=== block 1 ===
## config.mk

```make
export PLATFORM = sky130hd
export DESIGN_NAME = dflow_gen_sequencer
export DESIGN_NICKNAME = d
export VERILOG_FILES = /design/src/rtl/dflow_gen_sequencer.sv
export SDC_FILE = /design/constraint.sdc
export NUM_CORES = 1
export LEC_CHECK = 0
export CAP_MARGIN = 30
export CORE_MARGIN = 2
export CORE_UTILIZATION = 40
export DETAILED_ROUTE_END_ITERATION = 8
export DONT_BUFFER_PORTS = 1
export GPL_TIMING_DRIVEN = 0
export PLACE_DENSITY_LB_ADDON = 0.15
export SLEW_MARGIN = 20
export SYNTH_ARGS = -nofsm -noshare
export SYNTH_HDL_FRONTEND = slang
export SYNTH_SLANG_ARGS = --single-unit
```

## constraint.sdc

```tcl
create_clock -name clk -period 3.85 [get_ports clk]
set_input_delay 0.77 -clock clk [delete_from_list [all_inputs] [get_ports clk]]
set_output_delay 0.77 -clock clk [all_outputs]
set_load 0.005 [all_outputs]
```

## src/rtl/dflow_gen_sequencer.sv

```systemverilog
// dflow_gen_sequencer: run controller that clears, stores, flushes and replays a tuple stream.
module dflow_gen_sequencer #(
    parameter int COUNT_WIDTH   = 32,
    parameter int TIMEOUT_WIDTH = 24,
    parameter int SWRST_CYCLES  = 4
) (
    input  logic                     clk,
    input  logic                     rst,
    input  logic                     init_calib_complete,
    input  logic                     cfg_go,
    input  logic                     cfg_abort,
    input  logic [COUNT_WIDTH-1:0]   cfg_tuple_target,
    input  logic [TIMEOUT_WIDTH-1:0] cfg_timeout,
    input  logic                     tuple_acc,
    input  logic                     mem_wr_cmd,
    input  logic                     compelete_replay,
    output logic                     sw_rst,
    output logic                     start_store,
    output logic                     start_replay,
    output logic                     busy,
    output logic                     done,
    output logic                     error,
    output logic [COUNT_WIDTH-1:0]   stored_count,
    output logic [2:0]               state
);
    typedef enum logic [2:0] {IDLE, CAL, CLEAR, STORE, FLUSH, REPLAY, DONE, ERR} state_t;
    localparam int CW = $clog2(SWRST_CYCLES + 1);
    state_t cur, nxt;
    logic [COUNT_WIDTH-1:0] tgt, acc_cnt, acc_nxt, wr_nxt;
    logic [TIMEOUT_WIDTH-1:0] tmo, wd;
    logic [CW-1:0] clr_cnt;
    logic wd_act, wd_hit, calib_lost, idle_like;
    assign state = cur;
    always_comb begin
        idle_like = cur == IDLE || cur == DONE || cur == ERR;
        acc_nxt = (tuple_acc && cur == STORE && acc_cnt != '1) ? acc_cnt + 1'b1 : acc_cnt;
        wr_nxt = (mem_wr_cmd && (cur == STORE || cur == FLUSH) && stored_count != '1) ? stored_count + 1'b1 : stored_count;
        wd_act = (cur == CAL || cur == FLUSH || cur == REPLAY) && tmo != '0;
        // the watchdog fires on the cycle its count would reach the limit
        wd_hit = wd_act && !mem_wr_cmd && ({1'b0, wd} + 1'b1 >= {1'b0, tmo});
        calib_lost = (cur == STORE || cur == FLUSH || cur == REPLAY) && !init_calib_complete;
        nxt = cur;
        case (cur)
            IDLE, DONE, ERR: if (cfg_go) nxt = (cfg_tuple_target == '0) ? ERR : CAL;
            CAL:    if (init_calib_complete) nxt = CLEAR;
            CLEAR:  if (clr_cnt == CW'(SWRST_CYCLES - 1)) nxt = STORE;
            STORE:  if (acc_nxt >= tgt) nxt = FLUSH;
            FLUSH:  if (wr_nxt >= tgt) nxt = REPLAY;
            REPLAY: if (compelete_replay) nxt = DONE;
            default: nxt = cur;
        endcase
        if (wd_hit || calib_lost) nxt = ERR;
        if (cfg_abort) nxt = IDLE;
    end
    always_ff @(posedge clk) begin
        if (rst) begin
            cur          <= IDLE;
            tgt          <= '0;
            tmo          <= '0;
            acc_cnt      <= '0;
            stored_count <= '0;
            wd           <= '0;
            clr_cnt      <= '0;
            sw_rst       <= 1'b0;
            start_store  <= 1'b0;
            start_replay <= 1'b0;
            busy         <= 1'b0;
            done         <= 1'b0;
            error        <= 1'b0;
        end else begin
            cur <= nxt;
            if (cfg_go && idle_like && !cfg_abort) begin
                tgt <= cfg_tuple_target;
                tmo <= cfg_timeout;
            end
            acc_cnt      <= (nxt == CLEAR) ? '0 : acc_nxt;
            stored_count <= (nxt == CLEAR) ? '0 : wr_nxt;
            clr_cnt      <= (cur == CLEAR && nxt == CLEAR) ? clr_cnt + 1'b1 : '0;
            wd           <= (nxt != cur || mem_wr_cmd || !wd_act) ? '0 : wd + 1'b1;
            sw_rst       <= nxt == CLEAR;
            start_store  <= nxt == STORE || nxt == FLUSH;
            start_replay <= nxt == REPLAY;
            busy         <= nxt == CAL || nxt == CLEAR || nxt == STORE || nxt == FLUSH || nxt == REPLAY;
            done         <= nxt == DONE;
            error        <= nxt == ERR;
        end
    end
endmodule

```

=== block 2 ===
$ cat config.mk
export PLATFORM = sky130hd
export DESIGN_NAME = signed_seg7_display
export DESIGN_NICKNAME = d
export VERILOG_FILES = /design/src/rtl/seg7_pkg.sv /design/src/rtl/seg7_digit_decode.sv /design/src/rtl/signed_seg7_display.sv
export SDC_FILE = /design/constraint.sdc
export NUM_CORES = 1
export LEC_CHECK = 0
export CORE_ASPECT_RATIO = 2
export CORE_MARGIN = 2
export CORE_UTILIZATION = 40
export DETAILED_ROUTE_END_ITERATION = 16
export HOLD_SLACK_MARGIN = 0.06
export PLACE_DENSITY_LB_ADDON = 0.3
export SLEW_MARGIN = 20
export SYNTH_ARGS = -nofsm -noshare
export SYNTH_HDL_FRONTEND = slang
export SYNTH_HIERARCHICAL = 1
export SYNTH_SLANG_ARGS = --single-unit
$ cat constraint.sdc
create_clock -name clk -period 3.4 [get_ports clk]
set_input_delay 1.02 -clock clk [delete_from_list [all_inputs] [get_ports clk]]
set_output_delay 1.02 -clock clk [all_outputs]
set_load 0.02 [all_outputs]
$ cat src/rtl/seg7_pkg.sv
// Shared constants for the signed 7-segment display: segment glyphs and the converter FSM states.
// Segment order is {a,b,c,d,e,f,g}, active-high.
`timescale 1ns/1ps
package seg7_pkg;

    localparam logic [6:0] SEG_BLANK = 7'b0000000;
    localparam logic [6:0] SEG_MINUS = 7'b0000001;
    localparam logic [6:0] SEG_E     = 7'b1001111;

    typedef enum logic [1:0] {
        IDLE  = 2'd0,
        SHIFT = 2'd1,
        DONE  = 2'd2
    } state_t;

    // Glyph table for decimal digits 0..9; non-decimal codes render blank.
    function automatic logic [6:0] seg_glyph(input logic [3:0] d);
        logic [6:0] g;
        case (d)
            4'd0:    g = 7'b1111110;
            4'd1:    g = 7'b0110000;
            4'd2:    g = 7'b1101101;
            4'd3:    g = 7'b1111001;
            4'd4:    g = 7'b0110011;
            4'd5:    g = 7'b1011011;
            4'd6:    g = 7'b1011111;
            4'd7:    g = 7'b1110000;
            4'd8:    g = 7'b1111111;
            4'd9:    g = 7'b1111011;
            default: g = SEG_BLANK;
        endcase
        return g;
    endfunction

endpackage

$ cat src/rtl/seg7_digit_decode.sv
// One BCD digit to its 7-segment glyph; instantiated once per magnitude digit.
`timescale 1ns/1ps
module seg7_digit_decode
    import seg7_pkg::*;
(
    input  logic [3:0] bcd,
    output logic [6:0] seg
);

    assign seg = seg_glyph(bcd);

endmodule

$ cat src/rtl/signed_seg7_display.sv
// Signed/unsigned binary to sign+DIGITS decimal 7-segment display via iterative double-dabble,
// with a parallel segment bus and a scanned output. Optional macro: LEADING_ZERO_BLANK_EN.
`timescale 1ns/1ps
module signed_seg7_display
    import seg7_pkg::*;
#(
    parameter int WIDTH    = 8,
    parameter int DIGITS   = 3,
    parameter int SCAN_DIV = 16
) (
    input  logic                    clk,
    input  logic                    rst_n,
    input  logic                    load,
    input  logic                    is_signed,
    input  logic [WIDTH-1:0]        din,
    output logic                    busy,
    output logic                    done,
    output logic                    ovf,
    output logic [(DIGITS+1)*7-1:0] display,
    output logic [6:0]              scan_seg,
    output logic [DIGITS:0]         scan_an
);

    localparam int BW = 4 * DIGITS;
    localparam int CW = $clog2(WIDTH + 1);
    localparam int PW = $clog2(DIGITS + 1);
    localparam int DW = (SCAN_DIV > 1) ? $clog2(SCAN_DIV) : 1;

    state_t                    state, state_d;
    logic [BW-1:0]             bcd_q, bcd_adj;
    logic [WIDTH-1:0]          mag_q;
    logic [CW-1:0]             cnt_q;
    logic                      ovf_acc, neg_q, nz_q;
    logic                      load_neg;
    logic [WIDTH:0]            din_ext, mag_full;
    logic [DIGITS*7-1:0]       dig_seg, dig_shown;
    logic [6:0]                sign_seg;
    logic                      lead;
    logic [(DIGITS+1)*7-1:0]   display_d;
    logic [DW-1:0]             div_q;
    logic [PW-1:0]             pos_q, pos_d;
    logic                      div_wrap;

    // Magnitude is formed one bit wider so the most negative input negates exactly.
    assign load_neg = is_signed & din[WIDTH-1];
    assign din_ext  = {load_neg, din};
    assign mag_full = load_neg ? (~din_ext + 1'b1) : din_ext;

    assign busy = (state != IDLE);

    always_ff @(posedge clk or negedge rst_n) begin
        if (!rst_n) state <= IDLE;
        else        state <= state_d;
    end

    always_comb begin
        state_d = state;
        case (state)
            IDLE:    if (load) state_d = SHIFT;
            SHIFT:   if (cnt_q == CW'(1)) state_d = DONE;
            DONE:    state_d = IDLE;
            default: state_d = IDLE;
        endcase
    end

    always_comb begin
        bcd_adj = bcd_q;
        for (int i = 0; i < DIGITS; i++) begin
            if (bcd_q[4*i +: 4] >= 4'd5) bcd_adj[4*i +: 4] = bcd_q[4*i +: 4] + 4'd3;
        end
    end

    always_ff @(posedge clk or negedge rst_n) begin
        if (!rst_n) begin
            bcd_q   <= '0;
            mag_q   <= '0;
            cnt_q   <= '0;
            ovf_acc <= 1'b0;
            neg_q   <= 1'b0;
            nz_q    <= 1'b0;
        end else begin
            case (state)
                IDLE: if (load) begin
                    bcd_q   <= '0;
                    mag_q   <= mag_full[WIDTH-1:0];
                    cnt_q   <= CW'(WIDTH);
                    ovf_acc <= 1'b0;
                    neg_q   <= load_neg;
                    nz_q    <= |mag_full;
                end
                SHIFT: begin
                    {bcd_q, mag_q} <= {bcd_adj[BW-2:0], mag_q, 1'b0};
                    cnt_q          <= cnt_q - 1'b1;
                    // A carry out of the top nibble means the value needs more digits than we have.
                    if (bcd_adj[BW-1]) ovf_acc <= 1'b1;
                end
                default: ;
            endcase
        end
    end

    for (genvar g = 0; g < DIGITS; g++) begin : g_dec
        seg7_digit_decode u_dec (
            .bcd (bcd_q[4*g +: 4]),
            .seg (dig_seg[7*g +: 7])
        );
    end

    always_comb begin
        sign_seg  = (neg_q & nz_q) ? SEG_MINUS : SEG_BLANK;
        dig_shown = ovf_acc ? {DIGITS{SEG_E}} : dig_seg;
        lead      = 1'b1;
`ifdef LEADING_ZERO_BLANK_EN
        // Walk down from the top digit; the LS digit always stays visible.
        for (int i = DIGITS - 1; i >= 1; i--) begin
            if (bcd_q[4*i +: 4] != 4'd0) lead = 1'b0;
            if (lead && !ovf_acc) dig_shown[7*i +: 7] = SEG_BLANK;
        end
`endif
        display_d = (state == DONE) ? {sign_seg, dig_shown} : display;
    end

    always_ff @(posedge clk or negedge rst_n) begin
        if (!rst_n) begin
            display <= '0;
            ovf     <= 1'b0;
            done    <= 1'b0;
        end else begin
            display <= display_d;
            done    <= (state == DONE);
            if (state == DONE) ovf <= ovf_acc;
        end
    end

    assign div_wrap = (div_q == DW'(SCAN_DIV - 1));

    always_comb begin
        pos_d = pos_q;
        if (div_wrap) pos_d = (pos_q == PW'(DIGITS)) ? '0 : pos_q + 1'b1;
    end

    // scan_seg is taken from the next display value so it never lags a display update.
    always_ff @(posedge clk or negedge rst_n) begin
        if (!rst_n) begin
            div_q    <= '0;
            pos_q    <= '0;
            scan_an  <= {{DIGITS{1'b0}}, 1'b1};
            scan_seg <= '0;
        end else begin
            div_q    <= div_wrap ? '0 : div_q + 1'b1;
            pos_q    <= pos_d;
            scan_an  <= {{DIGITS{1'b0}}, 1'b1} << pos_d;
            scan_seg <= display_d[32'(pos_d)*7 +: 7];
        end
    end

endmodule
Block 2, clock wiring as the flow saved it:
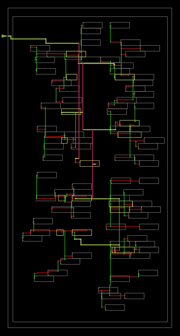
Clock group: 1.03 mW
number of clock buffers in the layout: 11

Block 2, routed clock nets over the placement:
Drawn at 3 px/µm.
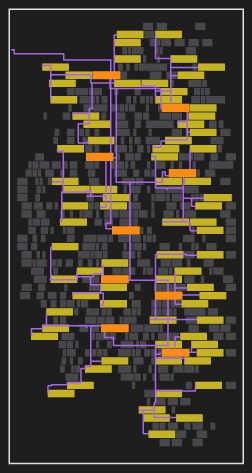
orange -> clock-net drivers  # count 9
purple -> clock wires  # length 951 µm
yellow -> flip-flops  # count 76
flops lie = widely spread
routed clock nets = 10

==> flow_metrics.env, block 2 <==
# source this file to load flow results
export IMPL_peak_clock_frequency_supported_by_timing_ghz=0.382
export IMPL_totalNegativeSetupSlack_ps=0
export IMPL_cts_htree_levels=3
export IMPL_design_final_nets=524
export IMPL_netlist_top_cell_by_instances="dfrtp_1"
export IMPL_final_min_clock_period_ps=2620
export IMPL_gp_routability_congestion=0.833
export IMPL_period_used_pct=76.9
export IMPL_final_layout_size_suffix_gt1_share_pct=9.86
export IMPL_final_instance_count_excl_fill=624
export IMPL_tritoncts_clock_tree="done"
export IMPL_cp_buffers_inverters=1
export IMPL_final_antenna_net_count=0
export IMPL_post_synth_ao_oa_area_fraction_pct=12.7
export IMPL_edff_count_synth=0
export IMPL_route_met2_wl_um=4900
export IMPL_warnings=46
export IMPL_yosys_stat_chipArea_um2=4320
export IMPL_worstHoldPathCells=2
export IMPL_io_buffers=53
export IMPL_avgSynthCellArea_um2=10.1
export IMPL_status="complete, no violations"
export IMPL_layout_top_cell="dfrtp_1"
export IMPL_path_clk_slew_ps=60
export IMPL_setup_viol=0
export IMPL_post_synth_most_frequent_cells="dfrtp_1, inv_1, mux2i_1, o21ai_0, nor2_1"
block 2: flip-flops by register name, summed over array words and instances, names as in the netlist:
name	flops
cnt_q	4
done	1
neg_q	1
bcd_q	12
mag_q	8
scan_an	4
nz_q	1
ovf	1
div_q	4
display	28
pos_q	2
ovf_acc	1
scan_seg	7
state	2
block 2: final cells by class:
class                      count  area, µm²  area share, %
inverter                      55        206           3.89
timing repair buffer          62        606           11.4
clock buffer                  11        243           4.57
tap                          137        171           3.23
clock inverter                 5       85.1           1.60
sequential                    76       1900           35.9
multi-input combinational    278       2090           39.4
Block 1, M3 wires:
Drawn at 3 px/µm. Cells faint in the background.
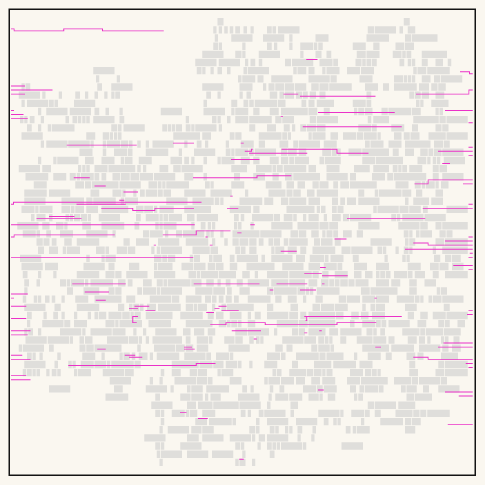
wire length on this layer = 1230 µm
main direction = horizontal
final wirelength: 27300 µm
number of vias in the routed layout: 8106
met3 Resource Use GR: 5.10%

==> flow_metrics.env, block 1 <==
# source this file to load flow results
export IMPL_edff_count_synth=0
export IMPL_report_final_slew_viol_count=0
export IMPL_path_clk_slew_ps=70
export IMPL_worst_hold_path_endpoint="tmo[11]"
export IMPL_dp_cells=1393
export IMPL_combinationalPower_mw=0.494
export IMPL_relSlewSlack_pct=41.6
export IMPL_chip_area_um2=24000
export IMPL_share_seq_of_total_power_pct=43.6
export IMPL_yosysWarningCount=0
export IMPL_post_cts_resize_count=150
export IMPL_nonClockInverterCount=77
export IMPL_grt_first_pass_wirelength_um=42200
export IMPL_worst_path_largest_cell_delay_ps=480
export IMPL_finalWorstSetupSlack_ps=-604
export IMPL_core_region_area_um2=22500
export IMPL_max_cap_violations=0
export IMPL_layout_top_cell="nand2_1"
export IMPL_timing_hold_worst_start="cfg_timeout[11]"
export IMPL_cp_top_family="simple AND/OR/NAND/NOR gates"
export IMPL_power_static_leakage_nw=4.54
export IMPL_sequential_cell_area_um2=3180
export IMPL_r2r_setup_slack_ps=-600
export IMPL_postSynthRegisterBits=156
export IMPL_overflow=0
export IMPL_preCtsSetupSlack_ps=-1270
export IMPL_warnings=29
export IMPL_worstSetupStartpointType="register"
export IMPL_routedLengthMet1_um=11700
export IMPL_gr_usage_all_layers_pct=22.6
export IMPL_period_used_pct=116
export IMPL_power_share_combinational_pct=12.9
export IMPL_ctsHoldBuffers=0
export IMPL_r2r_start="state[2]"
export IMPL_synth_top_cell_by_area="dfxtp_1"
export IMPL_final_min_clock_period_ps=4450
export IMPL_power_report_internal_total_mw=2.74
export IMPL_grt_antenna_before_repair=0
export IMPL_peak_clock_frequency_supported_by_timing_ghz=0.225
export IMPL_setup_viol=100
export IMPL_synth_async_reset_ratio_pct=0
export IMPL_status="finished, violations left"
export IMPL_largestPowerGroup="sequential cells"
export IMPL_die_width_um=155
export IMPL_antenna_cells_inserted=0
export IMPL_utilization_pct=52.2
export IMPL_tap_cells=285
export IMPL_fp_util_pct=40.5
export IMPL_r2r_end="stored_count[27]"
export IMPL_synth_top_area_share_pct=34.3
export IMPL_violations="setup timing"
export IMPL_syn_num_nets=1265
export IMPL_netSwitchingPower_mw=1.08
export IMPL_p_clk_mw=1.66
block 1: cells by family after synthesis:
group | after synthesis | synth area share [%]
compound gates | 160 | 11.1
flops | 156 | 34.3
buf+inv | 120 | 5.62
simple gates | 493 | 27.9
xor+xnor | 83 | 7.98
fa+ha+maj | 93 | 12.8
mux | 3 | 0.357
block 1: stage by stage:
step / cell area, µm² / power [mW] / setup TNS (ps)
detailed placement: 9600 / 2.06 / -108950
finish: 11800 / 3.82 / -53010
CTS: 11200 / 3.81 / -47760
global placement: 9600 / 2.06 / -106250
global route: 11800 / 3.97 / -72260
floorplan: 9240 / 1.95 / -4910

=== block 3 ===
Block 3, routed clock nets over the placement:
Drawn at 3 px/µm.
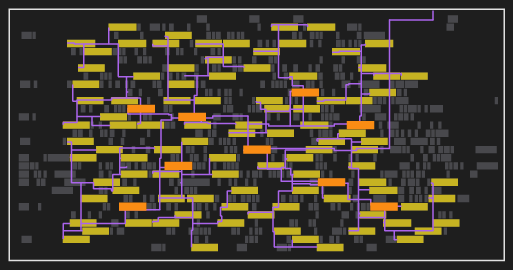

## src/rtl/spi_temp_pkg.sv

```systemverilog
// Shared definitions for the SPI temperature slave.
//
// Contents:
//   state_t          - frame FSM states (IDLE, ADDR, DATA, PAR, DONE)
//   DEF_DATA_W       - default temperature word width
//   DEF_NUM_CH       - default number of sensor channels
//   DEF_RESET_TEMP   - default reset value of every channel register
//   ch_width()       - channel address width, never less than one bit
//
// PAR is only reachable when SPI_TEMP_PARITY_EN is defined.
package spi_temp_pkg;

    localparam int          DEF_DATA_W     = 16;
    localparam int          DEF_NUM_CH     = 4;
    localparam logic [15:0] DEF_RESET_TEMP = 16'h3100;

    typedef enum logic [2:0] {
        IDLE = 3'd0,
        ADDR = 3'd1,
        DATA = 3'd2,
        PAR  = 3'd3,
        DONE = 3'd4
    } state_t;

    // A single channel still needs one address bit on the wire.
    function automatic int ch_width(input int n);
        return (n <= 1) ? 1 : $clog2(n);
    endfunction

endpackage

```

## src/rtl/sync_2ff.sv

```systemverilog
// Two-flop synchroniser for one asynchronous input.
//
// Parameters:
//   RESET_VAL - value both flops take during reset (the idle level of the input)
// Ports:
//   clk   - destination clock
//   rst_n - asynchronous active-low reset
//   d     - asynchronous input
//   q     - synchronised output, two clocks of latency
module sync_2ff #(
    parameter logic RESET_VAL = 1'b0
) (
    input  logic clk,
    input  logic rst_n,
    input  logic d,
    output logic q
);

    logic meta;

    always_ff @(posedge clk or negedge rst_n) begin
        if (!rst_n) begin
            meta <= RESET_VAL;
            q    <= RESET_VAL;
        end else begin
            meta <= d;
            q    <= meta;
        end
    end

endmodule

```

## src/rtl/spi_temp_slave.sv

```systemverilog
// SPI read-only temperature slave.
//
// The master lowers CS, shifts a CH_W-bit channel address in on SI (sampled on
// SCK rise, MSB first) and then reads the DATA_W-bit channel word on SO, MSB
// first. SO moves to the next bit on each SCK fall, so the master samples SO
// while SCK is high. The address's last rising edge loads the word, so the
// first data bit is already valid during that same high phase.
//
// Optional feature: define SPI_TEMP_PARITY_EN to append an even-parity bit
// (XOR of the word) after the data bits.
//
// Ports:
//   CLK, RST_N          - system clock, asynchronous active-low reset
//   CS, SCK, SI         - SPI inputs, asynchronous to CLK (SCK <= CLK/8)
//   SO, SO_OE           - serial data out and its tristate enable
//   TEMP_WE/CH/IN       - synchronous channel-register write port
//   BUSY                - frame in progress (state not IDLE)
//   ADDR_ERR            - one-CLK pulse when the address is >= NUM_CH
module spi_temp_slave
    import spi_temp_pkg::*;
#(
    parameter int                DATA_W     = DEF_DATA_W,
    parameter int                NUM_CH     = DEF_NUM_CH,
    parameter logic [DATA_W-1:0] RESET_TEMP = DATA_W'(DEF_RESET_TEMP),
    localparam int               CH_W       = ch_width(NUM_CH)
) (
    input  logic              CLK,
    input  logic              RST_N,
    input  logic              CS,
    input  logic              SCK,
    input  logic              SI,
    output logic              SO,
    output logic              SO_OE,
    input  logic              TEMP_WE,
    input  logic [CH_W-1:0]   TEMP_CH,
    input  logic [DATA_W-1:0] TEMP_IN,
    output logic              BUSY,
    output logic              ADDR_ERR
);

    localparam int MAX_W = (DATA_W > CH_W) ? DATA_W : CH_W;
    localparam int CNT_W = $clog2(MAX_W + 1);

    logic cs_s, sck_s, si_s;
    logic cs_d, sck_d;
    logic cs_fall, cs_rise, sck_rise, sck_fall;

    state_t            state_q, state_d;
    logic [CNT_W-1:0]  cnt_q, cnt_d;
    logic [CH_W-1:0]   addr_q, addr_d;
    logic [DATA_W-1:0] shift_q, shift_d;
    logic              addr_err_q, addr_err_d;

    logic [DATA_W-1:0] regs [NUM_CH];
    logic [CH_W:0]     addr_ext;
    logic [CH_W-1:0]   addr_full;
    logic              addr_ok;
    logic [DATA_W-1:0] load_word;

`ifdef SPI_TEMP_PARITY_EN
    logic par_q, par_d;
`endif

    // Inputs idle at CS high, SCK low, SI low so that reset looks like "no frame".
    sync_2ff #(.RESET_VAL(1'b1)) u_sync_cs  (.clk(CLK), .rst_n(RST_N), .d(CS),  .q(cs_s));
    sync_2ff #(.RESET_VAL(1'b0)) u_sync_sck (.clk(CLK), .rst_n(RST_N), .d(SCK), .q(sck_s));
    sync_2ff #(.RESET_VAL(1'b0)) u_sync_si  (.clk(CLK), .rst_n(RST_N), .d(SI),  .q(si_s));

    // Previous synchronised levels for edge detection.
    always_ff @(posedge CLK or negedge RST_N) begin
        if (!RST_N) begin
            cs_d  <= 1'b1;
            sck_d <= 1'b0;
        end else begin
            cs_d  <= cs_s;
            sck_d <= sck_s;
        end
    end

    assign cs_fall  = cs_d & ~cs_s;
    assign cs_rise  = ~cs_d & cs_s;
    assign sck_rise = ~sck_d & sck_s;
    assign sck_fall = sck_d & ~sck_s;

    // Channel registers. Out-of-range writes are dropped. A write landing on
    // the same edge as a frame load does not reach that frame, because the
    // load below reads the register before this edge updates it.
    always_ff @(posedge CLK or negedge RST_N) begin
        if (!RST_N) begin
            for (int i = 0; i < NUM_CH; i++) begin
                regs[i] <= RESET_TEMP;
            end
        end else if (TEMP_WE && (int'(TEMP_CH) < NUM_CH)) begin
            regs[TEMP_CH] <= TEMP_IN;
        end
    end

    // Address including the bit arriving on the current SCK rise; used so the
    // word can be loaded on the same edge that completes the address.
    assign addr_ext  = {addr_q, si_s};
    assign addr_full = addr_ext[CH_W-1:0];
    assign addr_ok   = (int'(addr_full) < NUM_CH);
    assign load_word = addr_ok ? regs[addr_full] : '0;

    always_ff @(posedge CLK or negedge RST_N) begin
        if (!RST_N) begin
            state_q    <= IDLE;
            cnt_q      <= '0;
            addr_q     <= '0;
            shift_q    <= '0;
            addr_err_q <= 1'b0;
`ifdef SPI_TEMP_PARITY_EN
            par_q      <= 1'b0;
`endif
        end else begin
            state_q    <= state_d;
            cnt_q      <= cnt_d;
            addr_q     <= addr_d;
            shift_q    <= shift_d;
            addr_err_q <= addr_err_d;
`ifdef SPI_TEMP_PARITY_EN
            par_q      <= par_d;
`endif
        end
    end

    // Frame sequencing. A CS rise wins over everything and abandons the frame.
    always_comb begin
        state_d    = state_q;
        cnt_d      = cnt_q;
        addr_d     = addr_q;
        shift_d    = shift_q;
        addr_err_d = 1'b0;
`ifdef SPI_TEMP_PARITY_EN
        par_d      = par_q;
`endif
        if (cs_rise) begin
            state_d = IDLE;
        end else begin
            case (state_q)
                IDLE: begin
                    if (cs_fall) begin
                        state_d = ADDR;
                        cnt_d   = '0;
                        addr_d  = '0;
                        shift_d = '0;
                    end
                end
                ADDR: begin
                    if (sck_rise) begin
                        addr_d = addr_full;
                        if (cnt_q == CNT_W'(CH_W - 1)) begin
                            state_d    = DATA;
                            cnt_d      = '0;
                            shift_d    = load_word;
                            addr_err_d = ~addr_ok;
`ifdef SPI_TEMP_PARITY_EN
                            par_d      = ^load_word;
`endif
                        end else begin
                            cnt_d = cnt_q + 1'b1;
                        end
                    end
                end
                DATA: begin
                    if (sck_fall) begin
                        shift_d = {shift_q[DATA_W-2:0], 1'b0};
                        if (cnt_q == CNT_W'(DATA_W - 1)) begin
                            cnt_d = '0;
`ifdef SPI_TEMP_PARITY_EN
                            state_d = PAR;
`else
                            state_d = DONE;
`endif
                        end else begin
                            cnt_d = cnt_q + 1'b1;
                        end
                    end
                end
`ifdef SPI_TEMP_PARITY_EN
                PAR: begin
                    if (sck_fall) begin
                        state_d = DONE;
                    end
                end
`endif
                DONE: begin
                    state_d = DONE;
                end
                default: begin
                    state_d = IDLE;
                end
            endcase
        end
    end

    // Outputs decode straight from registered state so reset clears them at once.
    always_comb begin
        SO    = 1'b0;
        SO_OE = 1'b0;
        case (state_q)
            DATA: begin
                SO    = shift_q[DATA_W-1];
                SO_OE = 1'b1;
            end
`ifdef SPI_TEMP_PARITY_EN
            PAR: begin
                SO    = par_q;
                SO_OE = 1'b1;
            end
`endif
            DONE: begin
                SO_OE = 1'b1;
            end
            default: begin
                SO    = 1'b0;
                SO_OE = 1'b0;
            end
        endcase
    end

    assign BUSY     = (state_q != IDLE);
    assign ADDR_ERR = addr_err_q;

endmodule
```

## config.mk

```make
export PLATFORM = sky130hd
export DESIGN_NAME = spi_temp_slave
export DESIGN_NICKNAME = d
export VERILOG_FILES = /design/src/rtl/spi_temp_pkg.sv /design/src/rtl/sync_2ff.sv /design/src/rtl/spi_temp_slave.sv
export SDC_FILE = /design/constraint.sdc
export NUM_CORES = 1
export LEC_CHECK = 0
export ABC_AREA = 1
export CAP_MARGIN = 20
export CORE_ASPECT_RATIO = 0.5
export CORE_UTILIZATION = 35
export CTS_CLUSTER_SIZE = 8
export DETAILED_ROUTE_END_ITERATION = 6
export HOLD_SLACK_MARGIN = 0.1
export PLACE_DENSITY = 0.53
export REMOVE_ABC_BUFFERS = 1
export SLEW_MARGIN = 20
export SYNTH_ARGS = -nofsm -noshare
export SYNTH_HDL_FRONTEND = slang
export SYNTH_SLANG_ARGS = --single-unit
```

## constraint.sdc

```tcl
create_clock -name CLK -period 2.02 [get_ports CLK]
set_input_delay 0.404 -clock CLK [delete_from_list [all_inputs] [get_ports CLK]]
set_output_delay 0.404 -clock CLK [all_outputs]
set_load 0.05 [all_outputs]
```

=== block 4 ===
--- config.mk ---
export PLATFORM = sky130hd
export DESIGN_NAME = myo_spi_scheduler
export DESIGN_NICKNAME = d
export VERILOG_FILES = /design/src/rtl/myo_sched_pkg.sv /design/src/rtl/myo_sched_next_index.sv /design/src/rtl/myo_spi_scheduler.sv
export SDC_FILE = /design/constraint.sdc
export NUM_CORES = 1
export LEC_CHECK = 0
export CAP_MARGIN = 20
export CORE_AREA = 2 2 184 114
export CTS_BUF_LIST = sky130_fd_sc_hd__clkbuf_8 sky130_fd_sc_hd__clkbuf_16
export CTS_CLUSTER_DIAMETER = 200
export DETAILED_ROUTE_END_ITERATION = 12
export DIE_AREA = 0 0 186 116
export PLACE_DENSITY_LB_ADDON = 0.05
export SLEW_MARGIN = 20
export SYNTH_ARGS = -nofsm -noshare
export SYNTH_HDL_FRONTEND = slang
export SYNTH_SLANG_ARGS = --single-unit
--- constraint.sdc ---
create_clock -name clock -period 4.4 [get_ports clock]
set_input_delay 0.66 -clock clock [delete_from_list [all_inputs] [get_ports clock]]
set_output_delay 0.66 -clock clock [all_outputs]
set_load 0.01 [all_outputs]
--- src/rtl/myo_sched_pkg.sv ---
`default_nettype none
// ============================================================================
//  Module      : myo_sched_pkg
//  Description : Shared types and helpers for the myocontrol SPI scheduler.
//                Holds the sequencer state encoding, the index-width helper
//                and the upper bound on slave selects.
//  Revision    : 1.0 - initial release
// ============================================================================
package myo_sched_pkg;

  localparam int MAX_MOTORS = 16;

  typedef enum logic [2:0] {
    IDLE      = 3'd0,
    LEAD      = 3'd1,
    START     = 3'd2,
    WAIT_DONE = 3'd3,
    GAP       = 3'd4
  } sched_state_e;

  // Bits needed to hold values 0..n-1, never less than one bit.
  function automatic int clog2_min1(input int n);
    return (n <= 2) ? 1 : $clog2(n);
  endfunction

endpackage
`default_nettype wire

--- src/rtl/myo_sched_next_index.sv ---
`default_nettype none
// ============================================================================
//  Module      : myo_sched_next_index
//  Description : Combinational find-first-set over a motor mask, searching
//                strictly above cur_idx, or from cur_idx upward when
//                include_cur is set (used to pick the first motor of a sweep).
//  Revision    : 1.0 - initial release
// ============================================================================
module myo_sched_next_index #(
  parameter int NUM_MOTORS = 9,
  parameter int IDX_W      = 4
) (
  input  logic [NUM_MOTORS-1:0] mask,
  input  logic [IDX_W-1:0]      cur_idx,
  input  logic                  include_cur,
  output logic                  found,
  output logic [IDX_W-1:0]      next_idx
);

  // Scan from the top down so the lowest qualifying bit is the last written.
  always_comb begin
    found    = 1'b0;
    next_idx = '0;
    for (int i = NUM_MOTORS - 1; i >= 0; i--) begin
      if (mask[i] && ((i > int'(cur_idx)) || (include_cur && (i == int'(cur_idx))))) begin
        found    = 1'b1;
        next_idx = IDX_W'(i);
      end
    end
  end

endmodule
`default_nettype wire

--- src/rtl/myo_spi_scheduler.sv ---
`default_nettype none
// ============================================================================
//  Module      : myo_spi_scheduler
//  Description : Periodic round-robin slave-select sequencer for one
//                myocontrol SPI master. Each period it walks the enabled
//                motors in ascending order: select, lead, start pulse, wait
//                for completion (with timeout), deselect, gap.
//  Revision    : 1.0 - initial release
// ============================================================================
module myo_spi_scheduler
  import myo_sched_pkg::*;
#(
  parameter  int NUM_MOTORS     = 9,
  parameter  int PERIOD_CYCLES  = 50000,
  parameter  int SS_LEAD        = 4,
  parameter  int SS_GAP         = 8,
  parameter  int TIMEOUT_CYCLES = 2048,
  localparam int IDX_W          = clog2_min1(NUM_MOTORS)
) (
  input  logic                  clock,
  input  logic                  reset,
  input  logic                  enable,
  input  logic [NUM_MOTORS-1:0] motor_mask,
  input  logic                  power_sense_n,
  input  logic                  err_clear,
  input  logic                  spi_done,
  output logic                  spi_start,
  output logic [IDX_W-1:0]      motor_sel,
  output logic [NUM_MOTORS-1:0] ss_n_o,
  output logic                  busy,
  output logic                  cycle_done,
  output logic                  overrun,
  output logic [NUM_MOTORS-1:0] timeout_mask,
  output logic [31:0]           sweep_count
);

  // One shared phase counter serves LEAD, WAIT_DONE and GAP.
  localparam int CNT_MAX = (SS_LEAD > SS_GAP)
                         ? ((SS_LEAD > TIMEOUT_CYCLES) ? SS_LEAD : TIMEOUT_CYCLES)
                         : ((SS_GAP  > TIMEOUT_CYCLES) ? SS_GAP  : TIMEOUT_CYCLES);
  localparam int CNT_W   = clog2_min1(CNT_MAX);
  localparam int TMR_W   = clog2_min1(PERIOD_CYCLES);

  sched_state_e          state_q, state_d;
  logic [CNT_W-1:0]      cnt_q, cnt_d;
  logic [TMR_W-1:0]      timer_q, timer_d;
  logic [IDX_W-1:0]      idx_q, idx_d;
  logic [NUM_MOTORS-1:0] mask_q, mask_d;
  logic [NUM_MOTORS-1:0] ss_n_q, ss_n_d;
  logic [IDX_W-1:0]      sel_q, sel_d;
  logic                  spi_start_q, spi_start_d;
  logic                  busy_q, busy_d;
  logic                  cycle_done_q, cycle_done_d;
  logic                  overrun_q, overrun_d;
  logic [NUM_MOTORS-1:0] tmask_q, tmask_d;
  logic [31:0]           sweep_count_q, sweep_count_d;

  logic                  tick;
  logic                  first_found, next_found;
  logic [IDX_W-1:0]      first_idx, next_idx;

  // Lowest enabled motor in the live mask, for sweep start.
  myo_sched_next_index #(
    .NUM_MOTORS (NUM_MOTORS),
    .IDX_W      (IDX_W)
  ) u_first (
    .mask        (motor_mask),
    .cur_idx     ('0),
    .include_cur (1'b1),
    .found       (first_found),
    .next_idx    (first_idx)
  );

  // Next enabled motor above the current one in the latched mask.
  myo_sched_next_index #(
    .NUM_MOTORS (NUM_MOTORS),
    .IDX_W      (IDX_W)
  ) u_next (
    .mask        (mask_q),
    .cur_idx     (idx_q),
    .include_cur (1'b0),
    .found       (next_found),
    .next_idx    (next_idx)
  );

  assign tick = (timer_q == TMR_W'(PERIOD_CYCLES - 1));

  // Period timer, sequencer next state and all registered outputs.
  always_comb begin
    timer_d       = enable ? (tick ? '0 : timer_q + TMR_W'(1)) : '0;
    state_d       = state_q;
    cnt_d         = cnt_q;
    idx_d         = idx_q;
    mask_d        = mask_q;
    ss_n_d        = ss_n_q;
    sel_d         = sel_q;
    spi_start_d   = 1'b0;
    cycle_done_d  = 1'b0;
    sweep_count_d = sweep_count_q;
    overrun_d     = tick && (state_q != IDLE);
    tmask_d       = err_clear ? '0 : tmask_q;

    case (state_q)
      IDLE: begin
        // first_found already implies a non-zero mask; other ticks are dropped.
        if (tick && enable && !power_sense_n && first_found) begin
          mask_d  = motor_mask;
          idx_d   = first_idx;
          sel_d   = first_idx;
          ss_n_d  = ~(NUM_MOTORS'(1) << first_idx);
          cnt_d   = '0;
          state_d = LEAD;
        end
      end
      LEAD: begin
        if (cnt_q == CNT_W'(SS_LEAD - 1)) begin
          cnt_d       = '0;
          spi_start_d = 1'b1;
          state_d     = START;
        end else begin
          cnt_d = cnt_q + CNT_W'(1);
        end
      end
      START: begin
        cnt_d   = '0;
        state_d = WAIT_DONE;
      end
      WAIT_DONE: begin
        // A real completion takes priority over a coincident timeout.
        if (spi_done) begin
          ss_n_d  = '1;
          cnt_d   = '0;
          state_d = GAP;
        end else if (cnt_q == CNT_W'(TIMEOUT_CYCLES - 1)) begin
          tmask_d[idx_q] = 1'b1;
          ss_n_d         = '1;
          cnt_d          = '0;
          state_d        = GAP;
        end else begin
          cnt_d = cnt_q + CNT_W'(1);
        end
      end
      GAP: begin
        if (cnt_q == CNT_W'(SS_GAP - 1)) begin
          cnt_d = '0;
          if (!enable || power_sense_n) begin
            state_d = IDLE;
          end else if (next_found) begin
            idx_d   = next_idx;
            sel_d   = next_idx;
            ss_n_d  = ~(NUM_MOTORS'(1) << next_idx);
            state_d = LEAD;
          end else begin
            cycle_done_d  = 1'b1;
            sweep_count_d = sweep_count_q + 32'd1;
            state_d       = IDLE;
          end
        end else begin
          cnt_d = cnt_q + CNT_W'(1);
        end
      end
      default: begin
        ss_n_d  = '1;
        state_d = IDLE;
      end
    endcase

    busy_d = (state_d != IDLE);
  end

  // Single register stage for FSM state, counters and outputs.
  always_ff @(posedge clock) begin
    if (reset) begin
      state_q       <= IDLE;
      cnt_q         <= '0;
      timer_q       <= '0;
      idx_q         <= '0;
      mask_q        <= '0;
      ss_n_q        <= '1;
      sel_q         <= '0;
      spi_start_q   <= 1'b0;
      busy_q        <= 1'b0;
      cycle_done_q  <= 1'b0;
      overrun_q     <= 1'b0;
      tmask_q       <= '0;
      sweep_count_q <= '0;
    end else begin
      state_q       <= state_d;
      cnt_q         <= cnt_d;
      timer_q       <= timer_d;
      idx_q         <= idx_d;
      mask_q        <= mask_d;
      ss_n_q        <= ss_n_d;
      sel_q         <= sel_d;
      spi_start_q   <= spi_start_d;
      busy_q        <= busy_d;
      cycle_done_q  <= cycle_done_d;
      overrun_q     <= overrun_d;
      tmask_q       <= tmask_d;
      sweep_count_q <= sweep_count_d;
    end
  end

  assign spi_start    = spi_start_q;
  assign motor_sel    = sel_q;
  assign ss_n_o       = ss_n_q;
  assign busy         = busy_q;
  assign cycle_done   = cycle_done_q;
  assign overrun      = overrun_q;
  assign timeout_mask = tmask_q;
  assign sweep_count  = sweep_count_q;

endmodule
`default_nettype wire

=== block 5 ===
**src/rtl/rtc_pkg.sv**
```systemverilog
// RTC control shared types and default widths.
// Holds the load FSM state encoding and datapath widths.
package rtc_pkg;

  localparam int PRESC_W = 16;
  localparam int CNT_W   = 32;

  typedef enum logic [1:0] {
    IDLE = 2'd0,
    LOAD = 2'd1,
    ACK  = 2'd2
  } state_t;

endpackage

```
**src/rtl/rtc_cnt_ctrl_if.sv**
```systemverilog
// 4-phase load handshake between register bank and RTC sequencer.
// master drives load_req/load_val; slave returns load_ack.
interface rtc_cnt_ctrl_if #(
  parameter int CNT_W = rtc_pkg::CNT_W
);

  logic             load_req;
  logic [CNT_W-1:0] load_val;
  logic             load_ack;

  modport master (
    output load_req,
    output load_val,
    input  load_ack
  );

  modport slave (
    input  load_req,
    input  load_val,
    output load_ack
  );

endinterface

```
**src/rtl/rtc_presc.sv**
```systemverilog
// RTC prescaler: emits a registered one-cycle tick every prescale+1 cycles.
// Ports: clk, rst_n, run, clr, prescale in; tick out.
module rtc_presc #(
  parameter int W = rtc_pkg::PRESC_W
) (
  input  logic         clk,
  input  logic         rst_n,
  input  logic         run,
  input  logic         clr,
  input  logic [W-1:0] prescale,
  output logic         tick
);

  logic [W-1:0] pre_cnt;

  // >= so a prescale lowered below pre_cnt fires on the next cycle
  always_ff @(posedge clk or negedge rst_n) begin
    if (!rst_n) begin
      pre_cnt <= '0;
      tick    <= 1'b0;
    end else if (!run || clr) begin
      pre_cnt <= '0;
      tick    <= 1'b0;
    end else if (pre_cnt >= prescale) begin
      pre_cnt <= '0;
      tick    <= 1'b1;
    end else begin
      pre_cnt <= pre_cnt + 1'b1;
      tick    <= 1'b0;
    end
  end

endmodule

```
**src/rtl/rtc_cnt_ctrl.sv**
```systemverilog
// RTC counter sequencer: prescaler strobe, load handshake, match irq.
// Ports: rtc_clk/presetn, ctrl/match/irq levels, ld handshake, rtc_cnt controls.
module rtc_cnt_ctrl #(
  parameter int PRESC_W = rtc_pkg::PRESC_W,
  parameter int CNT_W   = rtc_pkg::CNT_W
) (
  input  logic               rtc_clk,
  input  logic               presetn,
  input  logic               ctrl_en,
  input  logic               wrap_in,
  input  logic [PRESC_W-1:0] prescale,
  rtc_cnt_ctrl_if.slave      ld,
  input  logic [CNT_W-1:0]   match_val,
  input  logic [CNT_W-1:0]   count_val,
  input  logic               int_en,
  input  logic               int_clr,
  output logic               cnt_en,
  output logic               wrap_en,
  output logic               pdu_aou_wen_clr_sync,
  output logic [CNT_W-1:0]   pdu_aou_clr_reg,
  output logic               rtc_status,
  output logic               rtc_irq,
  output logic               busy
);

  import rtc_pkg::*;

  state_t state_q;
  state_t state_d;
  logic   tick;
  logic   idle;
  logic   match_hit;

  assign idle = (state_q == IDLE);

  rtc_presc #(
    .W (PRESC_W)
  ) u_presc (
    .clk      (rtc_clk),
    .rst_n    (presetn),
    .run      (ctrl_en),
    .clr      (!idle),
    .prescale (prescale),
    .tick     (tick)
  );

  // a tick registered on the IDLE->LOAD edge must not reach rtc_cnt
  assign cnt_en    = tick & idle;
  assign match_hit = cnt_en & (count_val == match_val);
  assign rtc_irq   = rtc_status & int_en;

  always_ff @(posedge rtc_clk or negedge presetn) begin
    if (!presetn) begin
      state_q <= IDLE;
    end else begin
      state_q <= state_d;
    end
  end

  always_comb begin
    state_d              = state_q;
    ld.load_ack          = 1'b0;
    pdu_aou_wen_clr_sync = 1'b0;
    busy                 = 1'b1;
    unique case (state_q)
      IDLE: begin
        busy = 1'b0;
        if (ld.load_req) state_d = LOAD;
      end
      LOAD: begin
        pdu_aou_wen_clr_sync = 1'b1;
        state_d              = ACK;
      end
      ACK: begin
        ld.load_ack = 1'b1;
        if (!ld.load_req) state_d = IDLE;
      end
      default: state_d = IDLE;
    endcase
  end

  always_ff @(posedge rtc_clk or negedge presetn) begin
    if (!presetn) begin
      pdu_aou_clr_reg <= '0;
      wrap_en         <= 1'b0;
      rtc_status      <= 1'b0;
    end else begin
      wrap_en <= wrap_in;
      if (idle && ld.load_req) begin
        pdu_aou_clr_reg <= ld.load_val;
      end
      // set beats a same-cycle clear
      if (match_hit) begin
        rtc_status <= 1'b1;
      end else if (int_clr) begin
        rtc_status <= 1'b0;
      end
    end
  end

endmodule

```
**src/flat_wrapper.sv**
```systemverilog
// flat-port wrapper written by rule: the top's interface ports become plain ports
module rtc_cnt_ctrl_flat import rtc_pkg::*;
#(
  parameter int PRESC_W = rtc_pkg::PRESC_W,
  parameter int CNT_W   = rtc_pkg::CNT_W
)
  (rtc_clk, presetn, ctrl_en, wrap_in, prescale, match_val, count_val, int_en, int_clr, cnt_en, wrap_en, pdu_aou_wen_clr_sync, pdu_aou_clr_reg, rtc_status, rtc_irq, busy, ld_load_req, ld_load_val, ld_load_ack);
  rtc_cnt_ctrl_if #(.CNT_W(CNT_W)) ld_i ();
  input  logic rtc_clk;
  input  logic presetn;
  input  logic ctrl_en;
  input  logic wrap_in;
  input  logic [PRESC_W-1:0] prescale;
  input  logic [CNT_W-1:0] match_val;
  input  logic [CNT_W-1:0] count_val;
  input  logic int_en;
  input  logic int_clr;
  output logic cnt_en;
  output logic wrap_en;
  output logic pdu_aou_wen_clr_sync;
  output logic [CNT_W-1:0] pdu_aou_clr_reg;
  output logic rtc_status;
  output logic rtc_irq;
  output logic busy;
  input wire logic [$bits(ld_i.load_req)-1:0] ld_load_req;
  input wire logic [$bits(ld_i.load_val)-1:0] ld_load_val;
  output wire logic [$bits(ld_i.load_ack)-1:0] ld_load_ack;
  assign ld_i.load_req = ld_load_req;
  assign ld_i.load_val = ld_load_val;
  assign ld_load_ack = ld_i.load_ack;
  rtc_cnt_ctrl #(.PRESC_W(PRESC_W), .CNT_W(CNT_W)) u_core (.rtc_clk(rtc_clk), .presetn(presetn), .ctrl_en(ctrl_en), .wrap_in(wrap_in), .prescale(prescale), .ld(ld_i), .match_val(match_val), .count_val(count_val), .int_en(int_en), .int_clr(int_clr), .cnt_en(cnt_en), .wrap_en(wrap_en), .pdu_aou_wen_clr_sync(pdu_aou_wen_clr_sync), .pdu_aou_clr_reg(pdu_aou_clr_reg), .rtc_status(rtc_status), .rtc_irq(rtc_irq), .busy(busy));
endmodule
```
**config.mk**
```make
export PLATFORM = sky130hd
export DESIGN_NAME = rtc_cnt_ctrl_flat
export DESIGN_NICKNAME = d
export VERILOG_FILES = /design/src/rtl/rtc_pkg.sv /design/src/rtl/rtc_cnt_ctrl_if.sv /design/src/rtl/rtc_presc.sv /design/src/rtl/rtc_cnt_ctrl.sv /design/src/flat_wrapper.sv
export SDC_FILE = /design/constraint.sdc
export NUM_CORES = 1
export LEC_CHECK = 0
export CORE_ASPECT_RATIO = 0.8
export CORE_MARGIN = 4
export CORE_UTILIZATION = 37
export CTS_BUF_LIST = sky130_fd_sc_hd__clkbuf_4
export CTS_CLUSTER_SIZE = 24
export DETAILED_ROUTE_END_ITERATION = 10
export PLACE_DENSITY = 0.8
export SLEW_MARGIN = 20
export SYNTH_ARGS = -nofsm -noshare
export SYNTH_HDL_FRONTEND = slang
export SYNTH_SLANG_ARGS = --single-unit
```
**constraint.sdc**
```tcl
create_clock -name rtc_clk -period 2.1 [get_ports rtc_clk]
set_clock_uncertainty 0.2 [all_clocks]
set_input_delay 0.63 -clock rtc_clk [delete_from_list [all_inputs] [get_ports rtc_clk]]
set_output_delay 0.63 -clock rtc_clk [all_outputs]
set_load 0.02 [all_outputs]
```
Block 5, local utilization:
Drawn at 3 px/µm. The die is cut into 11 by 9 equal tiles; white is low, dark blue is high, 0 to 100% covered.
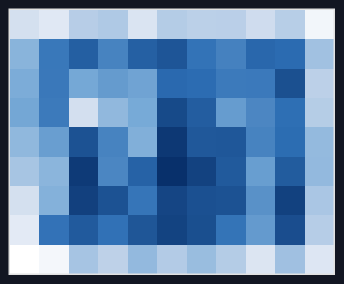
mean over tiles = 57%
fullest tile = 100%
tiles over 75% full = 32%

==> flow_metrics.env, block 5 <==
# source this file to load flow results
export IMPL_drt_iter0_markers=91
export IMPL_rsz0062_at_grt="yes"
export IMPL_crit_chain="or3b_4 > inv_2 > buf_6"
export IMPL_cts_made_buffers=5
export IMPL_sh_seq_area_pct=24.0
export IMPL_io_buffers=157
export IMPL_p_clk_mw=0.448
export IMPL_synthDistinctLibCells=38
export IMPL_final_routed_wire_length_divided_by_cell_count_um=17.4
export IMPL_status="finished, violations left"
export IMPL_route_met2_wl_um=5100
export IMPL_use_met3_pct=5.90
export IMPL_antenna_cells_inserted=0
export IMPL_globalRouteMet2Util_pct=34.2
export IMPL_avgSynthCellArea_um2=11.4
export IMPL_path_clk_slew_ps=160
export IMPL_finalWorstSetupSlack_ps=-75.0
export IMPL_netlist_top_cell_by_instances="dfrtp_1"
export IMPL_setup_viol=14
export IMPL_area_delta_synth_final_pct=88.3
export IMPL_combinationalPower_mw=2.29
export IMPL_grt_first_pass_wirelength_um=14200
export IMPL_violations="setup timing"
export IMPL_peak_clock_frequency_supported_by_timing_ghz=0.460
export IMPL_final_wirelength_um=9750
export IMPL_gp_routability_congestion=0.770
[block 5: worst max-delay path, delay by kind of cell, from the launching register on]
family | cells | cell delay, ps
buffers and inverters | 2 | 170
AND/OR/NAND/NOR | 1 | 410
flip-flops | 1 | 410
[block 5: through the flow]
stage,instance area (µm²),setup TNS [ps],hold slack (ps),setup WS [ps]
2_1_floorplan,3070,-2130,134,-194
3_3_place_gp,4980,-14560,289,-682
3_5_place_dp,4980,-16130,295,-737
4_1_cts,5300,-126,30.6,-102
5_1_grt,5560,-911,35.1,-161
6_report,5560,-333,39.8,-75.0
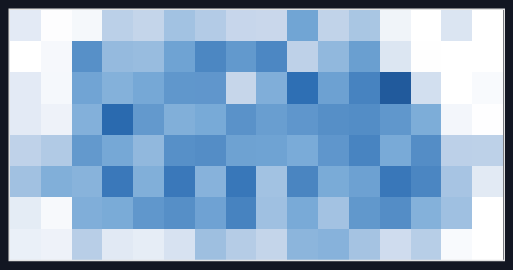
Block 3: local utilization
Drawn at 3 px/µm. The die is cut into 16 by 8 equal tiles; white is low, dark blue is high, 0 to 100% covered.
emptiest ninth of the die = upper right
fullest tile = 83%
densest ninth of the die = center
nearly empty tiles = 8.6%
mean over tiles = 38%
final core area utilization: 42.5%
core area: 12800 µm²
Core Util at FP: 36.2%

Block 3, metal 1:
Drawn at 2 px/µm. Supply wires on this layer in gray.
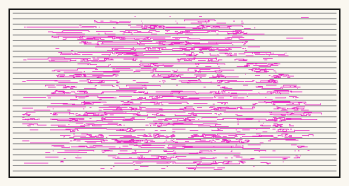
longest straight run = 63.5 µm
nets with wire on the layer = 567

## Picture notes: 'routed clock nets over the placement' of block 3
purple -> clock wires  # length 1230 µm
yellow -> flip-flops  # count 97
orange -> clock-net drivers  # count 9
routed clock nets = 10
portion of total power attributed to the clock network: 28.7%
Clock group: 1.69 mW
insertion delay to the later sink of the worst-skew pair: 340 ps

==> flow_metrics.env, block 3 <==
# source this file to load flow results
export IMPL_max_flop_register="regs"
export IMPL_die_width_um=164
export IMPL_tritoncts_clock_tree="done"
export IMPL_max_cap_violations=0
export IMPL_crit_chain="nor2_2 > nand2_1 > nor2_1 > buf_12"
export IMPL_power_density_cell_area_nw_per_um2=1090
export IMPL_status="complete, no violations"
export IMPL_worst_setup_path_startpoint="state_q[0]"
export IMPL_globalRouteMet2Util_pct=22.2
export IMPL_rsz0062_at_grt="no"
export IMPL_switching_portion_of_total_power_pct=35.2
export IMPL_netlist_top_cell_by_instances="nand2_1"
export IMPL_grt_antenna_before_repair=0
export IMPL_finalWorstSetupSlack_ps=117
export IMPL_postLayoutCellArea_um2=5430
export IMPL_period_used_pct=94.2
export IMPL_drt_iter0_markers=238
export IMPL_worstSetupStartpointType="register"
export IMPL_cts_setup_buffers=0
export IMPL_post_synth_most_frequent_cells="nand2_1, o21ai_0, dfrtp_1, inv_1, nor2_1"
export IMPL_r2r_end="shift_q[4]"
export IMPL_grt_most_used_layer="met1"
export IMPL_synth_async_reset_ratio_pct=100
export IMPL_worst_path_largest_cell_delay_ps=480
export IMPL_r2r_cells=11
export IMPL_combinationalPower_mw=1.72
export IMPL_post_cts_resize_count=0
export IMPL_postSynthRegisterBits=97
export IMPL_dp_cells=756
export IMPL_netSwitchingPower_mw=2.07
export IMPL_timing_hold_worst_start="u_sync_si.meta"
export IMPL_yosys_instances=576
export IMPL_power_static_leakage_nw=2.70
export IMPL_crit_required_ps=1620
export IMPL_avgSynthCellArea_um2=8.02
export IMPL_route_met2_wl_um=3870
export IMPL_preCtsSetupSlack_ps=306
export IMPL_cts_sinks=97
export IMPL_design_final_nets=628
export IMPL_die_h_um=83.2
export IMPL_setup_viol=0
export IMPL_drc=0
export IMPL_gr_usage_all_layers_pct=16.2
export IMPL_synth_top_cell_by_area="dfrtp_1"
export IMPL_top_signal_layer_used="met4"
export IMPL_total_power_mw=5.89
export IMPL_worstSetupPathType="reg2out"
export IMPL_area_delta_synth_final_pct=17.4
export IMPL_number_of_instances_in_the_synthesized_netlist=576
export IMPL_powerSeq_mw=2.48
export IMPL_path_clk_slew_ps=70
export IMPL_worstHoldPathCells=0
export IMPL_grt_pass1_vias=3427
export IMPL_final_routed_wire_length_divided_by_cell_count_um=12.6
## block 3: final cells by class
type	count	area [µm²]
multi-input combinational	410	1870
tap	170	213
timing repair buffer	37	435
clock buffer	9	225
sequential	97	2450
clock inverter	7	68.8
inverter	43	165
fill	1329	7350
## block 3: cells by family (layout without fill, tap and decap cells)
group	after synthesis	in the layout	synth area share (%)
xor+xnor	2	2	0.379
simple gates	296	296	26.7
buf+inv	69	96	6.55
fa+ha+maj	6	6	1.62
other cells	1	1	0.0812
flops	97	97	52.9
compound gates	105	105	11.8
Block 4, local utilization:
Drawn at 3 px/µm. The die is cut into 19 by 12 equal tiles; white is low, dark blue is high, 0 to 100% covered.
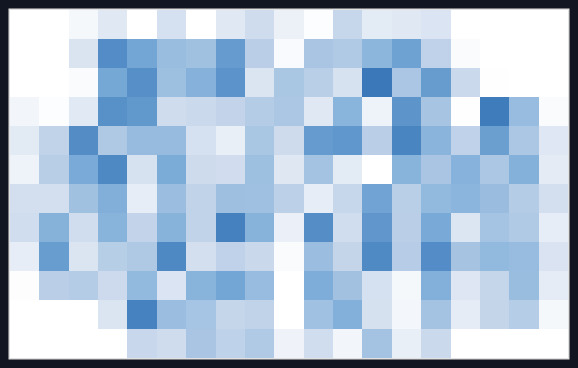
fullest tile = 71%
emptiest ninth of the die = upper right
nearly empty tiles = 16%
mean over tiles = 27%
final core area utilization: 31.0%
Core Util at FP: 24.6%
core area: 19800 µm²

Block 4, metal 1:
Drawn at 2 px/µm. Supply wires on this layer in gray.
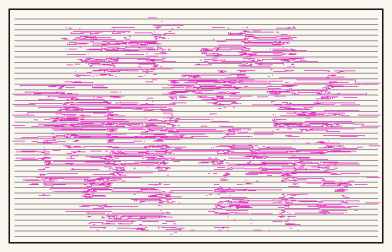
wire length on this layer = 8010 µm
share of all routed wire = 55%
nets with wire on the layer = 607
global routing met1 resource utilization: 21.3%
final wirelength: 14400 µm
number of vias in the routed layout: 4524

==> flow_metrics.env, block 4 <==
# source this file to load flow results
export IMPL_status="complete, no violations"
export IMPL_io_buffers=72
export IMPL_worstHoldPathCells=1
export IMPL_synthTopLogicFamily="simple AND/OR/NAND/NOR gates"
export IMPL_cts_setup_buffers=0
export IMPL_cpMostUsedCell="or4b_1"
export IMPL_ys_seq_share_pct=39.5
export IMPL_timing_critical_path_fanout_max=10
export IMPL_drt_iter0_markers=370
export IMPL_power_report_internal_total_mw=1.33
export IMPL_yosysWarningCount=0
export IMPL_timing_hold_worst_start="timer_q[0]"
export IMPL_area_delta_synth_final_pct=26.1
export IMPL_clock_latency_late_pin_ps=350
export IMPL_postSynthRegisterBits=96
export IMPL_cts_buffer_depth=2
export IMPL_worst_margin_pin_slew_ps=872
export IMPL_netSwitchingPower_mw=0.390
export IMPL_sequential_cell_area_um2=1920
export IMPL_drc=0
export IMPL_power_share_combinational_pct=3.3
-- block 4: power groups by stage --
stage	combinational [mW]	clock (mW)	sequential (mW)
final	0.0571	0.789	0.870
after CTS	0.0575	0.822	0.869
after floorplan	0.0288	0	0.890
after global placement	0.0575	0	0.890
after global routing	0.0628	0.854	0.869
after detailed placement	0.0572	0	0.890
-- block 4: per-layer routing --
layer / GRT usage [%] / vias up
li1: - / 2284
met1: 21.3 / 2130
met2: 19.0 / 100
met3: 3.27 / 10
met4: 3.36 / 0
met5: 0 / -

==> screenshots <==
M3 wires.
panel A
Drawn at 3 px/µm. Cells faint in the background.
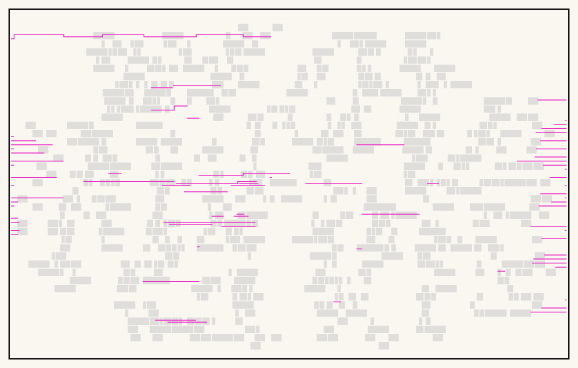
panel B
Drawn at 4 px/µm. Cells faint in the background.
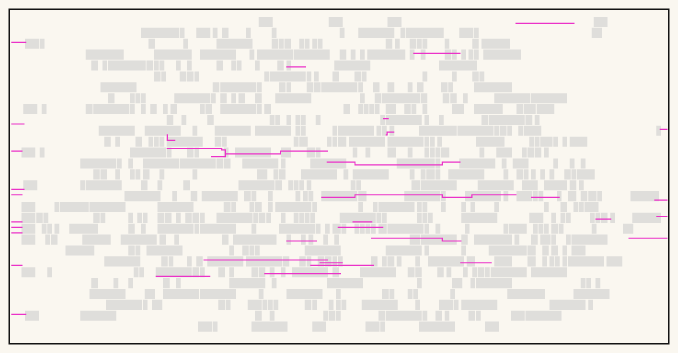
panel C
Drawn at 4 px/µm. Cells faint in the background.
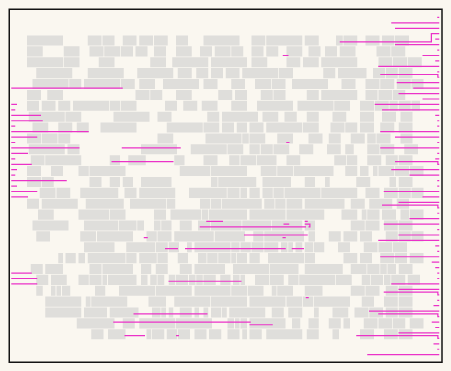
The one with the largest die is panel A.
The one with the smallest die is panel C.
Block 5 is panel C.
Block 3 is panel B.
Block 4 is panel A.


=== block 6 ===
Block 6, clock wiring as the flow saved it:
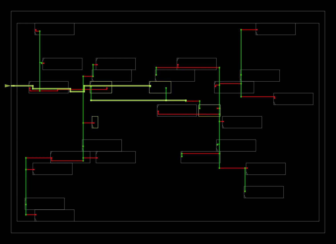

`src/rtl/neuron_fixed_pkg.sv`:
```
// Purpose : shared Q12.9 fixed-point types and constants for the digital-neuron datapath.
// Latency : n/a (declarations only).
// Backpressure: n/a.
package neuron_fixed_pkg;

   localparam int W    = 21;   // total signed width
   localparam int FRAC = 9;    // fractional bits (Q12.9)

   typedef logic signed [W-1:0] fixed_t;

   // 30.0 and -65.0 in Q12.9 (scaled by 2^FRAC).
   localparam fixed_t V_PEAK          = fixed_t'(30 * (1 << FRAC));   //  15360
   localparam fixed_t C_RESET_DEFAULT = fixed_t'(-65 * (1 << FRAC));  // -33280

endpackage

```
`src/rtl/mux_vsel_if.sv`:
```
// Purpose : groups the candidate-potential input bus and the selected-potential output bus.
// Latency : n/a (wiring only).
// Backpressure: none; producer may present a sample every cycle.
// Ports   : in_valid/v_in/c_in driven by the producer (master),
//           v_out/spike/out_valid driven by the selector (slave).
interface mux_vsel_if;
   import neuron_fixed_pkg::*;

   logic   in_valid;
   fixed_t v_in;
   fixed_t c_in;
   fixed_t v_out;
   logic   spike;
   logic   out_valid;

   modport master (
      output in_valid, v_in, c_in,
      input  v_out, spike, out_valid
   );

   modport slave (
      input  in_valid, v_in, c_in,
      output v_out, spike, out_valid
   );

endinterface

```
`src/rtl/vsel_core.sv`:
```
// Purpose : combinational spike test and reset-voltage select.
// Latency : 0 cycles (purely combinational).
// Backpressure: none.
// Ports   : v_in/c_in candidate and reset voltages; sel_v selected voltage; is_spike threshold hit.
module vsel_core
   import neuron_fixed_pkg::*;
(
   input  fixed_t v_in,
   input  fixed_t c_in,
   output fixed_t sel_v,
   output logic   is_spike
);

   // Both operands are signed fixed_t, so this is a true two's-complement
   // compare; reaching the peak exactly counts as a spike.
   assign is_spike = (v_in >= V_PEAK);
   assign sel_v    = is_spike ? c_in : v_in;

endmodule

```
`src/rtl/mux_vsel.sv`:
```
// Purpose : spike-reset voltage selector between the v-update arithmetic and the membrane register.
// Latency : 1 cycle from in_valid to out_valid.
// Backpressure: none; accepts one sample per cycle.
// Ports   : clk, rst_n (async active-low); bus.slave carries in_valid/v_in/c_in in,
//           v_out/spike/out_valid out (all outputs registered).
module mux_vsel
   import neuron_fixed_pkg::*;
(
   input  logic       clk,
   input  logic       rst_n,
   mux_vsel_if.slave  bus
);

   fixed_t sel_v;
   logic   is_spike;

   vsel_core u_core (
      .v_in     (bus.v_in),
      .c_in     (bus.c_in),
      .sel_v    (sel_v),
      .is_spike (is_spike)
   );

   always_ff @(posedge clk or negedge rst_n) begin
      if (!rst_n) begin
         bus.v_out     <= '0;
         bus.spike     <= 1'b0;
         bus.out_valid <= 1'b0;
      end else begin
         bus.out_valid <= bus.in_valid;
         // spike is a one-cycle qualifier, never left high on idle cycles.
         bus.spike     <= bus.in_valid & is_spike;
         // v_out keeps the last selected value while the input is idle.
         if (bus.in_valid) begin
            bus.v_out <= sel_v;
         end
      end
   end

endmodule

```
`src/flat_wrapper.sv`:
```
// flat-port wrapper written by rule: the top's interface ports become plain ports
module mux_vsel_flat import neuron_fixed_pkg::*;
  (clk, rst_n, bus_in_valid, bus_v_in, bus_c_in, bus_v_out, bus_spike, bus_out_valid);
  mux_vsel_if bus_i ();
  input  logic clk;
  input  logic rst_n;
  input wire logic [$bits(bus_i.in_valid)-1:0] bus_in_valid;
  input wire logic [$bits(bus_i.v_in)-1:0] bus_v_in;
  input wire logic [$bits(bus_i.c_in)-1:0] bus_c_in;
  output wire logic [$bits(bus_i.v_out)-1:0] bus_v_out;
  output wire logic [$bits(bus_i.spike)-1:0] bus_spike;
  output wire logic [$bits(bus_i.out_valid)-1:0] bus_out_valid;
  assign bus_i.in_valid = bus_in_valid;
  assign bus_i.v_in = bus_v_in;
  assign bus_i.c_in = bus_c_in;
  assign bus_v_out = bus_i.v_out;
  assign bus_spike = bus_i.spike;
  assign bus_out_valid = bus_i.out_valid;
  mux_vsel u_core (.clk(clk), .rst_n(rst_n), .bus(bus_i));
endmodule
```
`config.mk`:
```
export PLATFORM = sky130hd
export DESIGN_NAME = mux_vsel_flat
export DESIGN_NICKNAME = d
export VERILOG_FILES = /design/src/rtl/neuron_fixed_pkg.sv /design/src/rtl/mux_vsel_if.sv /design/src/rtl/vsel_core.sv /design/src/rtl/mux_vsel.sv /design/src/flat_wrapper.sv
export SDC_FILE = /design/constraint.sdc
export NUM_CORES = 1
export LEC_CHECK = 0
export CAP_MARGIN = 40
export CORE_ASPECT_RATIO = 0.7
export CORE_UTILIZATION = 34
export CTS_BUF_LIST = sky130_fd_sc_hd__clkbuf_8 sky130_fd_sc_hd__clkbuf_16
export CTS_CLUSTER_SIZE = 24
export DETAILED_ROUTE_END_ITERATION = 8
export PLACE_DENSITY_LB_ADDON = 0.2
export REMOVE_ABC_BUFFERS = 1
export SYNTH_ARGS = -nofsm -noshare
export SYNTH_HDL_FRONTEND = slang
export SYNTH_HIERARCHICAL = 1
export SYNTH_SLANG_ARGS = --single-unit
```
`constraint.sdc`:
```
create_clock -name clk -period 0.8 [get_ports clk]
set_input_delay 0.08 -clock clk [delete_from_list [all_inputs] [get_ports clk]]
set_output_delay 0.08 -clock clk [all_outputs]
set_load 0.01 [all_outputs]
```
=== block 7 ===
**config.mk**
```make
export PLATFORM = sky130hd
export DESIGN_NAME = spi_cmd_regs
export DESIGN_NICKNAME = d
export VERILOG_FILES = /design/src/rtl/spi_cmd_pkg.sv /design/src/rtl/spi_cmd_regs_ce0_sync.sv /design/src/rtl/spi_cmd_regs.sv
export SDC_FILE = /design/constraint.sdc
export NUM_CORES = 1
export LEC_CHECK = 0
export ABC_AREA = 0
export CORE_AREA = 10 10 48 54
export CTS_CLUSTER_DIAMETER = 50
export DETAILED_ROUTE_END_ITERATION = 6
export DIE_AREA = 0 0 58 64
export GPL_TIMING_DRIVEN = 1
export PLACE_DENSITY_LB_ADDON = 0.15
export SLEW_MARGIN = 20
export SYNTH_ARGS = -nofsm -noshare
export SYNTH_HDL_FRONTEND = slang
export SYNTH_SLANG_ARGS = --single-unit
```
**constraint.sdc**
```tcl
create_clock -name clock -period 5 [get_ports clock]
set_clock_uncertainty 0.15 [all_clocks]
set_input_delay 1.5 -clock clock [delete_from_list [all_inputs] [get_ports clock]]
set_output_delay 1.5 -clock clock [all_outputs]
set_load 0.1 [all_outputs]
```
**src/rtl/spi_cmd_pkg.sv**
```systemverilog
// Shared definitions for the SPI command decoder: opcodes, FSM encoding,
// status-byte layout and a helper that assembles the status byte.
package spi_cmd_pkg;

   localparam logic [7:0] OP_CTRL   = 8'h01;
   localparam logic [7:0] OP_CLEAR  = 8'h02;
   localparam logic [7:0] OP_RDCNT  = 8'h03;
   localparam logic [7:0] OP_RDSTAT = 8'h04;

   typedef enum logic {
      IDLE = 1'b0,
      ARG  = 1'b1
   } state_e;

   localparam int unsigned STAT_CET = 0;
   localparam int unsigned STAT_CEP = 1;
   localparam int unsigned STAT_TC  = 2;
   localparam int unsigned STAT_ERR = 7;

   function automatic logic [7:0] status_byte(input logic err, input logic tc_flag,
                                              input logic cep, input logic cet);
      logic [7:0] s;
      s           = '0;
      s[STAT_ERR] = err;
      s[STAT_TC]  = tc_flag;
      s[STAT_CEP] = cep;
      s[STAT_CET] = cet;
      return s;
   endfunction

endpackage

```
**src/rtl/spi_cmd_regs_ce0_sync.sv**
```systemverilog
// Brings the raw SPI chip enable into the clock domain and emits a one-cycle
// strobe (bstb) on its rising edge, i.e. when an SPI byte has completed.
module ce0_sync (
   input  logic clock,
   input  logic rst,
   input  logic ce0,
   output logic bstb
);

   logic sync1_q, sync2_q, ce0_dly_q;
   logic sync1_d, sync2_d, ce0_dly_d;

   always_comb begin
      sync1_d   = ce0;
      sync2_d   = sync1_q;
      ce0_dly_d = sync2_q;
   end

   // NOTE: all three flops reset to 1 (ce0 idle level) so that leaving reset
   // can never look like a rising edge and fire a spurious strobe.
   always_ff @(posedge clock or posedge rst) begin
      if (rst) begin
         sync1_q   <= 1'b1;
         sync2_q   <= 1'b1;
         ce0_dly_q <= 1'b1;
      end else begin
         sync1_q   <= sync1_d;
         sync2_q   <= sync2_d;
         ce0_dly_q <= ce0_dly_d;
      end
   end

   assign bstb = sync2_q & ~ce0_dly_q;

endmodule

```
**src/rtl/spi_cmd_regs.sv**
```systemverilog
// SPI command decoder driving the event counter's enable/clear inputs and
// loading tx_byte with count or status. Option macro: SPI_CMD_TIMEOUT_EN.
module spi_cmd_regs #(
   parameter int unsigned SIZE    = 5,
   parameter int unsigned TIMEOUT = 1024
) (
   input  logic            clock,
   input  logic            rst,
   input  logic            ce0,
   input  logic [7:0]      rx_byte,
   output logic [7:0]      tx_byte,
   input  logic [SIZE-1:0] count,
   input  logic            tc,
   output logic            cnt_cet,
   output logic            cnt_cep,
   output logic            cnt_rst
);

   import spi_cmd_pkg::*;

   if (SIZE > 8 || SIZE < 1 || TIMEOUT < 2) begin : g_bad_params
      $error("spi_cmd_regs: SIZE must be 1..8 and TIMEOUT must be >= 2");
   end

   logic   bstb;
   state_e state_q, state_d;
   logic [7:0] tx_byte_q, tx_byte_d;
   logic   cnt_cet_q, cnt_cet_d;
   logic   cnt_cep_q, cnt_cep_d;
   logic   cnt_rst_q, cnt_rst_d;
   logic   tc_flag_q, tc_flag_d;
   logic   err_flag_q, err_flag_d;
   logic   err_bit;

   ce0_sync u_ce0_sync (
      .clock (clock),
      .rst   (rst),
      .ce0   (ce0),
      .bstb  (bstb)
   );

`ifdef SPI_CMD_TIMEOUT_EN
   localparam int unsigned TIMER_W = $clog2(TIMEOUT);
   localparam logic [TIMER_W-1:0] TIMER_LAST = TIMER_W'(TIMEOUT - 1);

   logic [TIMER_W-1:0] timer_q, timer_d;

   assign err_bit = err_flag_q;
`else
   assign err_bit = 1'b0;
`endif

   // NOTE: every variable gets its hold/idle value first, so no path through
   // the case statements can leave one unassigned and infer a latch.
   always_comb begin
      state_d    = state_q;
      tx_byte_d  = tx_byte_q;
      cnt_cet_d  = cnt_cet_q;
      cnt_cep_d  = cnt_cep_q;
      cnt_rst_d  = 1'b0;
      tc_flag_d  = tc_flag_q;
      err_flag_d = err_flag_q;
`ifdef SPI_CMD_TIMEOUT_EN
      timer_d    = '0;
`endif

      case (state_q)
         IDLE: begin
            if (bstb) begin
               case (rx_byte)
                  OP_CTRL:   state_d = ARG;
                  OP_CLEAR:  cnt_rst_d = 1'b1;
                  OP_RDCNT:  tx_byte_d = 8'(count);
                  OP_RDSTAT: begin
                     tx_byte_d = status_byte(err_bit, tc_flag_q, cnt_cep_q, cnt_cet_q);
                     tc_flag_d = 1'b0;
                  end
                  default:   err_flag_d = 1'b1;
               endcase
            end
         end
         ARG: begin
            if (bstb) begin
               cnt_cet_d = rx_byte[0];
               cnt_cep_d = rx_byte[1];
               state_d   = IDLE;
            end
`ifdef SPI_CMD_TIMEOUT_EN
            else if (timer_q == TIMER_LAST) begin
               state_d    = IDLE;
               err_flag_d = 1'b1;
            end else begin
               timer_d = timer_q + TIMER_W'(1);
            end
`endif
         end
      endcase

      // A live tc beats the RDSTAT clear; a CLEAR beats tc since tc is stale.
      if (tc) begin
         tc_flag_d = 1'b1;
      end
      if (cnt_rst_d) begin
         tc_flag_d  = 1'b0;
         err_flag_d = 1'b0;
      end
   end

   // NOTE: sequential state uses non-blocking assignments only, so every flop
   // samples its _d value from before the edge regardless of statement order.
   always_ff @(posedge clock or posedge rst) begin
      if (rst) begin
         state_q    <= IDLE;
         tx_byte_q  <= 8'h00;
         cnt_cet_q  <= 1'b0;
         cnt_cep_q  <= 1'b0;
         cnt_rst_q  <= 1'b0;
         tc_flag_q  <= 1'b0;
         err_flag_q <= 1'b0;
      end else begin
         state_q    <= state_d;
         tx_byte_q  <= tx_byte_d;
         cnt_cet_q  <= cnt_cet_d;
         cnt_cep_q  <= cnt_cep_d;
         cnt_rst_q  <= cnt_rst_d;
         tc_flag_q  <= tc_flag_d;
         err_flag_q <= err_flag_d;
      end
   end

`ifdef SPI_CMD_TIMEOUT_EN
   always_ff @(posedge clock or posedge rst) begin
      if (rst) begin
         timer_q <= '0;
      end else begin
         timer_q <= timer_d;
      end
   end
`endif

   assign tx_byte = tx_byte_q;
   assign cnt_cet = cnt_cet_q;
   assign cnt_cep = cnt_cep_q;
   assign cnt_rst = cnt_rst_q;

endmodule

```
Block 6, local utilization:
Drawn at 4 px/µm. The die is cut into 7 by 5 equal tiles; white is low, dark blue is high, 0 to 100% covered.
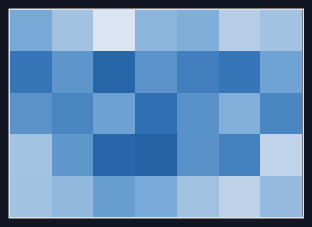
emptiest ninth of the die = lower right
mean over tiles = 53%
densest ninth of the die = center
Core Util at FP: 37.0%
core area: 3250 µm²

About 'clock wiring as the flow saved it' of block 6:
number of clock buffers in the layout: 3
sequential cell count: 23
insertion delay to the later sink of the worst-skew pair: 260 ps
CTS buffer count: 3
Post-Route Skew: 0 ps

==> flow_metrics.env, block 6 <==
# source this file to load flow results
export IMPL_grt_first_pass_wirelength_um=4780
export IMPL_crit_chain="buf_8 > nor4_4 > a31oi_4 > clkbuf_16 > mux2_4 > mux2_4"
export IMPL_layout_top_cell="clkdlybuf4s50_1"
export IMPL_final_instance_count_excl_fill=208
export IMPL_ys_sh_simple_pct=6.65
export IMPL_finalWorstSetupSlack_ps=-467
export IMPL_cts_setup_buffers=6
export IMPL_setup_viol=45
export IMPL_totalNegativeSetupSlack_ps=-10340
export IMPL_chip_area_um2=3790
export IMPL_gr_usage_all_layers_pct=17.1
export IMPL_die_width_um=73.1
export IMPL_preCtsSetupSlack_ps=-1150
export IMPL_io_pins=68
export IMPL_final_min_clock_period_ps=1270
export IMPL_gp_routability_congestion=0.803
export IMPL_r2r_cells=2
export IMPL_post_synth_most_frequent_cells="mux2_2, dfrtp_1, mux2_4, nor2b_1, a22o_1"
export IMPL_r2r_setup_slack_ps=-90
export IMPL_half_perimeter_wire_length_after_detailed_placement_um=2120
export IMPL_flip_flop_count_of_the_largest_register_all_copies_and_words_added=21
export IMPL_violations="setup timing"
export IMPL_status="finished, violations left"
export IMPL_antenna_cells_inserted=0
block 6: area by class of cell:
class | count | area (µm²)
clock buffer | 3 | 41.3
clock inverter | 1 | 3.75
fill | 264 | 1200
sequential | 23 | 576
tap | 47 | 58.8
multi-input combinational | 54 | 672
timing repair buffer | 80 | 707
block 6: report_power, final:
group	internal, mW	switching [mW]	total [mW]	leakage (nW)
combinational	0.653	0.348	1.00	0.677
clock	0.342	0.357	0.700	0.0269
sequential	1.30	0.0663	1.37	0.271
total	2.29	0.771	3.07	0.974
Block 7, clock wiring as the flow saved it:
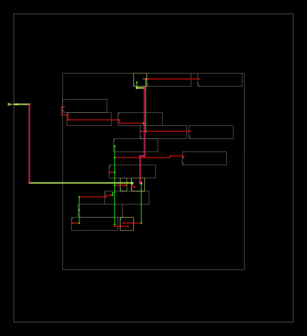
CTS buffer count: 3
insertion delay to the later sink of the worst-skew pair: 270 ps
number of clock buffers in the layout: 4

==> flow_metrics.env, block 7 <==
# source this file to load flow results
export IMPL_share_seq_of_total_power_pct=44.4
export IMPL_multiInputGateArea_um2=265
export IMPL_io_pins=28
export IMPL_gr_usage_all_layers_pct=8.50
export IMPL_worst_min_delay_path_category="reg2reg"
export IMPL_powerSeq_mw=0.115
export IMPL_routedLengthMet1_um=529
export IMPL_die_width_um=58
export IMPL_cp_buffers_inverters=1
export IMPL_yosys_stat_chipArea_um2=621
export IMPL_power_static_leakage_nw=0.378
export IMPL_fp_util_pct=40.3
export IMPL_max_cap_violations=0
export IMPL_crit_chain="clkdlybuf4s50_1"
export IMPL_dominant_cell_class="flip-flops and latches"
export IMPL_post_drt_via_cell_ratio=4.92
export IMPL_grt_start_max_net_pins=14
export IMPL_route_met2_wl_um=677
export IMPL_worst_path_largest_cell_delay_ps=1160
export IMPL_synth_async_reset_ratio_pct=100
export IMPL_timing_critical_path_fanout_max=3
export IMPL_hold_violations=0
export IMPL_status="complete, no violations"
export IMPL_postLayoutCellArea_um2=893
export IMPL_tap_cells=17
export IMPL_dr_wl_met3_um=180
export IMPL_yosys_most_used_dff="dfrtp_1"
export IMPL_antenna_cells_inserted=0
export IMPL_crit_required_ps=3350
export IMPL_synth_top_cell_by_area="dfrtp_1"
export IMPL_bufAreaShareNonClock_pct=26.9
export IMPL_comb_cell_share_pct=29.7
export IMPL_largestPowerGroup="sequential cells"
export IMPL_cts_buffer_depth=2
export IMPL_tritoncts_clock_tree="done"
export IMPL_drc=0
export IMPL_totalNegativeSetupSlack_ps=0
export IMPL_overflow=0
export IMPL_yosys_instances=55
==> block 7: final timing paths <==
path | start | endpoint | slack (ps) | depth (start not counted)
setup / recovery | cnt_cet | cnt_cet | 1540 | 1
hold / removal | u_ce0_sync.sync1_q | u_ce0_sync.ce0_dly_d | 210 | 0
setup reg to reg | u_ce0_sync.ce0_dly_d | tx_byte[1] | 3200 | 3
hold reg to reg | u_ce0_sync.sync1_q | u_ce0_sync.ce0_dly_d | 210 | 0
max in group asynchronous | rst | u_ce0_sync.ce0_dly_q | 2970 | 2
min in group asynchronous | rst | tx_byte[0] | 1380 | 2

=== block 8 ===
Block 8, routed clock nets over the placement:
Drawn at 3 px/µm.
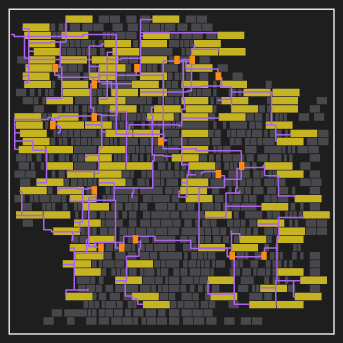

===== src/rtl/ama_riscv_pkg.sv =====
// Shared constants and types for the ama_riscv core.
// Imem geometry, loader states and byte-lane masks.
package ama_riscv_pkg;

  localparam int IMEM_AW = 14;
  localparam int IMEM_WORDS = 1 << IMEM_AW;

  localparam logic [3:0] WEA_FULL = 4'b1111;

  typedef enum logic [1:0] {
    IDLE,
    LOAD,
    DONE,
    ERR
  } ldr_state_e;

endpackage


===== src/rtl/ama_riscv_byte_packer.sv =====
// Packs a byte stream little-endian into 32-bit words.
// Flags a word as ready when lane 3 fills or on the last byte.
module ama_riscv_byte_packer
  import ama_riscv_pkg::*;
(
  input  logic        clk,
  input  logic        rst_n,
  input  logic        clr,
  input  logic        push,
  input  logic        last,
  input  logic [7:0]  byte_in,
  output logic        wr,
  output logic [31:0] word,
  output logic [3:0]  mask
);

  logic [1:0]  lane_q, lane_d;
  logic [31:0] acc_q, acc_d;

  // Merge incoming byte, derive fill mask, advance lane.
  always_comb begin
    word = acc_q | ({24'b0, byte_in} << {lane_q, 3'b000});
    wr = push && (lane_q == 2'd3 || last);
    mask = 4'b0000;
    unique case (lane_q)
      2'd0: mask = 4'b0001;
      2'd1: mask = 4'b0011;
      2'd2: mask = 4'b0111;
      2'd3: mask = WEA_FULL;
    endcase
    lane_d = lane_q;
    acc_d = acc_q;
    if (clr) begin
      lane_d = 2'd0;
      acc_d = '0;
    end else if (push) begin
      if (wr) begin
        lane_d = 2'd0;
        acc_d = '0;
      end else begin
        lane_d = lane_q + 2'd1;
        acc_d = word;
      end
    end
  end

  // Lane index and accumulator registers.
  always_ff @(posedge clk or negedge rst_n) begin
    if (!rst_n) begin
      lane_q <= 2'd0;
      acc_q <= '0;
    end else begin
      lane_q <= lane_d;
      acc_q <= acc_d;
    end
  end

endmodule


===== src/rtl/ama_riscv_imem_loader.sv =====
// Fills imem from a byte stream, one masked write per word.
// Reports done or address-overflow error to the boot controller.
module ama_riscv_imem_loader
  import ama_riscv_pkg::*;
#(
  parameter int AW = IMEM_AW,
  parameter int CW = 16
) (
  input  logic          clk,
  input  logic          rst_n,
  input  logic          start,
  input  logic [AW-1:0] base_addr,
  input  logic [CW-1:0] byte_cnt,
  input  logic [7:0]    rx_data,
  input  logic          rx_valid,
  output logic          rx_ready,
  output logic          ena,
  output logic [3:0]    wea,
  output logic [AW-1:0] addra,
  output logic [31:0]   dina,
  output logic          busy,
  output logic          done,
  output logic          err
);

  localparam logic [AW-1:0] ADDR_MAX = {AW{1'b1}};

  ldr_state_e    state_q, state_d;
  logic [AW-1:0] addr_q, addr_d;
  logic [CW-1:0] rem_q, rem_d;
  logic          ena_q, ena_d;
  logic [3:0]    wea_q, wea_d;
  logic [AW-1:0] addra_q, addra_d;
  logic [31:0]   dina_q, dina_d;

  logic        accept;
  logic        last;
  logic        clr;
  logic        pk_wr;
  logic [31:0] pk_word;
  logic [3:0]  pk_mask;

  assign rx_ready = (state_q == LOAD) && (rem_q != '0);
  assign accept = rx_valid && rx_ready;
  assign last = (rem_q == CW'(1));
  assign clr = (state_q == IDLE) && start;

  assign ena = ena_q;
  assign wea = wea_q;
  assign addra = addra_q;
  assign dina = dina_q;
  assign busy = (state_q != IDLE);
  assign done = (state_q == DONE) && !ena_q;
  assign err = (state_q == ERR);

  ama_riscv_byte_packer u_packer (
    .clk     (clk),
    .rst_n   (rst_n),
    .clr     (clr),
    .push    (accept),
    .last    (last),
    .byte_in (rx_data),
    .wr      (pk_wr),
    .word    (pk_word),
    .mask    (pk_mask)
  );

  // Next state, byte bookkeeping and write issue.
  always_comb begin
    state_d = state_q;
    addr_d = addr_q;
    rem_d = rem_q;
    ena_d = 1'b0;
    wea_d = 4'b0000;
    addra_d = addra_q;
    dina_d = dina_q;
    unique case (state_q)
      IDLE: begin
        if (start) begin
          addr_d = base_addr;
          rem_d = byte_cnt;
          state_d = (byte_cnt == '0) ? DONE : LOAD;
        end
      end
      LOAD: begin
        if (accept) begin
          rem_d = rem_q - CW'(1);
          if (pk_wr) begin
            ena_d = 1'b1;
            wea_d = pk_mask;
            addra_d = addr_q;
            dina_d = pk_word;
            if (addr_q != ADDR_MAX) begin
              addr_d = addr_q + AW'(1);
            end
          end
          if (last) begin
            state_d = DONE;
          end else if (pk_wr && addr_q == ADDR_MAX) begin
            state_d = ERR;
          end
        end
      end
      DONE: begin
        if (!ena_q) begin
          state_d = IDLE;
        end
      end
      ERR: begin
        state_d = IDLE;
      end
      default: state_d = IDLE;
    endcase
  end

  // State, counters and registered write port.
  always_ff @(posedge clk or negedge rst_n) begin
    if (!rst_n) begin
      state_q <= IDLE;
      addr_q <= '0;
      rem_q <= '0;
      ena_q <= 1'b0;
      wea_q <= 4'b0000;
      addra_q <= '0;
      dina_q <= '0;
    end else begin
      state_q <= state_d;
      addr_q <= addr_d;
      rem_q <= rem_d;
      ena_q <= ena_d;
      wea_q <= wea_d;
      addra_q <= addra_d;
      dina_q <= dina_d;
    end
  end

endmodule


===== config.mk =====
export PLATFORM = sky130hd
export DESIGN_NAME = ama_riscv_imem_loader
export DESIGN_NICKNAME = d
export VERILOG_FILES = /design/src/rtl/ama_riscv_pkg.sv /design/src/rtl/ama_riscv_byte_packer.sv /design/src/rtl/ama_riscv_imem_loader.sv
export SDC_FILE = /design/constraint.sdc
export NUM_CORES = 1
export LEC_CHECK = 0
export CORE_UTILIZATION = 50
export CTS_BUF_LIST = sky130_fd_sc_hd__clkbuf_2
export CTS_CLUSTER_SIZE = 8
export DETAILED_ROUTE_END_ITERATION = 12
export PLACE_DENSITY = 0.86
export SYNTH_ARGS = -nofsm -noshare
export SYNTH_HDL_FRONTEND = slang
export SYNTH_SLANG_ARGS = --single-unit

===== constraint.sdc =====
create_clock -name clk -period 2.02 [get_ports clk]
set_input_delay 0.202 -clock clk [delete_from_list [all_inputs] [get_ports clk]]
set_output_delay 0.202 -clock clk [all_outputs]
set_load 0.005 [all_outputs]

=== block 9 ===
<file path="config.mk">
export PLATFORM = sky130hd
export DESIGN_NAME = slc3_control_fsm
export DESIGN_NICKNAME = d
export VERILOG_FILES = /design/src/rtl/slc3_control_fsm.sv
export SDC_FILE = /design/constraint.sdc
export NUM_CORES = 1
export LEC_CHECK = 0
export ABC_AREA = 1
export ABC_CLOCK_PERIOD_IN_PS = 1950
export CORE_MARGIN = 2
export CORE_UTILIZATION = 41
export CTS_CLUSTER_DIAMETER = 80
export DETAILED_ROUTE_END_ITERATION = 16
export GPL_ROUTABILITY_DRIVEN = 0
export PLACE_DENSITY_LB_ADDON = 0.15
export SLEW_MARGIN = 20
export SYNTH_ARGS = -nofsm -noshare
export SYNTH_HDL_FRONTEND = slang
export SYNTH_SLANG_ARGS = --single-unit
</file>
<file path="constraint.sdc">
create_clock -name Clk -period 1.95 [get_ports Clk]
set_clock_uncertainty 0.15 [all_clocks]
set_input_delay 0.39 -clock Clk [delete_from_list [all_inputs] [get_ports Clk]]
set_output_delay 0.39 -clock Clk [all_outputs]
set_load 0.02 [all_outputs]
</file>
<file path="src/rtl/slc3_control_fsm.sv">
// SLC-3 instruction sequencer: fetch/decode/execute Moore FSM driving datapath
// loads, bus gates, mux selects and memory strobes with a fixed wait-state count.
module slc3_control_fsm #(
  parameter int unsigned MEM_WAIT = 2
) (
  input  logic        Clk,
  input  logic        Reset,
  input  logic        Run,
  input  logic        Continue,
  input  logic [15:0] IR,
  input  logic        BEN,
  output logic        LD_MAR,
  output logic        LD_MDR,
  output logic        LD_IR,
  output logic        LD_BEN,
  output logic        LD_CC,
  output logic        LD_REG,
  output logic        LD_PC,
  output logic        LD_LED,
  output logic        GatePC,
  output logic        GateMDR,
  output logic        GateALU,
  output logic        GateMARMUX,
  output logic [1:0]  PCMUX,
  output logic        DRMUX,
  output logic        SR1MUX,
  output logic        SR2MUX,
  output logic        ADDR1MUX,
  output logic [1:0]  ADDR2MUX,
  output logic [1:0]  ALUK,
  output logic        MIO_EN,
  output logic        Mem_OE,
  output logic        Mem_WE
);

  typedef enum logic [4:0] {
    S_HALTED, S_F1, S_F2, S_F3, S_DEC,
    S_ALU, S_BR0, S_JMP, S_J0, S_J1,
    S_L0, S_L1, S_L2, S_S0, S_S1, S_S2,
    S_P0, S_P1, S_P2
  } state_e;

  localparam logic [2:0] WAIT_LOAD = 3'(MEM_WAIT);

  state_e     state_q, state_d;
  logic [2:0] wait_q, wait_d;
  logic [3:0] opcode;
  logic       unused_ir;

  assign opcode    = IR[15:12];
  assign unused_ir = ^{IR[11:6], IR[4:0]};

  // NOTE: sequential state uses non-blocking assignments so every flop samples pre-edge values.
  always_ff @(posedge Clk) begin
    if (!Reset) begin
      state_q <= S_HALTED;
      wait_q  <= '0;
    end else begin
      state_q <= state_d;
      wait_q  <= wait_d;
    end
  end

  // NOTE: every always_comb output gets a default first so no path can infer a latch.
  always_comb begin
    state_d = state_q;
    wait_d  = wait_q;
    unique case (state_q)
      S_HALTED: if (Run) state_d = S_F1;
      S_F1: begin
        state_d = S_F2;
        wait_d  = WAIT_LOAD;
      end
      S_F2: begin
        if (wait_q == '0) state_d = S_F3;
        else              wait_d  = wait_q - 3'd1;
      end
      S_F3:  state_d = S_DEC;
      S_DEC: begin
        unique case (opcode)
          4'b0001, 4'b0101, 4'b1001: state_d = S_ALU;
          4'b0000: state_d = S_BR0;
          4'b1100: state_d = S_JMP;
          4'b0100: state_d = S_J0;
          4'b0110: state_d = S_L0;
          4'b0111: state_d = S_S0;
          4'b1101: state_d = S_P0;
          default: state_d = S_F1;
        endcase
      end
      S_ALU, S_BR0, S_JMP, S_J1, S_L2: state_d = S_F1;
      S_J0: state_d = S_J1;
      S_L0: begin
        state_d = S_L1;
        wait_d  = WAIT_LOAD;
      end
      S_L1: begin
        if (wait_q == '0) state_d = S_L2;
        else              wait_d  = wait_q - 3'd1;
      end
      S_S0: state_d = S_S1;
      S_S1: begin
        state_d = S_S2;
        wait_d  = WAIT_LOAD;
      end
      S_S2: begin
        if (wait_q == '0) state_d = S_F1;
        else              wait_d  = wait_q - 3'd1;
      end
      S_P0: state_d = S_P1;
      S_P1: if (Continue)  state_d = S_P2;
      S_P2: if (!Continue) state_d = S_F1;
      default: state_d = S_HALTED;
    endcase
  end

  always_comb begin
    LD_MAR     = 1'b0;
    LD_MDR     = 1'b0;
    LD_IR      = 1'b0;
    LD_BEN     = 1'b0;
    LD_CC      = 1'b0;
    LD_REG     = 1'b0;
    LD_PC      = 1'b0;
    LD_LED     = 1'b0;
    GatePC     = 1'b0;
    GateMDR    = 1'b0;
    GateALU    = 1'b0;
    GateMARMUX = 1'b0;
    PCMUX      = 2'b00;
    DRMUX      = 1'b0;
    SR1MUX     = 1'b0;
    SR2MUX     = 1'b0;
    ADDR1MUX   = 1'b0;
    ADDR2MUX   = 2'b00;
    ALUK       = 2'b00;
    MIO_EN     = 1'b0;
    Mem_OE     = 1'b0;
    Mem_WE     = 1'b0;
    unique case (state_q)
      S_F1: begin
        GatePC = 1'b1;
        LD_MAR = 1'b1;
        LD_PC  = 1'b1;
      end
      S_F2, S_L1: begin
        Mem_OE = 1'b1;
        MIO_EN = 1'b1;
        LD_MDR = (wait_q == '0);
      end
      S_F3: begin
        GateMDR = 1'b1;
        LD_IR   = 1'b1;
      end
      S_DEC: LD_BEN = 1'b1;
      S_ALU: begin
        GateALU = 1'b1;
        LD_REG  = 1'b1;
        LD_CC   = 1'b1;
        SR1MUX  = 1'b1;
        SR2MUX  = IR[5];
        if (opcode == 4'b0101)      ALUK = 2'b01;
        else if (opcode == 4'b1001) ALUK = 2'b10;
      end
      S_BR0: begin
        // BEN is already registered by the datapath when BR0 is reached.
        if (BEN) begin
          LD_PC    = 1'b1;
          PCMUX    = 2'b10;
          ADDR2MUX = 2'b10;
        end
      end
      S_JMP: begin
        LD_PC    = 1'b1;
        PCMUX    = 2'b10;
        ADDR1MUX = 1'b1;
        SR1MUX   = 1'b1;
      end
      S_J0: begin
        GatePC = 1'b1;
        DRMUX  = 1'b1;
        LD_REG = 1'b1;
      end
      S_J1: begin
        LD_PC    = 1'b1;
        PCMUX    = 2'b10;
        ADDR2MUX = 2'b01;
      end
      S_L0, S_S0: begin
        GateMARMUX = 1'b1;
        LD_MAR     = 1'b1;
        ADDR1MUX   = 1'b1;
        ADDR2MUX   = 2'b11;
        SR1MUX     = 1'b1;
      end
      S_L2: begin
        GateMDR = 1'b1;
        LD_REG  = 1'b1;
        LD_CC   = 1'b1;
      end
      S_S1: begin
        GateALU = 1'b1;
        ALUK    = 2'b11;
        LD_MDR  = 1'b1;
      end
      S_S2: Mem_WE = 1'b1;
      S_P0: LD_LED = 1'b1;
      default: ;
    endcase
  end

endmodule
</file>
Block 8, local utilization:
Drawn at 3 px/µm. The die is cut into 11 by 11 equal tiles; white is low, dark blue is high, 0 to 100% covered.
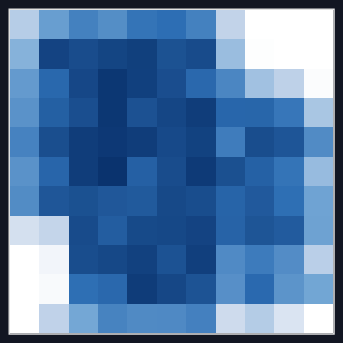
nearly empty tiles = 9.1%
emptiest ninth of the die = upper right
tiles over 75% full = 52%
densest ninth of the die = center
fullest tile = 99%
mean over tiles = 65%

Notes on 'routed clock nets over the placement' of block 8 above:
purple -> clock wires  # length 1460 µm
yellow -> flip-flops  # count 116
orange -> clock-net drivers  # count 17
routed clock nets = 18

==> flow_metrics.env, block 8 <==
# source this file to load flow results
export IMPL_status="finished, violations left"
export IMPL_violations="setup timing"
export IMPL_p_clk_mw=1.71
export IMPL_routedLengthMet1_um=6890
export IMPL_die_h_um=108
export IMPL_use_met3_pct=7.93
export IMPL_finalWorstSetupSlack_ps=-267
export IMPL_cts_setup_buffers=10
export IMPL_globalRouteMet2Util_pct=47.5
export IMPL_fp_util_pct=51.4
export IMPL_route_met2_wl_um=9090
export IMPL_cts_root_buffer_cell="clkbuf_2"
export IMPL_ys_seq_share_pct=51.9
export IMPL_synth_top_cell_by_area="dfrtp_1"
export IMPL_utilization_pct=71.2
export IMPL_worst_margin_pin_slew_ps=764
export IMPL_clock_tree_area_fraction_pct=3.42
export IMPL_holdWs_ps=58.5
export IMPL_setup_viol=89
export IMPL_final_layout_size_suffix_gt1_share_pct=21.6
export IMPL_std_cell_rows=38
export IMPL_syn_num_nets=647
export IMPL_post_drt_via_cell_ratio=6.47
## block 8: cells by family after synthesis
family | count (synthesis) | share of synthesized area [%]
and+or+nand+nor | 214 | 18.8
AOI/OAI and AO/OA | 200 | 22.3
DFF | 116 | 51.9
muxes | 2 | 0.358
adders and majority gates | 6 | 1.34
buffers and inverters | 61 | 5.28
## block 8: sequential cells by signal, indices dropped and copies added (netlist names)
name / cells
dina: 32
u_packer.acc_q: 32
rem_q: 16
addr_q: 14
addra: 14
wea: 4
state_q: 2
u_packer.lane_q: 2
Block 9, metal 1:
Drawn at 6 px/µm. Supply wires on this layer in gray.
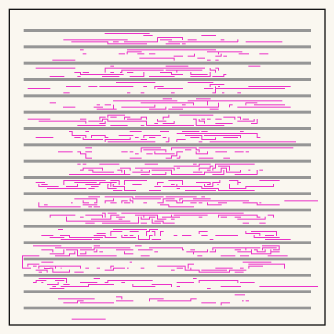
main direction = horizontal
share of all routed wire = 39%
global routing met1 resource utilization: 33.5%
number of vias in the routed layout: 1369

==> flow_metrics.env, block 9 <==
# source this file to load flow results
export IMPL_setup_viol=1
export IMPL_r2r_cells=11
export IMPL_worstSetupStartpointType="input port"
export IMPL_postSynthRegisterBits=8
export IMPL_post_cts_resize_count=89
export IMPL_bufAreaShareNonClock_pct=32.6
export IMPL_power_report_internal_total_mw=0.692
export IMPL_netSwitchingPower_mw=0.642
export IMPL_edff_count_synth=0
export IMPL_number_of_instances_in_the_synthesized_netlist=174
export IMPL_finalWorstSetupSlack_ps=-56.2
export IMPL_ctsHoldBuffers=0
export IMPL_ys_sh_simple_pct=53.8
export IMPL_synthesis_area_um2=960
export IMPL_synthTopLogicFamily="simple AND/OR/NAND/NOR gates"
export IMPL_cp_top_family="buffers and inverters"
export IMPL_worst_setup_path_startpoint="IR[14]"
export IMPL_synthDistinctLibCells=26
export IMPL_mostFrequentLayoutCells="nand2_1, buf_4, inv_1"
export IMPL_die_width_um=52.4
export IMPL_nonClockInverterCount=33
export IMPL_post_drt_via_cell_ratio=5.03
export IMPL_synth_adder_area_share_pct=2.61
export IMPL_vdd_ir_drop_max_uv=673
export IMPL_status="finished, violations left"
export IMPL_power_density_cell_area_nw_per_um2=845
export IMPL_worst_path_largest_cell_delay_ps=490
export IMPL_synth_top_cell_by_area="nand2_1"
export IMPL_combinationalPower_mw=0.962
export IMPL_violations="setup timing"
export IMPL_worst_min_delay_path_category="reg2reg"
export IMPL_peak_clock_frequency_supported_by_timing_ghz=0.498
export IMPL_layout_top_cell="nand2_1"
export IMPL_drc=0
export IMPL_half_perimeter_wire_length_after_detailed_placement_um=2540
export IMPL_cts_htree_levels=1
export IMPL_worstSetupPathType="in2out"
-- block 9: sequential cells by signal, indices dropped and copies added (netlist names) --
signal	flops
state_q	5
wait_q	3
-- block 9: layer usage --
| metal | part of all wire (%) | global-route usage (%) | wire, µm | vias to the layer above |
|---|---|---|---|---|
| li1 | - | - | - | 685 |
| met1 | 39 | 33.5 | 1320 | 614 |
| met2 | 50 | 43.3 | 1660 | 62 |
| met3 | 9.7 | 4.00 | 324 | 8 |
| met4 | 1.4 | 5.56 | 46 | 0 |
| met5 | 0 | 0 | 0 | - |

==> notes/layouts.md <==
Pictures saved along the way, in no particular order.

Clock wiring as the flow saved it.
picture 1
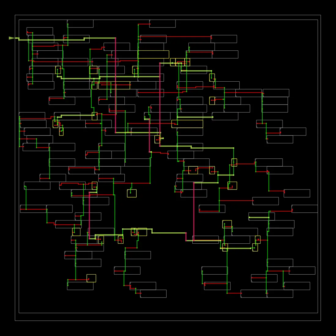
picture 2
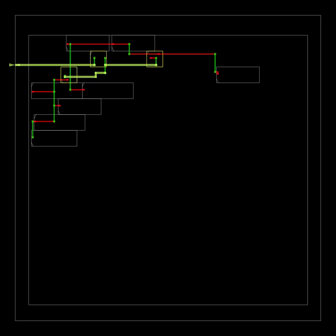
The one with the most clock buffers is picture 1.
The one with the most sequential cells is picture 1.
| from | picture |
|---|---|
| block 9 | picture 2 |
| block 8 | picture 1 |


=== block 10 ===
Block 10, routed clock nets over the placement:
Drawn at 2 px/µm.
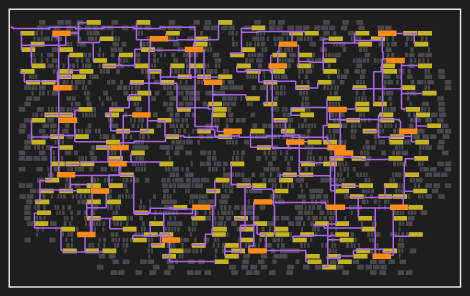

File: src/rtl/sprite_pkg.sv
// rtl/sprite_pkg.sv - shared constants and types for the sprite plotter
//
// Contents:
//   OP_DRAW / OP_ERASE       operation encoding sampled with start
//   state_t, ST_*            plotter FSM state encoding
//   DEF_FG_COLOR/BG_COLOR    default pixel colours
//   DEF_BITMAP               default 5x5 sprite shape, bit r*5+c
//   cnt_w()                  counter width helper (minimum 1 bit)

package sprite_pkg;

    localparam logic OP_DRAW  = 1'b0;
    localparam logic OP_ERASE = 1'b1;

    typedef logic [1:0] state_t;

    localparam state_t ST_IDLE   = 2'd0;
    localparam state_t ST_SCAN   = 2'd1;
    localparam state_t ST_FINISH = 2'd2;

    localparam logic [2:0]  DEF_FG_COLOR = 3'b111;
    localparam logic [2:0]  DEF_BG_COLOR = 3'b000;
    localparam logic [24:0] DEF_BITMAP   = 25'h023B6A;

    // Width needed to count 0..n-1; a single-value counter still gets one bit.
    function automatic int cnt_w(input int n);
        return (n > 1) ? $clog2(n) : 1;
    endfunction

endpackage

File: src/rtl/sprite_pixel_counter.sv
// rtl/sprite_pixel_counter.sv - nested column/row/sprite scan counter
//
// Ports:
//   clk, reset_n   clock, synchronous active-low reset
//   clear          force all counters to 0 (has priority over enable)
//   enable         advance one pixel this cycle
//   skip           abandon the current sprite: jump to column 0, row 0 of the next
//   col, row, spr  current scan position
//   last_pixel     current position is the final pixel of the pass
//                  (last pixel of the last sprite, or a skipped last sprite)

module sprite_pixel_counter
    import sprite_pkg::*;
#(
    parameter int COLS    = 5,
    parameter int ROWS    = 5,
    parameter int SPRITES = 10,
    localparam int CW = cnt_w(COLS),
    localparam int RW = cnt_w(ROWS),
    localparam int SW = cnt_w(SPRITES)
) (
    input  logic          clk,
    input  logic          reset_n,
    input  logic          clear,
    input  logic          enable,
    input  logic          skip,
    output logic [CW-1:0] col,
    output logic [RW-1:0] row,
    output logic [SW-1:0] spr,
    output logic          last_pixel
);

    logic col_last;
    logic row_last;
    logic spr_last;
    logic spr_end;

    assign col_last   = (col == CW'(COLS - 1));
    assign row_last   = (row == RW'(ROWS - 1));
    assign spr_last   = (spr == SW'(SPRITES - 1));
    assign spr_end    = skip || (col_last && row_last);
    assign last_pixel = spr_last && spr_end;

    always_ff @(posedge clk) begin
        if (!reset_n || clear) begin
            col <= '0;
            row <= '0;
            spr <= '0;
        end else if (enable) begin
            if (spr_end) begin
                col <= '0;
                row <= '0;
                spr <= spr_last ? '0 : spr + SW'(1);
            end else if (col_last) begin
                col <= '0;
                row <= row + RW'(1);
            end else begin
                col <= col + CW'(1);
            end
        end
    end

endmodule

File: src/rtl/sprite_plotter.sv
// rtl/sprite_plotter.sv - multi-sprite bitmap renderer, one pixel per cycle
//
// Scans NUM_SPRITES sprites of SPR_W x SPR_H pixels (sprite, row, column
// order) and emits registered pixel writes for the frame-buffer writer.
// Optional build macro SPRITE_PLOTTER_SKIP_INVISIBLE_EN: in draw mode an
// invisible sprite costs a single cycle instead of a full sprite scan.
//
// Ports:
//   clk, reset_n         clock, synchronous active-low reset
//   start                request one pass (accepted only in IDLE)
//   op                   0 = draw, 1 = erase; latched with start
//   x_flat, y_flat       per-sprite top-left coordinates, COORD_W bits each
//   visible              per-sprite visibility; latched with start
//   busy                 pass in progress (pixel output cycles)
//   done                 one-cycle pulse after the last pixel output
//   plot                 pixel write strobe
//   x_out, y_out         pixel coordinates
//   color_out            pixel colour

module sprite_plotter
    import sprite_pkg::*;
#(
    parameter int NUM_SPRITES = 10,
    parameter int SPR_W       = 5,
    parameter int SPR_H       = 5,
    parameter int COORD_W     = 8,
    parameter int COLOR_W     = 3,
    parameter logic [COLOR_W-1:0]     FG_COLOR = DEF_FG_COLOR,
    parameter logic [COLOR_W-1:0]     BG_COLOR = DEF_BG_COLOR,
    parameter logic [SPR_W*SPR_H-1:0] BITMAP   = DEF_BITMAP
) (
    input  logic                           clk,
    input  logic                           reset_n,
    input  logic                           start,
    input  logic                           op,
    input  logic [NUM_SPRITES*COORD_W-1:0] x_flat,
    input  logic [NUM_SPRITES*COORD_W-1:0] y_flat,
    input  logic [NUM_SPRITES-1:0]         visible,
    output logic                           busy,
    output logic                           done,
    output logic                           plot,
    output logic [COORD_W-1:0]             x_out,
    output logic [COORD_W-1:0]             y_out,
    output logic [COLOR_W-1:0]             color_out
);

    localparam int CW = cnt_w(SPR_W);
    localparam int RW = cnt_w(SPR_H);
    localparam int SW = cnt_w(NUM_SPRITES);

    state_t state;

    logic [NUM_SPRITES*COORD_W-1:0] x_q, y_q, x_src, y_src;
    logic [NUM_SPRITES-1:0]         vis_q, vis_src;
    logic                           op_q, op_src;

    logic          accept;
    logic          pix_valid;
    logic          cnt_clear;
    logic          skip;
    logic          last_pixel;
    logic [CW-1:0] col;
    logic [RW-1:0] row;
    logic [SW-1:0] spr;

    logic [COORD_W-1:0]     x_i, y_i;
    logic                   vis_i;
    logic [COORD_W:0]       sum_x, sum_y;
    logic [SPR_W*SPR_H-1:0] bm_shift;
    logic [COLOR_W-1:0]     color_d;
    logic                   plot_d;

    // Pixel 0 is selected in the accept cycle itself so that it is on the
    // outputs the very next cycle; the latches are not loaded until that
    // edge, so the live inputs feed the datapath while in IDLE.
    assign accept    = (state == ST_IDLE) && start;
    assign pix_valid = accept || (state == ST_SCAN);
    assign cnt_clear = (state != ST_SCAN) && !accept;

    always_comb begin
        x_src   = x_q;
        y_src   = y_q;
        vis_src = vis_q;
        op_src  = op_q;
        if (state == ST_IDLE) begin
            x_src   = x_flat;
            y_src   = y_flat;
            vis_src = visible;
            op_src  = op;
        end
    end

    always_comb begin
        x_i   = '0;
        y_i   = '0;
        vis_i = 1'b0;
        for (int i = 0; i < NUM_SPRITES; i++) begin
            if (spr == SW'(i)) begin
                x_i   = x_src[i*COORD_W +: COORD_W];
                y_i   = y_src[i*COORD_W +: COORD_W];
                vis_i = vis_src[i];
            end
        end
    end

`ifdef SPRITE_PLOTTER_SKIP_INVISIBLE_EN
    assign skip = pix_valid && (op_src == OP_DRAW) && !vis_i;
`else
    assign skip = 1'b0;
`endif

    sprite_pixel_counter #(
        .COLS    (SPR_W),
        .ROWS    (SPR_H),
        .SPRITES (NUM_SPRITES)
    ) u_counter (
        .clk        (clk),
        .reset_n    (reset_n),
        .clear      (cnt_clear),
        .enable     (pix_valid),
        .skip       (skip),
        .col        (col),
        .row        (row),
        .spr        (spr),
        .last_pixel (last_pixel)
    );

    // The extra top bit of each sum is the carry that marks an off-screen pixel.
    always_comb begin
        sum_x    = {1'b0, x_i} + (COORD_W+1)'(col);
        sum_y    = {1'b0, y_i} + (COORD_W+1)'(row);
        bm_shift = BITMAP >> (int'(row) * SPR_W + int'(col));
        if (op_src == OP_ERASE) begin
            color_d = BG_COLOR;
        end else begin
            color_d = bm_shift[0] ? FG_COLOR : BG_COLOR;
        end
        plot_d = pix_valid && (vis_i || (op_src == OP_ERASE)) &&
                 !sum_x[COORD_W] && !sum_y[COORD_W];
    end

    always_ff @(posedge clk) begin
        if (!reset_n) begin
            state <= ST_IDLE;
            x_q   <= '0;
            y_q   <= '0;
            vis_q <= '0;
            op_q  <= 1'b0;
        end else begin
            case (state)
                ST_IDLE: begin
                    if (start) begin
                        x_q   <= x_flat;
                        y_q   <= y_flat;
                        vis_q <= visible;
                        op_q  <= op;
                        state <= last_pixel ? ST_FINISH : ST_SCAN;
                    end
                end
                ST_SCAN: begin
                    if (last_pixel) begin
                        state <= ST_FINISH;
                    end
                end
                ST_FINISH: state <= ST_IDLE;
                default:   state <= ST_IDLE;
            endcase
        end
    end

    always_ff @(posedge clk) begin
        if (!reset_n) begin
            busy      <= 1'b0;
            done      <= 1'b0;
            plot      <= 1'b0;
            x_out     <= '0;
            y_out     <= '0;
            color_out <= '0;
        end else begin
            busy      <= pix_valid;
            done      <= (state == ST_FINISH);
            plot      <= plot_d;
            x_out     <= pix_valid ? sum_x[COORD_W-1:0] : '0;
            y_out     <= pix_valid ? sum_y[COORD_W-1:0] : '0;
            color_out <= pix_valid ? color_d : '0;
        end
    end

endmodule

File: config.mk
export PLATFORM = sky130hd
export DESIGN_NAME = sprite_plotter
export DESIGN_NICKNAME = d
export VERILOG_FILES = /design/src/rtl/sprite_pkg.sv /design/src/rtl/sprite_pixel_counter.sv /design/src/rtl/sprite_plotter.sv
export SDC_FILE = /design/constraint.sdc
export NUM_CORES = 1
export LEC_CHECK = 0
export CAP_MARGIN = 20
export CORE_ASPECT_RATIO = 0.6
export CORE_MARGIN = 4
export CORE_UTILIZATION = 38
export CTS_CLUSTER_SIZE = 8
export DETAILED_ROUTE_END_ITERATION = 6
export PLACE_DENSITY_LB_ADDON = 0.05
export SLEW_MARGIN = 40
export SYNTH_ARGS = -nofsm -noshare
export SYNTH_HDL_FRONTEND = slang
export SYNTH_SLANG_ARGS = --single-unit
File: constraint.sdc
create_clock -name clk -period 4 [get_ports clk]
set_input_delay 0.6 -clock clk [delete_from_list [all_inputs] [get_ports clk]]
set_output_delay 0.6 -clock clk [all_outputs]
set_load 0.005 [all_outputs]
=== block 11 ===
--- src/rtl/bin_to_bcd_digits.sv ---
// bin_to_bcd_digits: sequential binary-to-BCD converter (shift-add-3 / double dabble).
// A start pulse in IDLE captures bin_in. The conversion then runs one shift step per
// cycle for BIN_WIDTH cycles, and the result is latched in FINISH. The latched digits
// stay stable until the next conversion finishes. One nibble is muxed out per digit_sel.
// Ports:
//   clk, reset      clock; synchronous active-high reset
//   start, bin_in   conversion request and binary value (sampled only in IDLE)
//   busy            high while shifting
//   done            one-cycle pulse in FINISH
//   overflow        last value exceeded 10^NUM_DIGITS-1 (result saturated to all 9s)
//   bcd_out         latched BCD result, nibble 0 = least significant digit
//   digit_sel/digit combinational digit select; out-of-range index returns 4'hF
module bin_to_bcd_digits #(
    parameter int unsigned BIN_WIDTH  = 16,
    parameter int unsigned NUM_DIGITS = 5
) (
    input  logic                    clk,
    input  logic                    reset,
    input  logic                    start,
    input  logic [BIN_WIDTH-1:0]    bin_in,
    output logic                    busy,
    output logic                    done,
    output logic                    overflow,
    output logic [4*NUM_DIGITS-1:0] bcd_out,
    input  logic [2:0]              digit_sel,
    output logic [3:0]              digit
);

    localparam int unsigned BCD_W = 4 * NUM_DIGITS;
    localparam int unsigned CNT_W = $clog2(BIN_WIDTH + 1);

    function automatic longint unsigned pow10(input int unsigned n);
        longint unsigned p;
        p = 64'd1;
        for (int unsigned i = 0; i < n; i++) begin
            p = p * 64'd10;
        end
        return p;
    endfunction

    localparam longint unsigned MAX_VAL = pow10(NUM_DIGITS) - 64'd1;

    typedef enum logic [1:0] {
        IDLE   = 2'd0,
        SHIFT  = 2'd1,
        FINISH = 2'd2
    } state_t;

    state_t               state_q;
    logic [BIN_WIDTH-1:0] shift_q;
    logic [BCD_W-1:0]     scratch_q;
    logic [CNT_W-1:0]     cnt_q;
    logic                 ovf_pend_q;
    logic                 busy_q;
    logic                 done_q;
    logic                 overflow_q;
    logic [BCD_W-1:0]     bcd_out_q;

    logic [BCD_W-1:0]     adj_d;
    logic [BCD_W-1:0]     scratch_d;
    logic [BIN_WIDTH-1:0] shift_d;

    // One double-dabble step: add 3 to every nibble >= 5 (no inter-nibble carry), then shift.
    always_comb begin
        adj_d = scratch_q;
        for (int unsigned i = 0; i < NUM_DIGITS; i++) begin
            if (scratch_q[i*4 +: 4] >= 4'd5) begin
                adj_d[i*4 +: 4] = scratch_q[i*4 +: 4] + 4'd3;
            end
        end
        // The truncating cast discards the bit shifted out of the top of the scratch.
        scratch_d = BCD_W'({adj_d, shift_q[BIN_WIDTH-1]});
        shift_d   = shift_q << 1;
    end

    // Control FSM and datapath registers.
    always_ff @(posedge clk) begin
        if (reset) begin
            state_q    <= IDLE;
            shift_q    <= '0;
            scratch_q  <= '0;
            cnt_q      <= '0;
            ovf_pend_q <= 1'b0;
            busy_q     <= 1'b0;
            done_q     <= 1'b0;
            overflow_q <= 1'b0;
            bcd_out_q  <= '0;
        end else begin
            case (state_q)
                IDLE: begin
                    done_q <= 1'b0;
                    if (start) begin
                        shift_q    <= bin_in;
                        scratch_q  <= '0;
                        cnt_q      <= CNT_W'(BIN_WIDTH);
                        ovf_pend_q <= (64'(bin_in) > MAX_VAL);
                        busy_q     <= 1'b1;
                        state_q    <= SHIFT;
                    end
                end
                SHIFT: begin
                    scratch_q <= scratch_d;
                    shift_q   <= shift_d;
                    cnt_q     <= cnt_q - CNT_W'(1);
                    // Last step: busy drops and done rises for the FINISH cycle.
                    if (cnt_q == CNT_W'(1)) begin
                        busy_q  <= 1'b0;
                        done_q  <= 1'b1;
                        state_q <= FINISH;
                    end
                end
                FINISH: begin
                    bcd_out_q  <= ovf_pend_q ? {NUM_DIGITS{4'h9}} : scratch_q;
                    overflow_q <= ovf_pend_q;
                    done_q     <= 1'b0;
                    state_q    <= IDLE;
                end
                default: begin
                    state_q <= IDLE;
                end
            endcase
        end
    end

    // Digit mux; indices beyond NUM_DIGITS return 4'hF so that column is blanked.
    always_comb begin
        digit = 4'hF;
        for (int unsigned i = 0; i < NUM_DIGITS; i++) begin
            if (digit_sel == 3'(i)) begin
                digit = bcd_out_q[i*4 +: 4];
            end
        end
    end

    assign busy     = busy_q;
    assign done     = done_q;
    assign overflow = overflow_q;
    assign bcd_out  = bcd_out_q;

endmodule

--- config.mk ---
export PLATFORM = sky130hd
export DESIGN_NAME = bin_to_bcd_digits
export DESIGN_NICKNAME = d
export VERILOG_FILES = /design/src/rtl/bin_to_bcd_digits.sv
export SDC_FILE = /design/constraint.sdc
export NUM_CORES = 1
export LEC_CHECK = 0
export CORE_MARGIN = 5
export CORE_UTILIZATION = 48
export CTS_CLUSTER_DIAMETER = 150
export CTS_CLUSTER_SIZE = 25
export DETAILED_ROUTE_END_ITERATION = 6
export GPL_ROUTABILITY_DRIVEN = 1
export PLACE_DENSITY_LB_ADDON = 0.2
export SYNTH_ARGS = -nofsm -noshare
export SYNTH_HDL_FRONTEND = slang
export SYNTH_SLANG_ARGS = --single-unit
--- constraint.sdc ---
create_clock -name clk -period 1.35 [get_ports clk]
set_input_delay 0.27 -clock clk [delete_from_list [all_inputs] [get_ports clk]]
set_output_delay 0.27 -clock clk [all_outputs]
set_load 0.02 [all_outputs]

==> screenshots <==
Local utilization.
Plate I
Drawn at 4 px/µm. The die is cut into 9 by 9 equal tiles; white is low, dark blue is high, 0 to 100% covered.
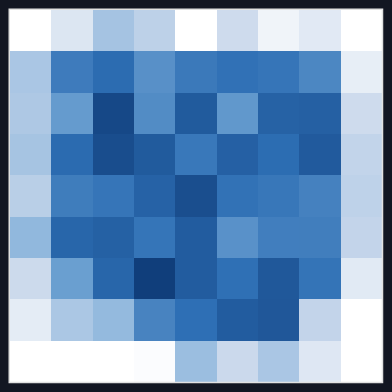
Plate II
Drawn at 2 px/µm. The die is cut into 22 by 14 equal tiles; white is low, dark blue is high, 0 to 100% covered.
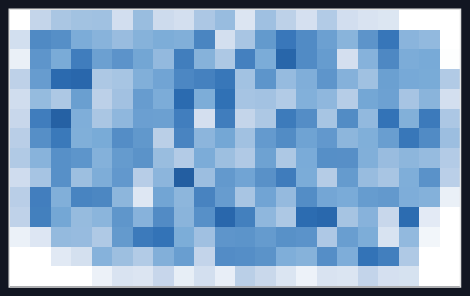
block 10: Plate II
block 11: Plate I
- highest utilization: Plate I

Key to Plate II:
nearly empty tiles = 5.8%
tiles over 75% full = 3.2%
fullest tile = 82%

Block 11, M3 wires:
Drawn at 4 px/µm. Cells faint in the background.
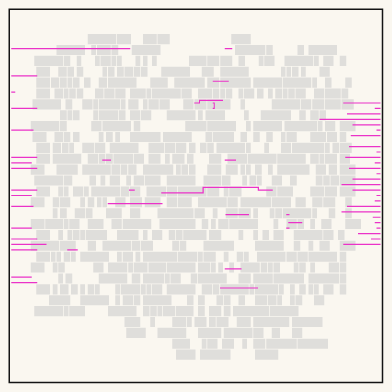
main direction = horizontal
wire length on this layer = 342 µm
longest straight run = 29.4 µm
nets with wire on the layer = 52
share of all routed wire = 4.3%
final wirelength: 8040 µm
number of vias in the routed layout: 3028

==> flow_metrics.env, block 11 <==
# source this file to load flow results
export IMPL_status="finished, violations left"
export IMPL_violations="setup timing"
export IMPL_post_cts_resize_count=103
export IMPL_buffers=111
export IMPL_synthesis_area_um2=3300
export IMPL_p_clk_mw=1.42
export IMPL_worstSetupStartpointType="register"
export IMPL_period_used_pct=124
export IMPL_dr_wl_met3_um=341
export IMPL_postSynthRegisterBits=65
export IMPL_placedInstanceArea_um2=4190
export IMPL_synthTopLogicFamily="AND-OR/OR-AND gates"
export IMPL_worstSetupPathType="reg2out"
export IMPL_grt_pass1_vias=2818
export IMPL_syn_num_nets=429
export IMPL_worst_setup_path_startpoint="bcd_out[13]"
export IMPL_gr_usage_all_layers_pct=19.1
export IMPL_total_power_mw=4.07
export IMPL_finalWorstSetupSlack_ps=-328
export IMPL_chip_area_um2=8640
export IMPL_cp_buffers_inverters=1
export IMPL_cts_made_buffers=9
export IMPL_setup_viol=4
export IMPL_path_clk_slew_ps=70
export IMPL_cts_buffer_depth=2
export IMPL_design_final_nets=523
export IMPL_timing_critical_path_slowest_stage_cell="mux4_2"
export IMPL_worst_path_largest_cell_delay_ps=480
export IMPL_core_region_area_um2=6760
export IMPL_clock_tree_area_fraction_pct=3.63
export IMPL_overflow=0
export IMPL_antenna_cells_inserted=0
export IMPL_synth_area_in_xor_xnor_pct=2.39
export IMPL_grt_antenna_before_repair=0
export IMPL_path_depth=4
export IMPL_final_clkbuf_count=12
export IMPL_arrival_ps=1410
export IMPL_io_buffers=47
export IMPL_die_width_um=93.0
export IMPL_cts_sinks=65
block 11: cells in the mapped netlist, drive strengths merged (9+ instances only):
| cell type | n |
|---|---|
| nor2 | 41 |
| dfxtp | 65 |
| o22ai | 9 |
| inv | 29 |
| nand2b | 9 |
| a22o | 14 |
| ha | 12 |
| nand2 | 46 |
| buf | 24 |
| o21ai | 20 |
| a21oi | 59 |
| nor3 | 11 |
block 11: per-layer routing:
metal  vias to the layer above  track usage [%]
met4                         0             7.45
li1                       1541                -
met3                         8             3.49
met2                        68             32.5
met1                      1411             23.7
met5                         -                0
Block 10, clock wiring as the flow saved it:
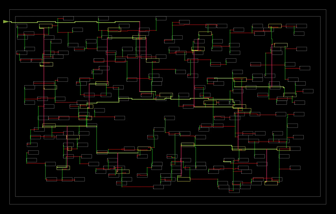
Post-Route Skew: 16.0 ps
sequential cell count: 203
insertion delay to the later sink of the worst-skew pair: 540 ps
CTS sink cnt: 203
CTS buffer count: 29

## Picture notes: 'routed clock nets over the placement' of block 10
purple -> clock wires  # length 3150 µm
orange -> clock-net drivers  # count 29
yellow -> flip-flops  # count 203
routed clock nets = 30
flops lie = widely spread

==> flow_metrics.env, block 10 <==
# source this file to load flow results
export IMPL_synthTopLogicFamily="simple AND/OR/NAND/NOR gates"
export IMPL_final_antenna_net_count=0
export IMPL_ctsHoldBuffers=0
export IMPL_buffers=247
export IMPL_r2r_setup_slack_ps=320
export IMPL_chip_area_um2=31100
export IMPL_layout_top_cell="nand2_1"
export IMPL_hold_violations=0
export IMPL_placedInstanceArea_um2=13000
export IMPL_crit_chain="or4b_1 > a21oi_1 > or4_1 > nor4_1 > a31oi_1 > o2111a_1 > ha_1 > a21oi_1 > a21oi_1 > nand3_1 > xor2_1 > nor2_1"
export IMPL_std_cell_rows=47
export IMPL_sequential_cell_area_um2=4060
export IMPL_fp_util_pct=38.7
export IMPL_rsz0062_at_grt="no"
export IMPL_warnings=31
export IMPL_synthesis_area_um2=10700
export IMPL_dominant_cell_class="multi-input combinational cells"
export IMPL_yosys_instances=1449
export IMPL_synth_top_cell_by_area="dfxtp_1"
export IMPL_timing_critical_path_fanout_max=18
export IMPL_final_clkbuf_count=29
export IMPL_status="complete, no violations"
export IMPL_synthDistinctLibCells=75
export IMPL_synth_area_in_xor_xnor_pct=1.39
export IMPL_post_drt_via_cell_ratio=5.43
export IMPL_total_power_mw=5.16
export IMPL_final_routed_wire_length_divided_by_cell_count_um=20.0
export IMPL_utilization_pct=49.7
export IMPL_yosysWarningCount=0
export IMPL_holdWs_ps=451
export IMPL_synthMuxAreaShare_pct=7.70
export IMPL_relSlewSlack_pct=35.8
export IMPL_grt_start_max_net_pins=173
export IMPL_final_layout_size_suffix_gt1_share_pct=7.08
export IMPL_worstHoldPathCells=2
export IMPL_peak_clock_frequency_supported_by_timing_ghz=0.272
export IMPL_ys_seq_share_pct=37.9
export IMPL_die_width_um=225
export IMPL_avgSynthCellArea_um2=7.40
export IMPL_totalNegativeSetupSlack_ps=0
export IMPL_drc=0
export IMPL_die_h_um=138
export IMPL_synth_top_area_share_pct=37.9
## block 10: cell usage after synthesis, drive strengths merged (10+ instances only)
| master | instances |
|---|---|
| nand2 | 521 |
| a21oi | 248 |
| dfxtp | 203 |
| clkbuf | 69 |
| mux2i | 69 |
| buf | 47 |
| o21ai | 34 |
| nor2 | 29 |
| o22ai | 24 |
| ha | 21 |
| nor4 | 17 |
| inv | 15 |
| nand3 | 14 |
| or3b | 10 |
| xor2 | 10 |
## block 10: power breakdown
group / switching (mW) / internal (mW)
Combinational: 0.447 / 0.381
Clock: 0.877 / 1.26
Sequential: 0.0541 / 2.14

=== block 12 ===
Block 12, local utilization:
Drawn at 8 px/µm. The die is cut into 9 by 9 equal tiles; white is low, dark blue is high, 0 to 100% covered.
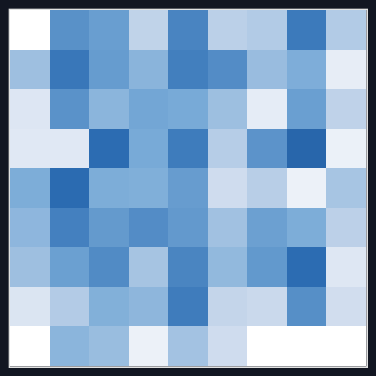

<file path="config.mk">
export PLATFORM = sky130hd
export DESIGN_NAME = way_decoder
export DESIGN_NICKNAME = d
export VERILOG_FILES = /design/src/rtl/way_decoder.sv
export SDC_FILE = /design/constraint.sdc
export NUM_CORES = 1
export LEC_CHECK = 0
export CELL_PAD_IN_SITES_DETAIL_PLACEMENT = 1
export CELL_PAD_IN_SITES_GLOBAL_PLACEMENT = 1
export CORE_UTILIZATION = 36
export CTS_BUF_LIST = sky130_fd_sc_hd__clkbuf_8
export CTS_CLUSTER_SIZE = 25
export DETAILED_ROUTE_END_ITERATION = 10
export HOLD_SLACK_MARGIN = 0.08
export PLACE_DENSITY_LB_ADDON = 0.1
export RECOVER_POWER = 100
export SYNTH_ARGS = -nofsm -noshare
export SYNTH_HDL_FRONTEND = slang
export SYNTH_SLANG_ARGS = --single-unit
</file>
<file path="constraint.sdc">
create_clock -name clk -period 2.59 [get_ports clk]
set_input_delay 0.259 -clock clk [delete_from_list [all_inputs] [get_ports clk]]
set_output_delay 0.259 -clock clk [all_outputs]
set_load 0.1 [all_outputs]
</file>
<file path="src/rtl/way_decoder.sv">
// Registered way decoder: one-hot, round-robin, thermometer and clear modes.
// One output register with a valid/ready handshake on each side.
module way_decoder #(
   parameter int SEL_W = 3
) (
   input  logic                  clk,
   input  logic                  rst_n,
   input  logic                  req_valid,
   output logic                  req_ready,
   input  logic [1:0]            req_mode,
   input  logic [SEL_W-1:0]      req_sel,
   output logic [(2**SEL_W)-1:0] dec_out,
   output logic                  out_valid,
   input  logic                  out_ready,
   output logic [SEL_W-1:0]      rr_ptr
);

   localparam int OUT_W = 2 ** SEL_W;

   logic             accept;
   logic             is_rr;
   logic [SEL_W-1:0] idx;
   logic [OUT_W-1:0] onehot;
   logic [OUT_W-1:0] therm;
   logic [OUT_W-1:0] nxt;

   // A free slot exists when the register is empty or drains this cycle.
   assign req_ready = !out_valid || out_ready;
   assign accept    = req_valid && req_ready;
   assign is_rr     = (req_mode == 2'b01);
   assign idx       = is_rr ? rr_ptr : req_sel;

   always_comb begin
      onehot      = '0;
      onehot[idx] = 1'b1;
   end

   always_comb begin
      therm = '0;
      for (int i = 0; i < OUT_W; i++) begin
         therm[i] = (SEL_W'(i) <= req_sel);
      end
   end

   always_comb begin
      nxt = '0;
      unique case (req_mode)
         2'b00: nxt = onehot;
         2'b01: nxt = onehot;
         2'b10: nxt = therm;
         2'b11: nxt = '0;
      endcase
   end

   always_ff @(posedge clk or negedge rst_n) begin
      if (!rst_n) begin
         dec_out   <= '0;
         out_valid <= 1'b0;
      end else if (accept) begin
         dec_out   <= nxt;
         out_valid <= 1'b1;
      end else if (out_ready) begin
         out_valid <= 1'b0;
      end
   end

   // Pointer wraps naturally since OUT_W is a power of two.
   always_ff @(posedge clk or negedge rst_n) begin
      if (!rst_n) begin
         rr_ptr <= '0;
      end else if (accept && is_rr) begin
         rr_ptr <= rr_ptr + SEL_W'(1);
      end
   end

endmodule
</file>
=== block 13 ===
<file path="config.mk">
export PLATFORM = sky130hd
export DESIGN_NAME = ps2_key_sequencer
export DESIGN_NICKNAME = d
export VERILOG_FILES = /design/src/rtl/ps2_key_sequencer.sv
export SDC_FILE = /design/constraint.sdc
export NUM_CORES = 1
export LEC_CHECK = 0
export CAP_MARGIN = 20
export CORE_MARGIN = 2
export CORE_UTILIZATION = 55
export DETAILED_ROUTE_END_ITERATION = 12
export PLACE_DENSITY_LB_ADDON = 0.12
export SLEW_MARGIN = 20
export SYNTH_ARGS = -nofsm -noshare
export SYNTH_HDL_FRONTEND = slang
export SYNTH_SLANG_ARGS = --single-unit
</file>
<file path="constraint.sdc">
create_clock -name clk -period 7.2 [get_ports clk]
set_clock_uncertainty 0.2 [all_clocks]
set_input_delay 1.8 -clock clk [delete_from_list [all_inputs] [get_ports clk]]
set_output_delay 1.8 -clock clk [all_outputs]
set_load 0.01 [all_outputs]
</file>
<file path="src/rtl/ps2_key_sequencer.sv">
// PS/2 scan-code sequencer: folds E0/F0 prefixes into key events queued in a FWFT FIFO.
// Optional build macro PS2_SEQ_TYPEMATIC_FILTER_EN suppresses repeated makes of a held key.
module ps2_key_sequencer #(
    parameter int FIFO_DEPTH     = 4,
    parameter int TIMEOUT_CYCLES = 50000
) (
    input  logic       clk,
    input  logic       reset,
    input  logic       rx_valid,
    input  logic [7:0] rx_byte,
    input  logic       rx_parity_err,
    output logic       ev_valid,
    input  logic       ev_ready,
    output logic [7:0] ev_code,
    output logic       ev_break,
    output logic       ev_ext,
    output logic       overflow,
    output logic [7:0] err_count
);
    localparam int AW = $clog2(FIFO_DEPTH);
    localparam int CW = AW + 1;
    localparam int TW = $clog2(TIMEOUT_CYCLES + 1);

    localparam logic [7:0] PFX_EXT = 8'hE0;
    localparam logic [7:0] PFX_BRK = 8'hF0;

    typedef enum logic [1:0] {
        IDLE     = 2'd0,
        GOT_E0   = 2'd1,
        GOT_F0   = 2'd2,
        GOT_E0F0 = 2'd3
    } state_t;

    state_t         state;
    state_t         next_state;
    logic [TW-1:0]  tmo_cnt;

    logic           is_e0;
    logic           is_f0;
    logic           is_status;
    logic           dec_emit;
    logic           dec_brk;
    logic           dec_ext;
    logic           suppress;
    logic           push;

    logic [9:0]     mem [FIFO_DEPTH];
    logic [AW-1:0]  wr_ptr;
    logic [AW-1:0]  rd_ptr;
    logic [CW-1:0]  count;
    logic           full;
    logic           pop;
    logic           do_push;
    logic [9:0]     head;

    assign is_e0 = (rx_byte == PFX_EXT);
    assign is_f0 = (rx_byte == PFX_BRK);

    always_comb begin
        is_status = 1'b0;
        case (rx_byte)
            8'h00, 8'hAA, 8'hEE, 8'hFA, 8'hFE, 8'hFF: is_status = 1'b1;
            default: is_status = 1'b0;
        endcase
    end

    // Next state and event for the byte on rx_byte; only consumed when rx_valid is high.
    always_comb begin
        next_state = IDLE;
        dec_emit   = 1'b0;
        dec_brk    = 1'b0;
        dec_ext    = 1'b0;
        if (!rx_parity_err && !is_status) begin
            case (state)
                IDLE: begin
                    if (is_e0)      next_state = GOT_E0;
                    else if (is_f0) next_state = GOT_F0;
                    else            dec_emit   = 1'b1;
                end
                GOT_E0: begin
                    if (is_f0)      next_state = GOT_E0F0;
                    else if (is_e0) next_state = GOT_E0;
                    else begin
                        dec_emit = 1'b1;
                        dec_ext  = 1'b1;
                    end
                end
                GOT_F0: begin
                    if (!is_e0 && !is_f0) begin
                        dec_emit = 1'b1;
                        dec_brk  = 1'b1;
                    end
                end
                GOT_E0F0: begin
                    if (!is_e0 && !is_f0) begin
                        dec_emit = 1'b1;
                        dec_brk  = 1'b1;
                        dec_ext  = 1'b1;
                    end
                end
                default: next_state = IDLE;
            endcase
        end
    end

`ifdef PS2_SEQ_TYPEMATIC_FILTER_EN
    logic       filt_valid;
    logic [7:0] filt_code;
    logic       filt_ext;
    logic       filt_hit;

    assign filt_hit = filt_valid && (filt_code == rx_byte) && (filt_ext == dec_ext);
    assign suppress = filt_hit && !dec_brk;

    always_ff @(posedge clk or posedge reset) begin
        if (reset) begin
            filt_valid <= 1'b0;
            filt_code  <= 8'h00;
            filt_ext   <= 1'b0;
        end else if (rx_valid && dec_emit) begin
            if (!dec_brk) begin
                filt_valid <= 1'b1;
                filt_code  <= rx_byte;
                filt_ext   <= dec_ext;
            end else if (filt_hit) begin
                filt_valid <= 1'b0;
            end
        end
    end
`else
    assign suppress = 1'b0;
`endif

    assign push = rx_valid && dec_emit && !suppress;

    always_ff @(posedge clk or posedge reset) begin
        if (reset) begin
            state     <= IDLE;
            tmo_cnt   <= '0;
            err_count <= 8'h00;
        end else begin
            if (rx_valid) begin
                state   <= next_state;
                tmo_cnt <= '0;
                if (rx_parity_err && err_count != 8'hFF)
                    err_count <= err_count + 8'd1;
            end else if (state != IDLE) begin
                if (tmo_cnt == TW'(TIMEOUT_CYCLES - 1)) begin
                    state   <= IDLE;
                    tmo_cnt <= '0;
                end else begin
                    tmo_cnt <= tmo_cnt + TW'(1);
                end
            end
        end
    end

    // A full FIFO still accepts a push when the head leaves in the same cycle.
    assign full    = (count == CW'(FIFO_DEPTH));
    assign pop     = ev_valid && ev_ready;
    assign do_push = push && (!full || pop);

    always_ff @(posedge clk) begin
        if (do_push)
            mem[wr_ptr] <= {rx_byte, dec_brk, dec_ext};
    end

    always_ff @(posedge clk or posedge reset) begin
        if (reset) begin
            wr_ptr   <= '0;
            rd_ptr   <= '0;
            count    <= '0;
            overflow <= 1'b0;
        end else begin
            if (do_push)
                wr_ptr <= wr_ptr + AW'(1);
            if (pop)
                rd_ptr <= rd_ptr + AW'(1);
            case ({do_push, pop})
                2'b10:   count <= count + CW'(1);
                2'b01:   count <= count - CW'(1);
                default: count <= count;
            endcase
            if (push && !do_push)
                overflow <= 1'b1;
        end
    end

    assign head     = mem[rd_ptr];
    assign ev_valid = (count != '0);
    assign ev_code  = ev_valid ? head[9:2] : 8'h00;
    assign ev_break = ev_valid ? head[1] : 1'b0;
    assign ev_ext   = ev_valid ? head[0] : 1'b0;

endmodule
</file>
=== block 14 ===
--- src/rtl/dff_arb_pkg.sv ---
// dff_arb_pkg
// Shared definitions for the DFF register-bank arbiter slice.
//   N_DEF, W_DEF, DEPTH_DEF : default requester count, data width, bank depth
//   rr_ptr_t                : round-robin pointer / requester index (covers up to 16 requesters)
//   onehot_to_idx           : converts a one-hot vector (up to 16 bits) to its bit index
package dff_arb_pkg;

    localparam int N_DEF     = 4;
    localparam int W_DEF     = 8;
    localparam int DEPTH_DEF = 8;

    typedef logic [3:0] rr_ptr_t;

    // ORs together the index of every set bit; for a one-hot input this is
    // exactly the index of the single set bit, and an all-zero input gives 0.
    function automatic rr_ptr_t onehot_to_idx(input logic [15:0] oh);
        rr_ptr_t idx;
        idx = '0;
        for (int i = 0; i < 16; i++) begin
            if (oh[i]) begin
                idx = idx | rr_ptr_t'(i);
            end
        end
        return idx;
    endfunction

endpackage

--- src/rtl/rr_arbiter.sv ---
// rr_arbiter
// N-input round-robin arbiter with a per-requester mask and a registered pointer.
// Ports:
//   clk, clr   : clock (rising edge) and asynchronous active-high reset
//   req[N]     : raw request vector
//   mask[N]    : requesters excluded from this cycle's arbitration
//   win_oh[N]  : combinational one-hot winner
//   win_idx    : combinational index of the winner (0 when none)
//   win_any    : high when some requester won
module rr_arbiter
    import dff_arb_pkg::*;
#(
    parameter int N = N_DEF
) (
    input  logic         clk,
    input  logic         clr,
    input  logic [N-1:0] req,
    input  logic [N-1:0] mask,
    output logic [N-1:0] win_oh,
    output rr_ptr_t      win_idx,
    output logic         win_any
);

    rr_ptr_t      ptr;
    logic [N-1:0] elig;
    logic [15:0]  oh_ext;
    logic         found;

    assign elig = req & ~mask;

    // Winner search in two passes: first the requesters at or above the
    // pointer, then (only if none of those were eligible) the ones below it.
    // Together this is the upward search from the pointer wrapping at N-1.
    always_comb begin
        win_oh = '0;
        found  = 1'b0;
        for (int k = 0; k < N; k++) begin
            if (!found && elig[k] && (k >= int'(ptr))) begin
                found     = 1'b1;
                win_oh[k] = 1'b1;
            end
        end
        for (int k = 0; k < N; k++) begin
            if (!found && elig[k]) begin
                found     = 1'b1;
                win_oh[k] = 1'b1;
            end
        end
    end

    // Widen the winner to the helper's fixed 16-bit input before indexing it.
    always_comb begin
        oh_ext         = '0;
        oh_ext[N-1:0]  = win_oh;
    end

    assign win_idx = onehot_to_idx(oh_ext);
    assign win_any = found;

    // The pointer moves to just past the winner so that requester drops to
    // lowest priority next time; with no winner the pointer holds.
    always_ff @(posedge clk or posedge clr) begin
        if (clr) begin
            ptr <= '0;
        end else if (win_any) begin
            ptr <= (int'(win_idx) == N - 1) ? '0 : win_idx + rr_ptr_t'(1);
        end
    end

endmodule

--- src/rtl/dff_bank_arbiter.sv ---
// dff_bank_arbiter
// Shares one bank of DEPTH W-bit registers between N write requesters using
// round-robin arbitration, with a single registered read port.
// Ports:
//   clk, clr          : clock (rising edge) and asynchronous active-high reset
//   req[N]            : level write request per requester
//   wr_addr[N*AW]     : per-requester address, slice k at [k*AW +: AW]
//   wr_data[N*W]      : per-requester data, slice k at [k*W +: W]
//   gnt[N]            : one-hot pulse, that requester's write has landed
//   gnt_id            : index of the granted requester
//   busy              : some eligible request is pending
//   rd_addr, rd_data  : read address and registered (1-cycle) read data
module dff_bank_arbiter
    import dff_arb_pkg::*;
#(
    parameter  int N     = N_DEF,
    parameter  int W     = W_DEF,
    parameter  int DEPTH = DEPTH_DEF,
    localparam int AW    = $clog2(DEPTH),
    localparam int GIW   = $clog2(N)
) (
    input  logic            clk,
    input  logic            clr,
    input  logic [N-1:0]    req,
    input  logic [N*AW-1:0] wr_addr,
    input  logic [N*W-1:0]  wr_data,
    output logic [N-1:0]    gnt,
    output logic [GIW-1:0]  gnt_id,
    output logic            busy,
    input  logic [AW-1:0]   rd_addr,
    output logic [W-1:0]    rd_data
);

    logic [N-1:0]            win_oh;
    rr_ptr_t                 win_idx;
    logic                    win_any;
    logic [AW-1:0]           waddr;
    logic [W-1:0]            wdata;
    logic [DEPTH-1:0][W-1:0] bank;

    // The requester granted last cycle is masked so a held req is not
    // counted twice while its grant is showing.
    rr_arbiter #(.N(N)) u_arb (
        .clk     (clk),
        .clr     (clr),
        .req     (req),
        .mask    (gnt),
        .win_oh  (win_oh),
        .win_idx (win_idx),
        .win_any (win_any)
    );

    assign busy  = |(req & ~gnt);
    assign waddr = wr_addr[int'(win_idx)*AW +: AW];
    assign wdata = wr_data[int'(win_idx)*W +: W];

    // Each bank entry is a plain DFF; the write enable is a hold mux on its
    // d input that recirculates the current value unless this entry is the
    // winner's target.
    for (genvar g = 0; g < DEPTH; g++) begin : g_reg
        logic [W-1:0] q;
        logic [W-1:0] d;

        always_comb begin
            d = (win_any && (waddr == AW'(g))) ? wdata : q;
        end

        always_ff @(posedge clk or posedge clr) begin
            if (clr) begin
                q <= '0;
            end else begin
                q <= d;
            end
        end

        assign bank[g] = q;
    end

    // Grant outputs are registered alongside the commit, so a visible grant
    // always means the data is already in the bank.
    always_ff @(posedge clk or posedge clr) begin
        if (clr) begin
            gnt    <= '0;
            gnt_id <= '0;
        end else begin
            gnt    <= win_oh;
            gnt_id <= win_idx[GIW-1:0];
        end
    end

    // Read samples the bank before this edge's write lands, so a same-address
    // write shows up one edge later.
    always_ff @(posedge clk or posedge clr) begin
        if (clr) begin
            rd_data <= '0;
        end else begin
            rd_data <= bank[rd_addr];
        end
    end

endmodule
--- config.mk ---
export PLATFORM = sky130hd
export DESIGN_NAME = dff_bank_arbiter
export DESIGN_NICKNAME = d
export VERILOG_FILES = /design/src/rtl/dff_arb_pkg.sv /design/src/rtl/rr_arbiter.sv /design/src/rtl/dff_bank_arbiter.sv
export SDC_FILE = /design/constraint.sdc
export NUM_CORES = 1
export LEC_CHECK = 0
export CAP_MARGIN = 20
export CORE_MARGIN = 3
export CORE_UTILIZATION = 53
export CTS_CLUSTER_DIAMETER = 150
export DETAILED_ROUTE_END_ITERATION = 8
export HOLD_SLACK_MARGIN = 0.02
export PLACE_DENSITY = 0.78
export SLEW_MARGIN = 20
export SYNTH_ARGS = -nofsm -noshare
export SYNTH_HDL_FRONTEND = slang
export SYNTH_SLANG_ARGS = --single-unit
--- constraint.sdc ---
create_clock -name clk -period 3.7 [get_ports clk]
set_input_delay 1.11 -clock clk [delete_from_list [all_inputs] [get_ports clk]]
set_output_delay 1.11 -clock clk [all_outputs]
set_load 0.05 [all_outputs]
=== block 15 ===
File: src/rtl/npu_log_snooper_pkg.sv
// Shared types for the NPU transaction-logger snoop and dump path.
// Holds the logger request codes, the dump FSM states and the logged-entry layout.
package npu_log_snooper_pkg;

  localparam int LOG_ADDR_W = 32;
  localparam int LOG_DATA_W = 512;

  typedef enum logic [1:0] {
    SNOOP_CORE      = 2'd0,
    SNOOP_MEM       = 2'd1,
    GET_CORE_EVENTS = 2'd2,
    GET_MEM_EVENTS  = 2'd3
  } log_snoop_req_enum_t;

  typedef log_snoop_req_enum_t log_snoop_req_t;

  typedef enum logic [2:0] {
    ST_IDLE,
    ST_REQ_CNT,
    ST_WAIT_CNT,
    ST_REQ_ENT,
    ST_WAIT_ENT,
    ST_EMIT,
    ST_DONE
  } log_dump_state_t;

  typedef struct packed {
    logic [LOG_ADDR_W-1:0] addr;
    logic [LOG_DATA_W-1:0] data;
    logic [LOG_ADDR_W-1:0] id;
    logic                  is_write;
    logic                  is_read;
  } log_dump_entry_t;

  // src: 0 = core log, 1 = memory log
  function automatic log_snoop_req_t entry_req(input logic src);
    return src ? SNOOP_MEM : SNOOP_CORE;
  endfunction

  function automatic log_snoop_req_t count_req(input logic src);
    return src ? GET_MEM_EVENTS : GET_CORE_EVENTS;
  endfunction

endpackage

File: src/rtl/npu_log_snooper.sv
// Drains the transaction logger: reads the event count, walks the log SRAM oldest-first
// and streams each entry to the host valid/ready port. Optional macro: NPU_LOG_SNOOPER_FILTER_EN.
//
// state       | meaning
// ST_IDLE     | waiting for dump_start_i
// ST_REQ_CNT  | issue GET_*_EVENTS to the logger
// ST_WAIT_CNT | wait for the event count, compute walk length and first index
// ST_REQ_ENT  | issue SNOOP_* for the current index
// ST_WAIT_ENT | wait for the logged entry, capture it
// ST_EMIT     | present the entry until the host accepts it
// ST_DONE     | one-cycle completion pulse
module npu_log_snooper
  import npu_log_snooper_pkg::*;
#(
  parameter int LOG_SIZE   = 512,
  parameter int DATA_WIDTH = LOG_DATA_W,
  parameter int ADDR_WIDTH = LOG_ADDR_W
) (
  input  logic                  clk,
  input  logic                  reset,
  input  logic                  dump_start_i,
  input  logic                  dump_source_i,
  input  logic                  dump_abort_i,
`ifdef NPU_LOG_SNOOPER_FILTER_EN
  input  logic [ADDR_WIDTH-1:0] filter_lo_i,
  input  logic [ADDR_WIDTH-1:0] filter_hi_i,
`endif
  output logic                  snoop_valid_o,
  output log_snoop_req_t        snoop_request_o,
  output logic [ADDR_WIDTH-1:0] snoop_addr_o,
  input  logic                  cl_valid_i,
  input  logic [ADDR_WIDTH-1:0] cl_req_addr_i,
  input  logic [DATA_WIDTH-1:0] cl_req_data_i,
  input  logic [ADDR_WIDTH-1:0] cl_req_id_i,
  input  logic                  cl_req_is_write_i,
  input  logic                  cl_req_is_read_i,
  output logic                  dump_valid_o,
  input  logic                  dump_ready_i,
  output logic [ADDR_WIDTH-1:0] dump_addr_o,
  output logic [DATA_WIDTH-1:0] dump_data_o,
  output logic [ADDR_WIDTH-1:0] dump_id_o,
  output logic                  dump_is_write_o,
  output logic                  dump_is_read_o,
  output logic                  dump_last_o,
  output logic                  busy_o,
  output logic                  done_o
);

  localparam int IDX_W = $clog2(LOG_SIZE);
  localparam int CNT_W = IDX_W + 1;
  localparam logic [ADDR_WIDTH-1:0] LOG_SIZE_A = ADDR_WIDTH'(LOG_SIZE);
  localparam logic [CNT_W-1:0]      LOG_SIZE_N = CNT_W'(LOG_SIZE);

  log_dump_state_t  state_q, state_d;
  logic             src_q;
  logic [IDX_W-1:0] idx_q;
  logic [CNT_W-1:0] left_q;
  log_dump_entry_t  entry_q;

  logic             start_ok;
  logic             in_window;
  logic             last_entry;
  logic             cnt_load;
  logic             ent_capture;
  logic             ent_advance;
  logic [CNT_W-1:0] walk_n;
  logic [IDX_W-1:0] walk_first;

  assign start_ok   = dump_start_i && !dump_abort_i;
  assign last_entry = (left_q == CNT_W'(1));

  // Once the logger has wrapped, the oldest surviving entry sits at C mod LOG_SIZE.
  always_comb begin
    walk_n     = cl_req_id_i[CNT_W-1:0];
    walk_first = '0;
    if (cl_req_id_i > LOG_SIZE_A) begin
      walk_n     = LOG_SIZE_N;
      walk_first = cl_req_id_i[IDX_W-1:0];
    end
  end

`ifdef NPU_LOG_SNOOPER_FILTER_EN
  assign in_window = (cl_req_addr_i >= filter_lo_i) && (cl_req_addr_i <= filter_hi_i);
`else
  assign in_window = 1'b1;
`endif

  always_comb begin
    state_d     = state_q;
    cnt_load    = 1'b0;
    ent_capture = 1'b0;
    ent_advance = 1'b0;
    case (state_q)
      ST_IDLE:     if (start_ok) state_d = ST_REQ_CNT;
      ST_REQ_CNT:  state_d = ST_WAIT_CNT;
      ST_WAIT_CNT: begin
        if (cl_valid_i) begin
          cnt_load = 1'b1;
          state_d  = (walk_n == '0) ? ST_DONE : ST_REQ_ENT;
        end
      end
      ST_REQ_ENT:  state_d = ST_WAIT_ENT;
      ST_WAIT_ENT: begin
        if (cl_valid_i) begin
          if (in_window) begin
            ent_capture = 1'b1;
            state_d     = ST_EMIT;
          end else begin
            ent_advance = 1'b1;
            state_d     = last_entry ? ST_DONE : ST_REQ_ENT;
          end
        end
      end
      ST_EMIT: begin
        if (dump_ready_i) begin
          ent_advance = 1'b1;
          state_d     = last_entry ? ST_DONE : ST_REQ_ENT;
        end
      end
      ST_DONE:     state_d = ST_IDLE;
      default:     state_d = ST_IDLE;
    endcase
    // Abort overrides everything, including a response landing in the same cycle.
    if (dump_abort_i && (state_q != ST_IDLE)) begin
      state_d     = ST_IDLE;
      cnt_load    = 1'b0;
      ent_capture = 1'b0;
      ent_advance = 1'b0;
    end
  end

  always_ff @(posedge clk) begin
    if (reset) state_q <= ST_IDLE;
    else       state_q <= state_d;
  end

  always_ff @(posedge clk) begin
    if (reset) begin
      src_q   <= 1'b0;
      idx_q   <= '0;
      left_q  <= '0;
      entry_q <= '0;
    end else begin
      if ((state_q == ST_IDLE) && start_ok) src_q <= dump_source_i;
      if (cnt_load) begin
        idx_q  <= walk_first;
        left_q <= walk_n;
      end
      if (ent_capture) begin
        entry_q.addr     <= cl_req_addr_i;
        entry_q.data     <= cl_req_data_i;
        entry_q.id       <= cl_req_id_i;
        entry_q.is_write <= cl_req_is_write_i;
        entry_q.is_read  <= cl_req_is_read_i;
      end
      if (ent_advance) begin
        idx_q  <= idx_q + IDX_W'(1);
        left_q <= left_q - CNT_W'(1);
      end
    end
  end

  assign snoop_valid_o   = (state_q == ST_REQ_CNT) || (state_q == ST_REQ_ENT);
  assign snoop_request_o = (state_q == ST_REQ_CNT) ? count_req(src_q) : entry_req(src_q);
  assign snoop_addr_o    = ADDR_WIDTH'(idx_q);

  assign dump_valid_o    = (state_q == ST_EMIT);
  assign dump_addr_o     = entry_q.addr;
  assign dump_data_o     = entry_q.data;
  assign dump_id_o       = entry_q.id;
  assign dump_is_write_o = entry_q.is_write;
  assign dump_is_read_o  = entry_q.is_read;
  assign dump_last_o     = dump_valid_o && last_entry;

  assign busy_o = (state_q != ST_IDLE);
  assign done_o = (state_q == ST_DONE);

endmodule

File: config.mk
export PLATFORM = sky130hd
export DESIGN_NAME = npu_log_snooper
export DESIGN_NICKNAME = d
export VERILOG_FILES = /design/src/rtl/npu_log_snooper_pkg.sv /design/src/rtl/npu_log_snooper.sv
export SDC_FILE = /design/constraint.sdc
export NUM_CORES = 1
export LEC_CHECK = 0
export ABC_AREA = 0
export CORE_AREA = 2 2 466 468
export DETAILED_ROUTE_END_ITERATION = 10
export DIE_AREA = 0 0 468 470
export GPL_TIMING_DRIVEN = 0
export PLACE_DENSITY_LB_ADDON = 0.1
export SLEW_MARGIN = 20
export SYNTH_ARGS = -nofsm -noshare
export SYNTH_HDL_FRONTEND = slang
export SYNTH_SLANG_ARGS = --single-unit
File: constraint.sdc
create_clock -name clk -period 2 [get_ports clk]
set_input_delay 0.2 -clock clk [delete_from_list [all_inputs] [get_ports clk]]
set_output_delay 0.2 -clock clk [all_outputs]
set_load 0.05 [all_outputs]
Block 12, clock wiring as the flow saved it:
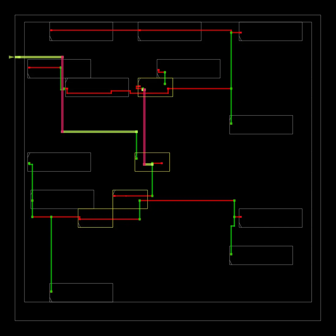
sequential cell count: 12
Post-Route Skew: 2.95 ps
CTS buffer count: 3
insertion delay to the later sink of the worst-skew pair: 240 ps

## Picture notes: 'local utilization' of block 12
nearly empty tiles = 6.2%
mean over tiles = 41%
tiles over 75% full = 4.9%
fullest tile = 78%

==> flow_metrics.env, block 12 <==
# source this file to load flow results
export IMPL_post_synth_most_frequent_cells="dfrtp_1, nor2_1"
export IMPL_postSynthRegisterBits=12
export IMPL_status="complete, no violations"
export IMPL_synth_async_reset_ratio_pct=100
export IMPL_yosysWarningCount=0
export IMPL_grt_antenna_before_repair=0
export IMPL_vdd_ir_drop_max_uv=903
export IMPL_final_clkbuf_count=4
export IMPL_sh_seq_area_pct=35.5
export IMPL_worstSetupStartpointType="input port"
export IMPL_first_pass_iters=4
export IMPL_power_share_combinational_pct=50.4
export IMPL_yosys_most_used_dff="dfrtp_1"
export IMPL_tritoncts_clock_tree="done"
export IMPL_mostFrequentLayoutCells="clkbuf_1, dfrtp_1, nor2_1"
export IMPL_final_routed_wire_length_divided_by_cell_count_um=13.1
export IMPL_synthMuxAreaShare_pct=4.80
export IMPL_crit_chain="dlygate4sd3_1 > nand2b_2 > clkbuf_1"
export IMPL_half_perimeter_wire_length_after_detailed_placement_um=1120
export IMPL_post_cts_resize_count=0
export IMPL_nonClockInverterCount=0
export IMPL_r2r_start="out_valid"
export IMPL_combinationalPower_mw=0.492
export IMPL_synthTopLogicFamily="simple AND/OR/NAND/NOR gates"
export IMPL_grt_start_max_net_pins=13
export IMPL_drt_iter0_markers=3
export IMPL_share_seq_of_total_power_pct=28.4
export IMPL_gp_routability_congestion=0.821
export IMPL_max_cap_violations=0
export IMPL_overflow=0
export IMPL_sequential_cell_area_um2=300
export IMPL_switching_portion_of_total_power_pct=54.2
export IMPL_dr_wl_met3_um=75
export IMPL_synth_adder_area_share_pct=1.92
export IMPL_hold_violations=0
export IMPL_cp_top_family="buffers and inverters"
export IMPL_final_antenna_net_count=0
export IMPL_synthDistinctLibCells=24
export IMPL_cts_setup_buffers=0
export IMPL_cp_buffers_inverters=2
export IMPL_area_delta_synth_final_pct=29.9
export IMPL_power_density_cell_area_nw_per_um2=1150
export IMPL_io_buffers=21
export IMPL_setup_viol=0
export IMPL_largestPowerGroup="combinational cells"
export IMPL_rsz0062_at_grt="no"
export IMPL_grt_pass1_vias=533
export IMPL_worst_setup_path_startpoint="out_ready"
export IMPL_comb_cell_share_pct=38.7
export IMPL_pwr_share_clk_pct=21.1
export IMPL_yosys_stat_chipArea_um2=652
export IMPL_tap_cells=25
export IMPL_ys_sh_simple_pct=22.1
export IMPL_globalRouteMet2Util_pct=25.9
export IMPL_utilization_pct=49.6
export IMPL_r2r_cells=5
block 12: flip-flops by register name (all words and copies together) (netlist names):
signal	count
rr_ptr	3
dec_out	8
out_valid	1
block 12: stage by stage:
step / cells / setup slack (ps) / hold WS (ps) / cell area [µm²]
after floorplan: 71 / 86.7 / -36.6 / 654
after global placement: 112 / 741 / 506 / 845
after detailed placement: 112 / 694 / 525 / 845
after CTS: 116 / 959 / 411 / 900
after global routing: 116 / 518 / 507 / 847
final: 116 / 573 / 446 / 847
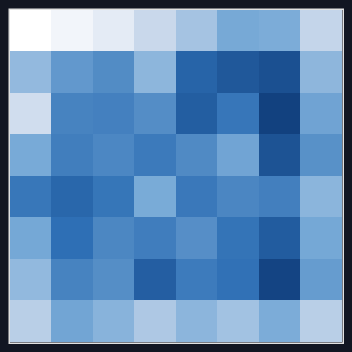
Block 13: local utilization
Drawn at 4 px/µm. The die is cut into 8 by 8 equal tiles; white is low, dark blue is high, 0 to 100% covered.
tiles over 75% full = 16%
mean over tiles = 57%
nearly empty tiles = 1.6%
emptiest ninth of the die = upper left
fullest tile = 93%
core area: 5990 µm²
Core Util at FP: 57.5%
final core area utilization: 67.1%

==> flow_metrics.env, block 13 <==
# source this file to load flow results
export IMPL_r2r_start="count[0]"
export IMPL_cp_top_family="simple AND/OR/NAND/NOR gates"
export IMPL_report_final_slew_viol_count=0
export IMPL_worst_path_largest_cell_delay_ps=550
export IMPL_yosys_most_used_dff="edfxtp_1"
export IMPL_pwr_share_clk_pct=23.7
export IMPL_half_perimeter_wire_length_after_detailed_placement_um=4350
export IMPL_hold_violations=0
export IMPL_final_wirelength_um=6430
export IMPL_die_h_um=83.1
export IMPL_cts_made_buffers=9
export IMPL_synthDistinctLibCells=48
export IMPL_route_met2_wl_um=3240
export IMPL_nonClockInverterCount=6
export IMPL_dominant_cell_class="flip-flops and latches"
export IMPL_synth_area_in_xor_xnor_pct=4.83
export IMPL_powerSeq_mw=0.596
export IMPL_io_buffers=32
export IMPL_die_width_um=83.1
export IMPL_cts_buffer_depth=2
export IMPL_rsz0062_at_grt="no"
export IMPL_worst_margin_pin_slew_ps=756
export IMPL_buffers=33
export IMPL_post_synth_most_frequent_cells="edfxtp_1, dfrtp_1, nor2_1, and2_1, nand2_1"
export IMPL_design_final_nets=322
export IMPL_layout_top_cell="edfxtp_1"
export IMPL_peak_clock_frequency_supported_by_timing_ghz=0.222
export IMPL_overflow=0
export IMPL_max_cap_violations=0
export IMPL_routed_via_count=2151
export IMPL_status="complete, no violations"
export IMPL_power_share_combinational_pct=30.9
export IMPL_drt_iter0_markers=161
export IMPL_final_antenna_net_count=0
export IMPL_power_static_leakage_nw=1.55
export IMPL_holdWs_ps=268
export IMPL_top_signal_layer_used="met4"
export IMPL_dr_wl_met3_um=206
export IMPL_avgSynthCellArea_um2=12.9
export IMPL_power_density_cell_area_nw_per_um2=326
export IMPL_placedInstanceArea_um2=3830
export IMPL_grt_start_max_net_pins=35
export IMPL_yosys_stat_chipArea_um2=3440
-- block 13: final timing paths --
kind,endpoint,slack (ps),cells past startpoint
hold reg to reg,overflow,270,1
min in group asynchronous,err_count[5],1640,3
setup reg to reg,count[2],4480,7
hold / removal,overflow,270,1
setup / recovery,count[1],2690,9
max in group asynchronous,state[0],4850,3
-- block 13: sequential cells by signal, summed over array words and instances, names as in the netlist --
register   count
wr_ptr         2
state          2
err_count      8
rd_ptr         2
mem           40
overflow       1
count          3
tmo_cnt       16
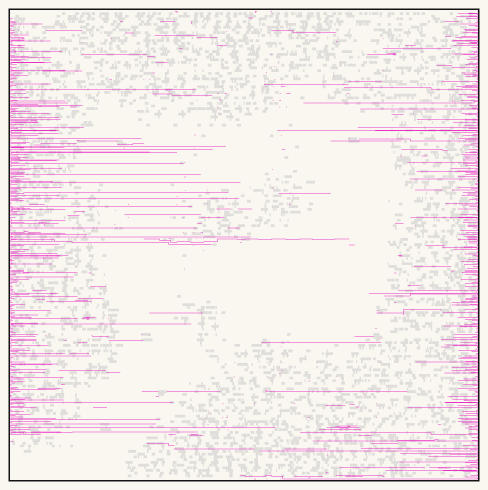
Block 15: M3 wires
Drawn at 1 px/µm. Cells faint in the background.
wire length on this layer = 17700 µm
share of all routed wire = 10%
longest straight run = 265 µm
nets with wire on the layer = 756
main direction = horizontal
number of vias in the routed layout: 25400
met3 Resource Use GR: 6.57%
final wirelength: 172000 µm

==> flow_metrics.env, block 15 <==
# source this file to load flow results
export IMPL_gr_usage_all_layers_pct=15.1
export IMPL_ctsHoldBuffers=448
export IMPL_area_delta_synth_final_pct=107
export IMPL_relSlewSlack_pct=30.5
export IMPL_finalWorstSetupSlack_ps=-46.3
export IMPL_crit_chain="nor3_4 > nand4_1 > buf_6 > nor2_4 > buf_6"
export IMPL_cts_made_buffers=90
export IMPL_dr_wl_met3_um=17700
export IMPL_warnings=30
export IMPL_timing_critical_path_fanout_max=4
export IMPL_dp_cells=6801
export IMPL_peak_clock_frequency_supported_by_timing_ghz=0.489
export IMPL_grt_most_used_layer="met2"
export IMPL_cts_setup_buffers=4
export IMPL_gp_routability_congestion=0.779
export IMPL_yosys_most_used_dff="dfxtp_1"
export IMPL_top_signal_layer_used="met5"
export IMPL_worstSetupPathType="reg2out"
export IMPL_sh_seq_area_pct=27.1
export IMPL_utilization_pct=20.6
export IMPL_worstHoldPathCells=3
export IMPL_pwr_share_clk_pct=51.6
export IMPL_io_buffers=1176
export IMPL_setup_viol=1
export IMPL_final_min_clock_period_ps=2050
export IMPL_worst_min_delay_path_category="in2reg"
export IMPL_final_clkbuf_count=135
export IMPL_violations="setup timing"
export IMPL_layout_filler_cells=24400
export IMPL_ys_top_cells_by_area="dfxtp_1, nand2_1, a21oi_1, buf_2, clkbuf_1"
export IMPL_comb_cells=1931
export IMPL_share_seq_of_total_power_pct=38.2
export IMPL_status="finished, violations left"
export IMPL_holdWs_ps=90.4
export IMPL_drc=0
export IMPL_drt_iter0_markers=876
export IMPL_powerSeq_mw=12.1
export IMPL_largestPowerGroup="clock"
export IMPL_post_synth_most_frequent_cells="nand2_1, a21oi_1, dfxtp_1, clkbuf_1, buf_2"
export IMPL_vdd_ir_drop_max_uv=536
export IMPL_placedInstanceArea_um2=36900
export IMPL_synth_async_reset_ratio_pct=0
[block 15: worst max-delay path: cells and delay by family (launching register included)]
| kind | cells | cell delay (ps) |
|---|---|---|
| buffers and inverters | 2 | 320 |
| DFF | 1 | 360 |
| and+or+nand+nor | 3 | 460 |
[block 15: cell families after synthesis]
kind of cell	synth area share, %
xor gates and xnor gates	0.0816
DFF	56.1
AOI/OAI and AO/OA	15.2
other	0.0175
buffers and inverters	5.18
muxes	0.257
adders and majority gates	0.175
and+or+nand+nor	23.1
Block 14, metal 1:
Drawn at 3 px/µm. Supply wires on this layer in gray.
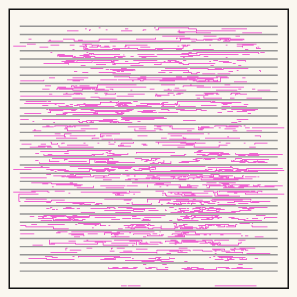
share of all routed wire = 45%
longest straight run = 29.4 µm
global routing met1 resource utilization: 31.5%
number of vias in the routed layout: 2737
final wirelength: 9010 µm

==> flow_metrics.env, block 14 <==
# source this file to load flow results
export IMPL_status="complete, no violations"
export IMPL_drc=0
export IMPL_r2r_start="u_arb.ptr[1]"
export IMPL_final_instance_count_excl_fill=485
export IMPL_ys_seq_share_pct=50.5
export IMPL_io_pins=68
export IMPL_crit_chain="clkdlybuf4s50_1 > buf_4 > nand2b_1 > buf_4 > nand4_1 > buf_12"
export IMPL_total_power_mw=4.84
export IMPL_cts_buffer_depth=2
export IMPL_final_setup_skew_ps=11.1
export IMPL_hold_violations=0
export IMPL_worstSetupStartpointType="input port"
export IMPL_syn_num_nets=343
export IMPL_die_h_um=92.5
export IMPL_worst_path_largest_cell_delay_ps=420
block 14: kinds of logic after synthesis:
family	after synthesis
mux	99
compound gates	36
flops	80
buf+inv	28
simple gates	47
block 14: worst max-delay path by stage:
| stage | endpoint | slack (ps) | cells after the start |
|---|---|---|---|
| 3_3_place_gp | g_reg[4].q[7] | -60 | 10 |
| 2_1_floorplan | g_reg[1].q[0] | 450 | 9 |
| 4_1_cts | busy | 190 | 6 |
| 6_report | busy | 180 | 6 |
| 3_5_place_dp | g_reg[4].q[2] | -90 | 10 |
| 5_1_grt | g_reg[4].q[7] | 50 | 10 |

=== block 16 ===
Block 16, M3 wires:
Drawn at 8 px/µm. Cells faint in the background.
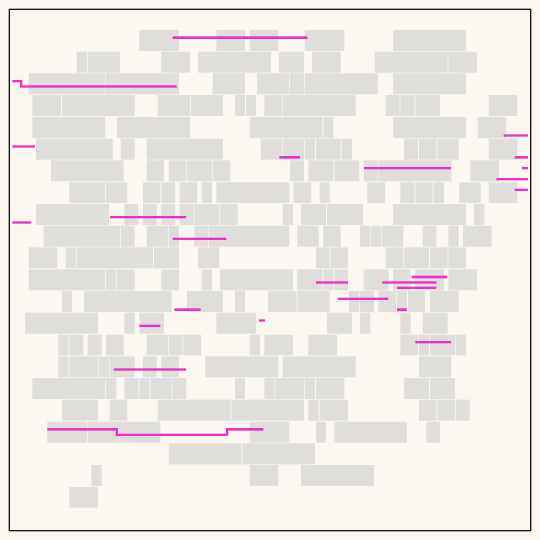

<file path="src/rtl/tm1637_pkg.sv">
// Shared constants for the TM1637 bus snoop: command classes, segment patterns, FSM states.
package tm1637_pkg;

  localparam logic [1:0] CMD_DATA = 2'b01;
  localparam logic [1:0] CMD_CTRL = 2'b10;
  localparam logic [1:0] CMD_ADDR = 2'b11;
  localparam int FIXED_ADDR_BIT = 2;

  // Segment order: bit0=a ... bit6=g
  localparam logic [6:0] SEG_0 = 7'h3F;
  localparam logic [6:0] SEG_1 = 7'h06;
  localparam logic [6:0] SEG_2 = 7'h5B;
  localparam logic [6:0] SEG_3 = 7'h4F;
  localparam logic [6:0] SEG_4 = 7'h66;
  localparam logic [6:0] SEG_5 = 7'h6D;
  localparam logic [6:0] SEG_6 = 7'h7D;
  localparam logic [6:0] SEG_7 = 7'h07;
  localparam logic [6:0] SEG_8 = 7'h7F;
  localparam logic [6:0] SEG_9 = 7'h67;
  localparam logic [6:0] SEG_A = 7'h77;
  localparam logic [6:0] SEG_B = 7'h7C;
  localparam logic [6:0] SEG_C = 7'h39;
  localparam logic [6:0] SEG_D = 7'h5E;
  localparam logic [6:0] SEG_E = 7'h79;
  localparam logic [6:0] SEG_F = 7'h71;

  typedef enum logic [1:0] {
    IDLE = 2'd0,
    CMD  = 2'd1,
    DATA = 2'd2
  } snoop_state_t;

endpackage

</file>
<file path="src/rtl/tm1637_seg_snoop_seg_to_hex.sv">
// Combinational 7-segment pattern to hex nibble decoder; unknown patterns give hex 0, known 0.
module seg_to_hex
  import tm1637_pkg::*;
(
  input  logic [6:0] seg,
  output logic [3:0] hex,
  output logic       known
);

  always_comb begin
    hex   = 4'h0;
    known = 1'b1;
    case (seg)
      SEG_0:   hex = 4'h0;
      SEG_1:   hex = 4'h1;
      SEG_2:   hex = 4'h2;
      SEG_3:   hex = 4'h3;
      SEG_4:   hex = 4'h4;
      SEG_5:   hex = 4'h5;
      SEG_6:   hex = 4'h6;
      SEG_7:   hex = 4'h7;
      SEG_8:   hex = 4'h8;
      SEG_9:   hex = 4'h9;
      SEG_A:   hex = 4'hA;
      SEG_B:   hex = 4'hB;
      SEG_C:   hex = 4'hC;
      SEG_D:   hex = 4'hD;
      SEG_E:   hex = 4'hE;
      SEG_F:   hex = 4'hF;
      default: known = 1'b0;
    endcase
  end

endmodule

</file>
<file path="src/rtl/tm1637_seg_snoop.sv">
// Passive TM1637 bus receiver: frames bytes, tracks mode/address, decodes display bytes to hex.
// Optional per-address shadow registers are enabled with SEG_SNOOP_SHADOW_EN.
module tm1637_seg_snoop
  import tm1637_pkg::*;
#(
  parameter int NUM_DIGITS  = 6,
  parameter int SYNC_STAGES = 2
) (
  input  logic                    clk,
  input  logic                    rst_n,
  input  logic                    tm_clk,
  input  logic                    tm_dio,
  output logic                    digit_valid,
  output logic [2:0]              digit_addr,
  output logic [3:0]              digit_hex,
  output logic                    digit_known,
  output logic                    digit_dp,
  output logic                    frame_err
`ifdef SEG_SNOOP_SHADOW_EN
  ,
  output logic [4*NUM_DIGITS-1:0] shadow_hex,
  output logic [NUM_DIGITS-1:0]   shadow_known
`endif
);

  logic [SYNC_STAGES-1:0] clk_sync;
  logic [SYNC_STAGES-1:0] dio_sync;
  logic                   clk_prev;
  logic                   dio_prev;
  logic                   clk_s;
  logic                   dio_s;
  logic                   start_det;
  logic                   stop_det;
  logic                   clk_rise;

  snoop_state_t state;
  logic         fixed_mode;
  logic         cmd_done;
  logic [2:0]   addr;
  logic [6:0]   shreg;
  logic [3:0]   bit_cnt;
  logic [7:0]   byte_next;
  logic [2:0]   addr_load;
  logic [2:0]   addr_inc;
  logic         partial;
  logic [3:0]   dec_hex;
  logic         dec_known;

  // Synchronizers reset to the idle-high bus level so release from reset makes no edges.
  always_ff @(posedge clk or negedge rst_n) begin
    if (!rst_n) begin
      clk_sync <= '1;
      dio_sync <= '1;
      clk_prev <= 1'b1;
      dio_prev <= 1'b1;
    end else begin
      clk_sync <= {clk_sync[SYNC_STAGES-2:0], tm_clk};
      dio_sync <= {dio_sync[SYNC_STAGES-2:0], tm_dio};
      clk_prev <= clk_sync[SYNC_STAGES-1];
      dio_prev <= dio_sync[SYNC_STAGES-1];
    end
  end

  assign clk_s     = clk_sync[SYNC_STAGES-1];
  assign dio_s     = dio_sync[SYNC_STAGES-1];
  assign start_det = clk_s & dio_prev & ~dio_s;
  assign stop_det  = clk_s & ~dio_prev & dio_s;
  assign clk_rise  = clk_s & ~clk_prev;

  // Bytes arrive LSB first; shreg holds the first seven bits once the count reaches 7.
  assign byte_next = {dio_s, shreg};
  assign addr_load = 3'(int'(byte_next[2:0]) % NUM_DIGITS);
  assign addr_inc  = (addr == 3'(NUM_DIGITS - 1)) ? 3'd0 : addr + 3'd1;
  assign partial   = (bit_cnt != 4'd0) && (bit_cnt != 4'd8);

  seg_to_hex u_seg_to_hex (
    .seg   (byte_next[6:0]),
    .hex   (dec_hex),
    .known (dec_known)
  );

  always_ff @(posedge clk or negedge rst_n) begin
    if (!rst_n) begin
      state       <= IDLE;
      fixed_mode  <= 1'b0;
      cmd_done    <= 1'b0;
      addr        <= 3'd0;
      shreg       <= 7'd0;
      bit_cnt     <= 4'd0;
      digit_valid <= 1'b0;
      digit_addr  <= 3'd0;
      digit_hex   <= 4'd0;
      digit_known <= 1'b0;
      digit_dp    <= 1'b0;
      frame_err   <= 1'b0;
    end else begin
      digit_valid <= 1'b0;
      frame_err   <= 1'b0;
      if (stop_det) begin
        frame_err <= partial;
        state     <= IDLE;
        bit_cnt   <= 4'd0;
        shreg     <= 7'd0;
      end else if (start_det) begin
        frame_err <= partial;
        state     <= CMD;
        cmd_done  <= 1'b0;
        bit_cnt   <= 4'd0;
        shreg     <= 7'd0;
      end else if (clk_rise && state != IDLE) begin
        if (bit_cnt == 4'd8) begin
          // ACK clock: the byte was already consumed on the previous rise
          bit_cnt <= 4'd0;
        end else begin
          shreg   <= byte_next[7:1];
          bit_cnt <= bit_cnt + 4'd1;
          if (bit_cnt == 4'd7) begin
            case (state)
              CMD: begin
                // Only the first byte of a frame is a command; the rest are ignored.
                if (!cmd_done) begin
                  cmd_done <= 1'b1;
                  case (byte_next[7:6])
                    CMD_DATA: fixed_mode <= byte_next[FIXED_ADDR_BIT];
                    CMD_ADDR: begin
                      addr  <= addr_load;
                      state <= DATA;
                    end
                    default: ;
                  endcase
                end
              end
              DATA: begin
                digit_valid <= 1'b1;
                digit_addr  <= addr;
                digit_hex   <= dec_hex;
                digit_known <= dec_known;
                digit_dp    <= byte_next[7];
                if (!fixed_mode) addr <= addr_inc;
              end
              default: ;
            endcase
          end
        end
      end
    end
  end

`ifdef SEG_SNOOP_SHADOW_EN
  always_ff @(posedge clk or negedge rst_n) begin
    if (!rst_n) begin
      shadow_hex   <= '0;
      shadow_known <= '0;
    end else if (digit_valid) begin
      for (int i = 0; i < NUM_DIGITS; i++) begin
        if (digit_addr == 3'(i)) begin
          shadow_hex[4*i +: 4] <= digit_hex;
          shadow_known[i]      <= digit_known;
        end
      end
    end
  end
`endif

endmodule

</file>
<file path="config.mk">
export PLATFORM = sky130hd
export DESIGN_NAME = tm1637_seg_snoop
export DESIGN_NICKNAME = d
export VERILOG_FILES = /design/src/rtl/tm1637_pkg.sv /design/src/rtl/tm1637_seg_snoop_seg_to_hex.sv /design/src/rtl/tm1637_seg_snoop.sv
export SDC_FILE = /design/constraint.sdc
export NUM_CORES = 1
export LEC_CHECK = 0
export CAP_MARGIN = 10
export CORE_MARGIN = 1.5
export CORE_UTILIZATION = 50
export DETAILED_ROUTE_END_ITERATION = 8
export PLACE_DENSITY_LB_ADDON = 0.3
export RECOVER_POWER = 100
export SLEW_MARGIN = 10
export SYNTH_ARGS = -nofsm -noshare
export SYNTH_HDL_FRONTEND = slang
export SYNTH_SLANG_ARGS = --single-unit
</file>
<file path="constraint.sdc">
create_clock -name clk -period 4.98 [get_ports clk]
set_clock_uncertainty 0.15 [all_clocks]
set_input_delay 0.747 -clock clk [delete_from_list [all_inputs] [get_ports clk]]
set_output_delay 0.747 -clock clk [all_outputs]
set_load 0.02 [all_outputs]
</file>
=== block 17 ===
## config.mk

```make
export PLATFORM = sky130hd
export DESIGN_NAME = joy_hex_encoder
export DESIGN_NICKNAME = d
export VERILOG_FILES = /design/src/rtl/joy_hex_encoder.sv
export SDC_FILE = /design/constraint.sdc
export NUM_CORES = 1
export LEC_CHECK = 0
export CAP_MARGIN = 20
export CORE_ASPECT_RATIO = 1.75
export CORE_MARGIN = 3
export CORE_UTILIZATION = 47
export CTS_CLUSTER_DIAMETER = 60
export DETAILED_ROUTE_END_ITERATION = 10
export DONT_BUFFER_PORTS = 1
export PLACE_DENSITY = 0.64
export SLEW_MARGIN = 0
export SYNTH_ARGS = -nofsm -noshare
export SYNTH_HDL_FRONTEND = slang
export SYNTH_SLANG_ARGS = --single-unit
```

## constraint.sdc

```tcl
create_clock -name clk -period 2.3 [get_ports clk]
set_input_delay 0.345 -clock clk [delete_from_list [all_inputs] [get_ports clk]]
set_output_delay 0.345 -clock clk [all_outputs]
set_load 0.01 [all_outputs]
```

## src/rtl/joy_hex_encoder.sv

```systemverilog
// joy_hex_encoder: debounces 8 answer buttons and drives one active-low one-hot code per press.
// Latency: DEB_CYCLES+1 cycles from a clean raw press to hex_joy/sent; code held HOLD_CYCLES cycles.
// No backpressure: re-arms only after all buttons release; `define JOY_RR_ARB_EN for round-robin ties.
module joy_hex_encoder #(
   parameter int DEB_CYCLES  = 4,
   parameter int HOLD_CYCLES = 8
) (
   input  logic       clk,
   input  logic       rst,
   input  logic       arm,
   input  logic [3:0] btn_p1,
   input  logic [3:0] btn_p2,
   output logic [7:0] hex_joy,
   output logic       busy,
   output logic       sent
);

   localparam int CW = $clog2(DEB_CYCLES + 1);
   localparam int HW = (HOLD_CYCLES > 1) ? $clog2(HOLD_CYCLES) : 1;
   localparam logic [CW-1:0] DEB_LAST  = CW'(DEB_CYCLES - 1);
   localparam logic [HW-1:0] HOLD_LAST = HW'(HOLD_CYCLES - 1);

   typedef enum logic [1:0] {
      S_IDLE,
      S_DRIVE,
      S_RELEASE
   } state_t;

   logic [7:0]    raw;
   logic [7:0]    db_q, db_d;
   logic [7:0]    db_prev_q;
   logic [CW-1:0] cnt_q [8];
   logic [CW-1:0] cnt_d [8];
   logic [7:0]    new_edge;

   state_t        state_q, state_d;
   logic [HW-1:0] hold_q, hold_d;
   logic [7:0]    hex_q, hex_d;
   logic          busy_q, busy_d;
   logic          sent_q, sent_d;
   logic          accept;

   logic          tie_to_p2;
   logic          pick_p2;
   logic [3:0]    sel;
   logic [1:0]    ans_idx;
   logic [7:0]    win_code;

   assign raw = {btn_p2, btn_p1};

   // A button's debounced state flips only after DEB_CYCLES consecutive disagreeing samples.
   always_comb begin
      db_d = db_q;
      for (int i = 0; i < 8; i++) begin
         cnt_d[i] = '0;
         if (raw[i] != db_q[i]) begin
            if (cnt_q[i] == DEB_LAST) begin
               db_d[i] = raw[i];
            end else begin
               cnt_d[i] = cnt_q[i] + CW'(1);
            end
         end
      end
   end

   always_ff @(posedge clk or posedge rst) begin
      if (rst) begin
         db_q      <= '0;
         db_prev_q <= '0;
         for (int i = 0; i < 8; i++) begin
            cnt_q[i] <= '0;
         end
      end else begin
         db_q      <= db_d;
         db_prev_q <= db_q;
         for (int i = 0; i < 8; i++) begin
            cnt_q[i] <= cnt_d[i];
         end
      end
   end

   assign new_edge = db_q & ~db_prev_q;

`ifdef JOY_RR_ARB_EN
   logic last_p2_q, last_p2_d;

   // Reset to "player 2 won last" so the first tie after reset favours player 1.
   always_comb begin
      last_p2_d = last_p2_q;
      if (accept) begin
         last_p2_d = pick_p2;
      end
   end

   always_ff @(posedge clk or posedge rst) begin
      if (rst) begin
         last_p2_q <= 1'b1;
      end else begin
         last_p2_q <= last_p2_d;
      end
   end

   assign tie_to_p2 = ~last_p2_q;
`else
   assign tie_to_p2 = 1'b0;
`endif

   // Lowest answer wins within a player; code bit index is {player1, 3-answer}.
   always_comb begin
      pick_p2 = (new_edge[7:4] != 4'd0) && ((new_edge[3:0] == 4'd0) || tie_to_p2);
      sel     = pick_p2 ? new_edge[7:4] : new_edge[3:0];
      ans_idx = 2'd3;
      for (int i = 3; i >= 0; i--) begin
         if (sel[i]) begin
            ans_idx = 2'(i);
         end
      end
      win_code = 8'hFF;
      win_code[{~pick_p2, ~ans_idx}] = 1'b0;
   end

   always_comb begin
      state_d = state_q;
      hold_d  = hold_q;
      accept  = 1'b0;
      unique case (state_q)
         S_IDLE: begin
            if (arm && (new_edge != 8'd0)) begin
               accept  = 1'b1;
               state_d = S_DRIVE;
               hold_d  = HOLD_LAST;
            end
         end
         S_DRIVE: begin
            if (hold_q == '0) begin
               state_d = S_RELEASE;
            end else begin
               hold_d = hold_q - HW'(1);
            end
         end
         S_RELEASE: begin
            if (db_q == 8'd0) begin
               state_d = S_IDLE;
            end
         end
         default: state_d = S_IDLE;
      endcase

      // Outputs are computed from the next state so they register alongside it.
      hex_d  = 8'hFF;
      if (accept) begin
         hex_d = win_code;
      end else if (state_d == S_DRIVE) begin
         hex_d = hex_q;
      end
      busy_d = (state_d != S_IDLE);
      sent_d = accept;
   end

   always_ff @(posedge clk or posedge rst) begin
      if (rst) begin
         state_q <= S_IDLE;
         hold_q  <= '0;
         hex_q   <= 8'hFF;
         busy_q  <= 1'b0;
         sent_q  <= 1'b0;
      end else begin
         state_q <= state_d;
         hold_q  <= hold_d;
         hex_q   <= hex_d;
         busy_q  <= busy_d;
         sent_q  <= sent_d;
      end
   end

   assign hex_joy = hex_q;
   assign busy    = busy_q;
   assign sent    = sent_q;

   // At most one bit low, and a code only appears while busy.
   assert property (@(posedge clk) disable iff (rst) $onehot0(~hex_joy));
   assert property (@(posedge clk) disable iff (rst) (hex_joy != 8'hFF) |-> busy);
   assert property (@(posedge clk) disable iff (rst) sent |-> (hex_joy != 8'hFF));

endmodule

```

Block 16, routed clock nets over the placement:
Drawn at 6 px/µm.
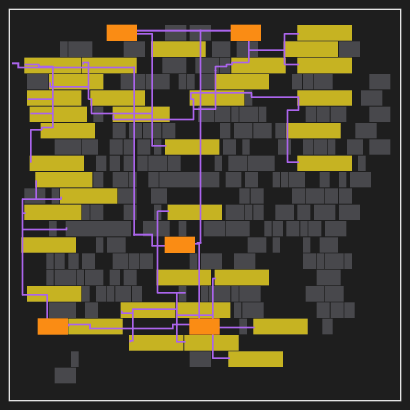
orange -> clock-net drivers  # count 5
yellow -> flip-flops  # count 35
purple -> clock wires  # length 453 µm
flops lie = widely spread
insertion delay to the later sink of the worst-skew pair: 290 ps
Clock group: 0.247 mW
portion of total power attributed to the clock network: 38.8%

Block 16, clock wiring as the flow saved it:
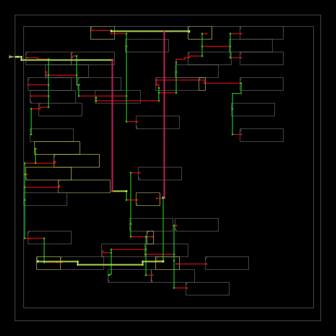
sequential cell count: 35
CTS sink cnt: 35
number of clock buffers in the layout: 7
CTS buffer count: 5

Notes on 'M3 wires' of block 16 above:
nets with wire on the layer = 21
main direction = horizontal

==> flow_metrics.env, block 16 <==
# source this file to load flow results
export IMPL_status="finished, violations left"
export IMPL_violations="capacitance limit, slew limit"
export IMPL_synthMuxAreaShare_pct=6.58
export IMPL_dominant_cell_class="multi-input combinational cells"
export IMPL_layout_top_registers="shreg (7), bit_cnt (4), digit_hex (4)"
export IMPL_max_cap_violations=2
export IMPL_peak_clock_frequency_supported_by_timing_ghz=0.339
export IMPL_die_width_um=65.0
export IMPL_drt_iter0_markers=160
export IMPL_bufAreaShareNonClock_pct=6.67
export IMPL_report_final_slew_viol_count=47
export IMPL_std_cell_rows=22
export IMPL_number_of_instances_in_the_synthesized_netlist=190
export IMPL_yosys_most_used_dff="dfrtp_1"
export IMPL_switching_portion_of_total_power_pct=25.4
export IMPL_post_synth_most_frequent_cells="dfrtp_1, a21oi_1, nor2_1, inv_1"
export IMPL_gp_routability_congestion=0.840
-- block 16: metrics by stage --
stage	util, %	cells	hold WS, ps	instance area [µm²]
2_1_floorplan	-	190	195	1920
3_3_place_gp	56.6	243	199	2090
3_5_place_dp	56.6	243	203	2090
4_1_cts	59.5	251	211	2190
5_1_grt	58.5	251	221	2160
6_report	58.5	251	215	2160
-- block 16: critical path: stages (launching register included) --
cell and delay (ps):
dfstp_1 690, nand2b_1 210, a311oi_1 1360, o22ai_1 230, a21oi_1 220
Block 17, routed clock nets over the placement:
Drawn at 4 px/µm.
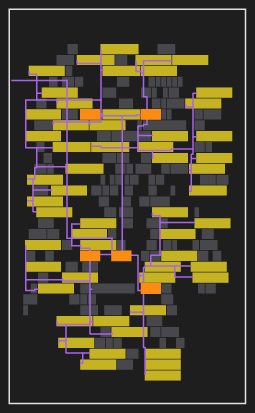
purple -> clock wires  # length 554 µm
orange -> clock-net drivers  # count 5
yellow -> flip-flops  # count 55
routed clock nets = 6

==> flow_metrics.env, block 17 <==
# source this file to load flow results
export IMPL_status="complete, no violations"
export IMPL_power_share_combinational_pct=31.1
export IMPL_overflow=0
export IMPL_buffers=3
export IMPL_synth_async_reset_ratio_pct=100
export IMPL_timing_critical_path_slowest_stage_cell="dfrtp_1"
export IMPL_clock_tree_area_fraction_pct=5.45
export IMPL_switching_portion_of_total_power_pct=33.2
export IMPL_grt_first_pass_wirelength_um=6440
export IMPL_period_used_pct=68.8
export IMPL_postSynthRegisterBits=55
export IMPL_crit_chain="and2b_1 > nor4_1 > nand4_1 > o22a_2"
export IMPL_dominant_cell_class="flip-flops and latches"
export IMPL_synthesis_area_um2=2280
export IMPL_fp_util_pct=50.0
export IMPL_peak_clock_frequency_supported_by_timing_ghz=0.632
-- block 17: routing by layer --
layer | track usage (%) | up-vias | share of wire [%]
met4 | 6.63 | 0 | 2.0
met1 | 16.5 | 675 | 37
met3 | 3.97 | 4 | 4.8
li1 | - | 628 | -
met2 | 24.4 | 25 | 56
met5 | 0 | - | 0
-- block 17: critical path, delay by kind of cell (launching register included) --
| kind | cells | cell delay, ps |
|---|---|---|
| flops | 1 | 430 |
| simple gates | 3 | 840 |
| compound gates | 1 | 250 |

==> gallery <==
Local utilization.
image #1
Drawn at 4 px/µm. The die is cut into 6 by 10 equal tiles; white is low, dark blue is high, 0 to 100% covered.
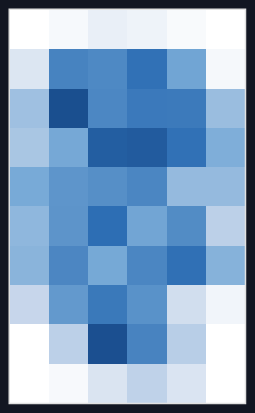
image #2
Drawn at 6 px/µm. The die is cut into 6 by 6 equal tiles; white is low, dark blue is high, 0 to 100% covered.
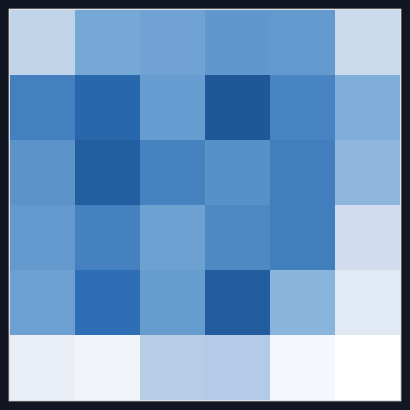
Block 16 is image #2.
Block 17 is image #1.
The one with the largest die is image #1.


=== block 18 ===
Block 18, M3 wires:
Drawn at 1.5 px/µm. Cells faint in the background.
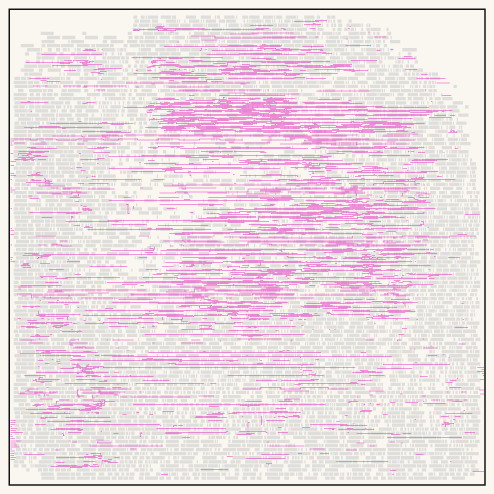

<file path="src/rtl/scie_cfir_pipelined_if.sv">
// Custom-instruction bus for the SCIE complex FIR unit.
// Core side drives instructions; unit returns ready and READ results.
interface scie_cfir_pipelined_if #(
    parameter int DATA_W = 16,
    parameter int OUT_W  = 32
);
    logic                     io_valid;
    logic                     io_ready;
    logic [31:0]              io_insn;
    logic signed [DATA_W-1:0] io_rs1_real;
    logic signed [DATA_W-1:0] io_rs1_imag;
    logic [31:0]              io_rs2;
    logic signed [OUT_W-1:0]  io_rd_real;
    logic signed [OUT_W-1:0]  io_rd_imag;
    logic                     io_rd_valid;

    modport master (
        output io_valid, io_insn, io_rs1_real, io_rs1_imag, io_rs2,
        input  io_ready, io_rd_real, io_rd_imag, io_rd_valid
    );

    modport slave (
        input  io_valid, io_insn, io_rs1_real, io_rs1_imag, io_rs2,
        output io_ready, io_rd_real, io_rd_imag, io_rd_valid
    );
endinterface

</file>
<file path="src/rtl/scie_cfir_pipelined.sv">
// Time-multiplexed complex FIR custom-instruction unit.
// Define SCIE_CFIR_SAT_EN to saturate results instead of wrapping.
module scie_cfir_pipelined #(
    parameter int DATA_W = 16,
    parameter int TAPS   = 5,
    parameter int LANES  = 1,
    parameter int OUT_W  = 32
) (
    input logic             clock,
    input logic             reset,
    scie_cfir_pipelined_if.slave cpu
);
    localparam int ACC_W = 2*DATA_W + 1 + $clog2(TAPS);
    localparam int N     = (TAPS + LANES - 1) / LANES;
    localparam int CNT_W = (N > 1) ? $clog2(N) : 1;
    localparam int IDX_W = $clog2(TAPS + LANES) + 1;

    localparam logic [6:0] OP_LOAD  = 7'h0B;
    localparam logic [6:0] OP_PUSH  = 7'h2B;
    localparam logic [6:0] OP_READ  = 7'h5B;
    localparam logic [6:0] OP_CLEAR = 7'h7B;

    typedef enum logic [1:0] {
        S_BOOT,
        S_IDLE,
        S_MAC
    } state_t;

    state_t state, state_nxt;

    logic signed [DATA_W-1:0] coef_re [TAPS];
    logic signed [DATA_W-1:0] coef_im [TAPS];
    logic signed [DATA_W-1:0] x_re [TAPS];
    logic signed [DATA_W-1:0] x_im [TAPS];

    logic signed [ACC_W-1:0] acc_re, acc_im;
    logic signed [ACC_W-1:0] sum_re, sum_im;
    logic signed [ACC_W-1:0] acc_re_nxt, acc_im_nxt;
    logic signed [OUT_W-1:0] res_re, res_im;
    logic [CNT_W-1:0]        cnt;
    logic                    last;

    logic       accept;
    logic [6:0] op;
    logic       is_load, is_push, is_read, is_clear;
    logic       unused_insn;

`ifdef SCIE_CFIR_SAT_EN
    localparam int MW = (ACC_W > OUT_W) ? ACC_W : OUT_W;
    localparam logic signed [MW-1:0] SMAX =
        {{(MW-OUT_W+1){1'b0}}, {(OUT_W-1){1'b1}}};
    localparam logic signed [MW-1:0] SMIN =
        {{(MW-OUT_W+1){1'b1}}, {(OUT_W-1){1'b0}}};

    function automatic logic signed [OUT_W-1:0] narrow(
        input logic signed [ACC_W-1:0] v
    );
        logic signed [MW-1:0] e;
        e = MW'(v);
        if (e > SMAX)      return SMAX[OUT_W-1:0];
        else if (e < SMIN) return SMIN[OUT_W-1:0];
        else               return e[OUT_W-1:0];
    endfunction
`else
    function automatic logic signed [OUT_W-1:0] narrow(
        input logic signed [ACC_W-1:0] v
    );
        return OUT_W'(v);
    endfunction
`endif

    assign cpu.io_ready = (state == S_IDLE);
    assign accept       = cpu.io_valid & cpu.io_ready;
    assign op           = cpu.io_insn[6:0];
    assign unused_insn  = ^cpu.io_insn[31:7];

    assign is_load  = accept && (op == OP_LOAD);
    assign is_push  = accept && (op == OP_PUSH);
    assign is_read  = accept && (op == OP_READ);
    assign is_clear = accept && (op == OP_CLEAR);

    assign last = (cnt == CNT_W'(N-1));

    always_ff @(posedge clock or negedge reset) begin
        if (!reset) state <= S_BOOT;
        else        state <= state_nxt;
    end

    always_comb begin
        state_nxt = state;
        unique case (state)
            S_BOOT: state_nxt = S_IDLE;
            S_IDLE: if (is_push) state_nxt = S_MAC;
            S_MAC:  if (last) state_nxt = S_IDLE;
            default: state_nxt = S_BOOT;
        endcase
    end

    // Each lane picks tap base+l through a mux; out-of-range lanes stay 0.
    always_comb begin
        logic [IDX_W-1:0]         base;
        logic signed [DATA_W-1:0] cr, ci, xr, xi;
        logic signed [2*DATA_W-1:0] p_rr, p_ii, p_ri, p_ir;
        sum_re = '0;
        sum_im = '0;
        cr = '0; ci = '0; xr = '0; xi = '0;
        p_rr = '0; p_ii = '0; p_ri = '0; p_ir = '0;
        base = IDX_W'(cnt) * IDX_W'(LANES);
        for (int l = 0; l < LANES; l++) begin
            cr = '0; ci = '0; xr = '0; xi = '0;
            for (int t = 0; t < TAPS; t++) begin
                if (IDX_W'(t) == base + IDX_W'(l)) begin
                    cr = coef_re[t];
                    ci = coef_im[t];
                    xr = x_re[t];
                    xi = x_im[t];
                end
            end
            p_rr = cr * xr;
            p_ii = ci * xi;
            p_ri = cr * xi;
            p_ir = ci * xr;
            sum_re = sum_re + ACC_W'(p_rr) - ACC_W'(p_ii);
            sum_im = sum_im + ACC_W'(p_ri) + ACC_W'(p_ir);
        end
    end

    assign acc_re_nxt = acc_re + sum_re;
    assign acc_im_nxt = acc_im + sum_im;

    always_ff @(posedge clock or negedge reset) begin
        if (!reset) begin
            for (int k = 0; k < TAPS; k++) begin
                coef_re[k] <= '0;
                coef_im[k] <= '0;
                x_re[k]    <= '0;
                x_im[k]    <= '0;
            end
            acc_re          <= '0;
            acc_im          <= '0;
            res_re          <= '0;
            res_im          <= '0;
            cnt             <= '0;
            cpu.io_rd_real  <= '0;
            cpu.io_rd_imag  <= '0;
            cpu.io_rd_valid <= 1'b0;
        end else begin
            cpu.io_rd_valid <= 1'b0;
            if (state == S_MAC) begin
                if (last) begin
                    res_re <= narrow(acc_re_nxt);
                    res_im <= narrow(acc_im_nxt);
                    acc_re <= '0;
                    acc_im <= '0;
                    cnt    <= '0;
                end else begin
                    acc_re <= acc_re_nxt;
                    acc_im <= acc_im_nxt;
                    cnt    <= cnt + 1'b1;
                end
            end
            unique case (1'b1)
                is_load: begin
                    for (int k = 0; k < TAPS; k++) begin
                        if (cpu.io_rs2 == 32'(k)) begin
                            coef_re[k] <= cpu.io_rs1_real;
                            coef_im[k] <= cpu.io_rs1_imag;
                        end
                    end
                end
                is_push: begin
                    for (int k = TAPS-1; k > 0; k--) begin
                        x_re[k] <= x_re[k-1];
                        x_im[k] <= x_im[k-1];
                    end
                    x_re[0] <= cpu.io_rs1_real;
                    x_im[0] <= cpu.io_rs1_imag;
                    cnt     <= '0;
                end
                is_read: begin
                    cpu.io_rd_real  <= res_re;
                    cpu.io_rd_imag  <= res_im;
                    cpu.io_rd_valid <= 1'b1;
                end
                is_clear: begin
                    for (int k = 0; k < TAPS; k++) begin
                        x_re[k] <= '0;
                        x_im[k] <= '0;
                    end
                    res_re         <= '0;
                    res_im         <= '0;
                    cpu.io_rd_real <= '0;
                    cpu.io_rd_imag <= '0;
                end
                default: ;
            endcase
        end
    end
endmodule
</file>
<file path="src/flat_wrapper.sv">
// flat-port wrapper written by rule: the top's interface ports become plain ports
module scie_cfir_pipelined_flat 
#(
    parameter int DATA_W = 16,
    parameter int TAPS   = 5,
    parameter int LANES  = 1,
    parameter int OUT_W  = 32
)
  (clock, reset, cpu_io_valid, cpu_io_insn, cpu_io_rs1_real, cpu_io_rs1_imag, cpu_io_rs2, cpu_io_ready, cpu_io_rd_real, cpu_io_rd_imag, cpu_io_rd_valid);
  scie_cfir_pipelined_if #(.DATA_W(DATA_W), .OUT_W(OUT_W)) cpu_i ();
  input logic clock;
  input logic reset;
  input wire logic [$bits(cpu_i.io_valid)-1:0] cpu_io_valid;
  input wire logic [$bits(cpu_i.io_insn)-1:0] cpu_io_insn;
  input wire logic [$bits(cpu_i.io_rs1_real)-1:0] cpu_io_rs1_real;
  input wire logic [$bits(cpu_i.io_rs1_imag)-1:0] cpu_io_rs1_imag;
  input wire logic [$bits(cpu_i.io_rs2)-1:0] cpu_io_rs2;
  output wire logic [$bits(cpu_i.io_ready)-1:0] cpu_io_ready;
  output wire logic [$bits(cpu_i.io_rd_real)-1:0] cpu_io_rd_real;
  output wire logic [$bits(cpu_i.io_rd_imag)-1:0] cpu_io_rd_imag;
  output wire logic [$bits(cpu_i.io_rd_valid)-1:0] cpu_io_rd_valid;
  assign cpu_i.io_valid = cpu_io_valid;
  assign cpu_i.io_insn = cpu_io_insn;
  assign cpu_i.io_rs1_real = cpu_io_rs1_real;
  assign cpu_i.io_rs1_imag = cpu_io_rs1_imag;
  assign cpu_i.io_rs2 = cpu_io_rs2;
  assign cpu_io_ready = cpu_i.io_ready;
  assign cpu_io_rd_real = cpu_i.io_rd_real;
  assign cpu_io_rd_imag = cpu_i.io_rd_imag;
  assign cpu_io_rd_valid = cpu_i.io_rd_valid;
  scie_cfir_pipelined #(.DATA_W(DATA_W), .TAPS(TAPS), .LANES(LANES), .OUT_W(OUT_W)) u_core (.clock(clock), .reset(reset), .cpu(cpu_i));
endmodule
</file>
<file path="config.mk">
export PLATFORM = sky130hd
export DESIGN_NAME = scie_cfir_pipelined_flat
export DESIGN_NICKNAME = d
export VERILOG_FILES = /design/src/rtl/scie_cfir_pipelined_if.sv /design/src/rtl/scie_cfir_pipelined.sv /design/src/flat_wrapper.sv
export SDC_FILE = /design/constraint.sdc
export NUM_CORES = 2
export LEC_CHECK = 0
export CAP_MARGIN = 30
export CORE_MARGIN = 2
export CORE_UTILIZATION = 65
export CTS_CLUSTER_SIZE = 12
export DETAILED_ROUTE_END_ITERATION = 12
export HOLD_SLACK_MARGIN = 0.02
export PLACE_DENSITY = 0.83
export SYNTH_ARGS = -nofsm -noshare
export SYNTH_HDL_FRONTEND = slang
export SYNTH_SLANG_ARGS = --single-unit
</file>
<file path="constraint.sdc">
create_clock -name clock -period 11.43 [get_ports clock]
set_input_delay 1.7145 -clock clock [delete_from_list [all_inputs] [get_ports clock]]
set_output_delay 1.7145 -clock clock [all_outputs]
set_load 0.005 [all_outputs]
</file>
=== block 19 ===
==> config.mk <==
export PLATFORM = sky130hd
export DESIGN_NAME = sn_accum_bank
export DESIGN_NICKNAME = d
export VERILOG_FILES = /design/src/rtl/sn_pkg.sv /design/src/rtl/sn_udc_lane.sv /design/src/rtl/sn_accum_bank.sv
export SDC_FILE = /design/constraint.sdc
export NUM_CORES = 1
export LEC_CHECK = 0
export ABC_AREA = 1
export CORE_MARGIN = 1.5
export CORE_UTILIZATION = 45
export DETAILED_ROUTE_END_ITERATION = 7
export PLACE_DENSITY = 0.65
export SLEW_MARGIN = 40
export SYNTH_ARGS = -nofsm -noshare
export SYNTH_HDL_FRONTEND = slang
export SYNTH_HIERARCHICAL = 1
export SYNTH_SLANG_ARGS = --single-unit
==> constraint.sdc <==
create_clock -name i_clk_udc -period 2.6 [get_ports i_clk_udc]
set_input_delay 0.65 -clock i_clk_udc [delete_from_list [all_inputs] [get_ports i_clk_udc]]
set_output_delay 0.65 -clock i_clk_udc [all_outputs]
set_load 0.02 [all_outputs]
==> src/rtl/sn_pkg.sv <==
`default_nettype none
// ============================================================================
//  Module      : sn_pkg
//  Description : Shared types for the stochastic-number datapath: the
//                up/down-counter FSM states, the bitstream mode and a helper
//                that maps one stochastic bit to a counter step.
//  Revision    : 1.0  initial release
// ============================================================================
package sn_pkg;

    typedef enum logic [1:0] {
        UDC_IDLE = 2'd0,
        UDC_ACC  = 2'd1,
        UDC_DONE = 2'd2
    } udc_state_e;

    typedef enum logic {
        SN_BIPOLAR  = 1'b0,
        SN_UNIPOLAR = 1'b1
    } sn_mode_e;

    typedef struct packed {
        logic up;
        logic dn;
    } sn_step_t;

    // Bit 1 always counts up; bit 0 counts down only for bipolar streams.
    function automatic sn_step_t sn_decode(input logic sn_bit, input sn_mode_e mode);
        sn_step_t s;
        s.up = sn_bit;
        s.dn = ~sn_bit & (mode == SN_BIPOLAR);
        return s;
    endfunction

endpackage
`default_nettype wire

==> src/rtl/sn_udc_lane.sv <==
`default_nettype none
// ============================================================================
//  Module      : sn_udc_lane
//  Description : One saturating signed up/down counter lane. Clear zeroes
//                the lane, load starts a fresh window with the current bit's
//                contribution, step accumulates it with saturation.
//  Revision    : 1.0  initial release
// ============================================================================
module sn_udc_lane
    import sn_pkg::*;
#(
    parameter int CNT_W = 8
) (
    input  logic                    i_clk_udc,
    input  logic                    i_rst_udc,
    input  logic                    i_clear,
    input  logic                    i_load,
    input  logic                    i_step,
    input  logic                    i_sn_bit,
    input  sn_mode_e                i_mode,
    output logic signed [CNT_W-1:0] o_value,
    output logic                    o_sat
);

    localparam logic signed [CNT_W-1:0] c_max  = {1'b0, {(CNT_W-1){1'b1}}};
    localparam logic signed [CNT_W-1:0] c_min  = {1'b1, {(CNT_W-1){1'b0}}};
    localparam logic signed [CNT_W-1:0] c_one  = {{(CNT_W-1){1'b0}}, 1'b1};
    localparam logic signed [CNT_W-1:0] c_mone = {CNT_W{1'b1}};

    sn_step_t                w_step;
    logic signed [CNT_W-1:0] r_value;
    logic                    r_sat;

    assign w_step  = sn_decode(i_sn_bit, i_mode);
    assign o_value = r_value;
    assign o_sat   = r_sat;

    // Lane counter: clear > load > saturating step; holds otherwise.
    always_ff @(posedge i_clk_udc or posedge i_rst_udc) begin
        if (i_rst_udc) begin
            r_value <= '0;
            r_sat   <= 1'b0;
        end else if (i_clear) begin
            r_value <= '0;
            r_sat   <= 1'b0;
        end else if (i_load) begin
            r_sat <= 1'b0;
            if (w_step.up)
                r_value <= c_one;
            else if (w_step.dn)
                r_value <= c_mone;
            else
                r_value <= '0;
        end else if (i_step) begin
            if (w_step.up) begin
                if (r_value == c_max)
                    r_sat <= 1'b1;
                else
                    r_value <= r_value + c_one;
            end else if (w_step.dn) begin
                if (r_value == c_min)
                    r_sat <= 1'b1;
                else
                    r_value <= r_value - c_one;
            end
        end
    end

endmodule
`default_nettype wire

==> src/rtl/sn_accum_bank.sv <==
`default_nettype none
// ============================================================================
//  Module      : sn_accum_bank
//  Description : Bank of N_CH saturating up/down counters converting
//                stochastic bitstreams back to binary over a start-framed
//                window, with abort, window length, sat flags and a
//                registered result qualified by a one-cycle valid pulse.
//  Revision    : 1.0  initial release
// ============================================================================
module sn_accum_bank
    import sn_pkg::*;
#(
    parameter int N_CH  = 4,
    parameter int CNT_W = 8,
    parameter int LEN_W = 8
) (
    input  logic                    i_clk_udc,
    input  logic                    i_rst_udc,
    input  logic                    i_start_udc,
    input  logic                    i_abort_udc,
    input  logic                    i_mode_udc,
    input  logic [N_CH-1:0]         i_sn_bit_udc,
    output logic [N_CH*CNT_W-1:0]   o_acc_result,
    output logic [N_CH-1:0]         o_sat_udc,
    output logic [LEN_W-1:0]        o_len_udc,
    output logic                    o_valid_udc,
    output logic                    o_busy_udc
);

    localparam logic [LEN_W-1:0] c_len_max = {LEN_W{1'b1}};
    localparam logic [LEN_W-1:0] c_len_one = {{(LEN_W-1){1'b0}}, 1'b1};

    udc_state_e              r_state;
    logic                    r_valid;
    logic                    r_busy;
    logic [LEN_W-1:0]        r_len;
    logic [N_CH*CNT_W-1:0]   r_acc_result;
    logic [N_CH-1:0]         r_sat_out;
    logic [LEN_W-1:0]        r_len_out;

    logic                    w_load;
    logic                    w_clear;
    logic                    w_step;
    logic [N_CH*CNT_W-1:0]   w_lane_flat;
    logic [N_CH-1:0]         w_lane_sat;
    sn_mode_e                w_mode;

    assign w_mode = sn_mode_e'(i_mode_udc);

    // Lane control decoded from the registered state; abort has priority.
    always_comb begin
        w_load  = 1'b0;
        w_clear = 1'b0;
        w_step  = 1'b0;
        case (r_state)
            UDC_IDLE, UDC_DONE: w_load = i_start_udc;
            UDC_ACC: begin
                w_clear = i_abort_udc;
                w_step  = ~i_abort_udc & i_start_udc;
            end
            default: ;
        endcase
    end

    generate
        for (genvar k = 0; k < N_CH; k++) begin : g_lane
            logic signed [CNT_W-1:0] w_val;

            sn_udc_lane #(
                .CNT_W (CNT_W)
            ) u_lane (
                .i_clk_udc (i_clk_udc),
                .i_rst_udc (i_rst_udc),
                .i_clear   (w_clear),
                .i_load    (w_load),
                .i_step    (w_step),
                .i_sn_bit  (i_sn_bit_udc[k]),
                .i_mode    (w_mode),
                .o_value   (w_val),
                .o_sat     (w_lane_sat[k])
            );

            assign w_lane_flat[k*CNT_W +: CNT_W] = w_val;
        end
    endgenerate

    // Window FSM with length counter and the result/flag output registers.
    always_ff @(posedge i_clk_udc or posedge i_rst_udc) begin
        if (i_rst_udc) begin
            r_state      <= UDC_IDLE;
            r_valid      <= 1'b0;
            r_busy       <= 1'b0;
            r_len        <= '0;
            r_acc_result <= '0;
            r_sat_out    <= '0;
            r_len_out    <= '0;
        end else begin
            r_valid <= 1'b0;
            case (r_state)
                UDC_IDLE, UDC_DONE: begin
                    if (i_start_udc) begin
                        r_state <= UDC_ACC;
                        r_busy  <= 1'b1;
                        r_len   <= c_len_one;
                    end else begin
                        r_state <= UDC_IDLE;
                        r_busy  <= 1'b0;
                    end
                end
                UDC_ACC: begin
                    if (i_abort_udc) begin
                        r_state <= UDC_IDLE;
                        r_busy  <= 1'b0;
                        r_len   <= '0;
                    end else if (i_start_udc) begin
                        if (r_len != c_len_max)
                            r_len <= r_len + c_len_one;
                    end else begin
                        r_state      <= UDC_DONE;
                        r_busy       <= 1'b0;
                        r_valid      <= 1'b1;
                        r_acc_result <= w_lane_flat;
                        r_sat_out    <= w_lane_sat;
                        r_len_out    <= r_len;
                    end
                end
                default: begin
                    r_state <= UDC_IDLE;
                    r_busy  <= 1'b0;
                end
            endcase
        end
    end

    assign o_acc_result = r_acc_result;
    assign o_sat_udc    = r_sat_out;
    assign o_len_udc    = r_len_out;
    assign o_valid_udc  = r_valid;
    assign o_busy_udc   = r_busy;

endmodule
`default_nettype wire

=== block 20 ===
<file path="src/rtl/imem_loader_pkg.sv">
// Shared definitions for the boot-time instruction-memory loader.
package imem_loader_pkg;

  // Loader FSM states.
  typedef enum logic [1:0] {
    IDLE  = 2'd0,
    LOAD  = 2'd1,
    WRITE = 2'd2,
    DONE  = 2'd3
  } state_t;

  // Default instruction word width and the byte count it implies.
  localparam int unsigned DEF_DATA_W     = 32;
  localparam int unsigned BYTES_PER_WORD = DEF_DATA_W / 8;

  // Smallest legal program length in the header byte.
  localparam int unsigned HDR_MIN = 1;

  // Bytes per instruction word for an arbitrary word width.
  function automatic int unsigned bytes_per_word(input int unsigned data_w);
    return data_w / 8;
  endfunction

  // A header is usable when it names between HDR_MIN and depth words.
  function automatic logic header_ok(input logic [7:0] n, input int unsigned depth);
    return (32'(n) >= HDR_MIN) && (32'(n) <= depth);
  endfunction

endpackage

</file>
<file path="src/rtl/imem_loader_word_assembler.sv">
// Big-endian byte-to-word shift register with a byte-position counter.
module word_assembler
  import imem_loader_pkg::*;
#(
  parameter int DATA_W = 32
) (
  input  logic              clk,
  input  logic              rst,
  input  logic              clr,
  input  logic              byte_en,
  input  logic [7:0]        byte_in,
  output logic [DATA_W-1:0] word_out,
  output logic              word_full
);

  localparam int unsigned BPW  = bytes_per_word(DATA_W);
  localparam int          BC_W = (BPW > 1) ? $clog2(BPW) : 1;

  logic [BC_W-1:0] byte_cnt;

  // word_full flags the byte that completes the current word, so the caller
  // can act on the same edge that accepts it.
  assign word_full = byte_en && (byte_cnt == BC_W'(BPW - 1));

  // Shift accepted bytes in from the bottom; the first byte ends up in the MSBs.
  always_ff @(posedge clk or posedge rst) begin
    if (rst) begin
      byte_cnt <= '0;
      word_out <= '0;
    end else if (clr) begin
      byte_cnt <= '0;
      word_out <= '0;
    end else if (byte_en) begin
      word_out <= (word_out << 8) | DATA_W'(byte_in);
      byte_cnt <= word_full ? '0 : byte_cnt + BC_W'(1);
    end
  end

endmodule

</file>
<file path="src/rtl/imem_loader.sv">
// Boot loader: turns a length-prefixed big-endian byte stream into
// instruction-memory writes and holds the core stalled until it is done.
module imem_loader
  import imem_loader_pkg::*;
#(
  parameter int ADDR_W = 4,
  parameter int DATA_W = 32
) (
  input  logic              clk,
  input  logic              rst,
  input  logic              start,
  input  logic [7:0]        in_data,
  input  logic              in_valid,
  output logic              in_ready,
  output logic              load_mem_en,
  output logic [ADDR_W-1:0] load_mem_addr,
  output logic [DATA_W-1:0] load_mem_data,
  output logic              stall,
  output logic              done,
  output logic              error
);

  localparam int unsigned DEPTH = 1 << ADDR_W;
  localparam int          CNT_W = ADDR_W + 1;

  state_t            state;
  state_t            state_nxt;
  logic [CNT_W-1:0]  word_cnt;
  logic [CNT_W-1:0]  words_total;
  logic              accept;
  logic              hdr_good;
  logic              hdr_take;
  logic              byte_en;
  logic              word_full;
  logic              last_word;
  logic [DATA_W-1:0] asm_word;
  logic [DATA_W-1:0] full_word;

  assign accept    = in_valid && in_ready;
  assign hdr_good  = header_ok(in_data, DEPTH);
  assign hdr_take  = accept && (state == IDLE) && hdr_good;
  assign byte_en   = accept && (state == LOAD);
  assign last_word = (word_cnt + CNT_W'(1)) == words_total;

  // The write is registered on the edge that accepts the final byte, so the
  // complete word is formed here from the partial word plus the live byte.
  assign full_word = (asm_word << 8) | DATA_W'(in_data);

  word_assembler #(
    .DATA_W (DATA_W)
  ) u_asm (
    .clk       (clk),
    .rst       (rst),
    .clr       (hdr_take),
    .byte_en   (byte_en),
    .byte_in   (in_data),
    .word_out  (asm_word),
    .word_full (word_full)
  );

  // Next-state selection for the loader FSM.
  always_comb begin
    state_nxt = state;
    case (state)
      IDLE:    if (hdr_take) state_nxt = LOAD;
      LOAD:    if (word_full) state_nxt = WRITE;
      WRITE:   state_nxt = last_word ? DONE : LOAD;
      DONE:    if (start) state_nxt = IDLE;
      default: state_nxt = IDLE;
    endcase
  end

  // State, counters and all outputs registered from the next state.
  always_ff @(posedge clk or posedge rst) begin
    if (rst) begin
      state         <= IDLE;
      word_cnt      <= '0;
      words_total   <= '0;
      in_ready      <= 1'b0;
      load_mem_en   <= 1'b0;
      load_mem_addr <= '0;
      load_mem_data <= '0;
      stall         <= 1'b1;
      done          <= 1'b0;
      error         <= 1'b0;
    end else begin
      state       <= state_nxt;
      in_ready    <= (state_nxt == IDLE) || (state_nxt == LOAD);
      load_mem_en <= (state_nxt == WRITE);
      stall       <= (state_nxt != DONE);
      done        <= (state_nxt == DONE);
      case (state)
        IDLE: begin
          if (accept) begin
            if (hdr_good) begin
              words_total <= CNT_W'(in_data);
              word_cnt    <= '0;
              error       <= 1'b0;
            end else begin
              error <= 1'b1;
            end
          end
        end
        LOAD: begin
          if (word_full) begin
            load_mem_addr <= word_cnt[ADDR_W-1:0];
            load_mem_data <= full_word;
          end
        end
        WRITE: word_cnt <= word_cnt + CNT_W'(1);
        default: ;
      endcase
    end
  end

endmodule

</file>
<file path="config.mk">
export PLATFORM = sky130hd
export DESIGN_NAME = imem_loader
export DESIGN_NICKNAME = d
export VERILOG_FILES = /design/src/rtl/imem_loader_pkg.sv /design/src/rtl/imem_loader_word_assembler.sv /design/src/rtl/imem_loader.sv
export SDC_FILE = /design/constraint.sdc
export NUM_CORES = 1
export LEC_CHECK = 0
export CORE_AREA = 2 2 101 103
export CTS_CLUSTER_DIAMETER = 200
export CTS_CLUSTER_SIZE = 8
export DETAILED_ROUTE_END_ITERATION = 16
export DIE_AREA = 0 0 103 105
export GPL_TIMING_DRIVEN = 0
export HOLD_SLACK_MARGIN = 0.05
export PLACE_DENSITY = 0.58
export SYNTH_ARGS = -nofsm -noshare
export SYNTH_HDL_FRONTEND = slang
export SYNTH_SLANG_ARGS = --single-unit
</file>
<file path="constraint.sdc">
create_clock -name clk -period 2.8 [get_ports clk]
set_clock_uncertainty 0.1 [all_clocks]
set_input_delay 0.28 -clock clk [delete_from_list [all_inputs] [get_ports clk]]
set_output_delay 0.28 -clock clk [all_outputs]
set_load 0.03 [all_outputs]
</file>
=== block 21 ===
$ cat src/rtl/pc_sequencer.sv
// Program counter owner and front-end pipeline sequencer for the RV32IM core.
// Optional PC_MISALIGN_TRAP_EN: misaligned redirect targets vector to TRAP_VECTOR.
module pc_sequencer #(
    parameter logic [31:0] RESET_VECTOR = 32'h0000_0000,
    parameter logic [31:0] PC_STEP      = 32'd4,
    parameter logic [31:0] TRAP_VECTOR  = 32'h0000_0100
) (
    input  logic        CLK,
    input  logic        RESET_N,
    input  logic        REDIRECT,
    input  logic [31:0] REDIRECT_PC,
    input  logic        LOAD_USE_STALL,
    input  logic        IMEM_BUSY,
    input  logic        DMEM_BUSY,
    output logic [31:0] PC,
`ifdef PC_MISALIGN_TRAP_EN
    output logic        MISALIGN_FAULT,
`endif
    output logic        PIPE_FREEZE,
    output logic        IF_ID_HOLD,
    output logic        IF_ID_FLUSH,
    output logic        ID_EX_FLUSH
);

    typedef enum logic [1:0] {
        BOOT    = 2'd0,
        RUN     = 2'd1,
        PENDING = 2'd2
    } state_t;

    state_t      state, state_n;
    logic [31:0] pc_q, pc_n;
    logic [31:0] target_q, target_n;
    logic        load;
    logic [31:0] load_addr;
    logic        hold_raw;
    logic        if_id_flush_c;
    logic        id_ex_flush_c;
    logic        freeze_c;
    logic        fault_n;

    always_ff @(posedge CLK or negedge RESET_N) begin
        if (!RESET_N) begin
            state    <= BOOT;
            pc_q     <= RESET_VECTOR;
            target_q <= '0;
        end else begin
            state    <= state_n;
            pc_q     <= pc_n;
            target_q <= target_n;
        end
    end

    always_comb begin
        state_n       = state;
        pc_n          = pc_q;
        target_n      = target_q;
        load          = 1'b0;
        load_addr     = target_q;
        hold_raw      = 1'b0;
        if_id_flush_c = 1'b0;
        id_ex_flush_c = 1'b0;
        freeze_c      = 1'b0;
        fault_n       = 1'b0;

        case (state)
            BOOT: begin
                if_id_flush_c = 1'b1;
                id_ex_flush_c = 1'b1;
                state_n       = RUN;
            end
            RUN: begin
                if (DMEM_BUSY) begin
                    freeze_c = 1'b1;
                    hold_raw = 1'b1;
                end else if (REDIRECT) begin
                    if_id_flush_c = 1'b1;
                    id_ex_flush_c = 1'b1;
                    if (!IMEM_BUSY) begin
                        load      = 1'b1;
                        load_addr = REDIRECT_PC;
                    end else begin
                        target_n = REDIRECT_PC;
                        state_n  = PENDING;
                    end
                end else if (LOAD_USE_STALL) begin
                    hold_raw      = 1'b1;
                    id_ex_flush_c = 1'b1;
                end else if (IMEM_BUSY) begin
                    if_id_flush_c = 1'b1;
                end else begin
                    pc_n = pc_q + PC_STEP;
                end
            end
            PENDING: begin
                if_id_flush_c = 1'b1;
                if (DMEM_BUSY) begin
                    freeze_c = 1'b1;
                    hold_raw = 1'b1;
                end else if (REDIRECT) begin
                    // A newer redirect supersedes the captured target.
                    id_ex_flush_c = 1'b1;
                    if (!IMEM_BUSY) begin
                        load      = 1'b1;
                        load_addr = REDIRECT_PC;
                        state_n   = RUN;
                    end else begin
                        target_n = REDIRECT_PC;
                    end
                end else if (!IMEM_BUSY) begin
                    load    = 1'b1;
                    state_n = RUN;
                end
            end
            default: begin
                state_n = BOOT;
            end
        endcase

        if (load) begin
`ifdef PC_MISALIGN_TRAP_EN
            if (load_addr[1:0] != 2'b00) begin
                pc_n    = TRAP_VECTOR;
                fault_n = 1'b1;
            end else begin
                pc_n = load_addr;
            end
`else
            pc_n = load_addr;
`endif
        end
    end

`ifdef PC_MISALIGN_TRAP_EN
    always_ff @(posedge CLK or negedge RESET_N) begin
        if (!RESET_N) begin
            MISALIGN_FAULT <= 1'b0;
        end else begin
            MISALIGN_FAULT <= fault_n;
        end
    end
`endif

    assign PC          = pc_q;
    assign PIPE_FREEZE = freeze_c;
    // A flush of IF/ID overrides any request to hold it.
    assign IF_ID_HOLD  = hold_raw & ~if_id_flush_c;
    assign IF_ID_FLUSH = if_id_flush_c;
    assign ID_EX_FLUSH = id_ex_flush_c;

endmodule

$ cat config.mk
export PLATFORM = sky130hd
export DESIGN_NAME = pc_sequencer
export DESIGN_NICKNAME = d
export VERILOG_FILES = /design/src/rtl/pc_sequencer.sv
export SDC_FILE = /design/constraint.sdc
export NUM_CORES = 1
export LEC_CHECK = 0
export CAP_MARGIN = 20
export CORE_MARGIN = 2
export CORE_UTILIZATION = 52
export CTS_CLUSTER_DIAMETER = 40
export DETAILED_ROUTE_END_ITERATION = 10
export PLACE_DENSITY_LB_ADDON = 0.05
export SLEW_MARGIN = 10
export SYNTH_ARGS = -nofsm -noshare
export SYNTH_HDL_FRONTEND = slang
export SYNTH_SLANG_ARGS = --single-unit
$ cat constraint.sdc
create_clock -name CLK -period 3.6 [get_ports CLK]
set_clock_uncertainty 0.2 [all_clocks]
set_input_delay 0.9 -clock CLK [delete_from_list [all_inputs] [get_ports CLK]]
set_output_delay 0.9 -clock CLK [all_outputs]
set_load 0.05 [all_outputs]
Block 19, M3 wires:
Drawn at 4 px/µm. Cells faint in the background.
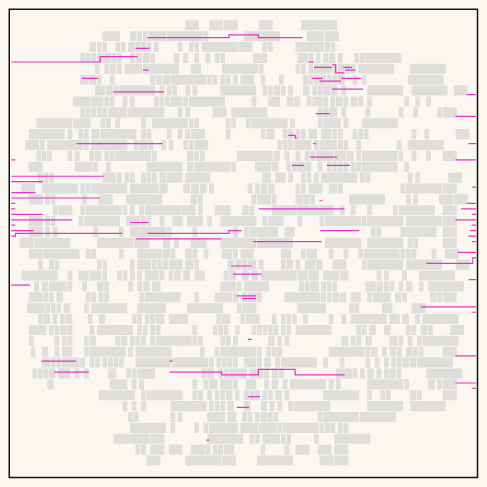
nets with wire on the layer = 62
wire length on this layer = 549 µm
longest straight run = 26.4 µm
share of all routed wire = 4.1%

==> flow_metrics.env, block 19 <==
# source this file to load flow results
export IMPL_std_cell_rows=41
export IMPL_postSynthRegisterBits=92
export IMPL_yosys_instances=821
export IMPL_final_setup_skew_ps=8.37
export IMPL_largestPowerGroup="combinational cells"
export IMPL_post_synth_ao_oa_area_fraction_pct=4.17
export IMPL_synthesis_area_um2=5820
export IMPL_layout_top_cell="nand2_1"
export IMPL_synth_top_area_share_pct=39.6
export IMPL_max_cap_violations=0
export IMPL_postLayoutCellArea_um2=6910
export IMPL_r2r_setup_slack_ps=770
export IMPL_tritoncts_clock_tree="done"
export IMPL_cts_setup_buffers=0
export IMPL_worst_setup_path_endpoint="o_len_udc[0]"
export IMPL_cts_buffer_depth=2
export IMPL_comb_cell_share_pct=44.8
export IMPL_hold_violations=0
export IMPL_pwr_share_clk_pct=17.7
export IMPL_timing_hold_worst_start="o_acc_result[25]"
export IMPL_status="complete, no violations"
export IMPL_dp_cells=1053
export IMPL_share_seq_of_total_power_pct=35.1
export IMPL_period_used_pct=82.6
export IMPL_post_drt_via_cell_ratio=4.93
export IMPL_io_buffers=54
export IMPL_layout_filler_cells=1232
export IMPL_cts_sinks=92
export IMPL_ys_sh_simple_pct=41.1
export IMPL_final_routed_wire_length_divided_by_cell_count_um=12.5
export IMPL_final_min_clock_period_ps=2150
export IMPL_first_pass_iters=5
export IMPL_grt_start_max_net_pins=50
export IMPL_dominant_cell_class="multi-input combinational cells"
export IMPL_finalWorstSetupSlack_ps=453
export IMPL_totalNegativeSetupSlack_ps=0
export IMPL_final_antenna_net_count=0
export IMPL_peak_clock_frequency_supported_by_timing_ghz=0.466
export IMPL_worst_hold_path_endpoint="o_acc_result[25]"
export IMPL_ctsHoldBuffers=0
export IMPL_ys_top_cells_by_area="dfrtp_1, nand2_1, ha_1, inv_1, nand3_1"
export IMPL_core_region_area_um2=12600
export IMPL_multiInputGateArea_um2=3100
export IMPL_switching_portion_of_total_power_pct=42.7
export IMPL_rsz0062_at_grt="no"
export IMPL_comb_cells=624
export IMPL_yosysWarningCount=6
==> block 19: kinds of logic after synthesis <==
family,after synthesis
and+or+nand+nor,539
xor gates and xnor gates,8
AOI/OAI and AO/OA,48
buffers and inverters,105
adders and majority gates,29
DFF,92
==> block 19: routing by layer <==
layer	global-route usage (%)	vias to the layer above	part of all wire [%]
li1	-	2691	-
met1	27.1	2450	46
met2	35.8	104	48
met3	5.24	18	4.1
met4	6.59	0	1.5
met5	0	-	0
==> block 19: worst max-delay path: stages <==
cell,delay [ps]
clkdlybuf4s50_1,480
inv_1,140
nand2_4,90
nor2_8,110
clkinv_2,540
o21ai_0,370
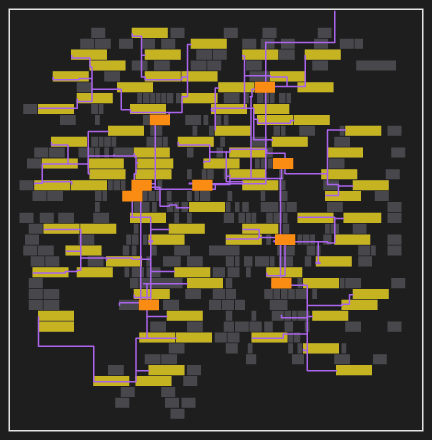
Block 20: routed clock nets over the placement
Drawn at 4 px/µm.
purple -> clock wires  # length 994 µm
orange -> clock-net drivers  # count 9
yellow -> flip-flops  # count 79
flops lie = widely spread
routed clock nets = 10

Block 20, metal 1:
Drawn at 3 px/µm. Supply wires on this layer in gray.
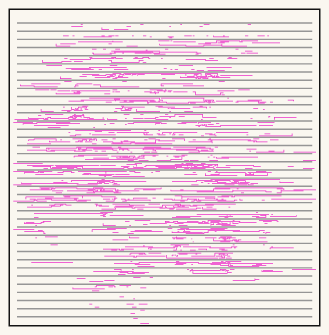
wire length on this layer = 3560 µm
nets with wire on the layer = 329
main direction = horizontal
share of all routed wire = 49%
longest straight run = 28.1 µm
global routing met1 resource utilization: 22.2%
final wirelength: 7250 µm
number of vias in the routed layout: 2304

==> flow_metrics.env, block 20 <==
# source this file to load flow results
export IMPL_cts_setup_buffers=0
export IMPL_io_buffers=52
export IMPL_syn_num_nets=294
export IMPL_vdd_ir_drop_max_uv=519
export IMPL_area_delta_synth_final_pct=28.3
export IMPL_tritoncts_clock_tree="done"
export IMPL_status="complete, no violations"
export IMPL_worst_min_delay_path_category="in2async"
export IMPL_post_drt_via_cell_ratio=4.78
export IMPL_max_cap_violations=0
export IMPL_synth_top_area_share_pct=59.1
export IMPL_combinationalPower_mw=2.02
export IMPL_final_antenna_net_count=0
export IMPL_synthesis_area_um2=3300
export IMPL_edff_count_synth=0
export IMPL_endpoint_kind_of_the_worst_setup_timing_path="register"
export IMPL_drt_iter0_markers=94
export IMPL_netSwitchingPower_mw=1.84
export IMPL_buffers=68
export IMPL_peak_clock_frequency_supported_by_timing_ghz=0.482
export IMPL_report_final_slew_viol_count=0
export IMPL_drc=0
export IMPL_p_clk_mw=0.905
export IMPL_finalWorstSetupSlack_ps=724
export IMPL_half_perimeter_wire_length_after_detailed_placement_um=4970
export IMPL_arrival_ps=2220
export IMPL_power_static_leakage_nw=1.89
export IMPL_use_met3_pct=2.94
export IMPL_grt_pass1_vias=2273
export IMPL_pwr_share_clk_pct=18.6
export IMPL_yosys_most_used_dff="dfrtp_1"
export IMPL_worst_setup_path_startpoint="in_data[5]"
export IMPL_timing_critical_path_fanout_max=10
export IMPL_netlist_top_cell_by_instances="dfrtp_1"
export IMPL_synth_async_reset_ratio_pct=100
export IMPL_grt_first_pass_wirelength_um=12100
export IMPL_worstSetupStartpointType="input port"
export IMPL_post_cts_resize_count=0
export IMPL_path_depth=6
export IMPL_final_clkbuf_count=12
export IMPL_clock_latency_late_pin_ps=350
export IMPL_grt_antenna_before_repair=0
export IMPL_sh_seq_area_pct=46.7
export IMPL_r2r_start="state[1]"
==> block 20: cells by family after synthesis <==
logic type / Yosys count / share of synthesized area [%]
adder cells (fa/ha/maj): 2 / 0.758
AND/OR/NAND/NOR: 89 / 12.7
AND-OR/OR-AND: 40 / 7.20
buffers and inverters: 22 / 3.56
XOR/XNOR: 6 / 1.59
multiplexers: 42 / 14.3
flip-flops: 79 / 59.9
==> block 20: registers in the layout (all words and copies together) (netlist names) <==
name and cells:
done 1, error 1, in_ready 1, load_mem_addr 4
load_mem_data 32, load_mem_en 1, stall 1, state 2
u_asm.byte_cnt 2, u_asm.word_out 24, word_cnt 5, words_total 5
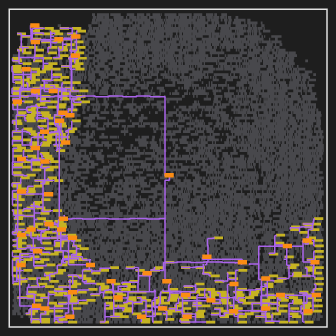
Block 18: routed clock nets over the placement
Drawn at 1 px/µm.
purple -> clock wires  # length 6260 µm
yellow -> flip-flops  # count 518
orange -> clock-net drivers  # count 54
routed clock nets = 55
flops lie = widely spread
insertion delay to the later sink of the worst-skew pair: 660 ps
portion of total power attributed to the clock network: 27.0%
Post-Route Skew: 65.2 ps
Clock group: 1.69 mW

Notes on 'M3 wires' of block 18 above:
wire length on this layer = 23.3 mm
nets with wire on the layer = 740
longest straight run = 186 µm
share of all routed wire = 11%

==> flow_metrics.env, block 18 <==
# source this file to load flow results
export IMPL_power_share_combinational_pct=41.8
export IMPL_worst_setup_path_startpoint="u_core.cnt[0]"
export IMPL_peak_clock_frequency_supported_by_timing_ghz=0.0894
export IMPL_yosys_stat_chipArea_um2=63300
export IMPL_status="complete, no violations"
export IMPL_rsz0062_at_grt="yes"
export IMPL_drc=0
export IMPL_cts_buffer_depth=3
export IMPL_comb_cell_share_pct=62.5
export IMPL_multiInputGateArea_um2=44800
export IMPL_final_routed_wire_length_divided_by_cell_count_um=24.9
export IMPL_globalRouteMet2Util_pct=65.1
export IMPL_avgSynthCellArea_um2=9.50
export IMPL_path_depth=44
export IMPL_die_h_um=316
export IMPL_r2r_cells=44
export IMPL_final_wirelength_um=206000
export IMPL_r2r_end="u_core.res_im[30]"
export IMPL_totalNegativeSetupSlack_ps=0
export IMPL_worst_hold_path_endpoint="u_core.acc_im[27]"
export IMPL_warnings=69
export IMPL_timing_critical_path_slowest_stage_cell="fa_1"
export IMPL_yosysWarningCount=0
export IMPL_ys_seq_share_pct=20.5
export IMPL_ys_sh_simple_pct=11.4
export IMPL_arrival_ps=11660
export IMPL_tritoncts_clock_tree="done"
export IMPL_post_synth_ao_oa_area_fraction_pct=8.58
export IMPL_layout_top_cell="inv_1"
export IMPL_number_of_instances_in_the_synthesized_netlist=6666
export IMPL_buffers=564
export IMPL_io_buffers=139
export IMPL_synthDistinctLibCells=70
export IMPL_gr_usage_all_layers_pct=41.7
export IMPL_sequential_cell_area_um2=13000
export IMPL_grt_antenna_before_repair=4
-- block 18: what timing repair did --
item	in CTS	in global routing
pin swaps	0	22
endpoints found under the setup margin	8	40
setup buffers	0	20
gates cloned	0	8
resized	13	118
-- block 18: registers in the layout, summed over array words and instances (netlist names), 32 cells and up --
signal / flops
u_core.coef_re: 80
u_core.res_re: 32
u_core.acc_im: 32
u_core.x_im: 80
u_core.coef_im: 80
u_core.res_im: 32
u_core.acc_re: 32
u_core.cpu.io_rd_imag: 32
u_core.cpu.io_rd_real: 32
u_core.x_re: 80
Block 21, local utilization:
Drawn at 4 px/µm. The die is cut into 9 by 9 equal tiles; white is low, dark blue is high, 0 to 100% covered.
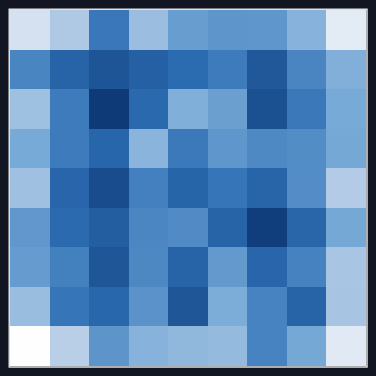
fullest tile = 96%
tiles over 75% full = 30%
nearly empty tiles = 1.2%
mean over tiles = 61%

==> flow_metrics.env, block 21 <==
# source this file to load flow results
export IMPL_status="complete, no violations"
export IMPL_report_final_slew_viol_count=0
export IMPL_power_density_cell_area_nw_per_um2=900
export IMPL_cp_buffers_inverters=2
export IMPL_layout_filler_cells=588
export IMPL_yosys_stat_chipArea_um2=3760
export IMPL_worst_setup_path_endpoint="IF_ID_HOLD"
export IMPL_seq_cell_count=66
export IMPL_antenna_cells_inserted=0
export IMPL_top_signal_layer_used="met4"
export IMPL_comb_cell_share_pct=40.4
export IMPL_timing_hold_worst_start="PC[1]"
export IMPL_yosysWarningCount=0
export IMPL_io_pins=74
export IMPL_totalNegativeSetupSlack_ps=0
export IMPL_cts_sinks=66
export IMPL_synth_adder_area_share_pct=1.66
export IMPL_r2r_cells=6
export IMPL_grt_first_pass_wirelength_um=15800
export IMPL_mostFrequentLayoutCells="clkdlybuf4s50_1, dfrtp_1, mux2_2"
export IMPL_post_cts_resize_count=0
export IMPL_preCtsSetupSlack_ps=173
export IMPL_ctsHoldBuffers=0
export IMPL_path_depth=6
export IMPL_post_drt_via_cell_ratio=6.13
export IMPL_grt_most_used_layer="met2"
export IMPL_clock_tree_area_fraction_pct=5.10
export IMPL_use_met3_pct=4.34
export IMPL_global_routing_met1_resource_utilization_pct=34.9
export IMPL_core_region_area_um2=7140
export IMPL_powerSeq_mw=1.48
export IMPL_worst_margin_pin_slew_ps=664
export IMPL_synth_top_area_share_pct=43.9
export IMPL_synthMuxAreaShare_pct=11.8
export IMPL_final_antenna_net_count=0
export IMPL_ys_sh_simple_pct=20.7
export IMPL_tap_cells=99
export IMPL_final_routed_wire_length_divided_by_cell_count_um=17.7
export IMPL_synthDistinctLibCells=45
export IMPL_r2r_setup_slack_ps=810
export IMPL_grt_pass1_vias=3212
export IMPL_r2r_start="state[1]"
export IMPL_sh_seq_area_pct=33.4
export IMPL_routedLengthMet1_um=4230
export IMPL_p_clk_mw=0.784
export IMPL_synthesis_area_um2=3760
export IMPL_gr_usage_all_layers_pct=26.0
export IMPL_rsz0062_at_grt="no"
export IMPL_postSynthRegisterBits=66
export IMPL_pwr_share_clk_pct=17.6
export IMPL_timing_critical_path_slowest_stage_cell="clkdlybuf4s50_1"
export IMPL_hold_violations=0
export IMPL_fp_util_pct=52.7
-- block 21: cells by family (layout without fill, tap and decap cells) --
kind of cell | count (synthesis) | in the layout
XOR/XNOR | 6 | 6
AND/OR/NAND/NOR | 128 | 128
flip-flops | 66 | 66
buffers and inverters | 34 | 111
AND-OR/OR-AND | 95 | 95
adder cells (fa/ha/maj) | 5 | 5
multiplexers | 40 | 40
-- block 21: stage by stage --
stage	area (µm²)	hold slack [ps]	utilization [%]
after detailed placement	4700	273	65.8
final	4950	297	69.4
after CTS	4950	294	69.4
after global placement	4700	266	65.8
after floorplan	3770	271	-
after global routing	4950	310	69.4

==> screenshots <==
Clock wiring as the flow saved it.
(a)
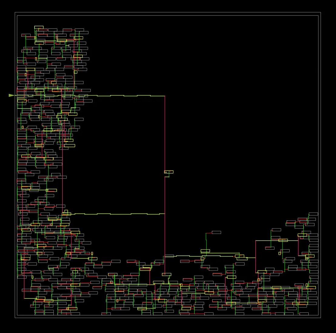
(b)
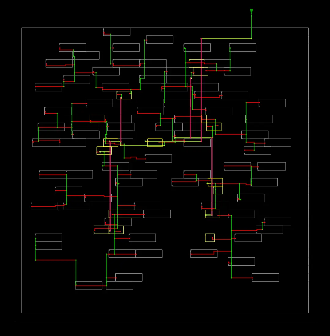
(c)
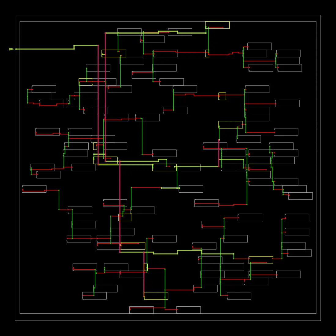
(d)
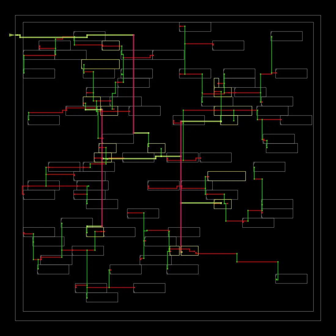
(d): block 21
(a): block 18
(c): block 19
(b): block 20
Of these, fewest sequential cells: (d)
Of these, most clock buffers: (a)



==> gallery <==
Metal 1.
shot_01.png
Drawn at 3 px/µm. Supply wires on this layer in gray.
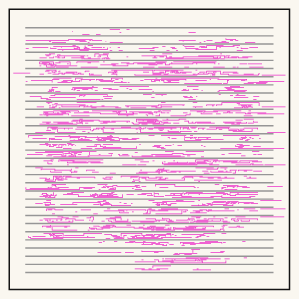
shot_02.png
Drawn at 1.5 px/µm. Supply wires on this layer in gray.
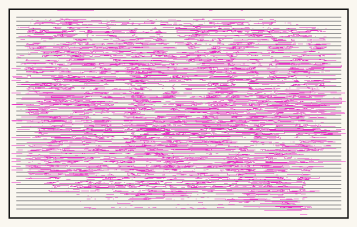
shot_03.png
Drawn at 4 px/µm. Supply wires on this layer in gray.
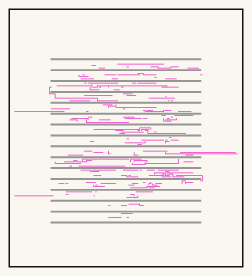
shot_04.png
Drawn at 3 px/µm. Supply wires on this layer in gray.
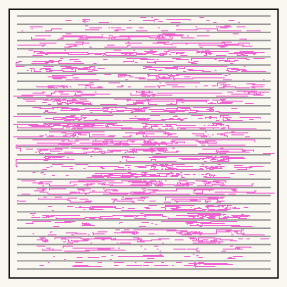
shot_05.png
Drawn at 4 px/µm. Supply wires on this layer in gray.
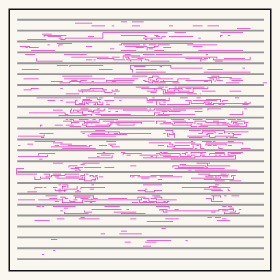
shot_06.png
Drawn at 1 px/µm. Supply wires on this layer in gray.
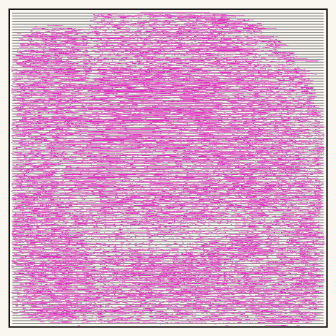
block 7 -> shot_03.png
block 10 -> shot_02.png
block 16 -> shot_05.png
block 21 -> shot_04.png
block 18 -> shot_06.png
block 11 -> shot_01.png
Of these, largest die: shot_06.png

Key to shot_05.png:
main direction = horizontal
nets with wire on the layer = 194


==> screenshots <==
Routed clock nets over the placement.
shot_01.png
Drawn at 3 px/µm.
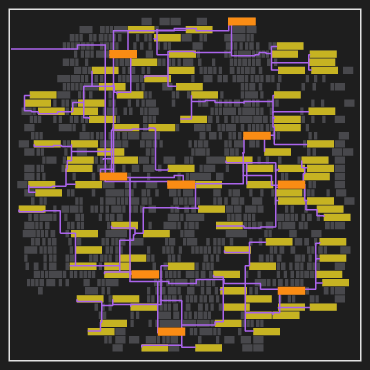
shot_02.png
Drawn at 4 px/µm.
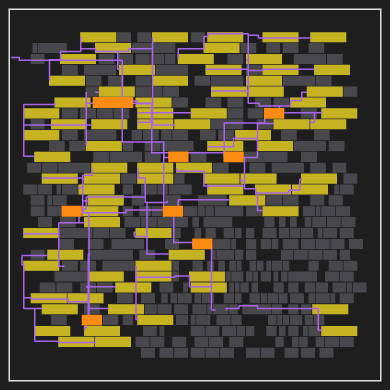
shot_03.png
Drawn at 4 px/µm.
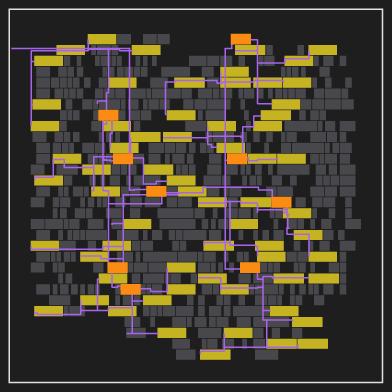
shot_04.png
Drawn at 1 px/µm.
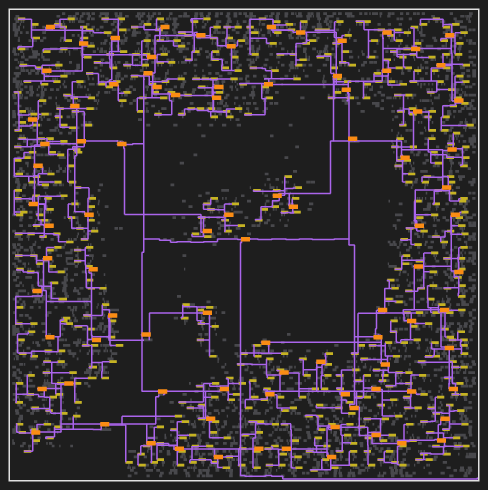
shot_05.png
Drawn at 2 px/µm.
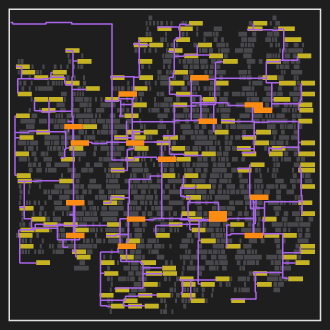
shot_06.png
Drawn at 6 px/µm.
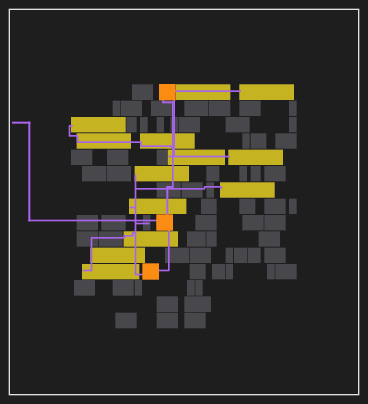
Of these, fewest sequential cells: shot_06.png
Of these, smallest die: shot_06.png
shot_05.png -> block 1
shot_04.png -> block 15
shot_02.png -> block 14
shot_06.png -> block 7
shot_03.png -> block 11
shot_01.png -> block 19

Power figures rest on the tool's default switching activity, not on a simulated workload.
